=== mc_ctrl_fsm ===
<file path="src/rtl/mc_ctrl_fsm.sv">
// ---------------------------------------------------------------------------
// mc_ctrl_fsm
//
// Multicycle control sequencer for the MIPS datapath. Fetch, decode/register
// read, execute, memory access and write-back share one ALU and one memory
// port, so each instruction walks through a short sequence of states. Every
// datapath mux select and write strobe is driven from here.
//
// Optional feature (macro ILLEGAL_TRAP_EN):
//   defined   - an unrecognised opcode in DECODE parks the FSM in TRAP with
//               trap=1 until reset.
//   undefined - an unrecognised opcode retires as a NOP; trap is tied to 0.
//
// Ports:
//   clk, rst       rising-edge clock, asynchronous active-high reset
//   run            0 = hold state/count and suppress all write strobes
//   opcode[5:0]    instr[31:26], sampled only in DECODE
//   mem_ready      memory completes the current access this cycle
//   pc_write, pc_write_cond, ir_write, mem_write, reg_write   write strobes
//   i_or_d, mem_read, mem_to_reg, reg_dst, alu_src_a          selects/requests
//   alu_src_b[1:0], alu_op[1:0], pc_source[1:0]               mux selects
//   state[3:0]     current state encoding (debug)
//   trap           illegal opcode seen (ILLEGAL_TRAP_EN only)
//   retired        retired-instruction count, wraps modulo 2^CNT_W
// ---------------------------------------------------------------------------
module mc_ctrl_fsm #(
  parameter int CNT_W = 32
) (
  input  logic             clk,
  input  logic             rst,
  input  logic             run,
  input  logic [5:0]       opcode,
  input  logic             mem_ready,
  output logic             pc_write,
  output logic             pc_write_cond,
  output logic             ir_write,
  output logic             i_or_d,
  output logic             mem_read,
  output logic             mem_write,
  output logic             mem_to_reg,
  output logic             reg_write,
  output logic             reg_dst,
  output logic             alu_src_a,
  output logic [1:0]       alu_src_b,
  output logic [1:0]       alu_op,
  output logic [1:0]       pc_source,
  output logic [3:0]       state,
  output logic             trap,
  output logic [CNT_W-1:0] retired
);

  typedef enum logic [3:0] {
    FETCH     = 4'd0,
    DECODE    = 4'd1,
    MEM_ADDR  = 4'd2,
    MEM_READ  = 4'd3,
    MEM_WB    = 4'd4,
    MEM_WRITE = 4'd5,
    R_EXEC    = 4'd6,
    R_WB      = 4'd7,
    BRANCH    = 4'd8,
    JUMP      = 4'd9,
    I_EXEC    = 4'd10,
    I_WB      = 4'd11,
    TRAP      = 4'd12
  } state_e;

  localparam logic [5:0] OP_RTYPE = 6'b000000;
  localparam logic [5:0] OP_LW    = 6'b100011;
  localparam logic [5:0] OP_SW    = 6'b101011;
  localparam logic [5:0] OP_BEQ   = 6'b000100;
  localparam logic [5:0] OP_J     = 6'b000010;
  localparam logic [5:0] OP_ADDI  = 6'b001000;

  localparam logic [CNT_W-1:0] CNT_ONE = {{(CNT_W-1){1'b0}}, 1'b1};

  state_e           state_q, state_d;
  logic [5:0]       opcode_q, opcode_d;
  logic [CNT_W-1:0] retired_q, retired_d;
  logic             retire;

  // State register, latched opcode and retired counter. The opcode is kept
  // so MEM_ADDR can still tell lw from sw after the decoder has moved on.
  always_ff @(posedge clk or posedge rst) begin
    if (rst) begin
      state_q   <= FETCH;
      opcode_q  <= 6'd0;
      retired_q <= '0;
    end else begin
      state_q   <= state_d;
      opcode_q  <= opcode_d;
      retired_q <= retired_d;
    end
  end

`ifdef ILLEGAL_TRAP_EN
  logic trap_q, trap_d;

  // Sticky trap flag, set on the same edge that enters TRAP. TRAP is only
  // left through reset, so the flag simply follows entry.
  always_ff @(posedge clk or posedge rst) begin
    if (rst) begin
      trap_q <= 1'b0;
    end else begin
      trap_q <= trap_d;
    end
  end

  always_comb begin
    trap_d = trap_q | (state_d == TRAP);
  end

  assign trap = trap_q;
`else
  assign trap = 1'b0;
`endif

  // Next-state logic. Nothing advances while run is low (TRAP is parked
  // regardless), and a mem_ready seen during a hold is ignored because the
  // whole transition is suppressed. retire flags every edge that completes
  // an instruction so the counter can follow it.
  always_comb begin
    state_d   = state_q;
    opcode_d  = opcode_q;
    retire    = 1'b0;
    retired_d = retired_q;
    if (run) begin
      case (state_q)
        FETCH: begin
          if (mem_ready) state_d = DECODE;
        end
        DECODE: begin
          opcode_d = opcode;
          case (opcode)
            OP_LW, OP_SW: state_d = MEM_ADDR;
            OP_RTYPE:     state_d = R_EXEC;
            OP_BEQ:       state_d = BRANCH;
            OP_J:         state_d = JUMP;
            OP_ADDI:      state_d = I_EXEC;
            default: begin
`ifdef ILLEGAL_TRAP_EN
              state_d = TRAP;
`else
              state_d = FETCH;
              retire  = 1'b1;
`endif
            end
          endcase
        end
        MEM_ADDR: begin
          state_d = (opcode_q == OP_SW) ? MEM_WRITE : MEM_READ;
        end
        MEM_READ: begin
          if (mem_ready) state_d = MEM_WB;
        end
        MEM_WRITE: begin
          if (mem_ready) begin
            state_d = FETCH;
            retire  = 1'b1;
          end
        end
        R_EXEC: state_d = R_WB;
        I_EXEC: state_d = I_WB;
        MEM_WB, R_WB, BRANCH, JUMP, I_WB: begin
          state_d = FETCH;
          retire  = 1'b1;
        end
`ifdef ILLEGAL_TRAP_EN
        TRAP: state_d = TRAP;
`endif
        default: state_d = FETCH;
      endcase
    end
`ifdef ILLEGAL_TRAP_EN
    else if (state_q == TRAP) begin
      state_d = TRAP;
    end
`endif
    if (retire) retired_d = retired_q + CNT_ONE;
  end

  // Moore output decode. Selects and mem_read come straight from the state;
  // write strobes are additionally gated by run so a hold never writes, and
  // the FETCH strobes also wait for the instruction to arrive (mem_ready).
  always_comb begin
    pc_write      = 1'b0;
    pc_write_cond = 1'b0;
    ir_write      = 1'b0;
    i_or_d        = 1'b0;
    mem_read      = 1'b0;
    mem_write     = 1'b0;
    mem_to_reg    = 1'b0;
    reg_write     = 1'b0;
    reg_dst       = 1'b0;
    alu_src_a     = 1'b0;
    alu_src_b     = 2'b00;
    alu_op        = 2'b00;
    pc_source     = 2'b00;
    case (state_q)
      FETCH: begin
        mem_read  = 1'b1;
        alu_src_b = 2'b01;
        ir_write  = mem_ready & run;
        pc_write  = mem_ready & run;
      end
      DECODE: begin
        alu_src_b = 2'b11;
      end
      MEM_ADDR, I_EXEC: begin
        alu_src_a = 1'b1;
        alu_src_b = 2'b10;
      end
      MEM_READ: begin
        mem_read = 1'b1;
        i_or_d   = 1'b1;
      end
      MEM_WB: begin
        reg_write  = run;
        mem_to_reg = 1'b1;
      end
      MEM_WRITE: begin
        mem_write = run;
        i_or_d    = 1'b1;
      end
      R_EXEC: begin
        alu_src_a = 1'b1;
        alu_op    = 2'b10;
      end
      R_WB: begin
        reg_write = run;
        reg_dst   = 1'b1;
      end
      BRANCH: begin
        alu_src_a     = 1'b1;
        alu_op        = 2'b01;
        pc_write_cond = run;
        pc_source     = 2'b01;
      end
      JUMP: begin
        pc_write  = run;
        pc_source = 2'b10;
      end
      I_WB: begin
        reg_write = run;
      end
      default: begin
      end
    endcase
  end

  assign state   = state_q;
  assign retired = retired_q;

endmodule

</file>
<file path="config.mk">
export PLATFORM = sky130hd
export DESIGN_NAME = mc_ctrl_fsm
export DESIGN_NICKNAME = d
export VERILOG_FILES = /design/src/rtl/mc_ctrl_fsm.sv
export SDC_FILE = /design/constraint.sdc
export NUM_CORES = 1
export LEC_CHECK = 0
export CORE_ASPECT_RATIO = 1.5
export CORE_MARGIN = 2
export CORE_UTILIZATION = 50
export CTS_BUF_LIST = sky130_fd_sc_hd__clkbuf_8
export DETAILED_ROUTE_END_ITERATION = 8
export PLACE_DENSITY = 0.82
export SETUP_SLACK_MARGIN = 0.05
export SLEW_MARGIN = 20
export SYNTH_ARGS = -nofsm -noshare
export SYNTH_HDL_FRONTEND = slang
export SYNTH_SLANG_ARGS = --single-unit
</file>
<file path="constraint.sdc">
create_clock -name clk -period 2.6 [get_ports clk]
set_input_delay 0.52 -clock clk [delete_from_list [all_inputs] [get_ports clk]]
set_output_delay 0.52 -clock clk [all_outputs]
set_load 0.05 [all_outputs]
</file>
Figure 1. Supply network (mc_ctrl_fsm).
Pins as bars on the die edge. Tap cells in grey.
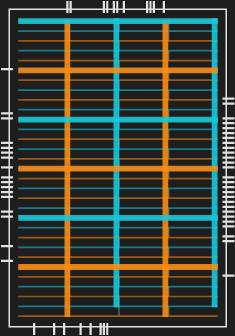
Cyan stands for VDD. Orange stands for VSS.
48 tap cells. 63 signal pins sit on the boundary. The core has 30 rows. 4 straps on met4. 31 met1 rails follow the rows.
Core ar.: 4500 sq um
width of the chip: 59.6 um
chip height: 87.4 um
Max VDD drop: 0.000503 V

==> flow_metrics.tcl <==
# implementation run metrics
set metrics [dict create \
    status "finished, final reports clean" \
    track_usage_pct 23.0 \
    flop_area_sq_um 1050 \
    largest_area_cell "dfrtp_1" \
    tool_warnings 27 \
    drive_above_1_share_pct 19.5 \
    path_cells "buf_4, clkdlybuf4s50_1" \
    critPathMaxFanout 12 \
    grt_pass1_wl_um 9270 \
    dp_slack_ns -0.101 \
    period_minus_slack_ns 2.44 \
    seq_cell_count 42 \
    syn-cell-area_sq_um 2320 \
    yosys-stat-area_sq_um 2320 \
    rsz0062_at_grt "false" \
    start_kind "flip-flop" \
    p_clk_share_pct 18.8 \
    met2_usage_pct 39.1 \
    cts_buffers 5 \
    critPathBufInv 2 \
    reg2reg_depth 6 \
    dr.pass1.iters 4 \
    worst_pin_slew_ns 0.531 \
    dp_hpwl_um 4090 \
    top_cell "dfrtp_1" \
    simple_gate_area_share_pct 25.9 \
    fp_util_pct 51.5 \
    ys_sh_aoi_pct 8.95 \
    root_buffer "clkbuf_8" \
    holdPathStages 1 \
    hold_violations 0 \
    swShare_pct 42.6 \
]
Figure 2. Cells coloured by class (mc_ctrl_fsm).
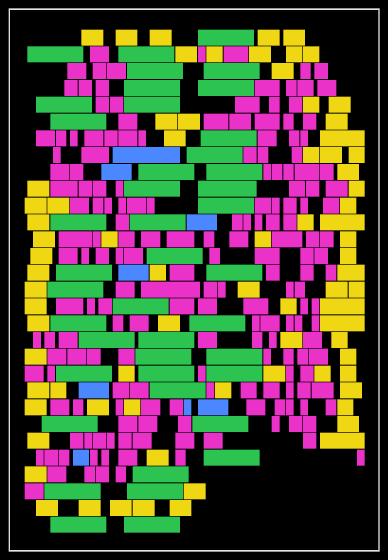
Blue stands for clock drivers and dummy loads, cells 8, share of their area 3.5%. Yellow stands for other buffers and delay cells, cells 76, share of their area 24%. Green stands for flip-flops, cells 42, share of their area 34%. Magenta stands for all other logic, cells 182, share of their area 39%.
Rows: 30
flop share of the area: 32.9%
Final Cell Area: 3200 sq um
Finished Core Util: 71.0%

==> metrics by stage <==
stage	cell area (sq um)	setup TNS, ns	power, uW
floorplan	2340	-0.0702	1770
global placement	3080	-0.135	2140
detailed placement	3080	-0.444	2170
CTS	3190	0	2670
global route	3200	0	2800
finish	3200	0	2650
==> registers in the layout, summed over array words and instances, names as in the netlist <==
signal and count:
retired 32, opcode_q 6, state 4
==> power groups by stage <==
stage	clock network [uW]	logic, uW	registers, uW
global route	532	1330	935
floorplan	0	715	1050
CTS	508	1250	911
finish	498	1240	914
global placement	0	1230	919
detailed placement	0	1240	925

=== ctech_lib_hsk_rx ===
**src/rtl/ctech_lib_hsk_pkg.sv**
```systemverilog
// Shared definitions for the ctech_lib toggle-handshake CDC pair (receive side today, transmit side later).
// State encoding and INIT length are fixed here so both ends agree.
package ctech_lib_hsk_pkg;

  typedef enum logic [1:0] {
    INIT = 2'd0,
    IDLE = 2'd1,
    HOLD = 2'd2
  } hsk_state_e;

  localparam int unsigned INIT_CYCLES = 3;

  // Terminal value of the 2-bit INIT counter: INIT ends on the INIT_CYCLES-th edge.
  localparam logic [1:0] INIT_CNT_LAST = 2'(INIT_CYCLES - 1);

  function automatic logic req_pending(input logic req_sync, input logic req_seen);
    return req_sync != req_seen;
  endfunction

endpackage

```
**src/rtl/ctech_lib_triplesync.sv**
```systemverilog
// Three-flop level synchroniser for quasi-static signals crossing into the clk domain.
// No reset on purpose: downstream logic masks the output until the chain has flushed.
module ctech_lib_triplesync #(
  parameter int WIDTH = 1
) (
  input  logic             clk,
  input  logic [WIDTH-1:0] d,
  output logic [WIDTH-1:0] q
);

  logic [WIDTH-1:0] s1_reg;
  logic [WIDTH-1:0] s2_reg;
  logic [WIDTH-1:0] s3_reg;

  for (genvar gi = 0; gi < WIDTH; gi++) begin : g_bit
    always_ff @(posedge clk) begin
      s1_reg[gi] <= d[gi];
      s2_reg[gi] <= s1_reg[gi];
      s3_reg[gi] <= s2_reg[gi];
    end
  end

  assign q = s3_reg;

endmodule

```
**src/rtl/ctech_lib_hsk_rx.sv**
```systemverilog
// Receive side of a toggle request/acknowledge CDC handshake: captures data_in once per req_tgl toggle.
// Optional protocol checker (sticky proto_err port) enabled by macro CTECH_LIB_HSK_RX_PROTO_CHK_EN.
module ctech_lib_hsk_rx
  import ctech_lib_hsk_pkg::*;
#(
  parameter int               WIDTH        = 8,
  parameter logic [WIDTH-1:0] DATA_RST_VAL = '0
) (
  input  logic             clk,
  input  logic             rst_b,
  input  logic             req_tgl,
  input  logic [WIDTH-1:0] data_in,
  output logic             out_valid,
  input  logic             out_ready,
  output logic [WIDTH-1:0] out_data,
  output logic             ack_tgl,
  output logic             busy
`ifdef CTECH_LIB_HSK_RX_PROTO_CHK_EN
  ,
  output logic             proto_err
`endif
);

  logic             req_sync;
  hsk_state_e       state_reg, state_next;
  logic [1:0]       cnt_reg, cnt_next;
  logic             req_seen_reg, req_seen_next;
  logic             valid_reg, valid_next;
  logic             ack_reg, ack_next;
  logic [WIDTH-1:0] data_reg, data_next;

  ctech_lib_triplesync #(
    .WIDTH (1)
  ) u_req_sync (
    .clk (clk),
    .d   (req_tgl),
    .q   (req_sync)
  );

  always_ff @(posedge clk or negedge rst_b) begin
    if (!rst_b) begin
      state_reg    <= INIT;
      cnt_reg      <= '0;
      req_seen_reg <= 1'b0;
      valid_reg    <= 1'b0;
      ack_reg      <= 1'b0;
      data_reg     <= DATA_RST_VAL;
    end else begin
      state_reg    <= state_next;
      cnt_reg      <= cnt_next;
      req_seen_reg <= req_seen_next;
      valid_reg    <= valid_next;
      ack_reg      <= ack_next;
      data_reg     <= data_next;
    end
  end

  always_comb begin
    state_next    = state_reg;
    cnt_next      = cnt_reg;
    req_seen_next = req_seen_reg;
    valid_next    = valid_reg;
    ack_next      = ack_reg;
    data_next     = data_reg;
    unique case (state_reg)
      INIT: begin
        // req_sync is not trusted until the synchroniser chain has been flushed.
        if (cnt_reg == INIT_CNT_LAST) begin
          state_next = IDLE;
        end else begin
          cnt_next = cnt_reg + 2'd1;
        end
      end
      IDLE: begin
        if (req_pending(req_sync, req_seen_reg)) begin
          data_next     = data_in;
          req_seen_next = req_sync;
          valid_next    = 1'b1;
          state_next    = HOLD;
        end
      end
      HOLD: begin
        if (valid_reg && out_ready) begin
          valid_next = 1'b0;
          ack_next   = ~ack_reg;
          state_next = IDLE;
        end
      end
      default: begin
        state_next = INIT;
        cnt_next   = '0;
        valid_next = 1'b0;
      end
    endcase
  end

  assign out_valid = valid_reg;
  assign out_data  = data_reg;
  assign ack_tgl   = ack_reg;
  assign busy      = (state_reg != IDLE);

`ifdef CTECH_LIB_HSK_RX_PROTO_CHK_EN
  logic req_sync_d_reg;
  logic proto_err_reg;

  // A sender must not toggle again before seeing ack; any req_sync movement in HOLD is a violation.
  always_ff @(posedge clk or negedge rst_b) begin
    if (!rst_b) begin
      req_sync_d_reg <= 1'b0;
      proto_err_reg  <= 1'b0;
    end else begin
      req_sync_d_reg <= req_sync;
      if ((state_reg == HOLD) && (req_sync != req_sync_d_reg)) begin
        proto_err_reg <= 1'b1;
      end
    end
  end

  assign proto_err = proto_err_reg;
`endif

endmodule

```
**config.mk**
```make
export PLATFORM = sky130hd
export DESIGN_NAME = ctech_lib_hsk_rx
export DESIGN_NICKNAME = d
export VERILOG_FILES = /design/src/rtl/ctech_lib_hsk_pkg.sv /design/src/rtl/ctech_lib_triplesync.sv /design/src/rtl/ctech_lib_hsk_rx.sv
export SDC_FILE = /design/constraint.sdc
export NUM_CORES = 1
export LEC_CHECK = 0
export ABC_AREA = 1
export CAP_MARGIN = 15
export CELL_PAD_IN_SITES_DETAIL_PLACEMENT = 0
export CELL_PAD_IN_SITES_GLOBAL_PLACEMENT = 1
export CORE_MARGIN = 2
export CORE_UTILIZATION = 30
export DETAILED_ROUTE_END_ITERATION = 16
export GPL_TIMING_DRIVEN = 0
export PLACE_DENSITY = 0.71
export SYNTH_ARGS = -nofsm -noshare
export SYNTH_HDL_FRONTEND = slang
export SYNTH_SLANG_ARGS = --single-unit
```
**constraint.sdc**
```tcl
create_clock -name clk -period 1.73 [get_ports clk]
set_input_delay 0.519 -clock clk [delete_from_list [all_inputs] [get_ports clk]]
set_output_delay 0.519 -clock clk [all_outputs]
set_load 0.05 [all_outputs]
```
Figure 3. Supply network (ctech_lib_hsk_rx).
Pins as bars on the die edge. Tap cells in grey.
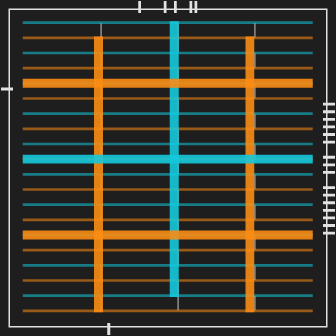
Cyan stands for VDD. Orange stands for VSS.
3 straps on met5. 31 tap cells. The core has 19 rows. 3 straps on met4.
Core ar.: 2690 sq um
chip height: 56.7 um
width of the chip: 56.7 um

Figure 4. Cells coloured by class (ctech_lib_hsk_rx).
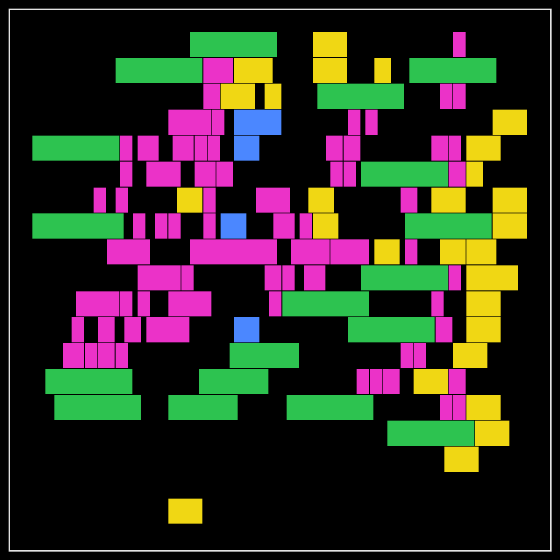
Green stands for flip-flops, cells 18, share of their area 39%. Blue stands for clock drivers and dummy loads, cells 4, share of their area 3.2%. Yellow stands for other buffers and delay cells, cells 27, share of their area 22%. Magenta stands for all other logic, cells 70, share of their area 36%.
Rows: 19
flop share of the area: 37.6%

Figure 5. Clock network drawn from the DEF (ctech_lib_hsk_rx).
The bar under the picture is 20 um long.
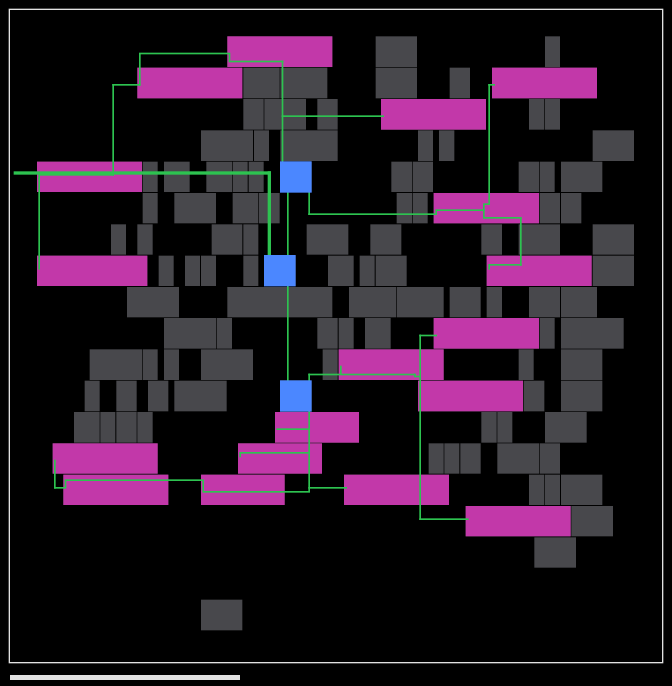
Blue stands for cells driving clock nets, count 3. Green stands for clock wires, length 230 um. Magenta stands for flip-flops, count 18.
Position of the flops: all over the die. There are 4 routed clock nets.
Clk network pwr share: 10.8%
Latency at later pin: 0.28 ns

==> flow_metrics.tcl <==
# implementation run metrics
set metrics [dict create \
    setup_viol_count_final 0 \
    grt_max_degree 16 \
    yosys.area_share.xor_xnor_pct 1.05 \
    reg2reg_depth 6 \
    ys.flop_type "dfrtp_1" \
    period_minus_slack_ns 1.68 \
    tool_warnings 33 \
    status "finished, final reports clean" \
    min_to "u_req_sync.q$_DFF_P_" \
    synth_cells 89 \
    cap_violations 0 \
    track_usage_pct 12.2 \
    grt_pass1_vias 689 \
    worst_pin_slew_ns 0.718 \
    syn_area_per_cell_sq_um 9.35 \
    reg2reg_slack_ns 0.34 \
    cts_tree "built" \
    cp_top_family "buffers and inverters" \
    drt-met1-wl_um 792 \
    syn-cell-area_sq_um 832 \
    cts_resized 27 \
    nWellTaps 31 \
    buffer_area_share_pct 21.3 \
    ys_sh_aoi_pct 2.56 \
    yosys-top-cells-count "27 x nand2_1, 15 x dfrtp_1, 11 x nand3_1" \
    finalClockSkew_ns 0.00476 \
    slew_headroom_pct 52.0 \
    start_kind "flip-flop" \
    dr.pass1.iters 4 \
    critPathMaxFanout 2 \
    port_buffers 22 \
    met3_usage_pct 3.00 \
    layout.nets 139 \
    cp_slowest_stage_delay_ns 0.53 \
    drt-total-wl_um 1690 \
    mi_logic_area_sq_um 368 \
]
==> stage by stage <==
stage / power [uW] / setup slack (ns) / instance area, sq um / std cells
2_1_floorplan: 1680 / 0.0266 / 832 / 89
4_1_cts: 2340 / -0.159 / 1140 / 146
5_1_grt: 2590 / -0.0182 / 1160 / 150
3_5_place_dp: 2100 / -0.588 / 1090 / 142
6_report: 2380 / 0.0509 / 1160 / 150
3_3_place_gp: 2080 / -0.580 / 1090 / 142
==> power by group <==
part           internal, uW  total [uW]  switching (uW)
logic                   479        1410             933
registers               593         708             115
clock network           128         255             127
total                  1200        2380            1180

=== spi_data_responder ===
Figure 6. Supply network (spi_data_responder).
Pins as bars on the die edge. Tap cells in grey.
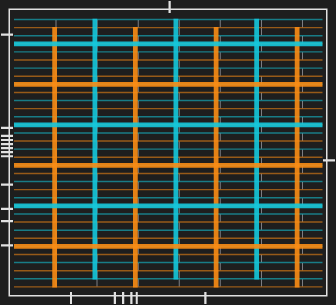
==> src/rtl/spi_data_responder.sv <==
`default_nettype none
// ============================================================================
// Module   : spi_data_responder
// Purpose  : SPI slave that answers a command byte with a header, a video
//            section and an audio section, fed through a one-byte prefetch.
// Revision : 1.0
// ============================================================================
module spi_data_responder #(
    parameter logic [7:0] CMD_BYTE    = 8'hAA,
    parameter logic [7:0] HDR_BYTE    = 8'hFF,
    parameter int         VIDEO_BYTES = 38400,
    parameter int         AUDIO_BYTES = 1024
) (
    input  logic       CLK_40,
    input  logic       reset_n,
    input  logic       SPI_clk_en,
    input  logic       chip_select,
    input  logic       MOSI,
    output logic       MISO,
    input  logic [7:0] src_data,
    input  logic       src_valid,
    output logic       src_ready,
    output logic       src_sel,
    output logic       busy,
    output logic       frame_sent,
    output logic       underrun
);
    localparam logic [2:0] c_IDLE     = 3'd0;
    localparam logic [2:0] c_CMD_RX   = 3'd1;
    localparam logic [2:0] c_HDR_TX   = 3'd2;
    localparam logic [2:0] c_VIDEO_TX = 3'd3;
    localparam logic [2:0] c_AUDIO_TX = 3'd4;
    localparam logic [2:0] c_WAIT_CS  = 3'd5;

    localparam logic [15:0] c_VID_N = 16'(VIDEO_BYTES);
    localparam logic [15:0] c_AUD_N = 16'(AUDIO_BYTES);

    logic [2:0]  r_state;
    logic [2:0]  w_next;
    logic [2:0]  r_bit_cnt;
    logic [6:0]  r_cmd;
    logic [7:0]  r_shift;
    logic [7:0]  r_pf_data;
    logic        r_pf_valid;
    logic [15:0] r_byte_cnt;
    logic [15:0] r_vid_taken;
    logic [15:0] r_aud_taken;
    logic        r_miso;
    logic        r_frame_sent;
    logic        r_underrun;

    logic       w_active;
    logic       w_payload;
    logic       w_abort;
    logic       w_strobe;
    logic       w_boundary;
    logic       w_last_bit;
    logic       w_sec_aud;
    logic       w_room;
    logic       w_clear;
    logic [7:0] w_load;

    assign w_active   = (r_state == c_HDR_TX) || w_payload;
    assign w_payload  = (r_state == c_VIDEO_TX) || (r_state == c_AUDIO_TX);
    assign w_abort    = chip_select && (w_active || (r_state == c_CMD_RX));
    assign w_strobe   = SPI_clk_en && !chip_select;
    assign w_boundary = w_strobe && w_payload && (r_bit_cnt == 3'd0);
    assign w_last_bit = (r_bit_cnt == 3'd7);
    // "taken" counts fetched bytes plus underrun slots, so a skipped byte
    // consumes its section budget and is never replaced.
    assign w_sec_aud  = (r_vid_taken == c_VID_N);
    assign w_room     = w_sec_aud ? (r_aud_taken != c_AUD_N) : 1'b1;
    assign w_clear    = w_abort || ((r_state == c_WAIT_CS) && chip_select);
    assign w_load     = r_pf_valid ? r_pf_data : 8'h00;

    always_ff @(posedge CLK_40) begin
        if (!reset_n) begin
            r_state <= c_IDLE;
        end else begin
            r_state <= w_next;
        end
    end

    always_comb begin
        w_next = r_state;
        if (w_abort) begin
            w_next = c_IDLE;
        end else begin
            case (r_state)
                c_IDLE:     if (w_strobe) w_next = c_CMD_RX;
                c_CMD_RX:   if (w_strobe && w_last_bit)
                                w_next = ({MOSI, r_cmd} == CMD_BYTE) ? c_HDR_TX : c_WAIT_CS;
                c_HDR_TX:   if (w_strobe && w_last_bit) w_next = c_VIDEO_TX;
                c_VIDEO_TX: if (w_strobe && w_last_bit && (r_byte_cnt == c_VID_N)) w_next = c_AUDIO_TX;
                c_AUDIO_TX: if (w_strobe && w_last_bit && (r_byte_cnt == c_AUD_N)) w_next = c_WAIT_CS;
                c_WAIT_CS:  if (chip_select) w_next = c_IDLE;
                default:    w_next = c_IDLE;
            endcase
        end
    end

    always_comb begin
        busy      = reset_n && (r_state != c_IDLE);
        src_sel   = reset_n && (r_state != c_IDLE) && w_sec_aud;
        // Fetching is held off on a boundary strobe so the prefetch is never
        // loaded and drained in the same cycle.
        src_ready = reset_n && w_active && !chip_select && !r_pf_valid &&
                    src_valid && w_room && !w_boundary;
    end

    always_ff @(posedge CLK_40) begin
        if (!reset_n) begin
            r_bit_cnt    <= '0;
            r_cmd        <= '0;
            r_shift      <= '0;
            r_pf_data    <= '0;
            r_pf_valid   <= 1'b0;
            r_byte_cnt   <= '0;
            r_vid_taken  <= '0;
            r_aud_taken  <= '0;
            r_miso       <= 1'b0;
            r_frame_sent <= 1'b0;
            r_underrun   <= 1'b0;
        end else begin
            r_frame_sent <= (r_state == c_AUDIO_TX) && (w_next == c_WAIT_CS);
            r_underrun   <= w_boundary && !r_pf_valid;
            if (w_clear) begin
                r_bit_cnt   <= '0;
                r_pf_valid  <= 1'b0;
                r_byte_cnt  <= '0;
                r_vid_taken <= '0;
                r_aud_taken <= '0;
                r_miso      <= 1'b0;
            end else begin
                if (src_ready) begin
                    r_pf_valid <= 1'b1;
                    r_pf_data  <= src_data;
                    if (w_sec_aud) r_aud_taken <= r_aud_taken + 16'd1;
                    else           r_vid_taken <= r_vid_taken + 16'd1;
                end
                if (w_strobe) begin
                    case (r_state)
                        c_IDLE: begin
                            r_cmd     <= {MOSI, r_cmd[6:1]};
                            r_bit_cnt <= 3'd1;
                        end
                        c_CMD_RX: begin
                            r_cmd     <= {MOSI, r_cmd[6:1]};
                            r_bit_cnt <= r_bit_cnt + 3'd1;
                            r_shift   <= HDR_BYTE;
                        end
                        c_HDR_TX: begin
                            r_miso    <= r_shift[7];
                            r_shift   <= {r_shift[6:0], 1'b0};
                            r_bit_cnt <= r_bit_cnt + 3'd1;
                        end
                        c_VIDEO_TX, c_AUDIO_TX: begin
                            r_bit_cnt <= r_bit_cnt + 3'd1;
                            if (r_bit_cnt == 3'd0) begin
                                r_miso     <= w_load[7];
                                r_shift    <= {w_load[6:0], 1'b0};
                                r_pf_valid <= 1'b0;
                                r_byte_cnt <= r_byte_cnt + 16'd1;
                                if (!r_pf_valid) begin
                                    if (r_state == c_VIDEO_TX) r_vid_taken <= r_vid_taken + 16'd1;
                                    else                       r_aud_taken <= r_aud_taken + 16'd1;
                                end
                            end else begin
                                r_miso  <= r_shift[7];
                                r_shift <= {r_shift[6:0], 1'b0};
                                if (w_last_bit && (r_state == c_VIDEO_TX) && (r_byte_cnt == c_VID_N))
                                    r_byte_cnt <= '0;
                            end
                        end
                        c_WAIT_CS: r_miso <= 1'b0;
                        default:   r_miso <= 1'b0;
                    endcase
                end
            end
        end
    end

    assign MISO       = r_miso;
    assign frame_sent = r_frame_sent;
    assign underrun   = r_underrun;

endmodule
`default_nettype wire

==> config.mk <==
export PLATFORM = sky130hd
export DESIGN_NAME = spi_data_responder
export DESIGN_NICKNAME = d
export VERILOG_FILES = /design/src/rtl/spi_data_responder.sv
export SDC_FILE = /design/constraint.sdc
export NUM_CORES = 1
export LEC_CHECK = 0
export CAP_MARGIN = 10
export CORE_ASPECT_RATIO = 0.9
export CORE_MARGIN = 1
export CORE_UTILIZATION = 45
export CTS_BUF_LIST = sky130_fd_sc_hd__clkbuf_16
export CTS_CLUSTER_SIZE = 40
export DETAILED_ROUTE_END_ITERATION = 6
export GPL_ROUTABILITY_DRIVEN = 0
export HOLD_SLACK_MARGIN = 0.05
export REMOVE_ABC_BUFFERS = 1
export SETUP_SLACK_MARGIN = 0.02
export SLEW_MARGIN = 20
export SYNTH_ARGS = -nofsm -noshare
export SYNTH_HDL_FRONTEND = slang
export SYNTH_SLANG_ARGS = --single-unit
==> constraint.sdc <==
create_clock -name CLK_40 -period 5.85 [get_ports CLK_40]
set_input_delay 1.4625 -clock CLK_40 [delete_from_list [all_inputs] [get_ports CLK_40]]
set_output_delay 1.4625 -clock CLK_40 [all_outputs]
set_load 0.05 [all_outputs]
==> flow_metrics.tcl <==
# implementation run metrics
set metrics [dict create \
    comb-cell-share_pct 52.8 \
    tool_warnings 29 \
    largest_area_cell "dfxtp_1" \
    n_fill_cell 890 \
    internal_power_uw 854 \
    path_depth 6 \
    reg2reg_depth 7 \
    max_freq_mhz 206 \
    cp.arrival_ns 3.39 \
    seqPwrFrac_pct 50.6 \
    yosys-stat-area_sq_um 4390 \
    path_cells "clkdlybuf4s50_1, and4bb_2, a21boi_2, o221ai_1, inv_1, buf_4" \
    swShare_pct 22.7 \
    clk_pin_slew_ns 0.06 \
    logic_gates 392 \
    top_power_group "registers" \
    status "finished, final reports clean" \
    crit_path_top_delay_cell "clkdlybuf4s50_1" \
    syn_area_per_cell_sq_um 8.45 \
    synth.cellmix.adderShare_pct 2.57 \
    dp_slack_ns 1.02 \
    finish.utilization_pct 52.5 \
    cts_tree "built" \
    fp_util_pct 47.2 \
    ys_sh_aoi_pct 23.2 \
    area_delta_synth_final_pct 11.2 \
    cts_max_level 3 \
    netlist-cell-type-count 58 \
    fin_ws_ns 1.00 \
    hold_ws_ns 0.454 \
    critPathCapture "src_ready" \
    syn-cell-area_sq_um 4390 \
    p_clk_share_pct 44.7 \
    cp_top_family "buffers and inverters" \
    top_logic_kind "simple AND/OR/NAND/NOR gates" \
    top_area_cell_class "multi-input combinational cells" \
    finalClockPeriodUsage_pct 82.9 \
    layout.nets 546 \
    ys_sh_mux_pct 6.39 \
    holdCritPathClass "reg2reg" \
]
## Picture notes: Figure 6
Orange stands for VSS. Cyan stands for VDD.
20 signal pins sit on the boundary. 34 met1 rails follow the rows. 7 straps on met4.
Max VDD drop: 0.000138 V
Core ar.: 9290 sq um

flip-flops by register name, indices dropped and copies added, names as in the netlist:
| register | count |
|---|---|
| r_pf_data | 8 |
| underrun | 1 |
| r_bit_cnt | 3 |
| r_aud_taken | 16 |
| MISO | 1 |
| r_pf_valid | 1 |
| r_shift | 8 |
| r_state | 3 |
| r_cmd | 7 |
| r_vid_taken | 16 |
| r_byte_cnt | 16 |
| frame_sent | 1 |
worst min-delay path, delay by kind of cell, from the launching register on:
family | cells | cell delay, ns
compound gates | 1 | 0.06
flops | 1 | 0.31
buf+inv | 1 | 0.05

=== ldtu_stream_decoder ===
<file path="src/rtl/ldtu_stream_decoder.sv">
// LiTE-DTU receive-side stream decoder: classifies 32-bit words and unpacks baseline/signal samples.
// Optional trailer sample-count check is enabled by defining LDTU_DEC_FRAMECHECK_EN.
module ldtu_stream_decoder #(
  parameter int Nbits_32   = 32,
  parameter int Nbits_12   = 12,
  parameter int ErrCntBits = 8
) (
  input  logic                  CLK,
  input  logic                  RST,
  input  logic [Nbits_32-1:0]   synch_pattern,
  input  logic [Nbits_32-1:0]   word_in,
  input  logic                  word_valid,
  output logic                  word_ready,
  output logic [Nbits_12:0]     sample_out,
  output logic                  sample_valid,
  input  logic                  sample_ready,
  output logic                  frame_end,
  output logic                  frame_error,
  output logic                  invalid_word,
  output logic                  synch_seen,
  output logic [ErrCntBits-1:0] err_count
);

  localparam logic [ErrCntBits-1:0] ERR_MAX = {ErrCntBits{1'b1}};
  localparam logic [ErrCntBits-1:0] ERR_ONE = {{(ErrCntBits-1){1'b0}}, 1'b1};

  typedef enum logic {IDLE = 1'b0, UNPACK = 1'b1} state_t;

  state_t      state_r;
  logic [29:0] word_r;
  logic        base_r;
  logic [2:0]  idx_r;
  logic [2:0]  rem_r;

  logic        is_synch_s;
  logic        is_base_s;
  logic        is_data_s;
  logic        is_trl_s;
  logic        is_inv_s;
  logic [2:0]  n_s;
  logic        accept_s;
  logic        load_s;
  logic        last_s;
  logic        mismatch_s;
  logic        err_inc_s;

  function automatic logic [Nbits_12:0] sample_of(input logic [29:0] w, input logic base,
                                                  input logic [2:0] idx);
    logic [5:0] b;
    case (idx)
      3'd0:    b = w[5:0];
      3'd1:    b = w[11:6];
      3'd2:    b = w[17:12];
      3'd3:    b = w[23:18];
      3'd4:    b = w[29:24];
      default: b = 6'd0;
    endcase
    if (base) begin
      sample_of = {{(Nbits_12-5){1'b0}}, b};
    end else if (idx == 3'd0) begin
      sample_of = w[12:0];
    end else begin
      sample_of = w[25:13];
    end
  endfunction

  // Word classification in priority order; n_s is the number of samples a data word carries.
  always_comb begin
    is_synch_s = 1'b0;
    is_base_s  = 1'b0;
    is_data_s  = 1'b0;
    is_trl_s   = 1'b0;
    is_inv_s   = 1'b0;
    n_s        = 3'd0;
    if (word_in == synch_pattern) begin
      is_synch_s = 1'b1;
    end else if (word_in[31:30] == 2'b01) begin
      is_base_s = 1'b1;
      is_data_s = 1'b1;
      n_s       = 3'd5;
    end else if (word_in[31:26] == 6'b001010) begin
      is_data_s = 1'b1;
      n_s       = 3'd2;
    end else if (word_in[31:26] == 6'b001011) begin
      is_data_s = 1'b1;
      n_s       = 3'd1;
    end else if (word_in[31:28] == 4'b1101) begin
      is_trl_s = 1'b1;
    end else begin
      is_inv_s = 1'b1;
    end
  end

  assign last_s     = (rem_r == 3'd1);
  assign word_ready = (state_r == IDLE) || ((state_r == UNPACK) && last_s && sample_ready);
  assign accept_s   = word_valid && word_ready;
  assign load_s     = accept_s && is_data_s;
  assign err_inc_s  = accept_s && (is_inv_s || (is_trl_s && mismatch_s));

`ifdef LDTU_DEC_FRAMECHECK_EN
  logic [7:0] frame_cnt_r;

  // Running sample count of the current frame, cleared by each trailer.
  always_ff @(posedge CLK) begin
    if (RST) begin
      frame_cnt_r <= 8'd0;
    end else if (accept_s && is_trl_s) begin
      frame_cnt_r <= 8'd0;
    end else if (load_s) begin
      frame_cnt_r <= frame_cnt_r + {5'd0, n_s};
    end else begin
      frame_cnt_r <= frame_cnt_r;
    end
  end

  assign mismatch_s = (word_in[7:0] != frame_cnt_r);
`else
  assign mismatch_s = 1'b0;
`endif

  // Unpack FSM with registered sample output, status pulses and saturating error counter.
  always_ff @(posedge CLK) begin
    if (RST) begin
      state_r      <= IDLE;
      word_r       <= 30'd0;
      base_r       <= 1'b0;
      idx_r        <= 3'd0;
      rem_r        <= 3'd0;
      sample_out   <= {(Nbits_12+1){1'b0}};
      sample_valid <= 1'b0;
      frame_end    <= 1'b0;
      frame_error  <= 1'b0;
      invalid_word <= 1'b0;
      synch_seen   <= 1'b0;
      err_count    <= {ErrCntBits{1'b0}};
    end else begin
      frame_end    <= accept_s && is_trl_s;
      frame_error  <= accept_s && is_trl_s && mismatch_s;
      invalid_word <= accept_s && is_inv_s;
      synch_seen   <= accept_s && is_synch_s;
      if (err_inc_s && (err_count != ERR_MAX)) begin
        err_count <= err_count + ERR_ONE;
      end
      if (load_s) begin
        state_r      <= UNPACK;
        word_r       <= word_in[29:0];
        base_r       <= is_base_s;
        idx_r        <= 3'd1;
        rem_r        <= n_s;
        sample_out   <= sample_of(word_in[29:0], is_base_s, 3'd0);
        sample_valid <= 1'b1;
      end else begin
        case (state_r)
          IDLE: begin
            sample_valid <= 1'b0;
          end
          UNPACK: begin
            if (sample_ready && !last_s) begin
              sample_out <= sample_of(word_r, base_r, idx_r);
              idx_r      <= idx_r + 3'd1;
              rem_r      <= rem_r - 3'd1;
            end else if (sample_ready) begin
              state_r      <= IDLE;
              rem_r        <= 3'd0;
              sample_valid <= 1'b0;
            end
          end
          default: begin
            state_r      <= IDLE;
            sample_valid <= 1'b0;
          end
        endcase
      end
    end
  end

endmodule

</file>
<file path="config.mk">
export PLATFORM = sky130hd
export DESIGN_NAME = ldtu_stream_decoder
export DESIGN_NICKNAME = d
export VERILOG_FILES = /design/src/rtl/ldtu_stream_decoder.sv
export SDC_FILE = /design/constraint.sdc
export NUM_CORES = 1
export LEC_CHECK = 0
export CORE_UTILIZATION = 49
export DETAILED_ROUTE_END_ITERATION = 7
export PLACE_DENSITY = 0.88
export SYNTH_ARGS = -nofsm -noshare
export SYNTH_HDL_FRONTEND = slang
export SYNTH_SLANG_ARGS = --single-unit
</file>
<file path="constraint.sdc">
create_clock -name CLK -period 2.68 [get_ports CLK]
set_input_delay 0.536 -clock CLK [delete_from_list [all_inputs] [get_ports CLK]]
set_output_delay 0.536 -clock CLK [all_outputs]
set_load 0.03 [all_outputs]
</file>
Figure 7. Clock network drawn from the DEF (ldtu_stream_decoder).
The bar under the picture is 20 um long.
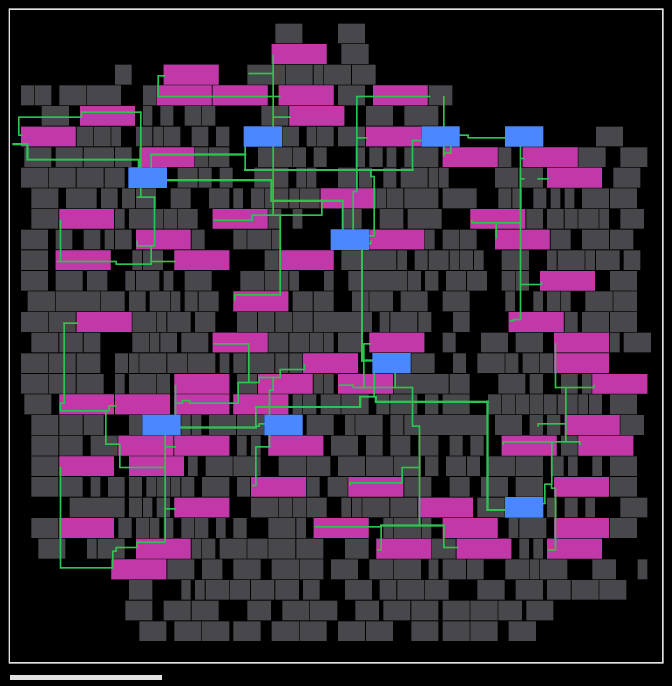
Magenta stands for flip-flops, count 63. Blue stands for cells driving clock nets, count 9. Green stands for clock wires, length 735 um.
Position of the flops: all over the die. There are 10 routed clock nets.
Clk network pwr share: 36.1%
Clk. pwr: 844 uW
Latency at later pin: 0.34 ns

==> flow_metrics.tcl <==
# implementation run metrics
set metrics [dict create \
    netlist-cell-type-count 47 \
    peakVddDrop_v 0.000397 \
    ys.flop_type "dfxtp_1" \
    top_power_group "registers" \
    tns_ns 0 \
    port_buffers 93 \
    met3_wirelength_um 714 \
    grt_util_met1_pct 34.8 \
    synthTopCellsByArea "dfxtp_1 36%, mux2i_1 11%, xnor2_1 8.1%" \
    clock-sinks 63 \
    syn-cell-area_sq_um 3460 \
    worst_pin_slew_ns 0.702 \
    synth.cellmix.adderShare_pct 2.89 \
    critPathMaxFanout 27 \
    fp_util_pct 51.0 \
    buffer_area_share_pct 23.9 \
    comb-cell-share_pct 42.6 \
    cp.arrival_ns 2.79 \
    synthArstFlopShare_pct 0 \
    drt-met1-wl_um 4230 \
    layoutNonFillerInstCount 607 \
    ctsHoldBuffers 0 \
    dpl.cell_count 591 \
    rsz0062_at_grt "false" \
    vias 3451 \
    cts_setup_buffers 0 \
    drc 0 \
    status "finished, final reports clean" \
]
[path summary, 6_finish.rpt]
check                   startpoint                      end  slack, ns  cells after the start
min reg2reg  rem_r[1]$_SDFFE_PP0P_    rem_r[1]$_SDFFE_PP0P_       0.47                      2
max                    word_in[28]    rem_r[2]$_SDFFE_PP0P_       0.16                      8
min          rem_r[1]$_SDFFE_PP0P_    rem_r[1]$_SDFFE_PP0P_       0.47                      2
max reg2reg  rem_r[0]$_SDFFE_PP0P_  word_r[15]$_SDFFE_PP0P_       0.45                      8

=== fmap_streamer_flat ===
--- src/rtl/fmap_streamer_if.sv ---
// Purpose: bundles the fill-side, control and replay-side signals of fmap_streamer.
// Latency: none, wiring only.
// Backpressure: none; the stream is vld-only and the consumer must accept every pixel.
interface fmap_streamer_if #(
    parameter int N       = 16,
    parameter int CHANNEL = 3
);
    logic                   wr_vld;
    logic [CHANNEL*N-1:0]   wr_din;
    logic                   wr_end;
    logic                   start;
    logic                   ready;
    logic                   busy;
    logic                   dout_vld;
    logic [CHANNEL*N-1:0]   dout;
    logic                   dout_end;
    logic                   err;

    // Producer/controller side: feeds pixels and requests replays.
    modport master (
        output wr_vld, wr_din, wr_end, start,
        input  ready, busy, dout_vld, dout, dout_end, err
    );

    // Streamer side.
    modport slave (
        input  wr_vld, wr_din, wr_end, start,
        output ready, busy, dout_vld, dout, dout_end, err
    );
endinterface

--- src/rtl/fmap_streamer.sv ---
// Purpose: stores one SIZE x SIZE multi-channel feature map and replays it once in raster order.
// Latency: start sampled at cycle t gives the first pixel at t+2, then one pixel every GAP+1 cycles.
// Backpressure: none; writes outside IDLE/FILL are dropped and flagged on the sticky err (STREAM_GAP_EN enables GAP spacing).
module fmap_streamer #(
    parameter int N       = 16,
    parameter int CHANNEL = 3,
    parameter int SIZE    = 6,
    parameter int GAP     = 0
) (
    input  logic         clk,
    input  logic         rst_n,
    fmap_streamer_if.slave bus
);
    localparam int W     = CHANNEL * N;
    localparam int DEPTH = SIZE * SIZE;
    localparam int AW    = $clog2(DEPTH);
    localparam logic [AW-1:0] LAST = AW'(DEPTH - 1);

    typedef enum logic [1:0] {IDLE, FILL, FULL, STREAM} state_t;

    state_t         state;
    logic [AW-1:0]  wa;
    logic [AW-1:0]  ra;
    logic           ready_q;
    logic           busy_q;
    logic           dout_vld_q;
    logic [W-1:0]   dout_q;
    logic           dout_end_q;
    logic           err_q;
    // Last pixel has been emitted; one more cycle of busy before returning to IDLE.
    logic           tail;
    logic           gap_idle;
    logic           emit;
    logic           mem_we;

    logic [W-1:0]   mem [DEPTH];

`ifdef STREAM_GAP_EN
    localparam int GW = (GAP > 0) ? $clog2(GAP + 1) : 1;
    logic [GW-1:0]  gap_cnt;
    assign gap_idle = (gap_cnt == '0);
`else
    assign gap_idle = 1'b1;
    logic unused_gap;
    assign unused_gap = (GAP != 0);
`endif

    // Only IDLE and FILL accept pixels; wa is 0 in IDLE so it doubles as the IDLE write address.
    assign mem_we = rst_n && bus.wr_vld && ((state == IDLE) || (state == FILL));
    assign emit   = (state == STREAM) && !tail && gap_idle;

    // Frame storage; contents are never reset, ready tracks validity.
    always_ff @(posedge clk) begin
        if (mem_we) begin
            mem[wa] <= bus.wr_din;
        end
    end

    // Fill/replay controller with registered outputs; the registered mem read is the output register.
    always_ff @(posedge clk) begin
        if (!rst_n) begin
            state      <= IDLE;
            wa         <= '0;
            ra         <= '0;
            ready_q    <= 1'b0;
            busy_q     <= 1'b0;
            dout_vld_q <= 1'b0;
            dout_q     <= '0;
            dout_end_q <= 1'b0;
            err_q      <= 1'b0;
            tail       <= 1'b0;
`ifdef STREAM_GAP_EN
            gap_cnt    <= '0;
`endif
        end else begin
            dout_vld_q <= 1'b0;
            dout_end_q <= 1'b0;
            case (state)
                IDLE: begin
                    // start without a stored frame is silently ignored.
                    if (bus.wr_vld) begin
                        wa    <= AW'(1);
                        state <= FILL;
                        if (bus.wr_end) err_q <= 1'b1;
                    end
                end
                FILL: begin
                    if (bus.wr_vld) begin
                        if (wa == LAST) begin
                            wa      <= '0;
                            state   <= FULL;
                            ready_q <= 1'b1;
                            if (!bus.wr_end) err_q <= 1'b1;
                        end else begin
                            wa <= wa + 1'b1;
                            if (bus.wr_end) err_q <= 1'b1;
                        end
                    end
                end
                FULL: begin
                    if (bus.wr_vld) err_q <= 1'b1;
                    if (bus.start) begin
                        state   <= STREAM;
                        ready_q <= 1'b0;
                        busy_q  <= 1'b1;
                        ra      <= '0;
                        tail    <= 1'b0;
                    end
                end
                STREAM: begin
                    if (bus.wr_vld) err_q <= 1'b1;
                    if (tail) begin
                        state  <= IDLE;
                        busy_q <= 1'b0;
                        tail   <= 1'b0;
                    end else if (emit) begin
                        dout_q     <= mem[ra];
                        dout_vld_q <= 1'b1;
                        if (ra == LAST) begin
                            dout_end_q <= 1'b1;
                            tail       <= 1'b1;
                            ra         <= '0;
                        end else begin
                            ra <= ra + 1'b1;
`ifdef STREAM_GAP_EN
                            gap_cnt <= GW'(GAP);
`endif
                        end
                    end
`ifdef STREAM_GAP_EN
                    if (!tail && !gap_idle) gap_cnt <= gap_cnt - 1'b1;
`endif
                end
                default: state <= IDLE;
            endcase
        end
    end

    assign bus.ready    = ready_q;
    assign bus.busy     = busy_q;
    assign bus.dout_vld = dout_vld_q;
    assign bus.dout     = dout_q;
    assign bus.dout_end = dout_end_q;
    assign bus.err      = err_q;
endmodule

--- src/flat_wrapper.sv ---
// flat-port wrapper written by rule: the top's interface ports become plain ports
module fmap_streamer_flat 
#(
    parameter int N       = 16,
    parameter int CHANNEL = 3,
    parameter int SIZE    = 6,
    parameter int GAP     = 0
)
  (clk, rst_n, bus_wr_vld, bus_wr_din, bus_wr_end, bus_start, bus_ready, bus_busy, bus_dout_vld, bus_dout, bus_dout_end, bus_err);
  fmap_streamer_if #(.N(N), .CHANNEL(CHANNEL)) bus_i ();
  input  logic clk;
  input  logic rst_n;
  input wire logic [$bits(bus_i.wr_vld)-1:0] bus_wr_vld;
  input wire logic [$bits(bus_i.wr_din)-1:0] bus_wr_din;
  input wire logic [$bits(bus_i.wr_end)-1:0] bus_wr_end;
  input wire logic [$bits(bus_i.start)-1:0] bus_start;
  output wire logic [$bits(bus_i.ready)-1:0] bus_ready;
  output wire logic [$bits(bus_i.busy)-1:0] bus_busy;
  output wire logic [$bits(bus_i.dout_vld)-1:0] bus_dout_vld;
  output wire logic [$bits(bus_i.dout)-1:0] bus_dout;
  output wire logic [$bits(bus_i.dout_end)-1:0] bus_dout_end;
  output wire logic [$bits(bus_i.err)-1:0] bus_err;
  assign bus_i.wr_vld = bus_wr_vld;
  assign bus_i.wr_din = bus_wr_din;
  assign bus_i.wr_end = bus_wr_end;
  assign bus_i.start = bus_start;
  assign bus_ready = bus_i.ready;
  assign bus_busy = bus_i.busy;
  assign bus_dout_vld = bus_i.dout_vld;
  assign bus_dout = bus_i.dout;
  assign bus_dout_end = bus_i.dout_end;
  assign bus_err = bus_i.err;
  fmap_streamer #(.N(N), .CHANNEL(CHANNEL), .SIZE(SIZE), .GAP(GAP)) u_core (.clk(clk), .rst_n(rst_n), .bus(bus_i));
endmodule
--- config.mk ---
export PLATFORM = sky130hd
export DESIGN_NAME = fmap_streamer_flat
export DESIGN_NICKNAME = d
export VERILOG_FILES = /design/src/rtl/fmap_streamer_if.sv /design/src/rtl/fmap_streamer.sv /design/src/flat_wrapper.sv
export SDC_FILE = /design/constraint.sdc
export NUM_CORES = 2
export LEC_CHECK = 0
export CAP_MARGIN = 40
export CORE_AREA = 8 8 362 364
export CTS_CLUSTER_SIZE = 28
export DETAILED_ROUTE_END_ITERATION = 12
export DIE_AREA = 0 0 370 372
export PLACE_DENSITY = 0.75
export SKIP_CTS_REPAIR_TIMING = 1
export SYNTH_ARGS = -nofsm -noshare
export SYNTH_HDL_FRONTEND = slang
export SYNTH_SLANG_ARGS = --single-unit
--- constraint.sdc ---
create_clock -name clk -period 7.7 [get_ports clk]
set_clock_uncertainty 0.05 [all_clocks]
set_input_delay 1.155 -clock clk [delete_from_list [all_inputs] [get_ports clk]]
set_output_delay 1.155 -clock clk [all_outputs]
set_load 0.01 [all_outputs]
Figure 8. Supply network (fmap_streamer_flat).
Pins as bars on the die edge. Tap cells in grey.
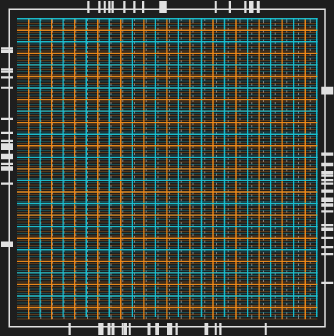
Orange stands for VSS. Cyan stands for VDD.
131 met1 rails follow the rows. 106 signal pins sit on the boundary. 26 straps on met5. The core has 130 rows. 26 straps on met4.
width of the chip: 370 um
Core ar.: 125000 sq um
Max VDD drop: 0.000266 V
chip height: 372 um

==> flow_metrics.tcl <==
# implementation run metrics
set metrics [dict create \
    grt_util_met1_pct 36.1 \
    fp_util_pct 54.7 \
    chipArea_sq_um 138000 \
    cts_buffers 171 \
    cts_buffer_depth 3 \
    simple_gate_area_share_pct 1.76 \
    buffer_area_share_pct 2.47 \
    cts_tree "built" \
    gr-total-overflow 0 \
    syn-num-nets 3128 \
    drv_slew 0 \
    edf_count 1728 \
    drt-met1-wl_um 65300 \
    holdPathStages 2 \
    clk_pin_slew_ns 0.06 \
    synth_cells 3069 \
    critPathKind "in2reg" \
    setup.worst_path.end_class "flip-flop" \
    clock_buffers 236 \
    status "finished, final reports clean" \
    r2r_start "u_core.state[1]$_SDFFE_PN0P_" \
    sequentialPower_uw 10900 \
    start_kind "primary input" \
    grt.busiest_layer "met2" \
    rsz0062_at_grt "false" \
    drive_above_1_share_pct 25.1 \
    drt-initial-drc-count 5768 \
    synthArstFlopShare_pct 0 \
    path_cells "buf_2, inv_1, buf_4, nor3_1, nand2_1, nor2_4, buf_4" \
    cap_violations 0 \
    largest_area_cell "edfxtp_1" \
]
## flip-flops by register name, summed over array words and instances, names as in the netlist
register and cells:
u_core.tail 1, u_core.ra 6, u_core.bus.ready 1, u_core.wa 6
u_core.bus.dout_end 1, u_core.bus.dout_vld 1, u_core.mem 1728, u_core.bus.err 1
u_core.bus.dout 48, u_core.bus.busy 1, u_core.state 2
## cell families after synthesis
group | after synthesis
simple gates | 260
buf+inv | 181
mux | 532
fa+ha+maj | 6
flops | 1796
compound gates | 293
xor+xnor | 1
## critical path: cells and delay by family
family / cells / cell delay, ns
buf+inv: 4 / 1.69
simple gates: 3 / 1.61

=== alu_arith_seq ===
Figure 9. Supply network (alu_arith_seq).
Pins as bars on the die edge. Tap cells in grey.
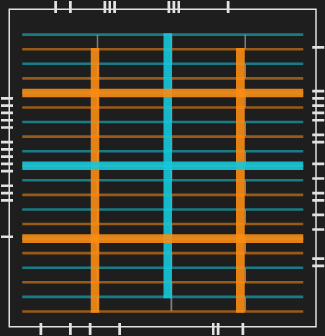
Figure 10. Cells coloured by class (alu_arith_seq).
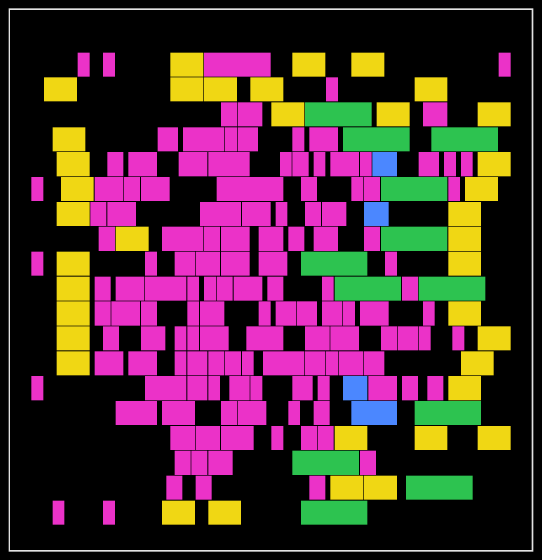
===== src/rtl/alu_arith_pkg.sv =====
// alu_arith_pkg: shared types for the sequential arithmetic unit.
// Holds the op code enum, the {c,n,v,z} flag bundle and FSM states.
package alu_arith_pkg;

    typedef enum logic [2:0] {
        OP_ADD  = 3'b000,
        OP_SUB  = 3'b001,
        OP_ADC  = 3'b010,
        OP_SBB  = 3'b011,
        OP_INC  = 3'b100,
        OP_DEC  = 3'b101,
        OP_MUL  = 3'b110,
        OP_PASS = 3'b111
    } op_e;

    typedef struct packed {
        logic c;
        logic n;
        logic v;
        logic z;
    } flags_t;

    typedef enum logic [1:0] {
        IDLE,
        BUSY,
        DONE
    } state_e;

endpackage


===== src/rtl/alu_mul_shiftadd.sv =====
// alu_mul_shiftadd: unsigned shift-add multiplier, one step per clock.
// Ports: clk, rst_n (sync, active-low), start, a, b -> done, prod.
// done is high during the last step; prod then holds the final product.
module alu_mul_shiftadd #(
    parameter int WIDTH = 8
) (
    input  logic                 clk,
    input  logic                 rst_n,
    input  logic                 start,
    input  logic [WIDTH-1:0]     a,
    input  logic [WIDTH-1:0]     b,
    output logic                 done,
    output logic [2*WIDTH-1:0]   prod
);

    localparam int CNT_W = $clog2(WIDTH + 1);

    logic                 busy;
    logic [CNT_W-1:0]     cnt;
    logic [2*WIDTH-1:0]   acc;
    logic [2*WIDTH-1:0]   acc_nx;
    logic [2*WIDTH-1:0]   mcand;
    logic [WIDTH-1:0]     mplier;

    always_comb begin
        acc_nx = acc;
        if (mplier[0]) begin
            acc_nx = acc + mcand;
        end
    end

    // prod exposes the post-step sum so the caller can latch it
    // on the same edge as the final step.
    assign done = busy && (cnt == CNT_W'(WIDTH - 1));
    assign prod = acc_nx;

    always_ff @(posedge clk) begin
        if (!rst_n) begin
            busy   <= 1'b0;
            cnt    <= '0;
            acc    <= '0;
            mcand  <= '0;
            mplier <= '0;
        end else if (start) begin
            busy   <= 1'b1;
            cnt    <= '0;
            acc    <= '0;
            mcand  <= {{WIDTH{1'b0}}, a};
            mplier <= b;
        end else if (busy) begin
            acc    <= acc_nx;
            mcand  <= mcand << 1;
            mplier <= mplier >> 1;
            cnt    <= cnt + CNT_W'(1);
            if (done) begin
                busy <= 1'b0;
            end
        end
    end

endmodule


===== src/rtl/alu_arith_seq.sv =====
// alu_arith_seq: registered add/sub/adc/sbb/inc/dec/pass/mul with
// valid/ready on input (in_valid/in_ready, op, a, b, c_in) and output
// (out_valid/out_ready, result, result_hi, flags {c,n,v,z}).
// Macro ALU_ARITH_MUL_EN enables the multi-cycle multiplier; without
// it, MUL completes in one cycle with zero result and flags.
module alu_arith_seq
    import alu_arith_pkg::*;
#(
    parameter int WIDTH = 8
) (
    input  logic              clk,
    input  logic              rst_n,
    input  logic              in_valid,
    output logic              in_ready,
    input  op_e               op,
    input  logic [WIDTH-1:0]  a,
    input  logic [WIDTH-1:0]  b,
    input  logic              c_in,
    output logic              out_valid,
    input  logic              out_ready,
    output logic [WIDTH-1:0]  result,
    output logic [WIDTH-1:0]  result_hi,
    output flags_t            flags
);

    state_e state, state_nx;
    logic   accept;
    logic   mul_op;

    logic [WIDTH-1:0] opa, opb, alu_r;
    logic             cin;
    logic [WIDTH:0]   sum;
    flags_t           alu_f;

    assign accept = in_valid && in_ready;

`ifdef ALU_ARITH_MUL_EN
    logic               mul_done;
    logic [2*WIDTH-1:0] prod;
    logic [WIDTH-1:0]   prod_hi, prod_lo;

    assign mul_op  = (op == OP_MUL);
    assign prod_hi = prod[2*WIDTH-1:WIDTH];
    assign prod_lo = prod[WIDTH-1:0];

    alu_mul_shiftadd #(
        .WIDTH (WIDTH)
    ) u_mul (
        .clk   (clk),
        .rst_n (rst_n),
        .start (accept && mul_op),
        .a     (a),
        .b     (b),
        .done  (mul_done),
        .prod  (prod)
    );
`else
    assign mul_op = 1'b0;
`endif

    // Single adder; SUB/SBB feed ~b so c=1 means no borrow.
    always_comb begin
        opa = a;
        opb = '0;
        cin = 1'b0;
        unique case (op)
            OP_ADD: opb = b;
            OP_SUB: begin
                opb = ~b;
                cin = 1'b1;
            end
            OP_ADC: begin
                opb = b;
                cin = c_in;
            end
            OP_SBB: begin
                opb = ~b;
                cin = c_in;
            end
            OP_INC: cin = 1'b1;
            OP_DEC: opb = '1;
            default: ;
        endcase
        sum     = {1'b0, opa} + {1'b0, opb} + {{WIDTH{1'b0}}, cin};
        alu_r   = sum[WIDTH-1:0];
        alu_f.c = sum[WIDTH];
        alu_f.n = alu_r[WIDTH-1];
        alu_f.v = (opa[WIDTH-1] == opb[WIDTH-1])
               && (alu_r[WIDTH-1] != opa[WIDTH-1]);
        alu_f.z = (alu_r == '0);
        if (op == OP_PASS) begin
            alu_r   = a;
            alu_f.c = 1'b0;
            alu_f.n = a[WIDTH-1];
            alu_f.v = 1'b0;
            alu_f.z = (a == '0);
        end
        if (op == OP_MUL) begin
            alu_r = '0;
            alu_f = '0;
        end
    end

    always_ff @(posedge clk) begin
        if (!rst_n) begin
            state <= IDLE;
        end else begin
            state <= state_nx;
        end
    end

    always_comb begin
        state_nx = state;
        unique case (state)
            IDLE: begin
                if (in_valid) begin
                    state_nx = mul_op ? BUSY : DONE;
                end
            end
            BUSY: begin
`ifdef ALU_ARITH_MUL_EN
                if (mul_done) begin
                    state_nx = DONE;
                end
`else
                state_nx = IDLE;
`endif
            end
            DONE: begin
                if (out_ready) begin
                    state_nx = IDLE;
                end
            end
            default: state_nx = IDLE;
        endcase
    end

    always_comb begin
        in_ready  = (state == IDLE);
        out_valid = (state == DONE);
    end

    // Result registers only change on completion; held otherwise.
    always_ff @(posedge clk) begin
        if (!rst_n) begin
            result    <= '0;
            result_hi <= '0;
            flags     <= '0;
        end else if (accept && !mul_op) begin
            result    <= alu_r;
            result_hi <= '0;
            flags     <= alu_f;
`ifdef ALU_ARITH_MUL_EN
        end else if ((state == BUSY) && mul_done) begin
            result    <= prod_lo;
            result_hi <= prod_hi;
            flags.c   <= |prod_hi;
            flags.n   <= prod_lo[WIDTH-1];
            flags.v   <= |prod_hi;
            flags.z   <= (prod == '0);
`endif
        end
    end

endmodule


===== config.mk =====
export PLATFORM = sky130hd
export DESIGN_NAME = alu_arith_seq
export DESIGN_NICKNAME = d
export VERILOG_FILES = /design/src/rtl/alu_arith_pkg.sv /design/src/rtl/alu_mul_shiftadd.sv /design/src/rtl/alu_arith_seq.sv
export SDC_FILE = /design/constraint.sdc
export NUM_CORES = 1
export LEC_CHECK = 0
export CAP_MARGIN = 20
export CORE_AREA = 2 2 55 57
export DETAILED_ROUTE_END_ITERATION = 10
export DIE_AREA = 0 0 57 59
export PLACE_DENSITY = 0.85
export SLEW_MARGIN = 20
export SYNTH_ARGS = -nofsm -noshare
export SYNTH_HDL_FRONTEND = slang
export SYNTH_SLANG_ARGS = --single-unit

===== constraint.sdc =====
create_clock -name clk -period 6.1 [get_ports clk]
set_input_delay 1.22 -clock clk [delete_from_list [all_inputs] [get_ports clk]]
set_output_delay 1.22 -clock clk [all_outputs]
set_load 0.005 [all_outputs]

==> flow_metrics.tcl <==
# implementation run metrics
set metrics [dict create \
    status "finished, final reports clean" \
    syn-cell-area_sq_um 1170 \
    mi_logic_area_sq_um 850 \
    clock_buffers 4 \
    period_minus_slack_ns 4.68 \
    post_dp_cell_area_sq_um 1510 \
    buffer_area_share_pct 23.9 \
    dr_wl_met2_um 1420 \
    ys_cells 157 \
    synthTopCellsByArea "dfxtp_1 20%, ha_1 7.5%, a22o_1 6.0%" \
    root_buffer "clkbuf_4" \
    cp_top_family "AND-OR/OR-AND gates" \
    worst_pin_slew_ns 0.975 \
    top_power_group "combinational logic" \
    num_io_pins 46 \
]
About Figure 9:
Orange stands for VSS. Cyan stands for VDD.
31 tap cells. 3 straps on met4. 20 met1 rails follow the rows.
Max VDD drop: 0.000163 V
width of the chip: 57 um
chip height: 59 um

About Figure 10:
Blue stands for clock drivers and dummy loads, cells 4, share of their area 2.4%. Yellow stands for other buffers and delay cells, cells 37, share of their area 25%. Green stands for flip-flops, cells 12, share of their area 16%. Magenta stands for all other logic, cells 135, share of their area 57%.
Finished Core Util: 57.1%
Rows: 19
Core ar.: 2710 sq um
Final Cell Area: 1550 sq um

path summary, 6_finish.rpt:
path | to | slack (ns) | startpoint | cells after the start
hold / removal | flags[1]$_SDFFE_PN0P_ | 0.47 | flags[1]$_SDFFE_PN0P_ | 2
setup / recovery | flags[0]$_SDFFE_PN0P_ | 1.42 | op[0] | 11
hold reg to reg | flags[1]$_SDFFE_PN0P_ | 0.47 | flags[1]$_SDFFE_PN0P_ | 2
setup reg to reg | flags[0]$_SDFFE_PN0P_ | 4.44 | state[1]$_SDFFE_PN0P_ | 4

=== tx_frame_ctrl ===
Figure 11. Supply network (tx_frame_ctrl).
Pins as bars on the die edge. Tap cells in grey.
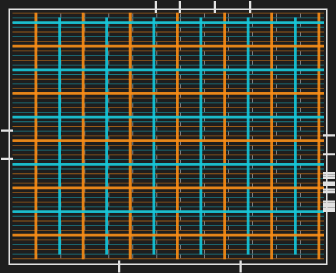
Figure 12. Cells coloured by class (tx_frame_ctrl).
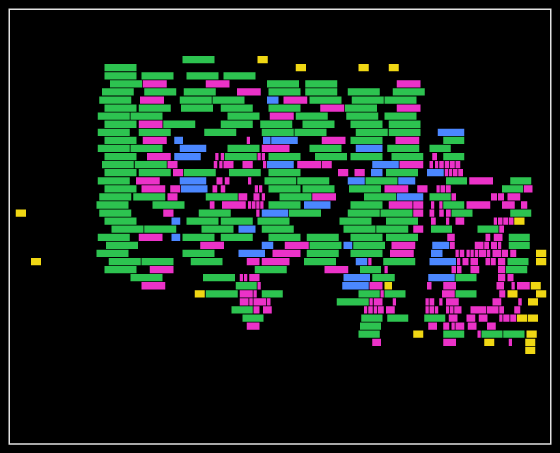
**src/rtl/tx_frame_ctrl.sv**
```systemverilog
// Byte FIFO feeding a UART-style serialiser: start bit, 8 data bits LSB first, stop bit.
// A frame drains the whole buffer back to back, then pulses tfin for one cycle.
module tx_frame_ctrl #(
  parameter int DEPTH      = 16,
  parameter int BIT_CYCLES = 4
) (
  input  logic                       clk,
  input  logic                       reset,
  input  logic [7:0]                 datain,
  input  logic                       en,
  input  logic                       start,
  input  logic                       abort,
  output logic                       txd,
  output logic                       busy,
  output logic                       tbnfout,
  output logic                       tfin,
  output logic [$clog2(DEPTH+1)-1:0] countout
);

  localparam int AW   = $clog2(DEPTH);
  localparam int CNTW = $clog2(DEPTH + 1);
  localparam int CW   = (BIT_CYCLES > 1) ? $clog2(BIT_CYCLES) : 1;

  typedef enum logic [2:0] {IDLE, START, DATA, STOP, DONE} state_t;

  state_t          state, state_nxt;
  logic [7:0]      mem [DEPTH];
  logic [AW-1:0]   wr_ptr, rd_ptr;
  logic [CNTW-1:0] count;
  logic [CW-1:0]   cyc;
  logic [2:0]      bit_idx, bit_nxt;
  logic [7:0]      shreg, cur_byte;
  logic            wr, bit_end, byte_end, txd_d;

  assign bit_end  = (cyc == CW'(BIT_CYCLES - 1));
  assign byte_end = (state == STOP) && bit_end;
  assign wr       = en && tbnfout;
  assign countout = count;

  always_ff @(posedge clk) begin
    if (reset) state <= IDLE;
    else       state <= state_nxt;
  end

  always_comb begin
    state_nxt = state;
    if (abort) begin
      state_nxt = IDLE;
    end else begin
      case (state)
        IDLE:    if (start && (count != '0 || wr)) state_nxt = START;
        START:   if (bit_end) state_nxt = DATA;
        DATA:    if (bit_end && bit_idx == 3'd7) state_nxt = STOP;
        STOP:    if (bit_end) state_nxt = (count == CNTW'(1)) ? DONE : START;
        DONE:    state_nxt = IDLE;
        default: state_nxt = IDLE;
      endcase
    end
  end

  always_comb begin
    busy     = (state == START) || (state == DATA) || (state == STOP);
    tfin     = (state == DONE);
    tbnfout  = !busy && (count != CNTW'(DEPTH));
    bit_nxt  = (state == DATA) ? bit_idx + 3'(bit_end) : 3'd0;
    // On the START->DATA edge the shift register is not loaded yet, so bit 0 comes from the buffer.
    cur_byte = (state == DATA) ? shreg : mem[rd_ptr];
    case (state_nxt)
      START:   txd_d = 1'b0;
      DATA:    txd_d = cur_byte[bit_nxt];
      default: txd_d = 1'b1;
    endcase
  end

  always_ff @(posedge clk) begin
    if (wr) mem[wr_ptr] <= datain;
  end

  always_ff @(posedge clk) begin
    if (reset) begin
      txd     <= 1'b1;
      count   <= '0;
      wr_ptr  <= '0;
      rd_ptr  <= '0;
      cyc     <= '0;
      bit_idx <= '0;
      shreg   <= '0;
    end else begin
      txd <= txd_d;
      if (abort) begin
        count   <= '0;
        wr_ptr  <= '0;
        rd_ptr  <= '0;
        cyc     <= '0;
        bit_idx <= '0;
      end else begin
        cyc     <= (busy && !bit_end) ? cyc + CW'(1) : '0;
        bit_idx <= bit_nxt;
        if (state == START && bit_end) shreg <= mem[rd_ptr];
        if (wr) begin
          wr_ptr <= wr_ptr + AW'(1);
          count  <= count + CNTW'(1);
        end else if (byte_end) begin
          count  <= count - CNTW'(1);
        end
        if (byte_end) rd_ptr <= rd_ptr + AW'(1);
        // Frame fully drained: rewind both pointers so the next frame starts at slot 0.
        if (state_nxt == DONE) begin
          rd_ptr <= '0;
          wr_ptr <= '0;
        end
      end
    end
  end

endmodule
```
**config.mk**
```make
export PLATFORM = sky130hd
export DESIGN_NAME = tx_frame_ctrl
export DESIGN_NICKNAME = d
export VERILOG_FILES = /design/src/rtl/tx_frame_ctrl.sv
export SDC_FILE = /design/constraint.sdc
export NUM_CORES = 1
export LEC_CHECK = 0
export CORE_ASPECT_RATIO = 0.8
export CORE_UTILIZATION = 25
export DETAILED_ROUTE_END_ITERATION = 12
export REMOVE_ABC_BUFFERS = 1
export SYNTH_ARGS = -nofsm -noshare
export SYNTH_HDL_FRONTEND = slang
export SYNTH_SLANG_ARGS = --single-unit
export TNS_END_PERCENT = 5
```
**constraint.sdc**
```tcl
create_clock -name clk -period 7.4 [get_ports clk]
set_clock_uncertainty 0.15 [all_clocks]
set_input_delay 1.48 -clock clk [delete_from_list [all_inputs] [get_ports clk]]
set_output_delay 1.48 -clock clk [all_outputs]
set_load 0.1 [all_outputs]
```
==> flow_metrics.tcl <==
# implementation run metrics
set metrics [dict create \
    status "finished, final reports clean" \
    cts_tree "built" \
    syn-cell-area_sq_um 6470 \
    sequentialPower_uw 990 \
    edf_count 128 \
    comb-cell-share_pct 24.0 \
    grt_pass1_vias 3440 \
    critPathKind "reg2out" \
    largest_area_cell "edfxtp_1" \
    antenna_found_initial 0 \
    grt_pass1_wl_um 19600 \
    powerComb_uw 56.6 \
    clk_pin_slew_ns 0.07 \
    syn_area_per_cell_sq_um 16.9 \
    root_buffer "clkbuf_16" \
    ys_cells 383 \
    start_kind "flip-flop" \
    reg2reg_slack_ns 4.08 \
    layoutNonFillerInstCount 742 \
    clock-sinks 162 \
    tool_warnings 31 \
    yosys-top-cells-count "128 x edfxtp_1, 37 x nor2_1, 34 x dfxtp_1" \
    drt-met1-wl_um 5500 \
    seqPwrFrac_pct 51.8 \
    fp_util_pct 25.5 \
    synthArstFlopShare_pct 0 \
    reg2reg_depth 6 \
    critPathMaxFanout 6 \
]
About Figure 11:
Cyan stands for VDD. Orange stands for VSS.
13 straps on met4. 53 met1 rails follow the rows. 10 straps on met5. 22 signal pins sit on the boundary. 324 tap cells.
width of the chip: 182 um
Core ar.: 25400 sq um
chip height: 146 um
Max VDD drop: 0.000143 V

About Figure 12:
Green stands for flip-flops, cells 162, share of their area 63%. Magenta stands for all other logic, cells 202, share of their area 26%. Blue stands for clock drivers and dummy loads, cells 32, share of their area 8.4%. Yellow stands for other buffers and delay cells, cells 22, share of their area 3.0%.
Rows: 52
Finished Core Util: 30.0%

## per-layer routing
metal / global-route usage (%) / vias to the layer above
li1: - / 1538
met1: 12.8 / 1724
met2: 16.7 / 97
met3: 2.95 / 8
met4: 3.03 / 0
met5: 0 / -
## worst max-delay path: stages, from the launching register on
cell and delay, ns:
dfxtp_1 0.45, inv_1 0.14, ha_1 0.24, nand4bb_1 0.12
and2_1 0.13, clkdlybuf4s50_1 1.12
## registers in the layout, indices dropped and copies added, names as in the netlist, named ones only
name and count:
rd_ptr 4, wr_ptr 4, txd 1, countout 5, state 3, cyc 2
bit_idx 3, mem 128, shreg 8

=== hex_display_ctrl_flat ===
Figure 13. Supply network (hex_display_ctrl_flat).
Pins as bars on the die edge. Tap cells in grey.
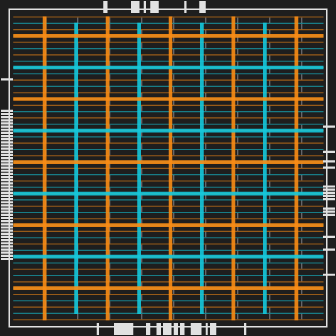
Figure 14. Cells coloured by class (hex_display_ctrl_flat).
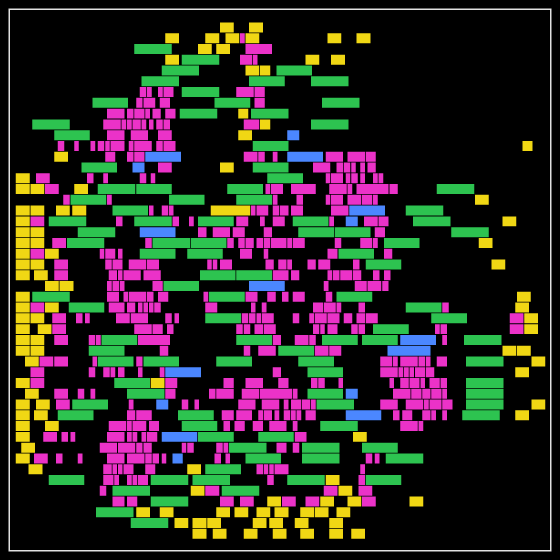
[config.mk]
export PLATFORM = sky130hd
export DESIGN_NAME = hex_display_ctrl_flat
export DESIGN_NICKNAME = d
export VERILOG_FILES = /design/src/rtl/hex_display_ctrl_if.sv /design/src/rtl/hex_display_ctrl.sv /design/src/flat_wrapper.sv
export SDC_FILE = /design/constraint.sdc
export NUM_CORES = 1
export LEC_CHECK = 0
export CAP_MARGIN = 20
export CORE_UTILIZATION = 30
export DETAILED_ROUTE_END_ITERATION = 10
export SYNTH_ARGS = -nofsm -noshare
export SYNTH_HDL_FRONTEND = slang
export SYNTH_SLANG_ARGS = --single-unit
[constraint.sdc]
create_clock -name clk -period 4.8 [get_ports clk]
set_clock_uncertainty 0.15 [all_clocks]
set_input_delay 0.96 -clock clk [delete_from_list [all_inputs] [get_ports clk]]
set_output_delay 0.96 -clock clk [all_outputs]
set_load 0.01 [all_outputs]
[src/rtl/hex_display_ctrl_if.sv]
// Display-update write channel: one requester pushes a six-digit hex value
// plus leading-zero and per-digit blink attributes over valid/ready.
interface hex_display_ctrl_if;
  logic        valid;
  logic        ready;
  logic [23:0] value;
  logic        lz;
  logic [5:0]  blink;

  modport master (output valid, output value, output lz, output blink, input ready);
  modport slave  (input valid, input value, input lz, input blink, output ready);
endinterface

[src/rtl/hex_display_ctrl.sv]
// Six-digit 7-segment controller for HEX0..HEX5. Two requesters (A = host,
// B = debug) are arbitrated round-robin; the granted update is latched and
// the displays are driven from registers with leading-zero blanking and
// per-digit blinking. Segments are active-low, bit 6 = g ... bit 0 = a.
module hex_display_ctrl #(
  parameter int BLINK_DIV = 12_500_000
) (
  input  logic                  clk,
  input  logic                  rst_n,
  hex_display_ctrl_if.slave     a,
  hex_display_ctrl_if.slave     b,
  output logic [6:0]            hex0,
  output logic [6:0]            hex1,
  output logic [6:0]            hex2,
  output logic [6:0]            hex3,
  output logic [6:0]            hex4,
  output logic [6:0]            hex5,
  output logic                  grant_b
);

  localparam int CNT_W = (BLINK_DIV > 2) ? $clog2(BLINK_DIV) : 1;
  localparam logic [CNT_W-1:0] CNT_LAST = CNT_W'(BLINK_DIV - 1);

  typedef enum logic {
    ST_IDLE   = 1'b0,
    ST_UPDATE = 1'b1
  } state_t;

  state_t              r_state;
  state_t              w_state_nxt;
  logic                r_last_b;
  logic                w_grant_b;
  logic                w_a_ready;
  logic                w_b_ready;
  logic                w_xfer;

  logic [23:0]         r_value;
  logic                r_lz;
  logic [5:0]          r_blink;
  logic                r_src_b;
  logic                r_grant_b;

  logic [CNT_W-1:0]    r_cnt;
  logic                r_phase;
  logic                w_wrap;

  logic [5:0]          w_lz_blank;
  logic [5:0][6:0]     w_hex_nxt;
  logic [5:0][6:0]     r_hex;

  // Hex nibble to active-low segment pattern (bit 6 = g ... bit 0 = a).
  function automatic logic [6:0] seg_decode(input logic [3:0] nib);
    logic [6:0] seg;
    case (nib)
      4'h0:    seg = 7'b1000000;
      4'h1:    seg = 7'b1111001;
      4'h2:    seg = 7'b0100100;
      4'h3:    seg = 7'b0110000;
      4'h4:    seg = 7'b0011001;
      4'h5:    seg = 7'b0010010;
      4'h6:    seg = 7'b0000010;
      4'h7:    seg = 7'b1011000;
      4'h8:    seg = 7'b0000000;
      4'h9:    seg = 7'b0010000;
      4'hA:    seg = 7'b0001000;
      4'hB:    seg = 7'b0000011;
      4'hC:    seg = 7'b0100111;
      4'hD:    seg = 7'b0100001;
      4'hE:    seg = 7'b0000110;
      default: seg = 7'b0001110;
    endcase
    return seg;
  endfunction

  // Round-robin pick: on contention favour whoever was not granted last.
  always_comb begin
    w_grant_b = b.valid;
    if (a.valid && b.valid) begin
      w_grant_b = ~r_last_b;
    end
  end

  // Next-state and ready generation; ready is held low while in reset.
  always_comb begin
    w_state_nxt = r_state;
    w_a_ready   = 1'b0;
    w_b_ready   = 1'b0;
    case (r_state)
      ST_IDLE: begin
        w_a_ready = rst_n & a.valid & ~w_grant_b;
        w_b_ready = rst_n & b.valid &  w_grant_b;
        if (w_a_ready || w_b_ready) begin
          w_state_nxt = ST_UPDATE;
        end
      end
      ST_UPDATE: begin
        w_state_nxt = ST_IDLE;
      end
      default: begin
        w_state_nxt = ST_IDLE;
      end
    endcase
  end

  assign w_xfer  = w_a_ready | w_b_ready;
  assign a.ready = w_a_ready;
  assign b.ready = w_b_ready;

  // State register.
  always_ff @(posedge clk or negedge rst_n) begin
    if (!rst_n) begin
      r_state <= ST_IDLE;
    end else begin
      r_state <= w_state_nxt;
    end
  end

  // Latch the granted payload and remember who won for round-robin.
  always_ff @(posedge clk or negedge rst_n) begin
    if (!rst_n) begin
      r_value  <= 24'd0;
      r_lz     <= 1'b0;
      r_blink  <= 6'd0;
      r_src_b  <= 1'b0;
      r_last_b <= 1'b1;
    end else if (w_xfer) begin
      r_src_b  <= w_grant_b;
      r_last_b <= w_grant_b;
      if (w_grant_b) begin
        r_value <= b.value;
        r_lz    <= b.lz;
        r_blink <= b.blink;
      end else begin
        r_value <= a.value;
        r_lz    <= a.lz;
        r_blink <= a.blink;
      end
    end
  end

  assign w_wrap = (r_cnt == CNT_LAST);

  // Free-running blink timebase, independent of writes.
  always_ff @(posedge clk or negedge rst_n) begin
    if (!rst_n) begin
      r_cnt   <= '0;
      r_phase <= 1'b0;
    end else if (w_wrap) begin
      r_cnt   <= '0;
      r_phase <= ~r_phase;
    end else begin
      r_cnt   <= r_cnt + 1'b1;
    end
  end

  // Per-digit blank/decode; digit k is LZ-blanked when nibbles k..5 are zero.
  always_comb begin
    w_lz_blank = '0;
    w_hex_nxt  = '0;
    for (int k = 1; k < 6; k++) begin
      w_lz_blank[k] = r_lz;
      for (int j = k; j < 6; j++) begin
        if (r_value[4*j +: 4] != 4'd0) begin
          w_lz_blank[k] = 1'b0;
        end
      end
    end
    for (int k = 0; k < 6; k++) begin
      if (w_lz_blank[k] || (r_phase && r_blink[k])) begin
        w_hex_nxt[k] = 7'h7F;
      end else begin
        w_hex_nxt[k] = seg_decode(r_value[4*k +: 4]);
      end
    end
  end

  // Registered segment drive and source indicator.
  always_ff @(posedge clk or negedge rst_n) begin
    if (!rst_n) begin
      r_hex     <= {6{7'h7F}};
      r_grant_b <= 1'b0;
    end else begin
      r_hex     <= w_hex_nxt;
      r_grant_b <= r_src_b;
    end
  end

  assign hex0    = r_hex[0];
  assign hex1    = r_hex[1];
  assign hex2    = r_hex[2];
  assign hex3    = r_hex[3];
  assign hex4    = r_hex[4];
  assign hex5    = r_hex[5];
  assign grant_b = r_grant_b;

endmodule

[src/flat_wrapper.sv]
// flat-port wrapper written by rule: the top's interface ports become plain ports
module hex_display_ctrl_flat 
#(
  parameter int BLINK_DIV = 12_500_000
)
  (clk, rst_n, hex0, hex1, hex2, hex3, hex4, hex5, grant_b, a_valid, a_value, a_lz, a_blink, a_ready, b_valid, b_value, b_lz, b_blink, b_ready);
  hex_display_ctrl_if a_i ();
  hex_display_ctrl_if b_i ();
  input  logic clk;
  input  logic rst_n;
  output logic [6:0] hex0;
  output logic [6:0] hex1;
  output logic [6:0] hex2;
  output logic [6:0] hex3;
  output logic [6:0] hex4;
  output logic [6:0] hex5;
  output logic grant_b;
  input wire logic [$bits(a_i.valid)-1:0] a_valid;
  input wire logic [$bits(a_i.value)-1:0] a_value;
  input wire logic [$bits(a_i.lz)-1:0] a_lz;
  input wire logic [$bits(a_i.blink)-1:0] a_blink;
  output wire logic [$bits(a_i.ready)-1:0] a_ready;
  input wire logic [$bits(b_i.valid)-1:0] b_valid;
  input wire logic [$bits(b_i.value)-1:0] b_value;
  input wire logic [$bits(b_i.lz)-1:0] b_lz;
  input wire logic [$bits(b_i.blink)-1:0] b_blink;
  output wire logic [$bits(b_i.ready)-1:0] b_ready;
  assign a_i.valid = a_valid;
  assign a_i.value = a_value;
  assign a_i.lz = a_lz;
  assign a_i.blink = a_blink;
  assign a_ready = a_i.ready;
  assign b_i.valid = b_valid;
  assign b_i.value = b_value;
  assign b_i.lz = b_lz;
  assign b_i.blink = b_blink;
  assign b_ready = b_i.ready;
  hex_display_ctrl #(.BLINK_DIV(BLINK_DIV)) u_core (.clk(clk), .rst_n(rst_n), .a(a_i), .b(b_i), .hex0(hex0), .hex1(hex1), .hex2(hex2), .hex3(hex3), .hex4(hex4), .hex5(hex5), .grant_b(grant_b));
endmodule
==> flow_metrics.tcl <==
# implementation run metrics
set metrics [dict create \
    status "finished, final reports clean" \
    top_area_share_pct 27.3 \
    drt-initial-drc-count 133 \
    yosys-stat-area_sq_um 5410 \
    cts_resized 0 \
    met3_wirelength_um 605 \
    top_area_cell_class "multi-input combinational cells" \
    final-clk-cell-share_pct 4.34 \
    drt-total-wl_um 12300 \
    slew_headroom_pct 40.7 \
    seqPwrFrac_pct 44.8 \
    crit_required_ns 3.69 \
    edf_count 0 \
    holdPathStages 0 \
    hold_ws_ns 0.237 \
    drv_slew 0 \
    gr-total-overflow 0 \
    wire_per_inst_um 14.5 \
    chipArea_sq_um 18600 \
    port_buffers 110 \
    internal_power_uw 1960 \
    start_kind "primary input" \
    synth_cells 523 \
    antenna_cells 0 \
    cts_buffers 9 \
    buffer_area_share_pct 16.3 \
]
## Picture notes: Figure 13
Cyan stands for VDD. Orange stands for VSS.
The core has 48 rows. 9 straps on met5.
Core ar.: 17500 sq um
width of the chip: 136 um
chip height: 136 um
Max VDD drop: 0.000163 V

## Picture notes: Figure 14
Blue stands for clock drivers and dummy loads, cells 16, share of their area 4.5%. Green stands for flip-flops, cells 102, share of their area 38%. Magenta stands for all other logic, cells 394, share of their area 40%. Yellow stands for other buffers and delay cells, cells 114, share of their area 17%.
flop share of the area: 36.9%
Rows: 48

cell families (layout without fill, tap and decap cells):
kind of cell             after synthesis  after routing  synth area share, %
flip-flops                           102            102                 48.2
AND/OR/NAND/NOR                      166            166                 15.8
adder cells (fa/ha/maj)               35             35                 8.09
AND-OR/OR-AND                        117            117                 13.4
multiplexers                          45             45                 9.08
XOR/XNOR                              14             14                 2.27
buffers and inverters                 44            147                 3.17
worst register-to-register path: cells and delay by family, from the launching register on:
kind            cells  cell delay, ns
simple gates        2            0.96
fa+ha+maj           1            0.20
flops               1            0.46
compound gates      2            0.45
buf+inv             1            0.14

=== sc_et_decoder_flat ===
## src/rtl/sc_et_decoder_if.sv

```systemverilog
`default_nettype none
// ============================================================================
// Module   : sc_et_decoder_if
// Brief    : Control, bitstream and result handshake bundle for sc_et_decoder.
// Revision : 1.0 - initial release
// ============================================================================
interface sc_et_decoder_if #(
    parameter int W  = 6,
    parameter int PW = $clog2(W + 1)
);
    logic          start;
    logic [PW-1:0] prec;
    logic          bit_in;
    logic          bit_valid;
    logic          busy;
    logic          out_valid;
    logic          out_ready;
    logic [W-1:0]  result;
    logic [W:0]    ones_cnt;

    modport master (
        output start, prec, bit_in, bit_valid, out_ready,
        input  busy, out_valid, result, ones_cnt
    );

    modport slave (
        input  start, prec, bit_in, bit_valid, out_ready,
        output busy, out_valid, result, ones_cnt
    );
endinterface
`default_nettype wire

```

## src/rtl/sc_et_decoder.sv

```systemverilog
`default_nettype none
// ============================================================================
// Module   : sc_et_decoder
// Brief    : Stochastic-to-binary decoder with per-operation stream length 2^p.
// Revision : 1.0 - initial release
// ============================================================================
module sc_et_decoder #(
    parameter int W  = 6,
    parameter int PW = $clog2(W + 1)
) (
    input  logic           clk,
    input  logic           rst,
    sc_et_decoder_if.slave bus
);
    localparam logic [PW-1:0] C_PMAX = PW'(W);

    typedef enum logic [1:0] {
        S_IDLE = 2'd0,
        S_RUN  = 2'd1,
        S_HOLD = 2'd2
    } state_t;

    state_t        state_q, state_d;
    logic [PW-1:0] p_q, p_d;
    logic [W:0]    cyc_q, cyc_d;
    logic [W:0]    ones_q, ones_d;
    logic          valid_q, valid_d;
    logic [W-1:0]  result_q, result_d;

    logic [W:0]    w_target;
    logic [W:0]    w_cyc_inc;
    logic [PW-1:0] w_shamt;
    logic [W:0]    w_scaled;
    logic [W-1:0]  w_sat;

    assign w_target  = (W+1)'(1) << p_q;
    assign w_cyc_inc = cyc_q + (W+1)'(1);
    assign w_shamt   = C_PMAX - p_q;
    // ones <= 2^p, so the scaled value is at most 2^W and fits in W+1 bits
    assign w_scaled  = ones_q << w_shamt;
    assign w_sat     = w_scaled[W] ? {W{1'b1}} : w_scaled[W-1:0];

    always_comb begin
        state_d  = state_q;
        p_d      = p_q;
        cyc_d    = cyc_q;
        ones_d   = ones_q;
        valid_d  = valid_q;
        result_d = result_q;
        case (state_q)
            S_IDLE: begin
                if (bus.start) begin
                    state_d = S_RUN;
                    p_d     = (bus.prec > C_PMAX) ? C_PMAX : bus.prec;
                    cyc_d   = '0;
                    ones_d  = '0;
                end
            end
            S_RUN: begin
                if (bus.bit_valid) begin
                    cyc_d  = w_cyc_inc;
                    ones_d = ones_q + (W+1)'(bus.bit_in);
                    if (w_cyc_inc == w_target) begin
                        state_d = S_HOLD;
                    end
                end
            end
            S_HOLD: begin
                // First HOLD cycle registers the rescaled result from the frozen count
                if (!valid_q) begin
                    valid_d  = 1'b1;
                    result_d = w_sat;
                end else if (bus.out_ready) begin
                    valid_d = 1'b0;
                    state_d = S_IDLE;
                end
            end
            default: begin
                state_d = S_IDLE;
                valid_d = 1'b0;
            end
        endcase
    end

    always_ff @(posedge clk) begin
        if (rst) begin
            state_q  <= S_IDLE;
            p_q      <= '0;
            cyc_q    <= '0;
            ones_q   <= '0;
            valid_q  <= 1'b0;
            result_q <= '0;
        end else begin
            state_q  <= state_d;
            p_q      <= p_d;
            cyc_q    <= cyc_d;
            ones_q   <= ones_d;
            valid_q  <= valid_d;
            result_q <= result_d;
        end
    end

    assign bus.busy      = (state_q != S_IDLE);
    assign bus.out_valid = valid_q;
    assign bus.result    = result_q;
    assign bus.ones_cnt  = ones_q;
endmodule
`default_nettype wire

```

## src/flat_wrapper.sv

```systemverilog
// flat-port wrapper written by rule: the top's interface ports become plain ports
module sc_et_decoder_flat 
#(
    parameter int W  = 6,
    parameter int PW = $clog2(W + 1)
)
  (clk, rst, bus_start, bus_prec, bus_bit_in, bus_bit_valid, bus_out_ready, bus_busy, bus_out_valid, bus_result, bus_ones_cnt);
  sc_et_decoder_if #(.W(W), .PW(PW)) bus_i ();
  input  logic clk;
  input  logic rst;
  input wire logic [$bits(bus_i.start)-1:0] bus_start;
  input wire logic [$bits(bus_i.prec)-1:0] bus_prec;
  input wire logic [$bits(bus_i.bit_in)-1:0] bus_bit_in;
  input wire logic [$bits(bus_i.bit_valid)-1:0] bus_bit_valid;
  input wire logic [$bits(bus_i.out_ready)-1:0] bus_out_ready;
  output wire logic [$bits(bus_i.busy)-1:0] bus_busy;
  output wire logic [$bits(bus_i.out_valid)-1:0] bus_out_valid;
  output wire logic [$bits(bus_i.result)-1:0] bus_result;
  output wire logic [$bits(bus_i.ones_cnt)-1:0] bus_ones_cnt;
  assign bus_i.start = bus_start;
  assign bus_i.prec = bus_prec;
  assign bus_i.bit_in = bus_bit_in;
  assign bus_i.bit_valid = bus_bit_valid;
  assign bus_i.out_ready = bus_out_ready;
  assign bus_busy = bus_i.busy;
  assign bus_out_valid = bus_i.out_valid;
  assign bus_result = bus_i.result;
  assign bus_ones_cnt = bus_i.ones_cnt;
  sc_et_decoder #(.W(W), .PW(PW)) u_core (.clk(clk), .rst(rst), .bus(bus_i));
endmodule
```

## config.mk

```make
export PLATFORM = sky130hd
export DESIGN_NAME = sc_et_decoder_flat
export DESIGN_NICKNAME = d
export VERILOG_FILES = /design/src/rtl/sc_et_decoder_if.sv /design/src/rtl/sc_et_decoder.sv /design/src/flat_wrapper.sv
export SDC_FILE = /design/constraint.sdc
export NUM_CORES = 1
export LEC_CHECK = 0
export CAP_MARGIN = 20
export CORE_ASPECT_RATIO = 1.2
export CORE_MARGIN = 2
export CORE_UTILIZATION = 53
export CTS_CLUSTER_DIAMETER = 120
export DETAILED_ROUTE_END_ITERATION = 8
export MAX_ROUTING_LAYER = met4
export PLACE_DENSITY = 0.78
export SLEW_MARGIN = 10
export SYNTH_ARGS = -nofsm -noshare
export SYNTH_HDL_FRONTEND = slang
export SYNTH_SLANG_ARGS = --single-unit
```

## constraint.sdc

```tcl
create_clock -name clk -period 3.1 [get_ports clk]
set_input_delay 0.62 -clock clk [delete_from_list [all_inputs] [get_ports clk]]
set_output_delay 0.62 -clock clk [all_outputs]
set_load 0.03 [all_outputs]
```

==> flow_metrics.tcl <==
# implementation run metrics
set metrics [dict create \
    largest_area_cell "dfxtp_1" \
    post_dp_cell_area_sq_um 1830 \
    antenna_found_initial 0 \
    cp_top_family "flip-flops" \
    place_congestion 0.894 \
    tns_ns 0 \
    holdPathStages 2 \
    top_area_share_pct 32.7 \
    ys_sh_mux_pct 7.95 \
    status "finished, final reports clean" \
    drv_slew 0 \
    path_cells "inv_1, ha_1, mux4_2, nand2_1, o211a_1, a211oi_1" \
    clk_latency_ns 0.32 \
    slew_headroom_pct 45.3 \
    crit_required_ns 3.29 \
    cp-startpoint "u_core.p_q[0]$_SDFFE_PP0P_" \
    hold_ws_ns 0.507 \
    critPathBufInv 1 \
    met3_usage_pct 3.50 \
    yosys.area_share.xor_xnor_pct 8.18 \
    clock_buffers 3 \
    power.total_uw 746 \
    grt_pass1_wl_um 5800 \
    min_to "u_core.bus.result[5]$_SDFFE_PP0P_" \
    period_minus_slack_ns 2.43 \
    dr_wl_met2_um 1710 \
    top_area_cell_class "multi-input combinational cells" \
    grt_util_met1_pct 25.3 \
    top_layer_used "met4" \
    syn_area_per_cell_sq_um 8.20 \
    dp_slack_ns 0.709 \
    critPathKind "reg2reg" \
    fp_util_pct 56.0 \
    ys_sh_aoi_pct 14.8 \
    flop_area_sq_um 520 \
    seq_cell_count 26 \
    clk_pin_slew_ns 0.15 \
    nWellTaps 34 \
]
report_power, final:
group          switching [uW]  leakage (uW)  internal, uW  total, uW
sequential               15.8      0.000211           346        362
clock                     105     0.0000279           131        235
combinational            85.1      0.000444          63.5        149
flip-flops by register name, summed over array words and instances (netlist names):
signal                cells
u_core.bus.ones_cnt       7
u_core.cyc_q              7
u_core.bus.result         6
u_core.p_q                3
u_core.state_q            2
u_core.bus.out_valid      1
worst reg2reg max path, cell delays in order (launching register included):
cell      delay, ns
dfxtp_1        0.64
inv_1          0.17
ha_1           0.53
mux4_2         0.54
nand2_1        0.10
o211a_1        0.23
a211oi_1       0.10
Figure 15. Supply network (sc_et_decoder_flat).
Pins as bars on the die edge. Tap cells in grey.
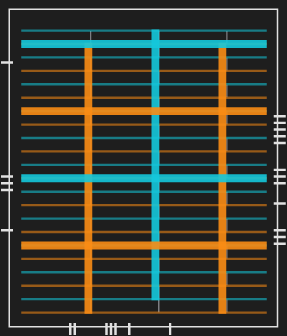
Orange stands for VSS. Cyan stands for VDD.
The core has 21 rows. 24 signal pins sit on the boundary.
width of the chip: 54.0 um
Core ar.: 2840 sq um
chip height: 64.0 um
Max VDD drop: 0.000265 V

Figure 16. Cells coloured by class (sc_et_decoder_flat).
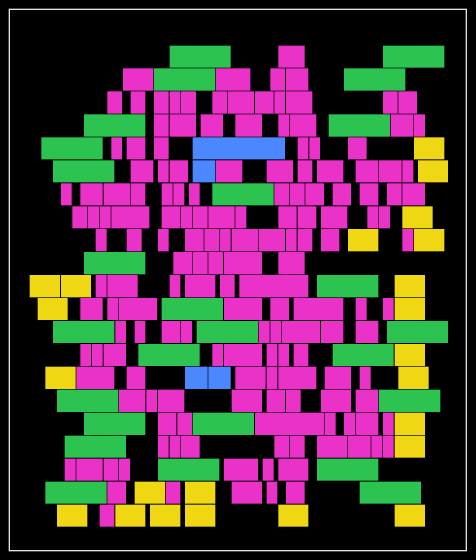
Magenta stands for all other logic, cells 161, share of their area 56%. Green stands for flip-flops, cells 26, share of their area 28%. Yellow stands for other buffers and delay cells, cells 23, share of their area 12%. Blue stands for clock drivers and dummy loads, cells 4, share of their area 2.9%.
Rows: 21
Final Cell Area: 1890 sq um


=== temp_sample_filter ===
## src/rtl/temp_filter_pkg.sv

```systemverilog
// Shared constants and types for the temperature sample filter.
package temp_filter_pkg;

  // Width of one raw XADC conversion code.
  localparam int TEMP_W = 12;

  // Default over-temperature hysteresis thresholds (filtered code).
  localparam logic [TEMP_W-1:0] HI_THRESH_DEF = 12'd2500;
  localparam logic [TEMP_W-1:0] LO_THRESH_DEF = 12'd2400;

  // Over-temperature hysteresis state.
  typedef enum logic {
    OT_OK  = 1'b0,
    OT_HOT = 1'b1
  } ot_state_e;

endpackage : temp_filter_pkg

```

## src/rtl/temp_sample_filter_ring.sv

```systemverilog
// Sample history ring: DEPTH entries with a wrap-around write pointer.
// The entry about to be overwritten is presented combinationally so the
// running sum can subtract it in the same edge that stores the new sample.
module sample_ring
  import temp_filter_pkg::*;
#(
  parameter int LOG2_DEPTH = 3
) (
  input  logic              CLK,
  input  logic              RST,
  input  logic              i_wr_en,
  input  logic [TEMP_W-1:0] i_wr_data,
  output logic [TEMP_W-1:0] o_evict_data
);

  localparam int DEPTH = 1 << LOG2_DEPTH;

  logic [TEMP_W-1:0]     r_mem [DEPTH];
  logic [LOG2_DEPTH-1:0] r_wr_ptr;

  // Store the accepted sample and advance the pointer; DEPTH is a power of
  // two so the pointer wraps DEPTH-1 -> 0 by natural overflow.
  always_ff @(posedge CLK) begin
    if (RST) begin
      for (int i = 0; i < DEPTH; i++) begin
        r_mem[i] <= '0;
      end
      r_wr_ptr <= '0;
    end else if (i_wr_en) begin
      r_mem[r_wr_ptr] <= i_wr_data;
      r_wr_ptr        <= r_wr_ptr + LOG2_DEPTH'(1);
    end
  end

  assign o_evict_data = r_mem[r_wr_ptr];

endmodule : sample_ring

```

## src/rtl/temp_sample_filter.sv

```systemverilog
// Boxcar moving-average filter for XADC temperature codes, with a
// hysteretic over-temperature flag driven from the filtered value.
module temp_sample_filter
  import temp_filter_pkg::*;
#(
  parameter int                LOG2_DEPTH = 3,
  parameter logic [TEMP_W-1:0] HI_THRESH  = HI_THRESH_DEF,
  parameter logic [TEMP_W-1:0] LO_THRESH  = LO_THRESH_DEF
) (
  input  logic              CLK,
  input  logic              RST,
  input  logic              ready,
  input  logic [TEMP_W-1:0] digitalTemp,
  output logic [TEMP_W-1:0] filteredTemp,
  output logic              filteredValid,
  output logic              overTemp,
  output logic              primed
);

  localparam int DEPTH = 1 << LOG2_DEPTH;
  localparam int SUM_W = TEMP_W + LOG2_DEPTH;
  localparam int CNT_W = LOG2_DEPTH + 1;
  localparam logic [CNT_W-1:0] DEPTH_C = CNT_W'(DEPTH);

  logic              r_ready_d;
  logic              w_accept;
  logic              r_accept_d;
  logic [SUM_W-1:0]  r_sum;
  logic [CNT_W-1:0]  r_count;
  logic [TEMP_W-1:0] w_evict;
  logic [TEMP_W-1:0] r_filtered;
  logic              r_valid;
  logic              r_primed;
  ot_state_e         r_ot_state;
  ot_state_e         w_ot_next;

  // A sample is taken only on the 0->1 transition of ready.
  assign w_accept = ready & ~r_ready_d;

  sample_ring #(
    .LOG2_DEPTH (LOG2_DEPTH)
  ) u_ring (
    .CLK          (CLK),
    .RST          (RST),
    .i_wr_en      (w_accept),
    .i_wr_data    (digitalTemp),
    .o_evict_data (w_evict)
  );

  // Edge history, running sum and saturating fill count. The sum wraps
  // modulo 2^SUM_W mid-expression but the final value always fits.
  always_ff @(posedge CLK) begin
    if (RST) begin
      r_ready_d  <= 1'b0;
      r_accept_d <= 1'b0;
      r_sum      <= '0;
      r_count    <= '0;
    end else begin
      r_ready_d  <= ready;
      r_accept_d <= w_accept;
      if (w_accept) begin
        r_sum <= r_sum + SUM_W'(digitalTemp) - SUM_W'(w_evict);
        if (r_count != DEPTH_C) begin
          r_count <= r_count + CNT_W'(1);
        end
      end
    end
  end

  // One cycle after an accept, publish the truncated mean once the window is full.
  always_ff @(posedge CLK) begin
    if (RST) begin
      r_filtered <= '0;
      r_valid    <= 1'b0;
      r_primed   <= 1'b0;
    end else begin
      r_valid <= 1'b0;
      if (r_accept_d && (r_count == DEPTH_C)) begin
        r_filtered <= r_sum[SUM_W-1:LOG2_DEPTH];
        r_valid    <= 1'b1;
        r_primed   <= 1'b1;
      end
    end
  end

  // Hysteresis state register.
  always_ff @(posedge CLK) begin
    if (RST) begin
      r_ot_state <= OT_OK;
    end else begin
      r_ot_state <= w_ot_next;
    end
  end

  // Hysteresis next state; only re-evaluated while a fresh mean is valid.
  always_comb begin
    w_ot_next = r_ot_state;
    if (r_valid) begin
      case (r_ot_state)
        OT_OK:   w_ot_next = (r_filtered >= HI_THRESH) ? OT_HOT : OT_OK;
        OT_HOT:  w_ot_next = (r_filtered <= LO_THRESH) ? OT_OK : OT_HOT;
        default: w_ot_next = OT_OK;
      endcase
    end else begin
      w_ot_next = r_ot_state;
    end
  end

  // Hysteresis output decode from the registered state.
  always_comb begin
    overTemp = 1'b0;
    case (r_ot_state)
      OT_HOT:  overTemp = 1'b1;
      default: overTemp = 1'b0;
    endcase
  end

  assign filteredTemp  = r_filtered;
  assign filteredValid = r_valid;
  assign primed        = r_primed;

endmodule : temp_sample_filter

```

## config.mk

```make
export PLATFORM = sky130hd
export DESIGN_NAME = temp_sample_filter
export DESIGN_NICKNAME = d
export VERILOG_FILES = /design/src/rtl/temp_filter_pkg.sv /design/src/rtl/temp_sample_filter_ring.sv /design/src/rtl/temp_sample_filter.sv
export SDC_FILE = /design/constraint.sdc
export NUM_CORES = 1
export LEC_CHECK = 0
export CORE_ASPECT_RATIO = 1.5
export CORE_MARGIN = 2
export CORE_UTILIZATION = 28
export DETAILED_ROUTE_END_ITERATION = 8
export REMOVE_ABC_BUFFERS = 1
export SLEW_MARGIN = 20
export SYNTH_ARGS = -nofsm -noshare
export SYNTH_HDL_FRONTEND = slang
export SYNTH_SLANG_ARGS = --single-unit
export TNS_END_PERCENT = 1
```

## constraint.sdc

```tcl
create_clock -name CLK -period 3.2 [get_ports CLK]
set_input_delay 0.96 -clock CLK [delete_from_list [all_inputs] [get_ports CLK]]
set_output_delay 0.96 -clock CLK [all_outputs]
set_load 0.02 [all_outputs]
```

Figure 17. Cells coloured by class (temp_sample_filter).
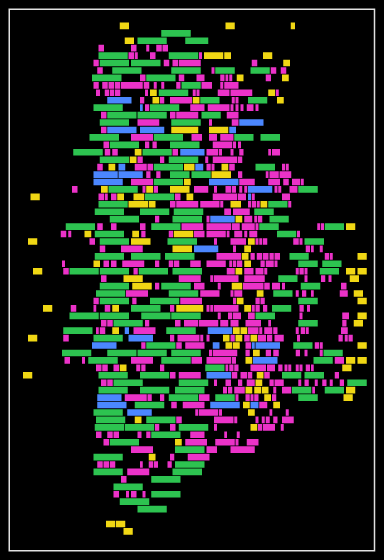
Green stands for flip-flops, cells 138, share of their area 43%. Yellow stands for other buffers and delay cells, cells 102, share of their area 12%. Magenta stands for all other logic, cells 426, share of their area 38%. Blue stands for clock drivers and dummy loads, cells 31, share of their area 7.3%.
Finished Core Util: 37.2%
flop share of the area: 41.0%
Final Cell Area: 9090 sq um
Rows: 70
Core ar.: 24400 sq um

==> flow_metrics.tcl <==
# implementation run metrics
set metrics [dict create \
    yosysWarnings 0 \
    top_area_share_pct 41.2 \
    seqPwrFrac_pct 32.1 \
    fp.dieW_um 133 \
    powerComb_uw 2450 \
    sequentialPower_uw 2160 \
    internal_power_uw 4690 \
    rsz0062_at_grt "true" \
    drt-total-wl_um 16100 \
    dp_slack_ns -0.737 \
    met3_wirelength_um 483 \
    grt_pass1_wl_um 26300 \
    mi_logic_area_sq_um 3090 \
    top_layer_used "met4" \
    simple_gate_area_share_pct 16.5 \
    port_buffers 29 \
    critPathKind "reg2reg" \
    start_kind "flip-flop" \
    fp_util_pct 28.6 \
    ctsHoldBuffers 0 \
    violations "setup timing" \
    cap_violations 0 \
    status "finished, violations left" \
    hold_violations 0 \
    critPathMaxFanout 5 \
    edf_count 96 \
    grt_pass1_vias 5017 \
    ys_sh_mux_pct 10.3 \
    drv_slew 0 \
    synth.cellmix.adderShare_pct 6.65 \
    area_delta_synth_final_pct 29.9 \
    dr.pass1.iters 4 \
    critPathCapture "r_sum[14]$_SDFFE_PP0P_" \
    clock-sinks 138 \
    yosys-stat-area_sq_um 6990 \
    fin_ws_ns -0.256 \
    drc 0 \
    p_per_area_nw_per_um2 739 \
    num_io_pins 30 \
    setup.worst_path.end_class "flip-flop" \
    setup_viol_count_final 8 \
    tns_ns -1.26 \
    cts_resized 32 \
    max_freq_mhz 289 \
]
worst max-delay path: stages (launching register included):
cell and delay, ns:
dfxtp_4 0.39, buf_16 0.14, mux4_2 0.51, mux2_2 0.28, ha_1 0.27, inv_1 0.07
ha_2 0.17, inv_1 0.05, fa_2 0.35, nand2b_4 0.17, a21oi_4 0.24, o31ai_4 0.11
a31o_1 0.24, and4_1 0.20, o21ba_1 0.17
cell type report:
type / count / area share (%)
sequential: 138 / 41.0
multi-input combinational: 368 / 34.0
timing repair buffer: 102 / 11.2
clock buffer: 19 / 4.76
tap: 324 / 4.46
inverter: 58 / 2.40
clock inverter: 12 / 2.19

=== round_timer_hud ===
$ cat src/rtl/round_timer_hud.sv
// Countdown round timer with M:SS seven-segment overlay for the metadata HUD.
// Seconds are derived from startOfFrame pulses; pixel outputs are registered one clock after pixelX/pixelY.
module round_timer_hud #(
   parameter int         FRAMES_PER_SEC = 60,
   parameter int         START_MIN      = 3,
   parameter int         START_SEC      = 0,
   parameter int         WARN_SEC       = 10,
   parameter int         BLINK_FRAMES   = 30,
   parameter int         TOP_LEFT_X     = 256,
   parameter int         TOP_LEFT_Y     = 8,
   parameter logic [7:0] DIGIT_COLOR    = 8'hFF,
   parameter logic [7:0] WARN_COLOR     = 8'hE0
) (
   input  logic        clk,
   input  logic        resetN,
   input  logic        startOfFrame,
   input  logic        startRound,
   input  logic        pause,
   input  logic [10:0] pixelX,
   input  logic [10:0] pixelY,
   output logic        drawingRequestOut,
   output logic [7:0]  RGBOut,
   output logic        timeUp,
   output logic [3:0]  timeMin,
   output logic [2:0]  timeSecT,
   output logic [3:0]  timeSecU
);

   localparam int FC_W = $clog2(FRAMES_PER_SEC + 1);
   localparam int BC_W = $clog2(BLINK_FRAMES + 1);

   localparam logic [3:0] START_M    = 4'(START_MIN);
   localparam logic [2:0] START_T    = 3'(START_SEC / 10);
   localparam logic [3:0] START_U    = 4'(START_SEC % 10);
   localparam bit         START_ZERO = (START_MIN == 0) && (START_SEC == 0);

   typedef enum logic [1:0] {IDLE, RUNNING, PAUSED, EXPIRED} state_t;

   state_t            state, state_next;
   logic              time_up_next;
   logic [FC_W-1:0]   frame_cnt;
   logic [BC_W-1:0]   blink_cnt;
   logic              blink_on;

   logic [9:0]        remaining;
   logic              warn_window;
   logic              tick;
   logic              sec_done;
   logic              expire_now;
   logic              blink_hold;
   logic [3:0]        dec_min;
   logic [2:0]        dec_t;
   logic [3:0]        dec_u;

   // ---------------------------------------------------------------
   // Countdown control
   // ---------------------------------------------------------------
   assign remaining   = 10'(timeMin) * 10'd60 + 10'(timeSecT) * 10'd10 + 10'(timeSecU);
   assign warn_window = (state == RUNNING) && (remaining <= 10'(WARN_SEC));
   assign tick        = (state == RUNNING) && !pause && startOfFrame;
   assign sec_done    = tick && (frame_cnt == FC_W'(FRAMES_PER_SEC - 1));
   assign expire_now  = sec_done && (dec_min == 4'd0) && (dec_t == 3'd0) && (dec_u == 4'd0);
   // Blink state is frozen while paused, including the cycle that enters PAUSED.
   assign blink_hold  = (state == PAUSED) || ((state == RUNNING) && pause);

   always_comb begin
      dec_min = timeMin;
      dec_t   = timeSecT;
      dec_u   = timeSecU;
      if (timeSecU != 4'd0) begin
         dec_u = timeSecU - 4'd1;
      end else begin
         dec_u = 4'd9;
         if (timeSecT != 3'd0) begin
            dec_t = timeSecT - 3'd1;
         end else begin
            dec_t   = 3'd5;
            dec_min = timeMin - 4'd1;
         end
      end
   end

   always_comb begin
      state_next   = state;
      time_up_next = 1'b0;
      if (startRound) begin
         state_next   = START_ZERO ? EXPIRED : RUNNING;
         time_up_next = START_ZERO;
      end else begin
         case (state)
            RUNNING: begin
               if (pause) begin
                  state_next = PAUSED;
               end else if (expire_now) begin
                  state_next   = EXPIRED;
                  time_up_next = 1'b1;
               end
            end
            PAUSED: begin
               if (!pause) state_next = RUNNING;
            end
            default: state_next = state;
         endcase
      end
   end

   always_ff @(posedge clk) begin
      if (!resetN) begin
         state     <= IDLE;
         timeUp    <= 1'b0;
         timeMin   <= START_M;
         timeSecT  <= START_T;
         timeSecU  <= START_U;
         frame_cnt <= '0;
         blink_cnt <= '0;
         blink_on  <= 1'b1;
      end else begin
         state  <= state_next;
         timeUp <= time_up_next;
         if (startRound) begin
            timeMin   <= START_M;
            timeSecT  <= START_T;
            timeSecU  <= START_U;
            frame_cnt <= '0;
            blink_cnt <= '0;
            blink_on  <= 1'b1;
         end else begin
            if (tick) begin
               if (sec_done) begin
                  frame_cnt <= '0;
                  timeMin   <= dec_min;
                  timeSecT  <= dec_t;
                  timeSecU  <= dec_u;
               end else begin
                  frame_cnt <= frame_cnt + 1'b1;
               end
            end
            if (!blink_hold) begin
               if (!warn_window || expire_now) begin
                  blink_cnt <= '0;
                  blink_on  <= 1'b1;
               end else if (tick) begin
                  if (blink_cnt == BC_W'(BLINK_FRAMES - 1)) begin
                     blink_cnt <= '0;
                     blink_on  <= !blink_on;
                  end else begin
                     blink_cnt <= blink_cnt + 1'b1;
                  end
               end
            end
         end
      end
   end

   // ---------------------------------------------------------------
   // Readout rendering: slots are min(16) colon(8) secT(16) secU(16)
   // ---------------------------------------------------------------
   function automatic logic [6:0] seg_map(input logic [3:0] d);
      // bit order {g,f,e,d,c,b,a}
      case (d)
         4'd0:    seg_map = 7'b0111111;
         4'd1:    seg_map = 7'b0000110;
         4'd2:    seg_map = 7'b1011011;
         4'd3:    seg_map = 7'b1001111;
         4'd4:    seg_map = 7'b1100110;
         4'd5:    seg_map = 7'b1101101;
         4'd6:    seg_map = 7'b1111101;
         4'd7:    seg_map = 7'b0000111;
         4'd8:    seg_map = 7'b1111111;
         4'd9:    seg_map = 7'b1101111;
         default: seg_map = 7'b0000000;
      endcase
   endfunction

   function automatic logic seg_lit(input logic [6:0] segs, input logic [3:0] x, input logic [4:0] y);
      logic top_half;
      top_half = (y <= 5'd15);
      seg_lit  = (segs[0] && (y <= 5'd2))
              || (segs[1] && (x >= 4'd13) && top_half)
              || (segs[2] && (x >= 4'd13) && !top_half)
              || (segs[3] && (y >= 5'd29))
              || (segs[4] && (x <= 4'd2) && !top_half)
              || (segs[5] && (x <= 4'd2) && top_half)
              || (segs[6] && (y >= 5'd14) && (y <= 5'd16));
   endfunction

   logic [10:0] dx;
   logic [10:0] dy;
   logic        in_box;
   logic        is_colon;
   logic [3:0]  digit_val;
   logic [3:0]  lx;
   logic [4:0]  ly;
   logic        colon_lit;
   logic        pix_lit;
   logic        draw_next;
   logic [7:0]  rgb_next;

   assign dx     = pixelX - 11'(TOP_LEFT_X);
   assign dy     = pixelY - 11'(TOP_LEFT_Y);
   assign in_box = (pixelX >= 11'(TOP_LEFT_X)) && (pixelY >= 11'(TOP_LEFT_Y))
                && (dx < 11'd56) && (dy < 11'd32);
   assign ly     = dy[4:0];

   always_comb begin
      is_colon  = 1'b0;
      digit_val = timeSecU;
      lx        = 4'(dx - 11'd40);
      if (dx < 11'd16) begin
         digit_val = timeMin;
         lx        = dx[3:0];
      end else if (dx < 11'd24) begin
         is_colon = 1'b1;
         lx       = 4'(dx - 11'd16);
      end else if (dx < 11'd40) begin
         digit_val = {1'b0, timeSecT};
         lx        = 4'(dx - 11'd24);
      end
   end

   assign colon_lit = (lx >= 4'd2) && (lx <= 4'd5)
                   && (((ly >= 5'd8) && (ly <= 5'd11)) || ((ly >= 5'd20) && (ly <= 5'd23)));
   assign pix_lit   = in_box && (is_colon ? colon_lit : seg_lit(seg_map(digit_val), lx, ly));
   assign draw_next = pix_lit && blink_on;
   assign rgb_next  = !draw_next ? 8'h00
                    : ((warn_window || (state == EXPIRED)) ? WARN_COLOR : DIGIT_COLOR);

   always_ff @(posedge clk) begin
      if (!resetN) begin
         drawingRequestOut <= 1'b0;
         RGBOut            <= 8'h00;
      end else begin
         drawingRequestOut <= draw_next;
         RGBOut            <= rgb_next;
      end
   end

endmodule

$ cat config.mk
export PLATFORM = sky130hd
export DESIGN_NAME = round_timer_hud
export DESIGN_NICKNAME = d
export VERILOG_FILES = /design/src/rtl/round_timer_hud.sv
export SDC_FILE = /design/constraint.sdc
export NUM_CORES = 1
export LEC_CHECK = 0
export CORE_ASPECT_RATIO = 1.2
export CORE_MARGIN = 2
export CORE_UTILIZATION = 40
export CTS_CLUSTER_SIZE = 25
export DETAILED_ROUTE_END_ITERATION = 16
export MAX_ROUTING_LAYER = met4
export PLACE_DENSITY_LB_ADDON = 0.2
export REMOVE_ABC_BUFFERS = 1
export SLEW_MARGIN = 0
export SYNTH_ARGS = -nofsm -noshare
export SYNTH_HDL_FRONTEND = slang
export SYNTH_SLANG_ARGS = --single-unit
$ cat constraint.sdc
create_clock -name clk -period 5.1 [get_ports clk]
set_input_delay 1.02 -clock clk [delete_from_list [all_inputs] [get_ports clk]]
set_output_delay 1.02 -clock clk [all_outputs]
set_load 0.1 [all_outputs]
Figure 18. Supply network (round_timer_hud).
Pins as bars on the die edge. Tap cells in grey.
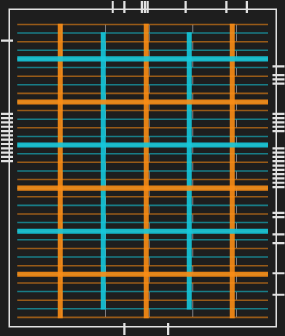
Cyan stands for VDD. Orange stands for VSS.
5 straps on met4. 35 met1 rails follow the rows. The core has 34 rows. 90 tap cells.
chip height: 99.8 um
width of the chip: 83.8 um
Core ar.: 7320 sq um

==> flow_metrics.tcl <==
# implementation run metrics
set metrics [dict create \
    met3_wirelength_um 351 \
    power_clock_uw 249 \
    yosys-top-cells-count "42 x ha_1, 35 x inv_1, 29 x dfxtp_1" \
    crit_required_ns 5.28 \
    chipArea_sq_um 8360 \
    cp.arrival_ns 4.71 \
    yosysWarnings 0 \
    tool_warnings 41 \
    reg2reg_slack_ns 0.57 \
    start_kind "flip-flop" \
    setup.worst_path.end_class "flip-flop" \
    cp-startpoint "timeMin[1]$_SDFFE_PP1P_" \
    root_buffer "clkbuf_8" \
    status "finished, final reports clean" \
    area_delta_synth_final_pct 20.3 \
    holdPathStages 2 \
    clk_pin_slew_ns 0.08 \
    critPathBufInv 1 \
    cp_slowest_stage_delay_ns 0.53 \
    cts_buffer_depth 2 \
    drive_above_1_share_pct 10.4 \
    ys_cells 355 \
    wire_per_inst_um 14.6 \
    critPathCapture "blink_on$_SDFFE_PP1P_" \
    ys.flop_type "dfxtp_1" \
]
Figure 19. Cells coloured by class (round_timer_hud).
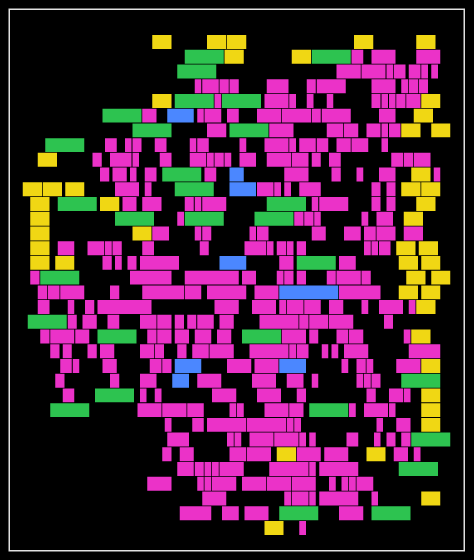
Magenta stands for all other logic, cells 312, share of their area 67%. Blue stands for clock drivers and dummy loads, cells 8, share of their area 3.2%. Yellow stands for other buffers and delay cells, cells 47, share of their area 13%. Green stands for flip-flops, cells 29, share of their area 16%.
Rows: 34
flop share of the area: 15.8%

## metrics by stage
step,hold slack [ns],cells,util [%]
floorplan,0.452,341,-
global placement,0.464,478,48.7
detailed placement,0.469,478,48.7
CTS,0.478,486,50.3
global route,0.510,486,50.3
finish,0.476,486,50.3
## flip-flops by register name (all words and copies together) (netlist names)
name,flops
state,2
timeMin,4
timeSecT,3
timeUp,1
drawingRequestOut,1
blink_cnt,5
RGBOut,2
frame_cnt,6
timeSecU,4
blink_on,1

=== seg7_capture_flat ===
File: config.mk
export PLATFORM = sky130hd
export DESIGN_NAME = seg7_capture_flat
export DESIGN_NICKNAME = d
export VERILOG_FILES = /design/src/rtl/seg7_capture_if.sv /design/src/rtl/seg7_capture.sv /design/src/flat_wrapper.sv
export SDC_FILE = /design/constraint.sdc
export NUM_CORES = 1
export LEC_CHECK = 0
export ABC_AREA = 0
export CAP_MARGIN = 20
export CELL_PAD_IN_SITES_DETAIL_PLACEMENT = 1
export CELL_PAD_IN_SITES_GLOBAL_PLACEMENT = 1
export CORE_MARGIN = 10
export CORE_UTILIZATION = 40
export CTS_BUF_LIST = sky130_fd_sc_hd__clkbuf_2
export CTS_CLUSTER_SIZE = 8
export DETAILED_ROUTE_END_ITERATION = 7
export GPL_TIMING_DRIVEN = 0
export PLACE_DENSITY_LB_ADDON = 0.08
export SLEW_MARGIN = 20
export SYNTH_ARGS = -nofsm -noshare
export SYNTH_HDL_FRONTEND = slang
export SYNTH_SLANG_ARGS = --single-unit
File: constraint.sdc
create_clock -name clk -period 4.45 [get_ports clk]
set_input_delay 0.89 -clock clk [delete_from_list [all_inputs] [get_ports clk]]
set_output_delay 0.89 -clock clk [all_outputs]
set_load 0.03 [all_outputs]
File: src/rtl/seg7_capture_if.sv
`default_nettype none
//==============================================================================
// Module : seg7_capture_if
// Desc   : Segment-bus sample inputs and decoded readback outputs of seg7_capture.
// Rev    : 1.0  initial release
//==============================================================================
interface seg7_capture_if;
    logic [6:0] seg7_in;
    logic [6:0] seg7_tens_in;
    logic [3:0] bcd_units;
    logic [3:0] bcd_tens;
    logic       value_valid;
    logic       invalid_code;
    logic       seq_error;
    logic [7:0] error_count;

    modport master (
        output seg7_in, seg7_tens_in,
        input  bcd_units, bcd_tens, value_valid, invalid_code, seq_error, error_count
    );

    modport slave (
        input  seg7_in, seg7_tens_in,
        output bcd_units, bcd_tens, value_valid, invalid_code, seq_error, error_count
    );
endinterface
`default_nettype wire

File: src/rtl/seg7_capture.sv
`default_nettype none
//==============================================================================
// Module : seg7_capture
// Desc   : Two-digit seven-segment readback decoder with stability filter, illegal
//          pattern detection and optional +1 mod 100 sequence check.
// Option : define SEG7_SEQ_CHECK_EN to build the sequence checker.
// Rev    : 1.0  initial release
//==============================================================================
module seg7_capture #(
    parameter int unsigned STABLE_CYCLES = 4
) (
    input  wire logic      clk,
    input  wire logic      reset,
    seg7_capture_if.slave  bus
);

    typedef enum logic [1:0] {
        ST_EMPTY  = 2'd0,
        ST_SETTLE = 2'd1,
        ST_HOLD   = 2'd2
    } state_t;

    localparam logic [7:0]  c_stable     = 8'(STABLE_CYCLES);
    // Bit 14 set can never match a sampled {tens, units} pair.
    localparam logic [14:0] c_impossible = 15'h4000;

    // Returns {illegal, digit}; blank decodes to digit 4'hF.
    function automatic logic [4:0] decode(input logic [6:0] seg);
        logic [4:0] r;
        case (seg)
            7'h40:   r = 5'h00;
            7'h79:   r = 5'h01;
            7'h24:   r = 5'h02;
            7'h30:   r = 5'h03;
            7'h19:   r = 5'h04;
            7'h12:   r = 5'h05;
            7'h02:   r = 5'h06;
            7'h78:   r = 5'h07;
            7'h00:   r = 5'h08;
            7'h10:   r = 5'h09;
            7'h7F:   r = 5'h0F;
            default: r = 5'h1F;
        endcase
        return r;
    endfunction

    state_t      state_q,  state_d;
    logic [14:0] samp_q,   samp_d;
    logic [7:0]  cnt_q,    cnt_d;
    logic [14:0] acc_q,    acc_d;
    logic [14:0] rej_q,    rej_d;
    logic [3:0]  bcd_units_q, bcd_units_d;
    logic [3:0]  bcd_tens_q,  bcd_tens_d;
    logic        valid_q,  valid_d;
    logic        inv_q,    inv_d;
    logic [7:0]  err_q,    err_d;

    logic [14:0] w_pair;
    logic        w_same;
    logic        w_new;
    logic        w_accept;
    logic [4:0]  w_dt;
    logic [4:0]  w_du;
    logic        w_illegal;
    logic        w_event;

`ifdef SEG7_SEQ_CHECK_EN
    logic        have_prev_q, have_prev_d;
    logic [6:0]  prev_q,      prev_d;
    logic        seq_q,       seq_d;
    logic [6:0]  w_tens_val;
    logic [6:0]  w_val;
    logic [6:0]  w_prev_inc;
`endif

    assign w_pair    = {1'b0, bus.seg7_tens_in, bus.seg7_in};
    assign w_same    = (samp_q == w_pair);
    assign w_new     = (w_pair != acc_q) && (w_pair != rej_q);
    assign w_dt      = decode(bus.seg7_tens_in);
    assign w_du      = decode(bus.seg7_in);
    assign w_illegal = w_dt[4] | w_du[4];
    // Acceptance lands on the edge where the counter would reach STABLE_CYCLES.
    assign w_accept  = (state_q == ST_SETTLE) && w_new && w_same && (cnt_q == c_stable - 8'd1);

`ifdef SEG7_SEQ_CHECK_EN
    assign w_tens_val = (w_dt[3:0] == 4'hF) ? 7'd0 : {3'b000, w_dt[3:0]};
    assign w_val      = w_tens_val * 7'd10 + {3'b000, w_du[3:0]};
    assign w_prev_inc = (prev_q == 7'd99) ? 7'd0 : prev_q + 7'd1;
`endif

    always_comb begin
        state_d     = state_q;
        samp_d      = w_pair;
        acc_d       = acc_q;
        rej_d       = rej_q;
        bcd_units_d = bcd_units_q;
        bcd_tens_d  = bcd_tens_q;
        valid_d     = 1'b0;
        inv_d       = 1'b0;
        if (!w_same) begin
            cnt_d = 8'd0;
        end else if (cnt_q == c_stable) begin
            cnt_d = cnt_q;
        end else begin
            cnt_d = cnt_q + 8'd1;
        end

        case (state_q)
            ST_EMPTY, ST_HOLD: begin
                if (w_new) state_d = ST_SETTLE;
            end
            ST_SETTLE: begin
                if (w_accept || !w_new) state_d = ST_HOLD;
            end
            default: state_d = ST_EMPTY;
        endcase

        if (w_accept) begin
            if (w_illegal) begin
                inv_d = 1'b1;
                rej_d = w_pair;
            end else begin
                valid_d     = 1'b1;
                acc_d       = w_pair;
                bcd_tens_d  = w_dt[3:0];
                bcd_units_d = w_du[3:0];
            end
        end
    end

`ifdef SEG7_SEQ_CHECK_EN
    always_comb begin
        have_prev_d = have_prev_q;
        prev_d      = prev_q;
        seq_d       = 1'b0;
        if (w_accept) begin
            if (w_illegal || (w_du[3:0] == 4'hF)) begin
                have_prev_d = 1'b0;
            end else begin
                seq_d       = have_prev_q && (w_val != w_prev_inc);
                prev_d      = w_val;
                have_prev_d = 1'b1;
            end
        end
    end
    assign w_event = inv_d | seq_d;
`else
    assign w_event = inv_d;
`endif

    assign err_d = (w_event && (err_q != 8'hFF)) ? err_q + 8'd1 : err_q;

    always_ff @(posedge clk or posedge reset) begin
        if (reset) begin
            state_q     <= ST_EMPTY;
            samp_q      <= c_impossible;
            cnt_q       <= 8'd0;
            acc_q       <= c_impossible;
            rej_q       <= c_impossible;
            bcd_units_q <= 4'hF;
            bcd_tens_q  <= 4'hF;
            valid_q     <= 1'b0;
            inv_q       <= 1'b0;
            err_q       <= 8'd0;
        end else begin
            state_q     <= state_d;
            samp_q      <= samp_d;
            cnt_q       <= cnt_d;
            acc_q       <= acc_d;
            rej_q       <= rej_d;
            bcd_units_q <= bcd_units_d;
            bcd_tens_q  <= bcd_tens_d;
            valid_q     <= valid_d;
            inv_q       <= inv_d;
            err_q       <= err_d;
        end
    end

`ifdef SEG7_SEQ_CHECK_EN
    always_ff @(posedge clk or posedge reset) begin
        if (reset) begin
            have_prev_q <= 1'b0;
            prev_q      <= 7'd0;
            seq_q       <= 1'b0;
        end else begin
            have_prev_q <= have_prev_d;
            prev_q      <= prev_d;
            seq_q       <= seq_d;
        end
    end
    assign bus.seq_error = seq_q;
`else
    assign bus.seq_error = 1'b0;
`endif

    assign bus.bcd_units    = bcd_units_q;
    assign bus.bcd_tens     = bcd_tens_q;
    assign bus.value_valid  = valid_q;
    assign bus.invalid_code = inv_q;
    assign bus.error_count  = err_q;

endmodule
`default_nettype wire
File: src/flat_wrapper.sv
// flat-port wrapper written by rule: the top's interface ports become plain ports
module seg7_capture_flat 
#(
    parameter int unsigned STABLE_CYCLES = 4
)
  (clk, reset, bus_seg7_in, bus_seg7_tens_in, bus_bcd_units, bus_bcd_tens, bus_value_valid, bus_invalid_code, bus_seq_error, bus_error_count);
  seg7_capture_if bus_i ();
  input  wire logic clk;
  input  wire logic reset;
  input wire logic [$bits(bus_i.seg7_in)-1:0] bus_seg7_in;
  input wire logic [$bits(bus_i.seg7_tens_in)-1:0] bus_seg7_tens_in;
  output wire logic [$bits(bus_i.bcd_units)-1:0] bus_bcd_units;
  output wire logic [$bits(bus_i.bcd_tens)-1:0] bus_bcd_tens;
  output wire logic [$bits(bus_i.value_valid)-1:0] bus_value_valid;
  output wire logic [$bits(bus_i.invalid_code)-1:0] bus_invalid_code;
  output wire logic [$bits(bus_i.seq_error)-1:0] bus_seq_error;
  output wire logic [$bits(bus_i.error_count)-1:0] bus_error_count;
  assign bus_i.seg7_in = bus_seg7_in;
  assign bus_i.seg7_tens_in = bus_seg7_tens_in;
  assign bus_bcd_units = bus_i.bcd_units;
  assign bus_bcd_tens = bus_i.bcd_tens;
  assign bus_value_valid = bus_i.value_valid;
  assign bus_invalid_code = bus_i.invalid_code;
  assign bus_seq_error = bus_i.seq_error;
  assign bus_error_count = bus_i.error_count;
  seg7_capture #(.STABLE_CYCLES(STABLE_CYCLES)) u_core (.clk(clk), .reset(reset), .bus(bus_i));
endmodule
Figure 20. Supply network (seg7_capture_flat).
Pins as bars on the die edge. Tap cells in grey.
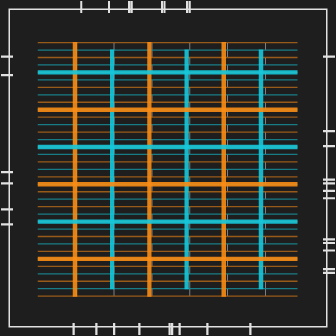
Cyan stands for VDD. Orange stands for VSS.
35 met1 rails follow the rows. 108 tap cells.
Core ar.: 8760 sq um
chip height: 115 um
Max VDD drop: 0.000127 V

==> flow_metrics.tcl <==
# implementation run metrics
set metrics [dict create \
    status "finished, final reports clean" \
    num_io_pins 35 \
    hold_ws_ns 0.505 \
    internal_power_uw 841 \
    place_congestion 0.800 \
    critPathKind "in2reg" \
    yosys-top-cells-count "62 x dfrtp_1, 28 x nor2_1, 27 x xor2_1" \
    clk_pin_slew_ns 0.23 \
    simple_gate_area_share_pct 16.0 \
    power_frac_comb_pct 9.0 \
    synthTopCellsByArea "dfrtp_1 43%, dfstp_2 8.0%, mux2_1 6.8%" \
    ys_sh_mux_pct 11.5 \
    syn_area_per_cell_sq_um 11.3 \
    viasPerCell 5.28 \
    grt.busiest_layer "met2" \
    dr.pass1.iters 4 \
    cp.arrival_ns 4.11 \
    synth.cellmix.adderShare_pct 1.03 \
    largest_area_cell "dfrtp_1" \
    track_usage_pct 13.6 \
    top_area_share_pct 42.8 \
    reg2reg_depth 7 \
    netlist-cell-type-count 41 \
    setup_viol_count_final 0 \
    period_minus_slack_ns 3.70 \
    yosysWarnings 0 \
    syn-cell-area_sq_um 3630 \
    top_cell "dfrtp_1" \
    power.total_uw 1160 \
    grt_max_degree 55 \
    drc 0 \
    cts_max_level 3 \
    cap_violations 0 \
    flop_area_sq_um 1840 \
    lay_top_count "dfrtp_1" \
    chipArea_sq_um 13300 \
    setup.worst_path.end_class "flip-flop" \
    cts_buffer_depth 2 \
    clock-sinks 73 \
    dp_hpwl_um 6260 \
]
Figure 21. Cells coloured by class (seg7_capture_flat).
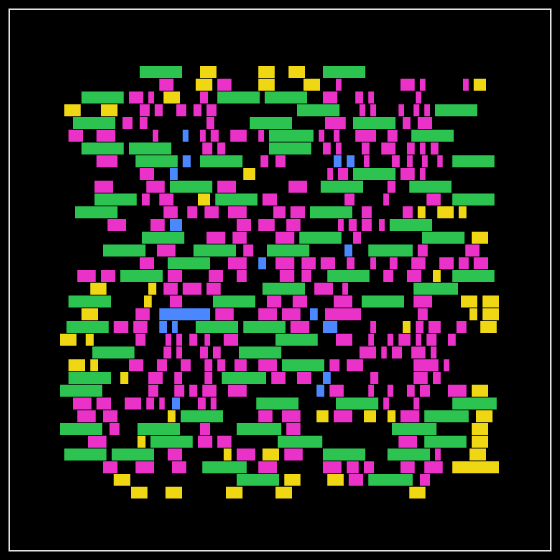
Blue stands for clock drivers and dummy loads, cells 16, share of their area 2.7%. Yellow stands for other buffers and delay cells, cells 53, share of their area 11%. Green stands for flip-flops, cells 73, share of their area 45%. Magenta stands for all other logic, cells 231, share of their area 41%.
flop share of the area: 43.4%
Finished Core Util: 48.3%

cell type report:
type | count | area share, %
Timing Repair Buffer | 34 | 8.45
Sequential cell | 73 | 43.4
Buffer | 19 | 2.54
Multi-Input combinational cell | 227 | 39.4
Inverter | 4 | 0.413
Clock buffer | 10 | 1.18
Tap cell | 108 | 3.19
Clock inverter | 6 | 1.39
worst max-delay path, cell delays in order:
cell	delay (ns)
clkdlybuf4s50_1	0.63
buf_2	0.31
xnor2_1	0.17
nand4_1	0.16
nor4_1	0.55
nand4_1	0.30
nor4_4	0.46
buf_4	0.30
mux2_1	0.34

=== interpolator_pipe ===
File: src/rtl/interpolator_pipe.sv
// interpolator_pipe: maps a pixel level from [low, high] onto [lobound, upbound].
// Out-of-range pixels are clamped. Degenerate intervals and inverted bounds are flagged.
// A restoring divider resolves one quotient bit per stage, MSB first.
// One result is produced per clock, with a fixed latency of BND_W+3 registers.
module interpolator_pipe #(
  parameter int PIX_W = 11,
  parameter int BND_W = 8,
  parameter int ROUND = 0
) (
  input  logic             clk,
  input  logic             rst_n,
  input  logic             i_hs,
  input  logic             i_vs,
  input  logic [PIX_W-1:0] pixel_in,
  input  logic [PIX_W-1:0] lowLevel,
  input  logic [PIX_W-1:0] highLevel,
  input  logic [BND_W-1:0] lobound,
  input  logic [BND_W-1:0] upbound,
  output logic             o_hs,
  output logic             o_vs,
  output logic             o_valid,
  output logic [BND_W-1:0] o_delta,
  output logic [BND_W-1:0] o_value,
  output logic [1:0]       o_flag
);

  localparam int LAT = BND_W + 3;
  localparam int PW  = PIX_W + BND_W;

  logic             v_in;
  logic             flag_up;
  logic             flag_iv;
  logic [BND_W-1:0] bdiff_in;
  logic [PIX_W-1:0] intv_in;
  logic [PIX_W-1:0] alpha_in;

  logic             s1_v;
  logic [BND_W-1:0] s1_bdiff;
  logic [PIX_W-1:0] s1_intv;
  logic [PIX_W-1:0] s1_alpha;
  logic [BND_W-1:0] s1_lo;
  logic [1:0]       s1_flag;

  logic [PW-1:0]    prod;
  logic [PW-1:0]    rnd_add;

  // Divider pipeline. Index 0 is the multiply stage; index k+1 is the output of divider stage k.
  logic             dv    [0:BND_W];
  logic [PW-1:0]    drem  [0:BND_W];
  logic [PIX_W-1:0] dintv [0:BND_W];
  logic [BND_W-1:0] dlo   [0:BND_W];
  logic [1:0]       dflag [0:BND_W];
  logic [BND_W-1:0] dquo  [1:BND_W];

  logic [LAT-1:0]   hs_sr;
  logic [LAT-1:0]   vs_sr;

  // Stage-1 combinational work: bound/interval differences and the pixel clamp
  always_comb begin
    v_in     = i_hs & i_vs;
    flag_up  = upbound < lobound;
    flag_iv  = highLevel <= lowLevel;
    bdiff_in = flag_up ? '0 : upbound - lobound;
    intv_in  = flag_iv ? '0 : highLevel - lowLevel;
    if (pixel_in <= lowLevel)
      alpha_in = '0;
    else if (pixel_in >= highLevel)
      alpha_in = intv_in;
    else
      alpha_in = pixel_in - lowLevel;
  end

  // Stage-1 registers; data is zeroed whenever the pixel is not valid
  always_ff @(posedge clk or negedge rst_n) begin
    if (!rst_n) begin
      s1_v     <= 1'b0;
      s1_bdiff <= '0;
      s1_intv  <= '0;
      s1_alpha <= '0;
      s1_lo    <= '0;
      s1_flag  <= '0;
    end else begin
      s1_v <= v_in;
      if (v_in) begin
        s1_bdiff <= bdiff_in;
        s1_intv  <= intv_in;
        s1_alpha <= alpha_in;
        s1_lo    <= lobound;
        s1_flag  <= {flag_up, flag_iv};
      end else begin
        s1_bdiff <= '0;
        s1_intv  <= '0;
        s1_alpha <= '0;
        s1_lo    <= '0;
        s1_flag  <= '0;
      end
    end
  end

  // Because alpha <= intv and bdiff < 2^BND_W, the dividend stays below intv<<BND_W.
  // This holds even with the half-interval rounding term added.
  assign prod    = {{PIX_W{1'b0}}, s1_bdiff} * {{BND_W{1'b0}}, s1_alpha};
  assign rnd_add = (ROUND != 0) ? {{BND_W{1'b0}}, 1'b0, s1_intv[PIX_W-1:1]} : '0;

  // Stage-2 register: the exact product (plus the rounding term) becomes the dividend
  always_ff @(posedge clk or negedge rst_n) begin
    if (!rst_n) begin
      dv[0]    <= 1'b0;
      drem[0]  <= '0;
      dintv[0] <= '0;
      dlo[0]   <= '0;
      dflag[0] <= '0;
    end else begin
      dv[0] <= s1_v;
      if (s1_v) begin
        drem[0]  <= prod + rnd_add;
        dintv[0] <= s1_intv;
        dlo[0]   <= s1_lo;
        dflag[0] <= s1_flag;
      end else begin
        drem[0]  <= '0;
        dintv[0] <= '0;
        dlo[0]   <= '0;
        dflag[0] <= '0;
      end
    end
  end

  for (genvar k = 0; k < BND_W; k++) begin : g_div
    localparam int SH = BND_W - 1 - k;
    localparam logic [BND_W-1:0] QBIT = BND_W'(1) << SH;

    logic [PW-1:0]    dsr;
    logic             ge;
    logic [BND_W-1:0] q_prev;

    if (k == 0) begin : g_first
      assign q_prev = '0;
    end else begin : g_rest
      assign q_prev = dquo[k];
    end

    // A zero interval never sets a quotient bit, so the divider is bypassed to 0.
    assign dsr = {{BND_W{1'b0}}, dintv[k]} << SH;
    assign ge  = (dintv[k] != '0) && (drem[k] >= dsr);

    // One restoring-division step: subtract the shifted divisor when it fits
    always_ff @(posedge clk or negedge rst_n) begin
      if (!rst_n) begin
        dv[k+1]    <= 1'b0;
        drem[k+1]  <= '0;
        dquo[k+1]  <= '0;
        dintv[k+1] <= '0;
        dlo[k+1]   <= '0;
        dflag[k+1] <= '0;
      end else begin
        dv[k+1] <= dv[k];
        if (dv[k]) begin
          drem[k+1]  <= ge ? drem[k] - dsr : drem[k];
          dquo[k+1]  <= ge ? (q_prev | QBIT) : q_prev;
          dintv[k+1] <= dintv[k];
          dlo[k+1]   <= dlo[k];
          dflag[k+1] <= dflag[k];
        end else begin
          drem[k+1]  <= '0;
          dquo[k+1]  <= '0;
          dintv[k+1] <= '0;
          dlo[k+1]   <= '0;
          dflag[k+1] <= '0;
        end
      end
    end
  end

  // Output stage: the offset is added back onto lobound. The sum cannot wrap because quotient <= bdiff.
  always_ff @(posedge clk or negedge rst_n) begin
    if (!rst_n) begin
      o_valid <= 1'b0;
      o_delta <= '0;
      o_value <= '0;
      o_flag  <= '0;
    end else begin
      o_valid <= dv[BND_W];
      if (dv[BND_W]) begin
        o_delta <= dquo[BND_W];
        o_value <= dlo[BND_W] + dquo[BND_W];
        o_flag  <= dflag[BND_W];
      end else begin
        o_delta <= '0;
        o_value <= '0;
        o_flag  <= '0;
      end
    end
  end

  // Sync delay lines, independent of pixel validity
  always_ff @(posedge clk or negedge rst_n) begin
    if (!rst_n) begin
      hs_sr <= '0;
      vs_sr <= '0;
    end else begin
      hs_sr <= {hs_sr[LAT-2:0], i_hs};
      vs_sr <= {vs_sr[LAT-2:0], i_vs};
    end
  end

  assign o_hs = hs_sr[LAT-1];
  assign o_vs = vs_sr[LAT-1];

endmodule

File: config.mk
export PLATFORM = sky130hd
export DESIGN_NAME = interpolator_pipe
export DESIGN_NICKNAME = d
export VERILOG_FILES = /design/src/rtl/interpolator_pipe.sv
export SDC_FILE = /design/constraint.sdc
export NUM_CORES = 1
export LEC_CHECK = 0
export CAP_MARGIN = 20
export CORE_MARGIN = 4
export CORE_UTILIZATION = 40
export CTS_BUF_LIST = sky130_fd_sc_hd__clkbuf_8
export DETAILED_ROUTE_END_ITERATION = 6
export HOLD_SLACK_MARGIN = 0.08
export SYNTH_ARGS = -nofsm -noshare
export SYNTH_HDL_FRONTEND = slang
export SYNTH_SLANG_ARGS = --single-unit
File: constraint.sdc
create_clock -name clk -period 4.29 [get_ports clk]
set_input_delay 0.858 -clock clk [delete_from_list [all_inputs] [get_ports clk]]
set_output_delay 0.858 -clock clk [all_outputs]
set_load 0.01 [all_outputs]
Figure 22. Supply network (interpolator_pipe).
Pins as bars on the die edge. Tap cells in grey.
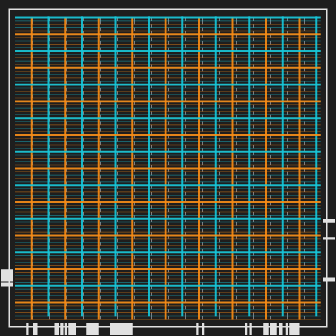
Cyan stands for VDD. Orange stands for VSS.
18 straps on met5. The core has 90 rows. 74 signal pins sit on the boundary. 18 straps on met4.
Max VDD drop: 0.000180 V
Core ar.: 60700 sq um

==> flow_metrics.tcl <==
# implementation run metrics
set metrics [dict create \
    die_height_um 256 \
    layout_top_cells "446 x dfrtp_1, 331 x and2_1, 253 x inv_1" \
    netlist-cell-type-count 81 \
    grt_pass1_vias 18000 \
    drt-initial-drc-count 804 \
    num_io_pins 74 \
    critPathKind "reg2reg" \
    vias 16800 \
    yosys-stat-area_sq_um 24700 \
    flop_area_sq_um 11400 \
    cts_buffers 78 \
    power_frac_comb_pct 7.3 \
    finalClockSkew_ns 0.0283 \
    fin_ws_ns 0.0286 \
    critPathMaxFanout 5 \
    nNonClkBuffers 142 \
    power.total_uw 9040 \
    slew_headroom_pct 37.6 \
    clock_buffers 96 \
    clock-sinks 457 \
    antenna_found_initial 0 \
    edf_count 0 \
    cp.arrival_ns 4.78 \
    tool_warnings 27 \
    status "finished, final reports clean" \
]
[per-layer routing]
| metal | track usage [%] | vias up | routed length, um |
|---|---|---|---|
| met5 | 0 | - | 0 |
| met1 | 20.0 | 8204 | 22500 |
| met2 | 29.4 | 269 | 27000 |
| met4 | 4.80 | 0 | 1380 |
| li1 | - | 8231 | - |
| met3 | 2.73 | 116 | 1610 |
[synthesized netlist by cell type (46+ instances only)]
cell      number
dfrtp_1      457
and2_1       339
inv_1        239
ha_1         175
nor2_1       140
nand2_1      108
a21oi_1       85
fa_1          65
xnor2_1       62
o21ai_0       61
clkbuf_1      56
mux2i_1       51
nor2b_1       46

=== lisnoc_router_output_arb ===
Figure 23. Supply network (lisnoc_router_output_arb).
Pins as bars on the die edge. Tap cells in grey.
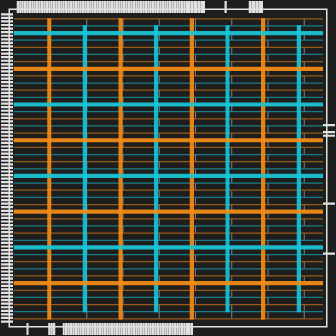
[src/rtl/lisnoc_pkg.sv]
// LISNoC shared definitions: flit type encoding and
// output arbiter state type.
package lisnoc_pkg;

    localparam logic [1:0] FLIT_PAYLOAD = 2'b00;
    localparam logic [1:0] FLIT_HEADER  = 2'b01;
    localparam logic [1:0] FLIT_LAST    = 2'b10;
    localparam logic [1:0] FLIT_SINGLE  = 2'b11;

    typedef enum logic {
        IDLE   = 1'b0,
        ACTIVE = 1'b1
    } arb_state_e;

endpackage

[src/rtl/lisnoc_rr_select.sv]
// Combinational round-robin picker: first requester at or
// after ptr, wrapping at ports-1, returned one-hot.
module lisnoc_rr_select #(
    parameter int ports = 5,
    localparam int PW = (ports > 1) ? $clog2(ports) : 1
) (
    input  logic [ports-1:0] req,
    input  logic [PW-1:0]    ptr,
    output logic [ports-1:0] grant,
    output logic             valid
);

    logic [PW:0]   sum;
    logic [PW-1:0] idx;

    // scan ptr, ptr+1, ... modulo ports; first hit wins
    always_comb begin
        grant = '0;
        valid = 1'b0;
        sum   = '0;
        idx   = '0;
        for (int i = 0; i < ports; i++) begin
            sum = {1'b0, ptr} + (PW+1)'(i);
            if (sum >= (PW+1)'(ports)) begin
                sum = sum - (PW+1)'(ports);
            end
            idx = sum[PW-1:0];
            if (!valid && req[idx]) begin
                grant[idx] = 1'b1;
                valid      = 1'b1;
            end
        end
    end

endmodule

[src/rtl/lisnoc_router_output_arb.sv]
// LISNoC router output arbiter: per-packet round-robin
// grant among input ports feeding one output register.
module lisnoc_router_output_arb
    import lisnoc_pkg::*;
#(
    parameter int flit_data_width = 32,
    parameter int flit_type_width = 2,
    parameter int ports = 5,
    localparam int flit_width = flit_data_width + flit_type_width
) (
    input  logic                        clk,
    input  logic                        rst,
    input  logic [ports*flit_width-1:0] in_flit,
    input  logic [ports-1:0]            in_request,
    output logic [ports-1:0]            in_read,
    output logic [flit_width-1:0]       out_flit,
    output logic                        out_valid,
    input  logic                        out_ready,
    output logic [15:0]                 pkt_count,
    output logic                        proto_err
);

    localparam int PW = (ports > 1) ? $clog2(ports) : 1;

    arb_state_e            state_q, state_d;
    logic [PW-1:0]         owner_q, owner_d;
    logic [PW-1:0]         rr_ptr_q, rr_ptr_d;
    logic [flit_width-1:0] out_flit_q, out_flit_d;
    logic                  out_valid_q, out_valid_d;
    logic [15:0]           pkt_count_q, pkt_count_d;
    logic                  proto_err_q, proto_err_d;

    logic                  slot_free;
    logic [ports-1:0]      rr_grant;
    logic                  rr_valid;
    logic [PW-1:0]         win_idx;
    logic [PW-1:0]         sel_idx;
    logic [flit_width-1:0] sel_flit;
    logic [1:0]            sel_type;
    logic                  rd_en;

    lisnoc_rr_select #(
        .ports (ports)
    ) u_rr_select (
        .req   (in_request),
        .ptr   (rr_ptr_q),
        .grant (rr_grant),
        .valid (rr_valid)
    );

    // encode the round-robin winner as a port index
    always_comb begin
        win_idx = '0;
        for (int i = 0; i < ports; i++) begin
            if (rr_grant[i]) begin
                win_idx = PW'(i);
            end
        end
    end

    // pick the port to read: arbiter winner or locked owner
    always_comb begin
        slot_free = !out_valid_q || out_ready;
        sel_idx   = (state_q == ACTIVE) ? owner_q : win_idx;
        sel_flit  = '0;
        for (int i = 0; i < ports; i++) begin
            if (PW'(i) == sel_idx) begin
                sel_flit = in_flit[i*flit_width +: flit_width];
            end
        end
        sel_type = sel_flit[flit_width-1 -: 2];
        if (state_q == ACTIVE) begin
            rd_en = !rst && slot_free && in_request[sel_idx];
        end else begin
            rd_en = !rst && slot_free && rr_valid;
        end
    end

    // one-hot read acknowledge back to the chosen input
    always_comb begin
        in_read = '0;
        for (int i = 0; i < ports; i++) begin
            in_read[i] = rd_en && (PW'(i) == sel_idx);
        end
    end

    // packet FSM, output register and counters next state
    always_comb begin
        state_d     = state_q;
        owner_d     = owner_q;
        rr_ptr_d    = rr_ptr_q;
        out_flit_d  = out_flit_q;
        out_valid_d = out_valid_q;
        pkt_count_d = pkt_count_q;
        proto_err_d = proto_err_q;
        if (rd_en) begin
            out_flit_d  = sel_flit;
            out_valid_d = 1'b1;
            if (state_q == IDLE) begin
                if (win_idx == PW'(ports - 1)) begin
                    rr_ptr_d = '0;
                end else begin
                    rr_ptr_d = win_idx + 1'b1;
                end
                case (sel_type)
                    FLIT_HEADER: begin
                        state_d = ACTIVE;
                        owner_d = win_idx;
                    end
                    FLIT_SINGLE: begin
                        pkt_count_d = pkt_count_q + 16'd1;
                    end
                    default: begin
                        proto_err_d = 1'b1;
                    end
                endcase
            end else begin
                case (sel_type)
                    FLIT_LAST: begin
                        state_d     = IDLE;
                        pkt_count_d = pkt_count_q + 16'd1;
                    end
                    FLIT_PAYLOAD: begin
                        state_d = ACTIVE;
                    end
                    default: begin
                        proto_err_d = 1'b1;
                    end
                endcase
            end
        end else if (out_ready) begin
            out_valid_d = 1'b0;
        end
    end

    // state registers with asynchronous reset
    always_ff @(posedge clk or posedge rst) begin
        if (rst) begin
            state_q     <= IDLE;
            owner_q     <= '0;
            rr_ptr_q    <= '0;
            out_flit_q  <= '0;
            out_valid_q <= 1'b0;
            pkt_count_q <= '0;
            proto_err_q <= 1'b0;
        end else begin
            state_q     <= state_d;
            owner_q     <= owner_d;
            rr_ptr_q    <= rr_ptr_d;
            out_flit_q  <= out_flit_d;
            out_valid_q <= out_valid_d;
            pkt_count_q <= pkt_count_d;
            proto_err_q <= proto_err_d;
        end
    end

    assign out_flit  = out_flit_q;
    assign out_valid = out_valid_q;
    assign pkt_count = pkt_count_q;
    assign proto_err = proto_err_q;

endmodule

[config.mk]
export PLATFORM = sky130hd
export DESIGN_NAME = lisnoc_router_output_arb
export DESIGN_NICKNAME = d
export VERILOG_FILES = /design/src/rtl/lisnoc_pkg.sv /design/src/rtl/lisnoc_rr_select.sv /design/src/rtl/lisnoc_router_output_arb.sv
export SDC_FILE = /design/constraint.sdc
export NUM_CORES = 1
export LEC_CHECK = 0
export ABC_AREA = 1
export CORE_UTILIZATION = 38
export DETAILED_ROUTE_END_ITERATION = 7
export GPL_TIMING_DRIVEN = 0
export PLACE_DENSITY = 0.81
export SLEW_MARGIN = 20
export SYNTH_ARGS = -nofsm -noshare
export SYNTH_HDL_FRONTEND = slang
export SYNTH_HIERARCHICAL = 1
export SYNTH_SLANG_ARGS = --single-unit
[constraint.sdc]
create_clock -name clk -period 13.6 [get_ports clk]
set_input_delay 2.72 -clock clk [delete_from_list [all_inputs] [get_ports clk]]
set_output_delay 2.72 -clock clk [all_outputs]
set_load 0.05 [all_outputs]
==> flow_metrics.tcl <==
# implementation run metrics
set metrics [dict create \
    cts_buffers 9 \
    worstHoldStart "out_flit[14]$_DFFE_PP0N_" \
    wire_per_inst_um 15.0 \
    cp_slowest_stage_delay_ns 0.88 \
    status "finished, final reports clean" \
    root_buffer "clkbuf_16" \
    cp_common_cell "nand2_1" \
    cts_setup_buffers 0 \
    synth_cells 857 \
    worst_pin_slew_ns 0.592 \
    drc 0 \
    place_congestion 0.967 \
    dr_wl_met2_um 9710 \
    mi_logic_area_sq_um 3190 \
    r2r_start "rr_ptr_q[0]$_DFFE_PP0P_" \
    nNonClkInverters 122 \
    grt_pass1_vias 6160 \
    clock_buffers 9 \
    tns_ns 0 \
    top_layer_used "met4" \
    holdCritPathClass "reg2reg" \
    grt.busiest_layer "met2" \
    critPathBufInv 7 \
    ctsHoldBuffers 0 \
    antenna_found_initial 0 \
    cts_buffer_depth 2 \
    met3_usage_pct 6.13 \
]
About Figure 23:
Cyan stands for VDD. Orange stands for VSS.
The core has 42 rows. 8 straps on met5. 8 straps on met4. 235 signal pins sit on the boundary.
chip height: 120 um

through the flow:
stage          hold slack [ns]  cells  worst slack (ns)
6_report                 0.479   1284              3.84
5_1_grt                  0.494   1284              3.51
4_1_cts                  0.480   1284              3.84
3_5_place_dp             0.466   1268              3.89
3_3_place_gp             0.461   1267              3.57
2_1_floorplan            0.442    857              4.95
flip-flops by register name, summed over array words and instances (netlist names):
| name | flops |
|---|---|
| out_valid | 1 |
| pkt_count | 16 |
| state_q | 1 |
| proto_err | 1 |
| rr_ptr_q | 3 |
| owner_q | 3 |
| out_flit | 34 |


==> notes/layouts.md <==
Pictures saved along the way, in no particular order.

Cells coloured by class.
shot_01.png
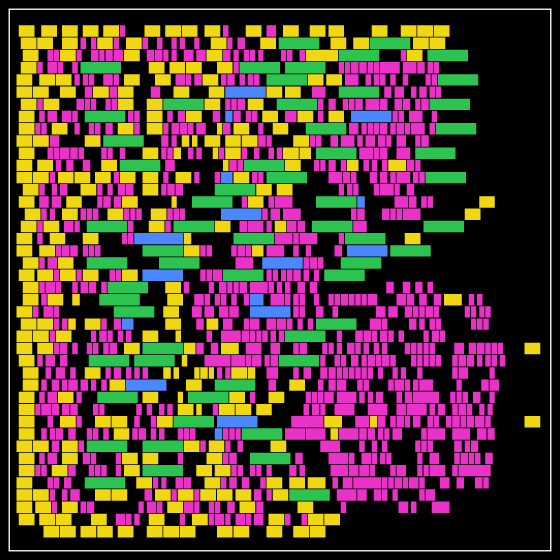
shot_02.png
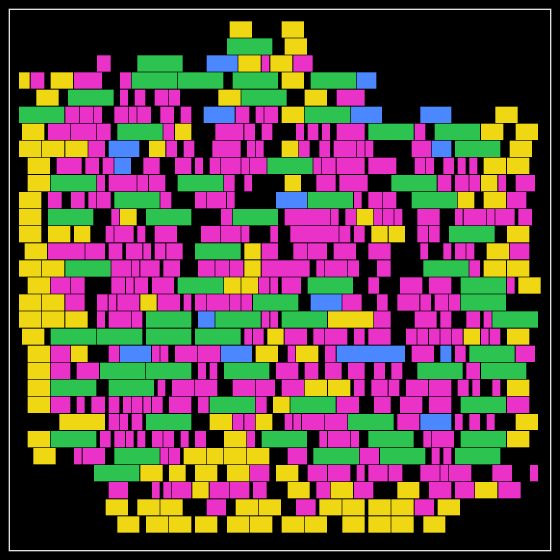
shot_03.png
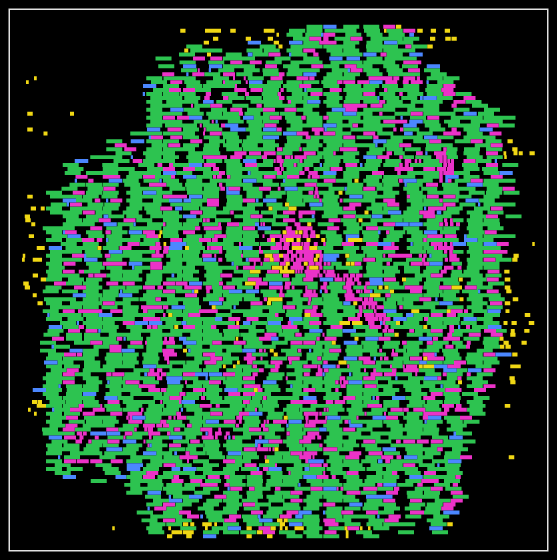
shot_04.png
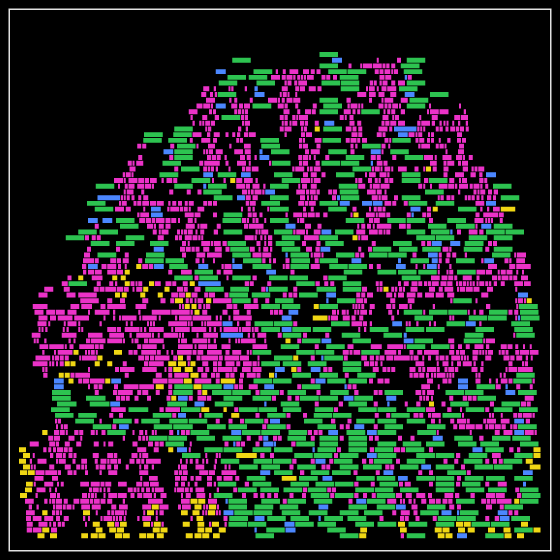
shot_05.png
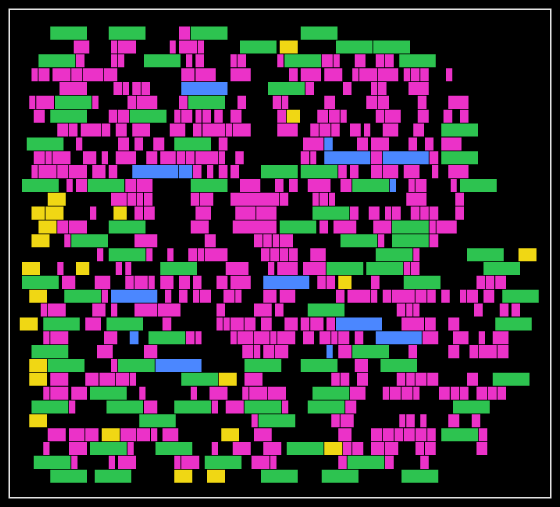
- fmap_streamer_flat = shot_03.png
- spi_data_responder = shot_05.png
- ldtu_stream_decoder = shot_02.png
- lisnoc_router_output_arb = shot_01.png
- interpolator_pipe = shot_04.png

Key to shot_01.png:
Yellow stands for other buffers and delay cells, cells 268, share of their area 32%. Green stands for flip-flops, cells 59, share of their area 19%. Magenta stands for all other logic, cells 765, share of their area 46%. Blue stands for clock drivers and dummy loads, cells 16, share of their area 3.7%.


==> gallery <==
Signal wires by layer.
Plate I
The bar under the picture is 50 um long.
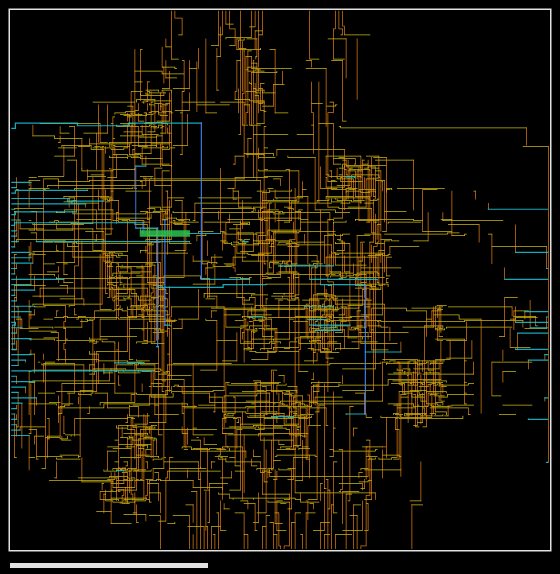
Plate II
The bar under the picture is 100 um long.
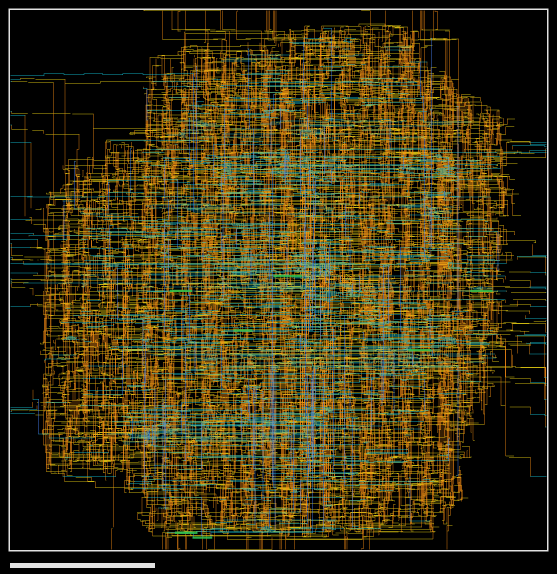
Plate III
The bar under the picture is 20 um long.
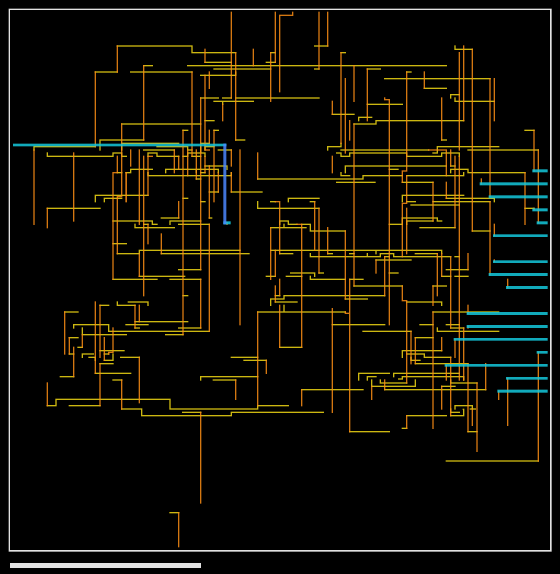
Plate IV
The bar under the picture is 20 um long.
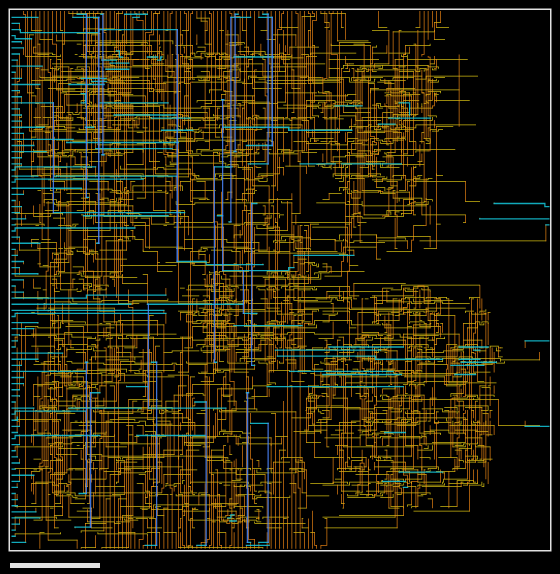
Plate V
The bar under the picture is 20 um long.
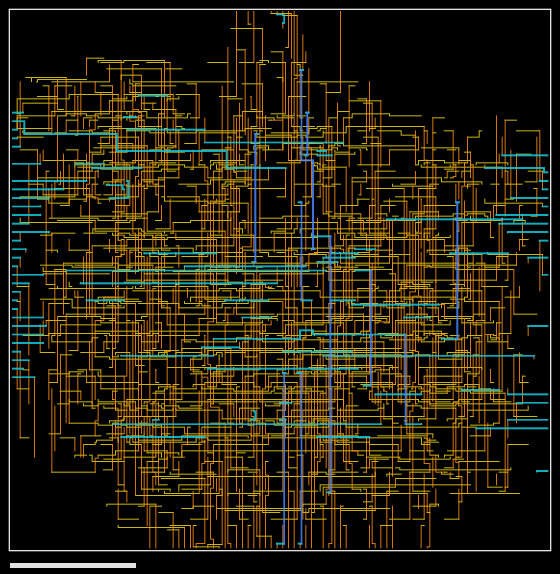
Plate VI
The bar under the picture is 20 um long.
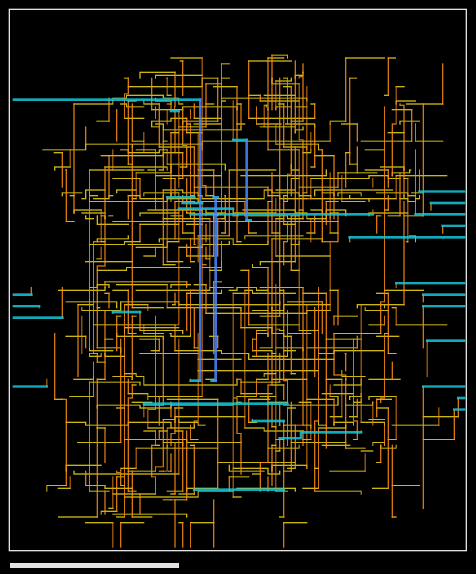
The one with the least wire is Plate III.
The one with the most wire is Plate II.
fmap_streamer_flat: Plate II
ctech_lib_hsk_rx: Plate III
sc_et_decoder_flat: Plate VI
ldtu_stream_decoder: Plate V
lisnoc_router_output_arb: Plate IV
hex_display_ctrl_flat: Plate I

Power figures rest on the tool's default switching activity, not on a simulated workload.
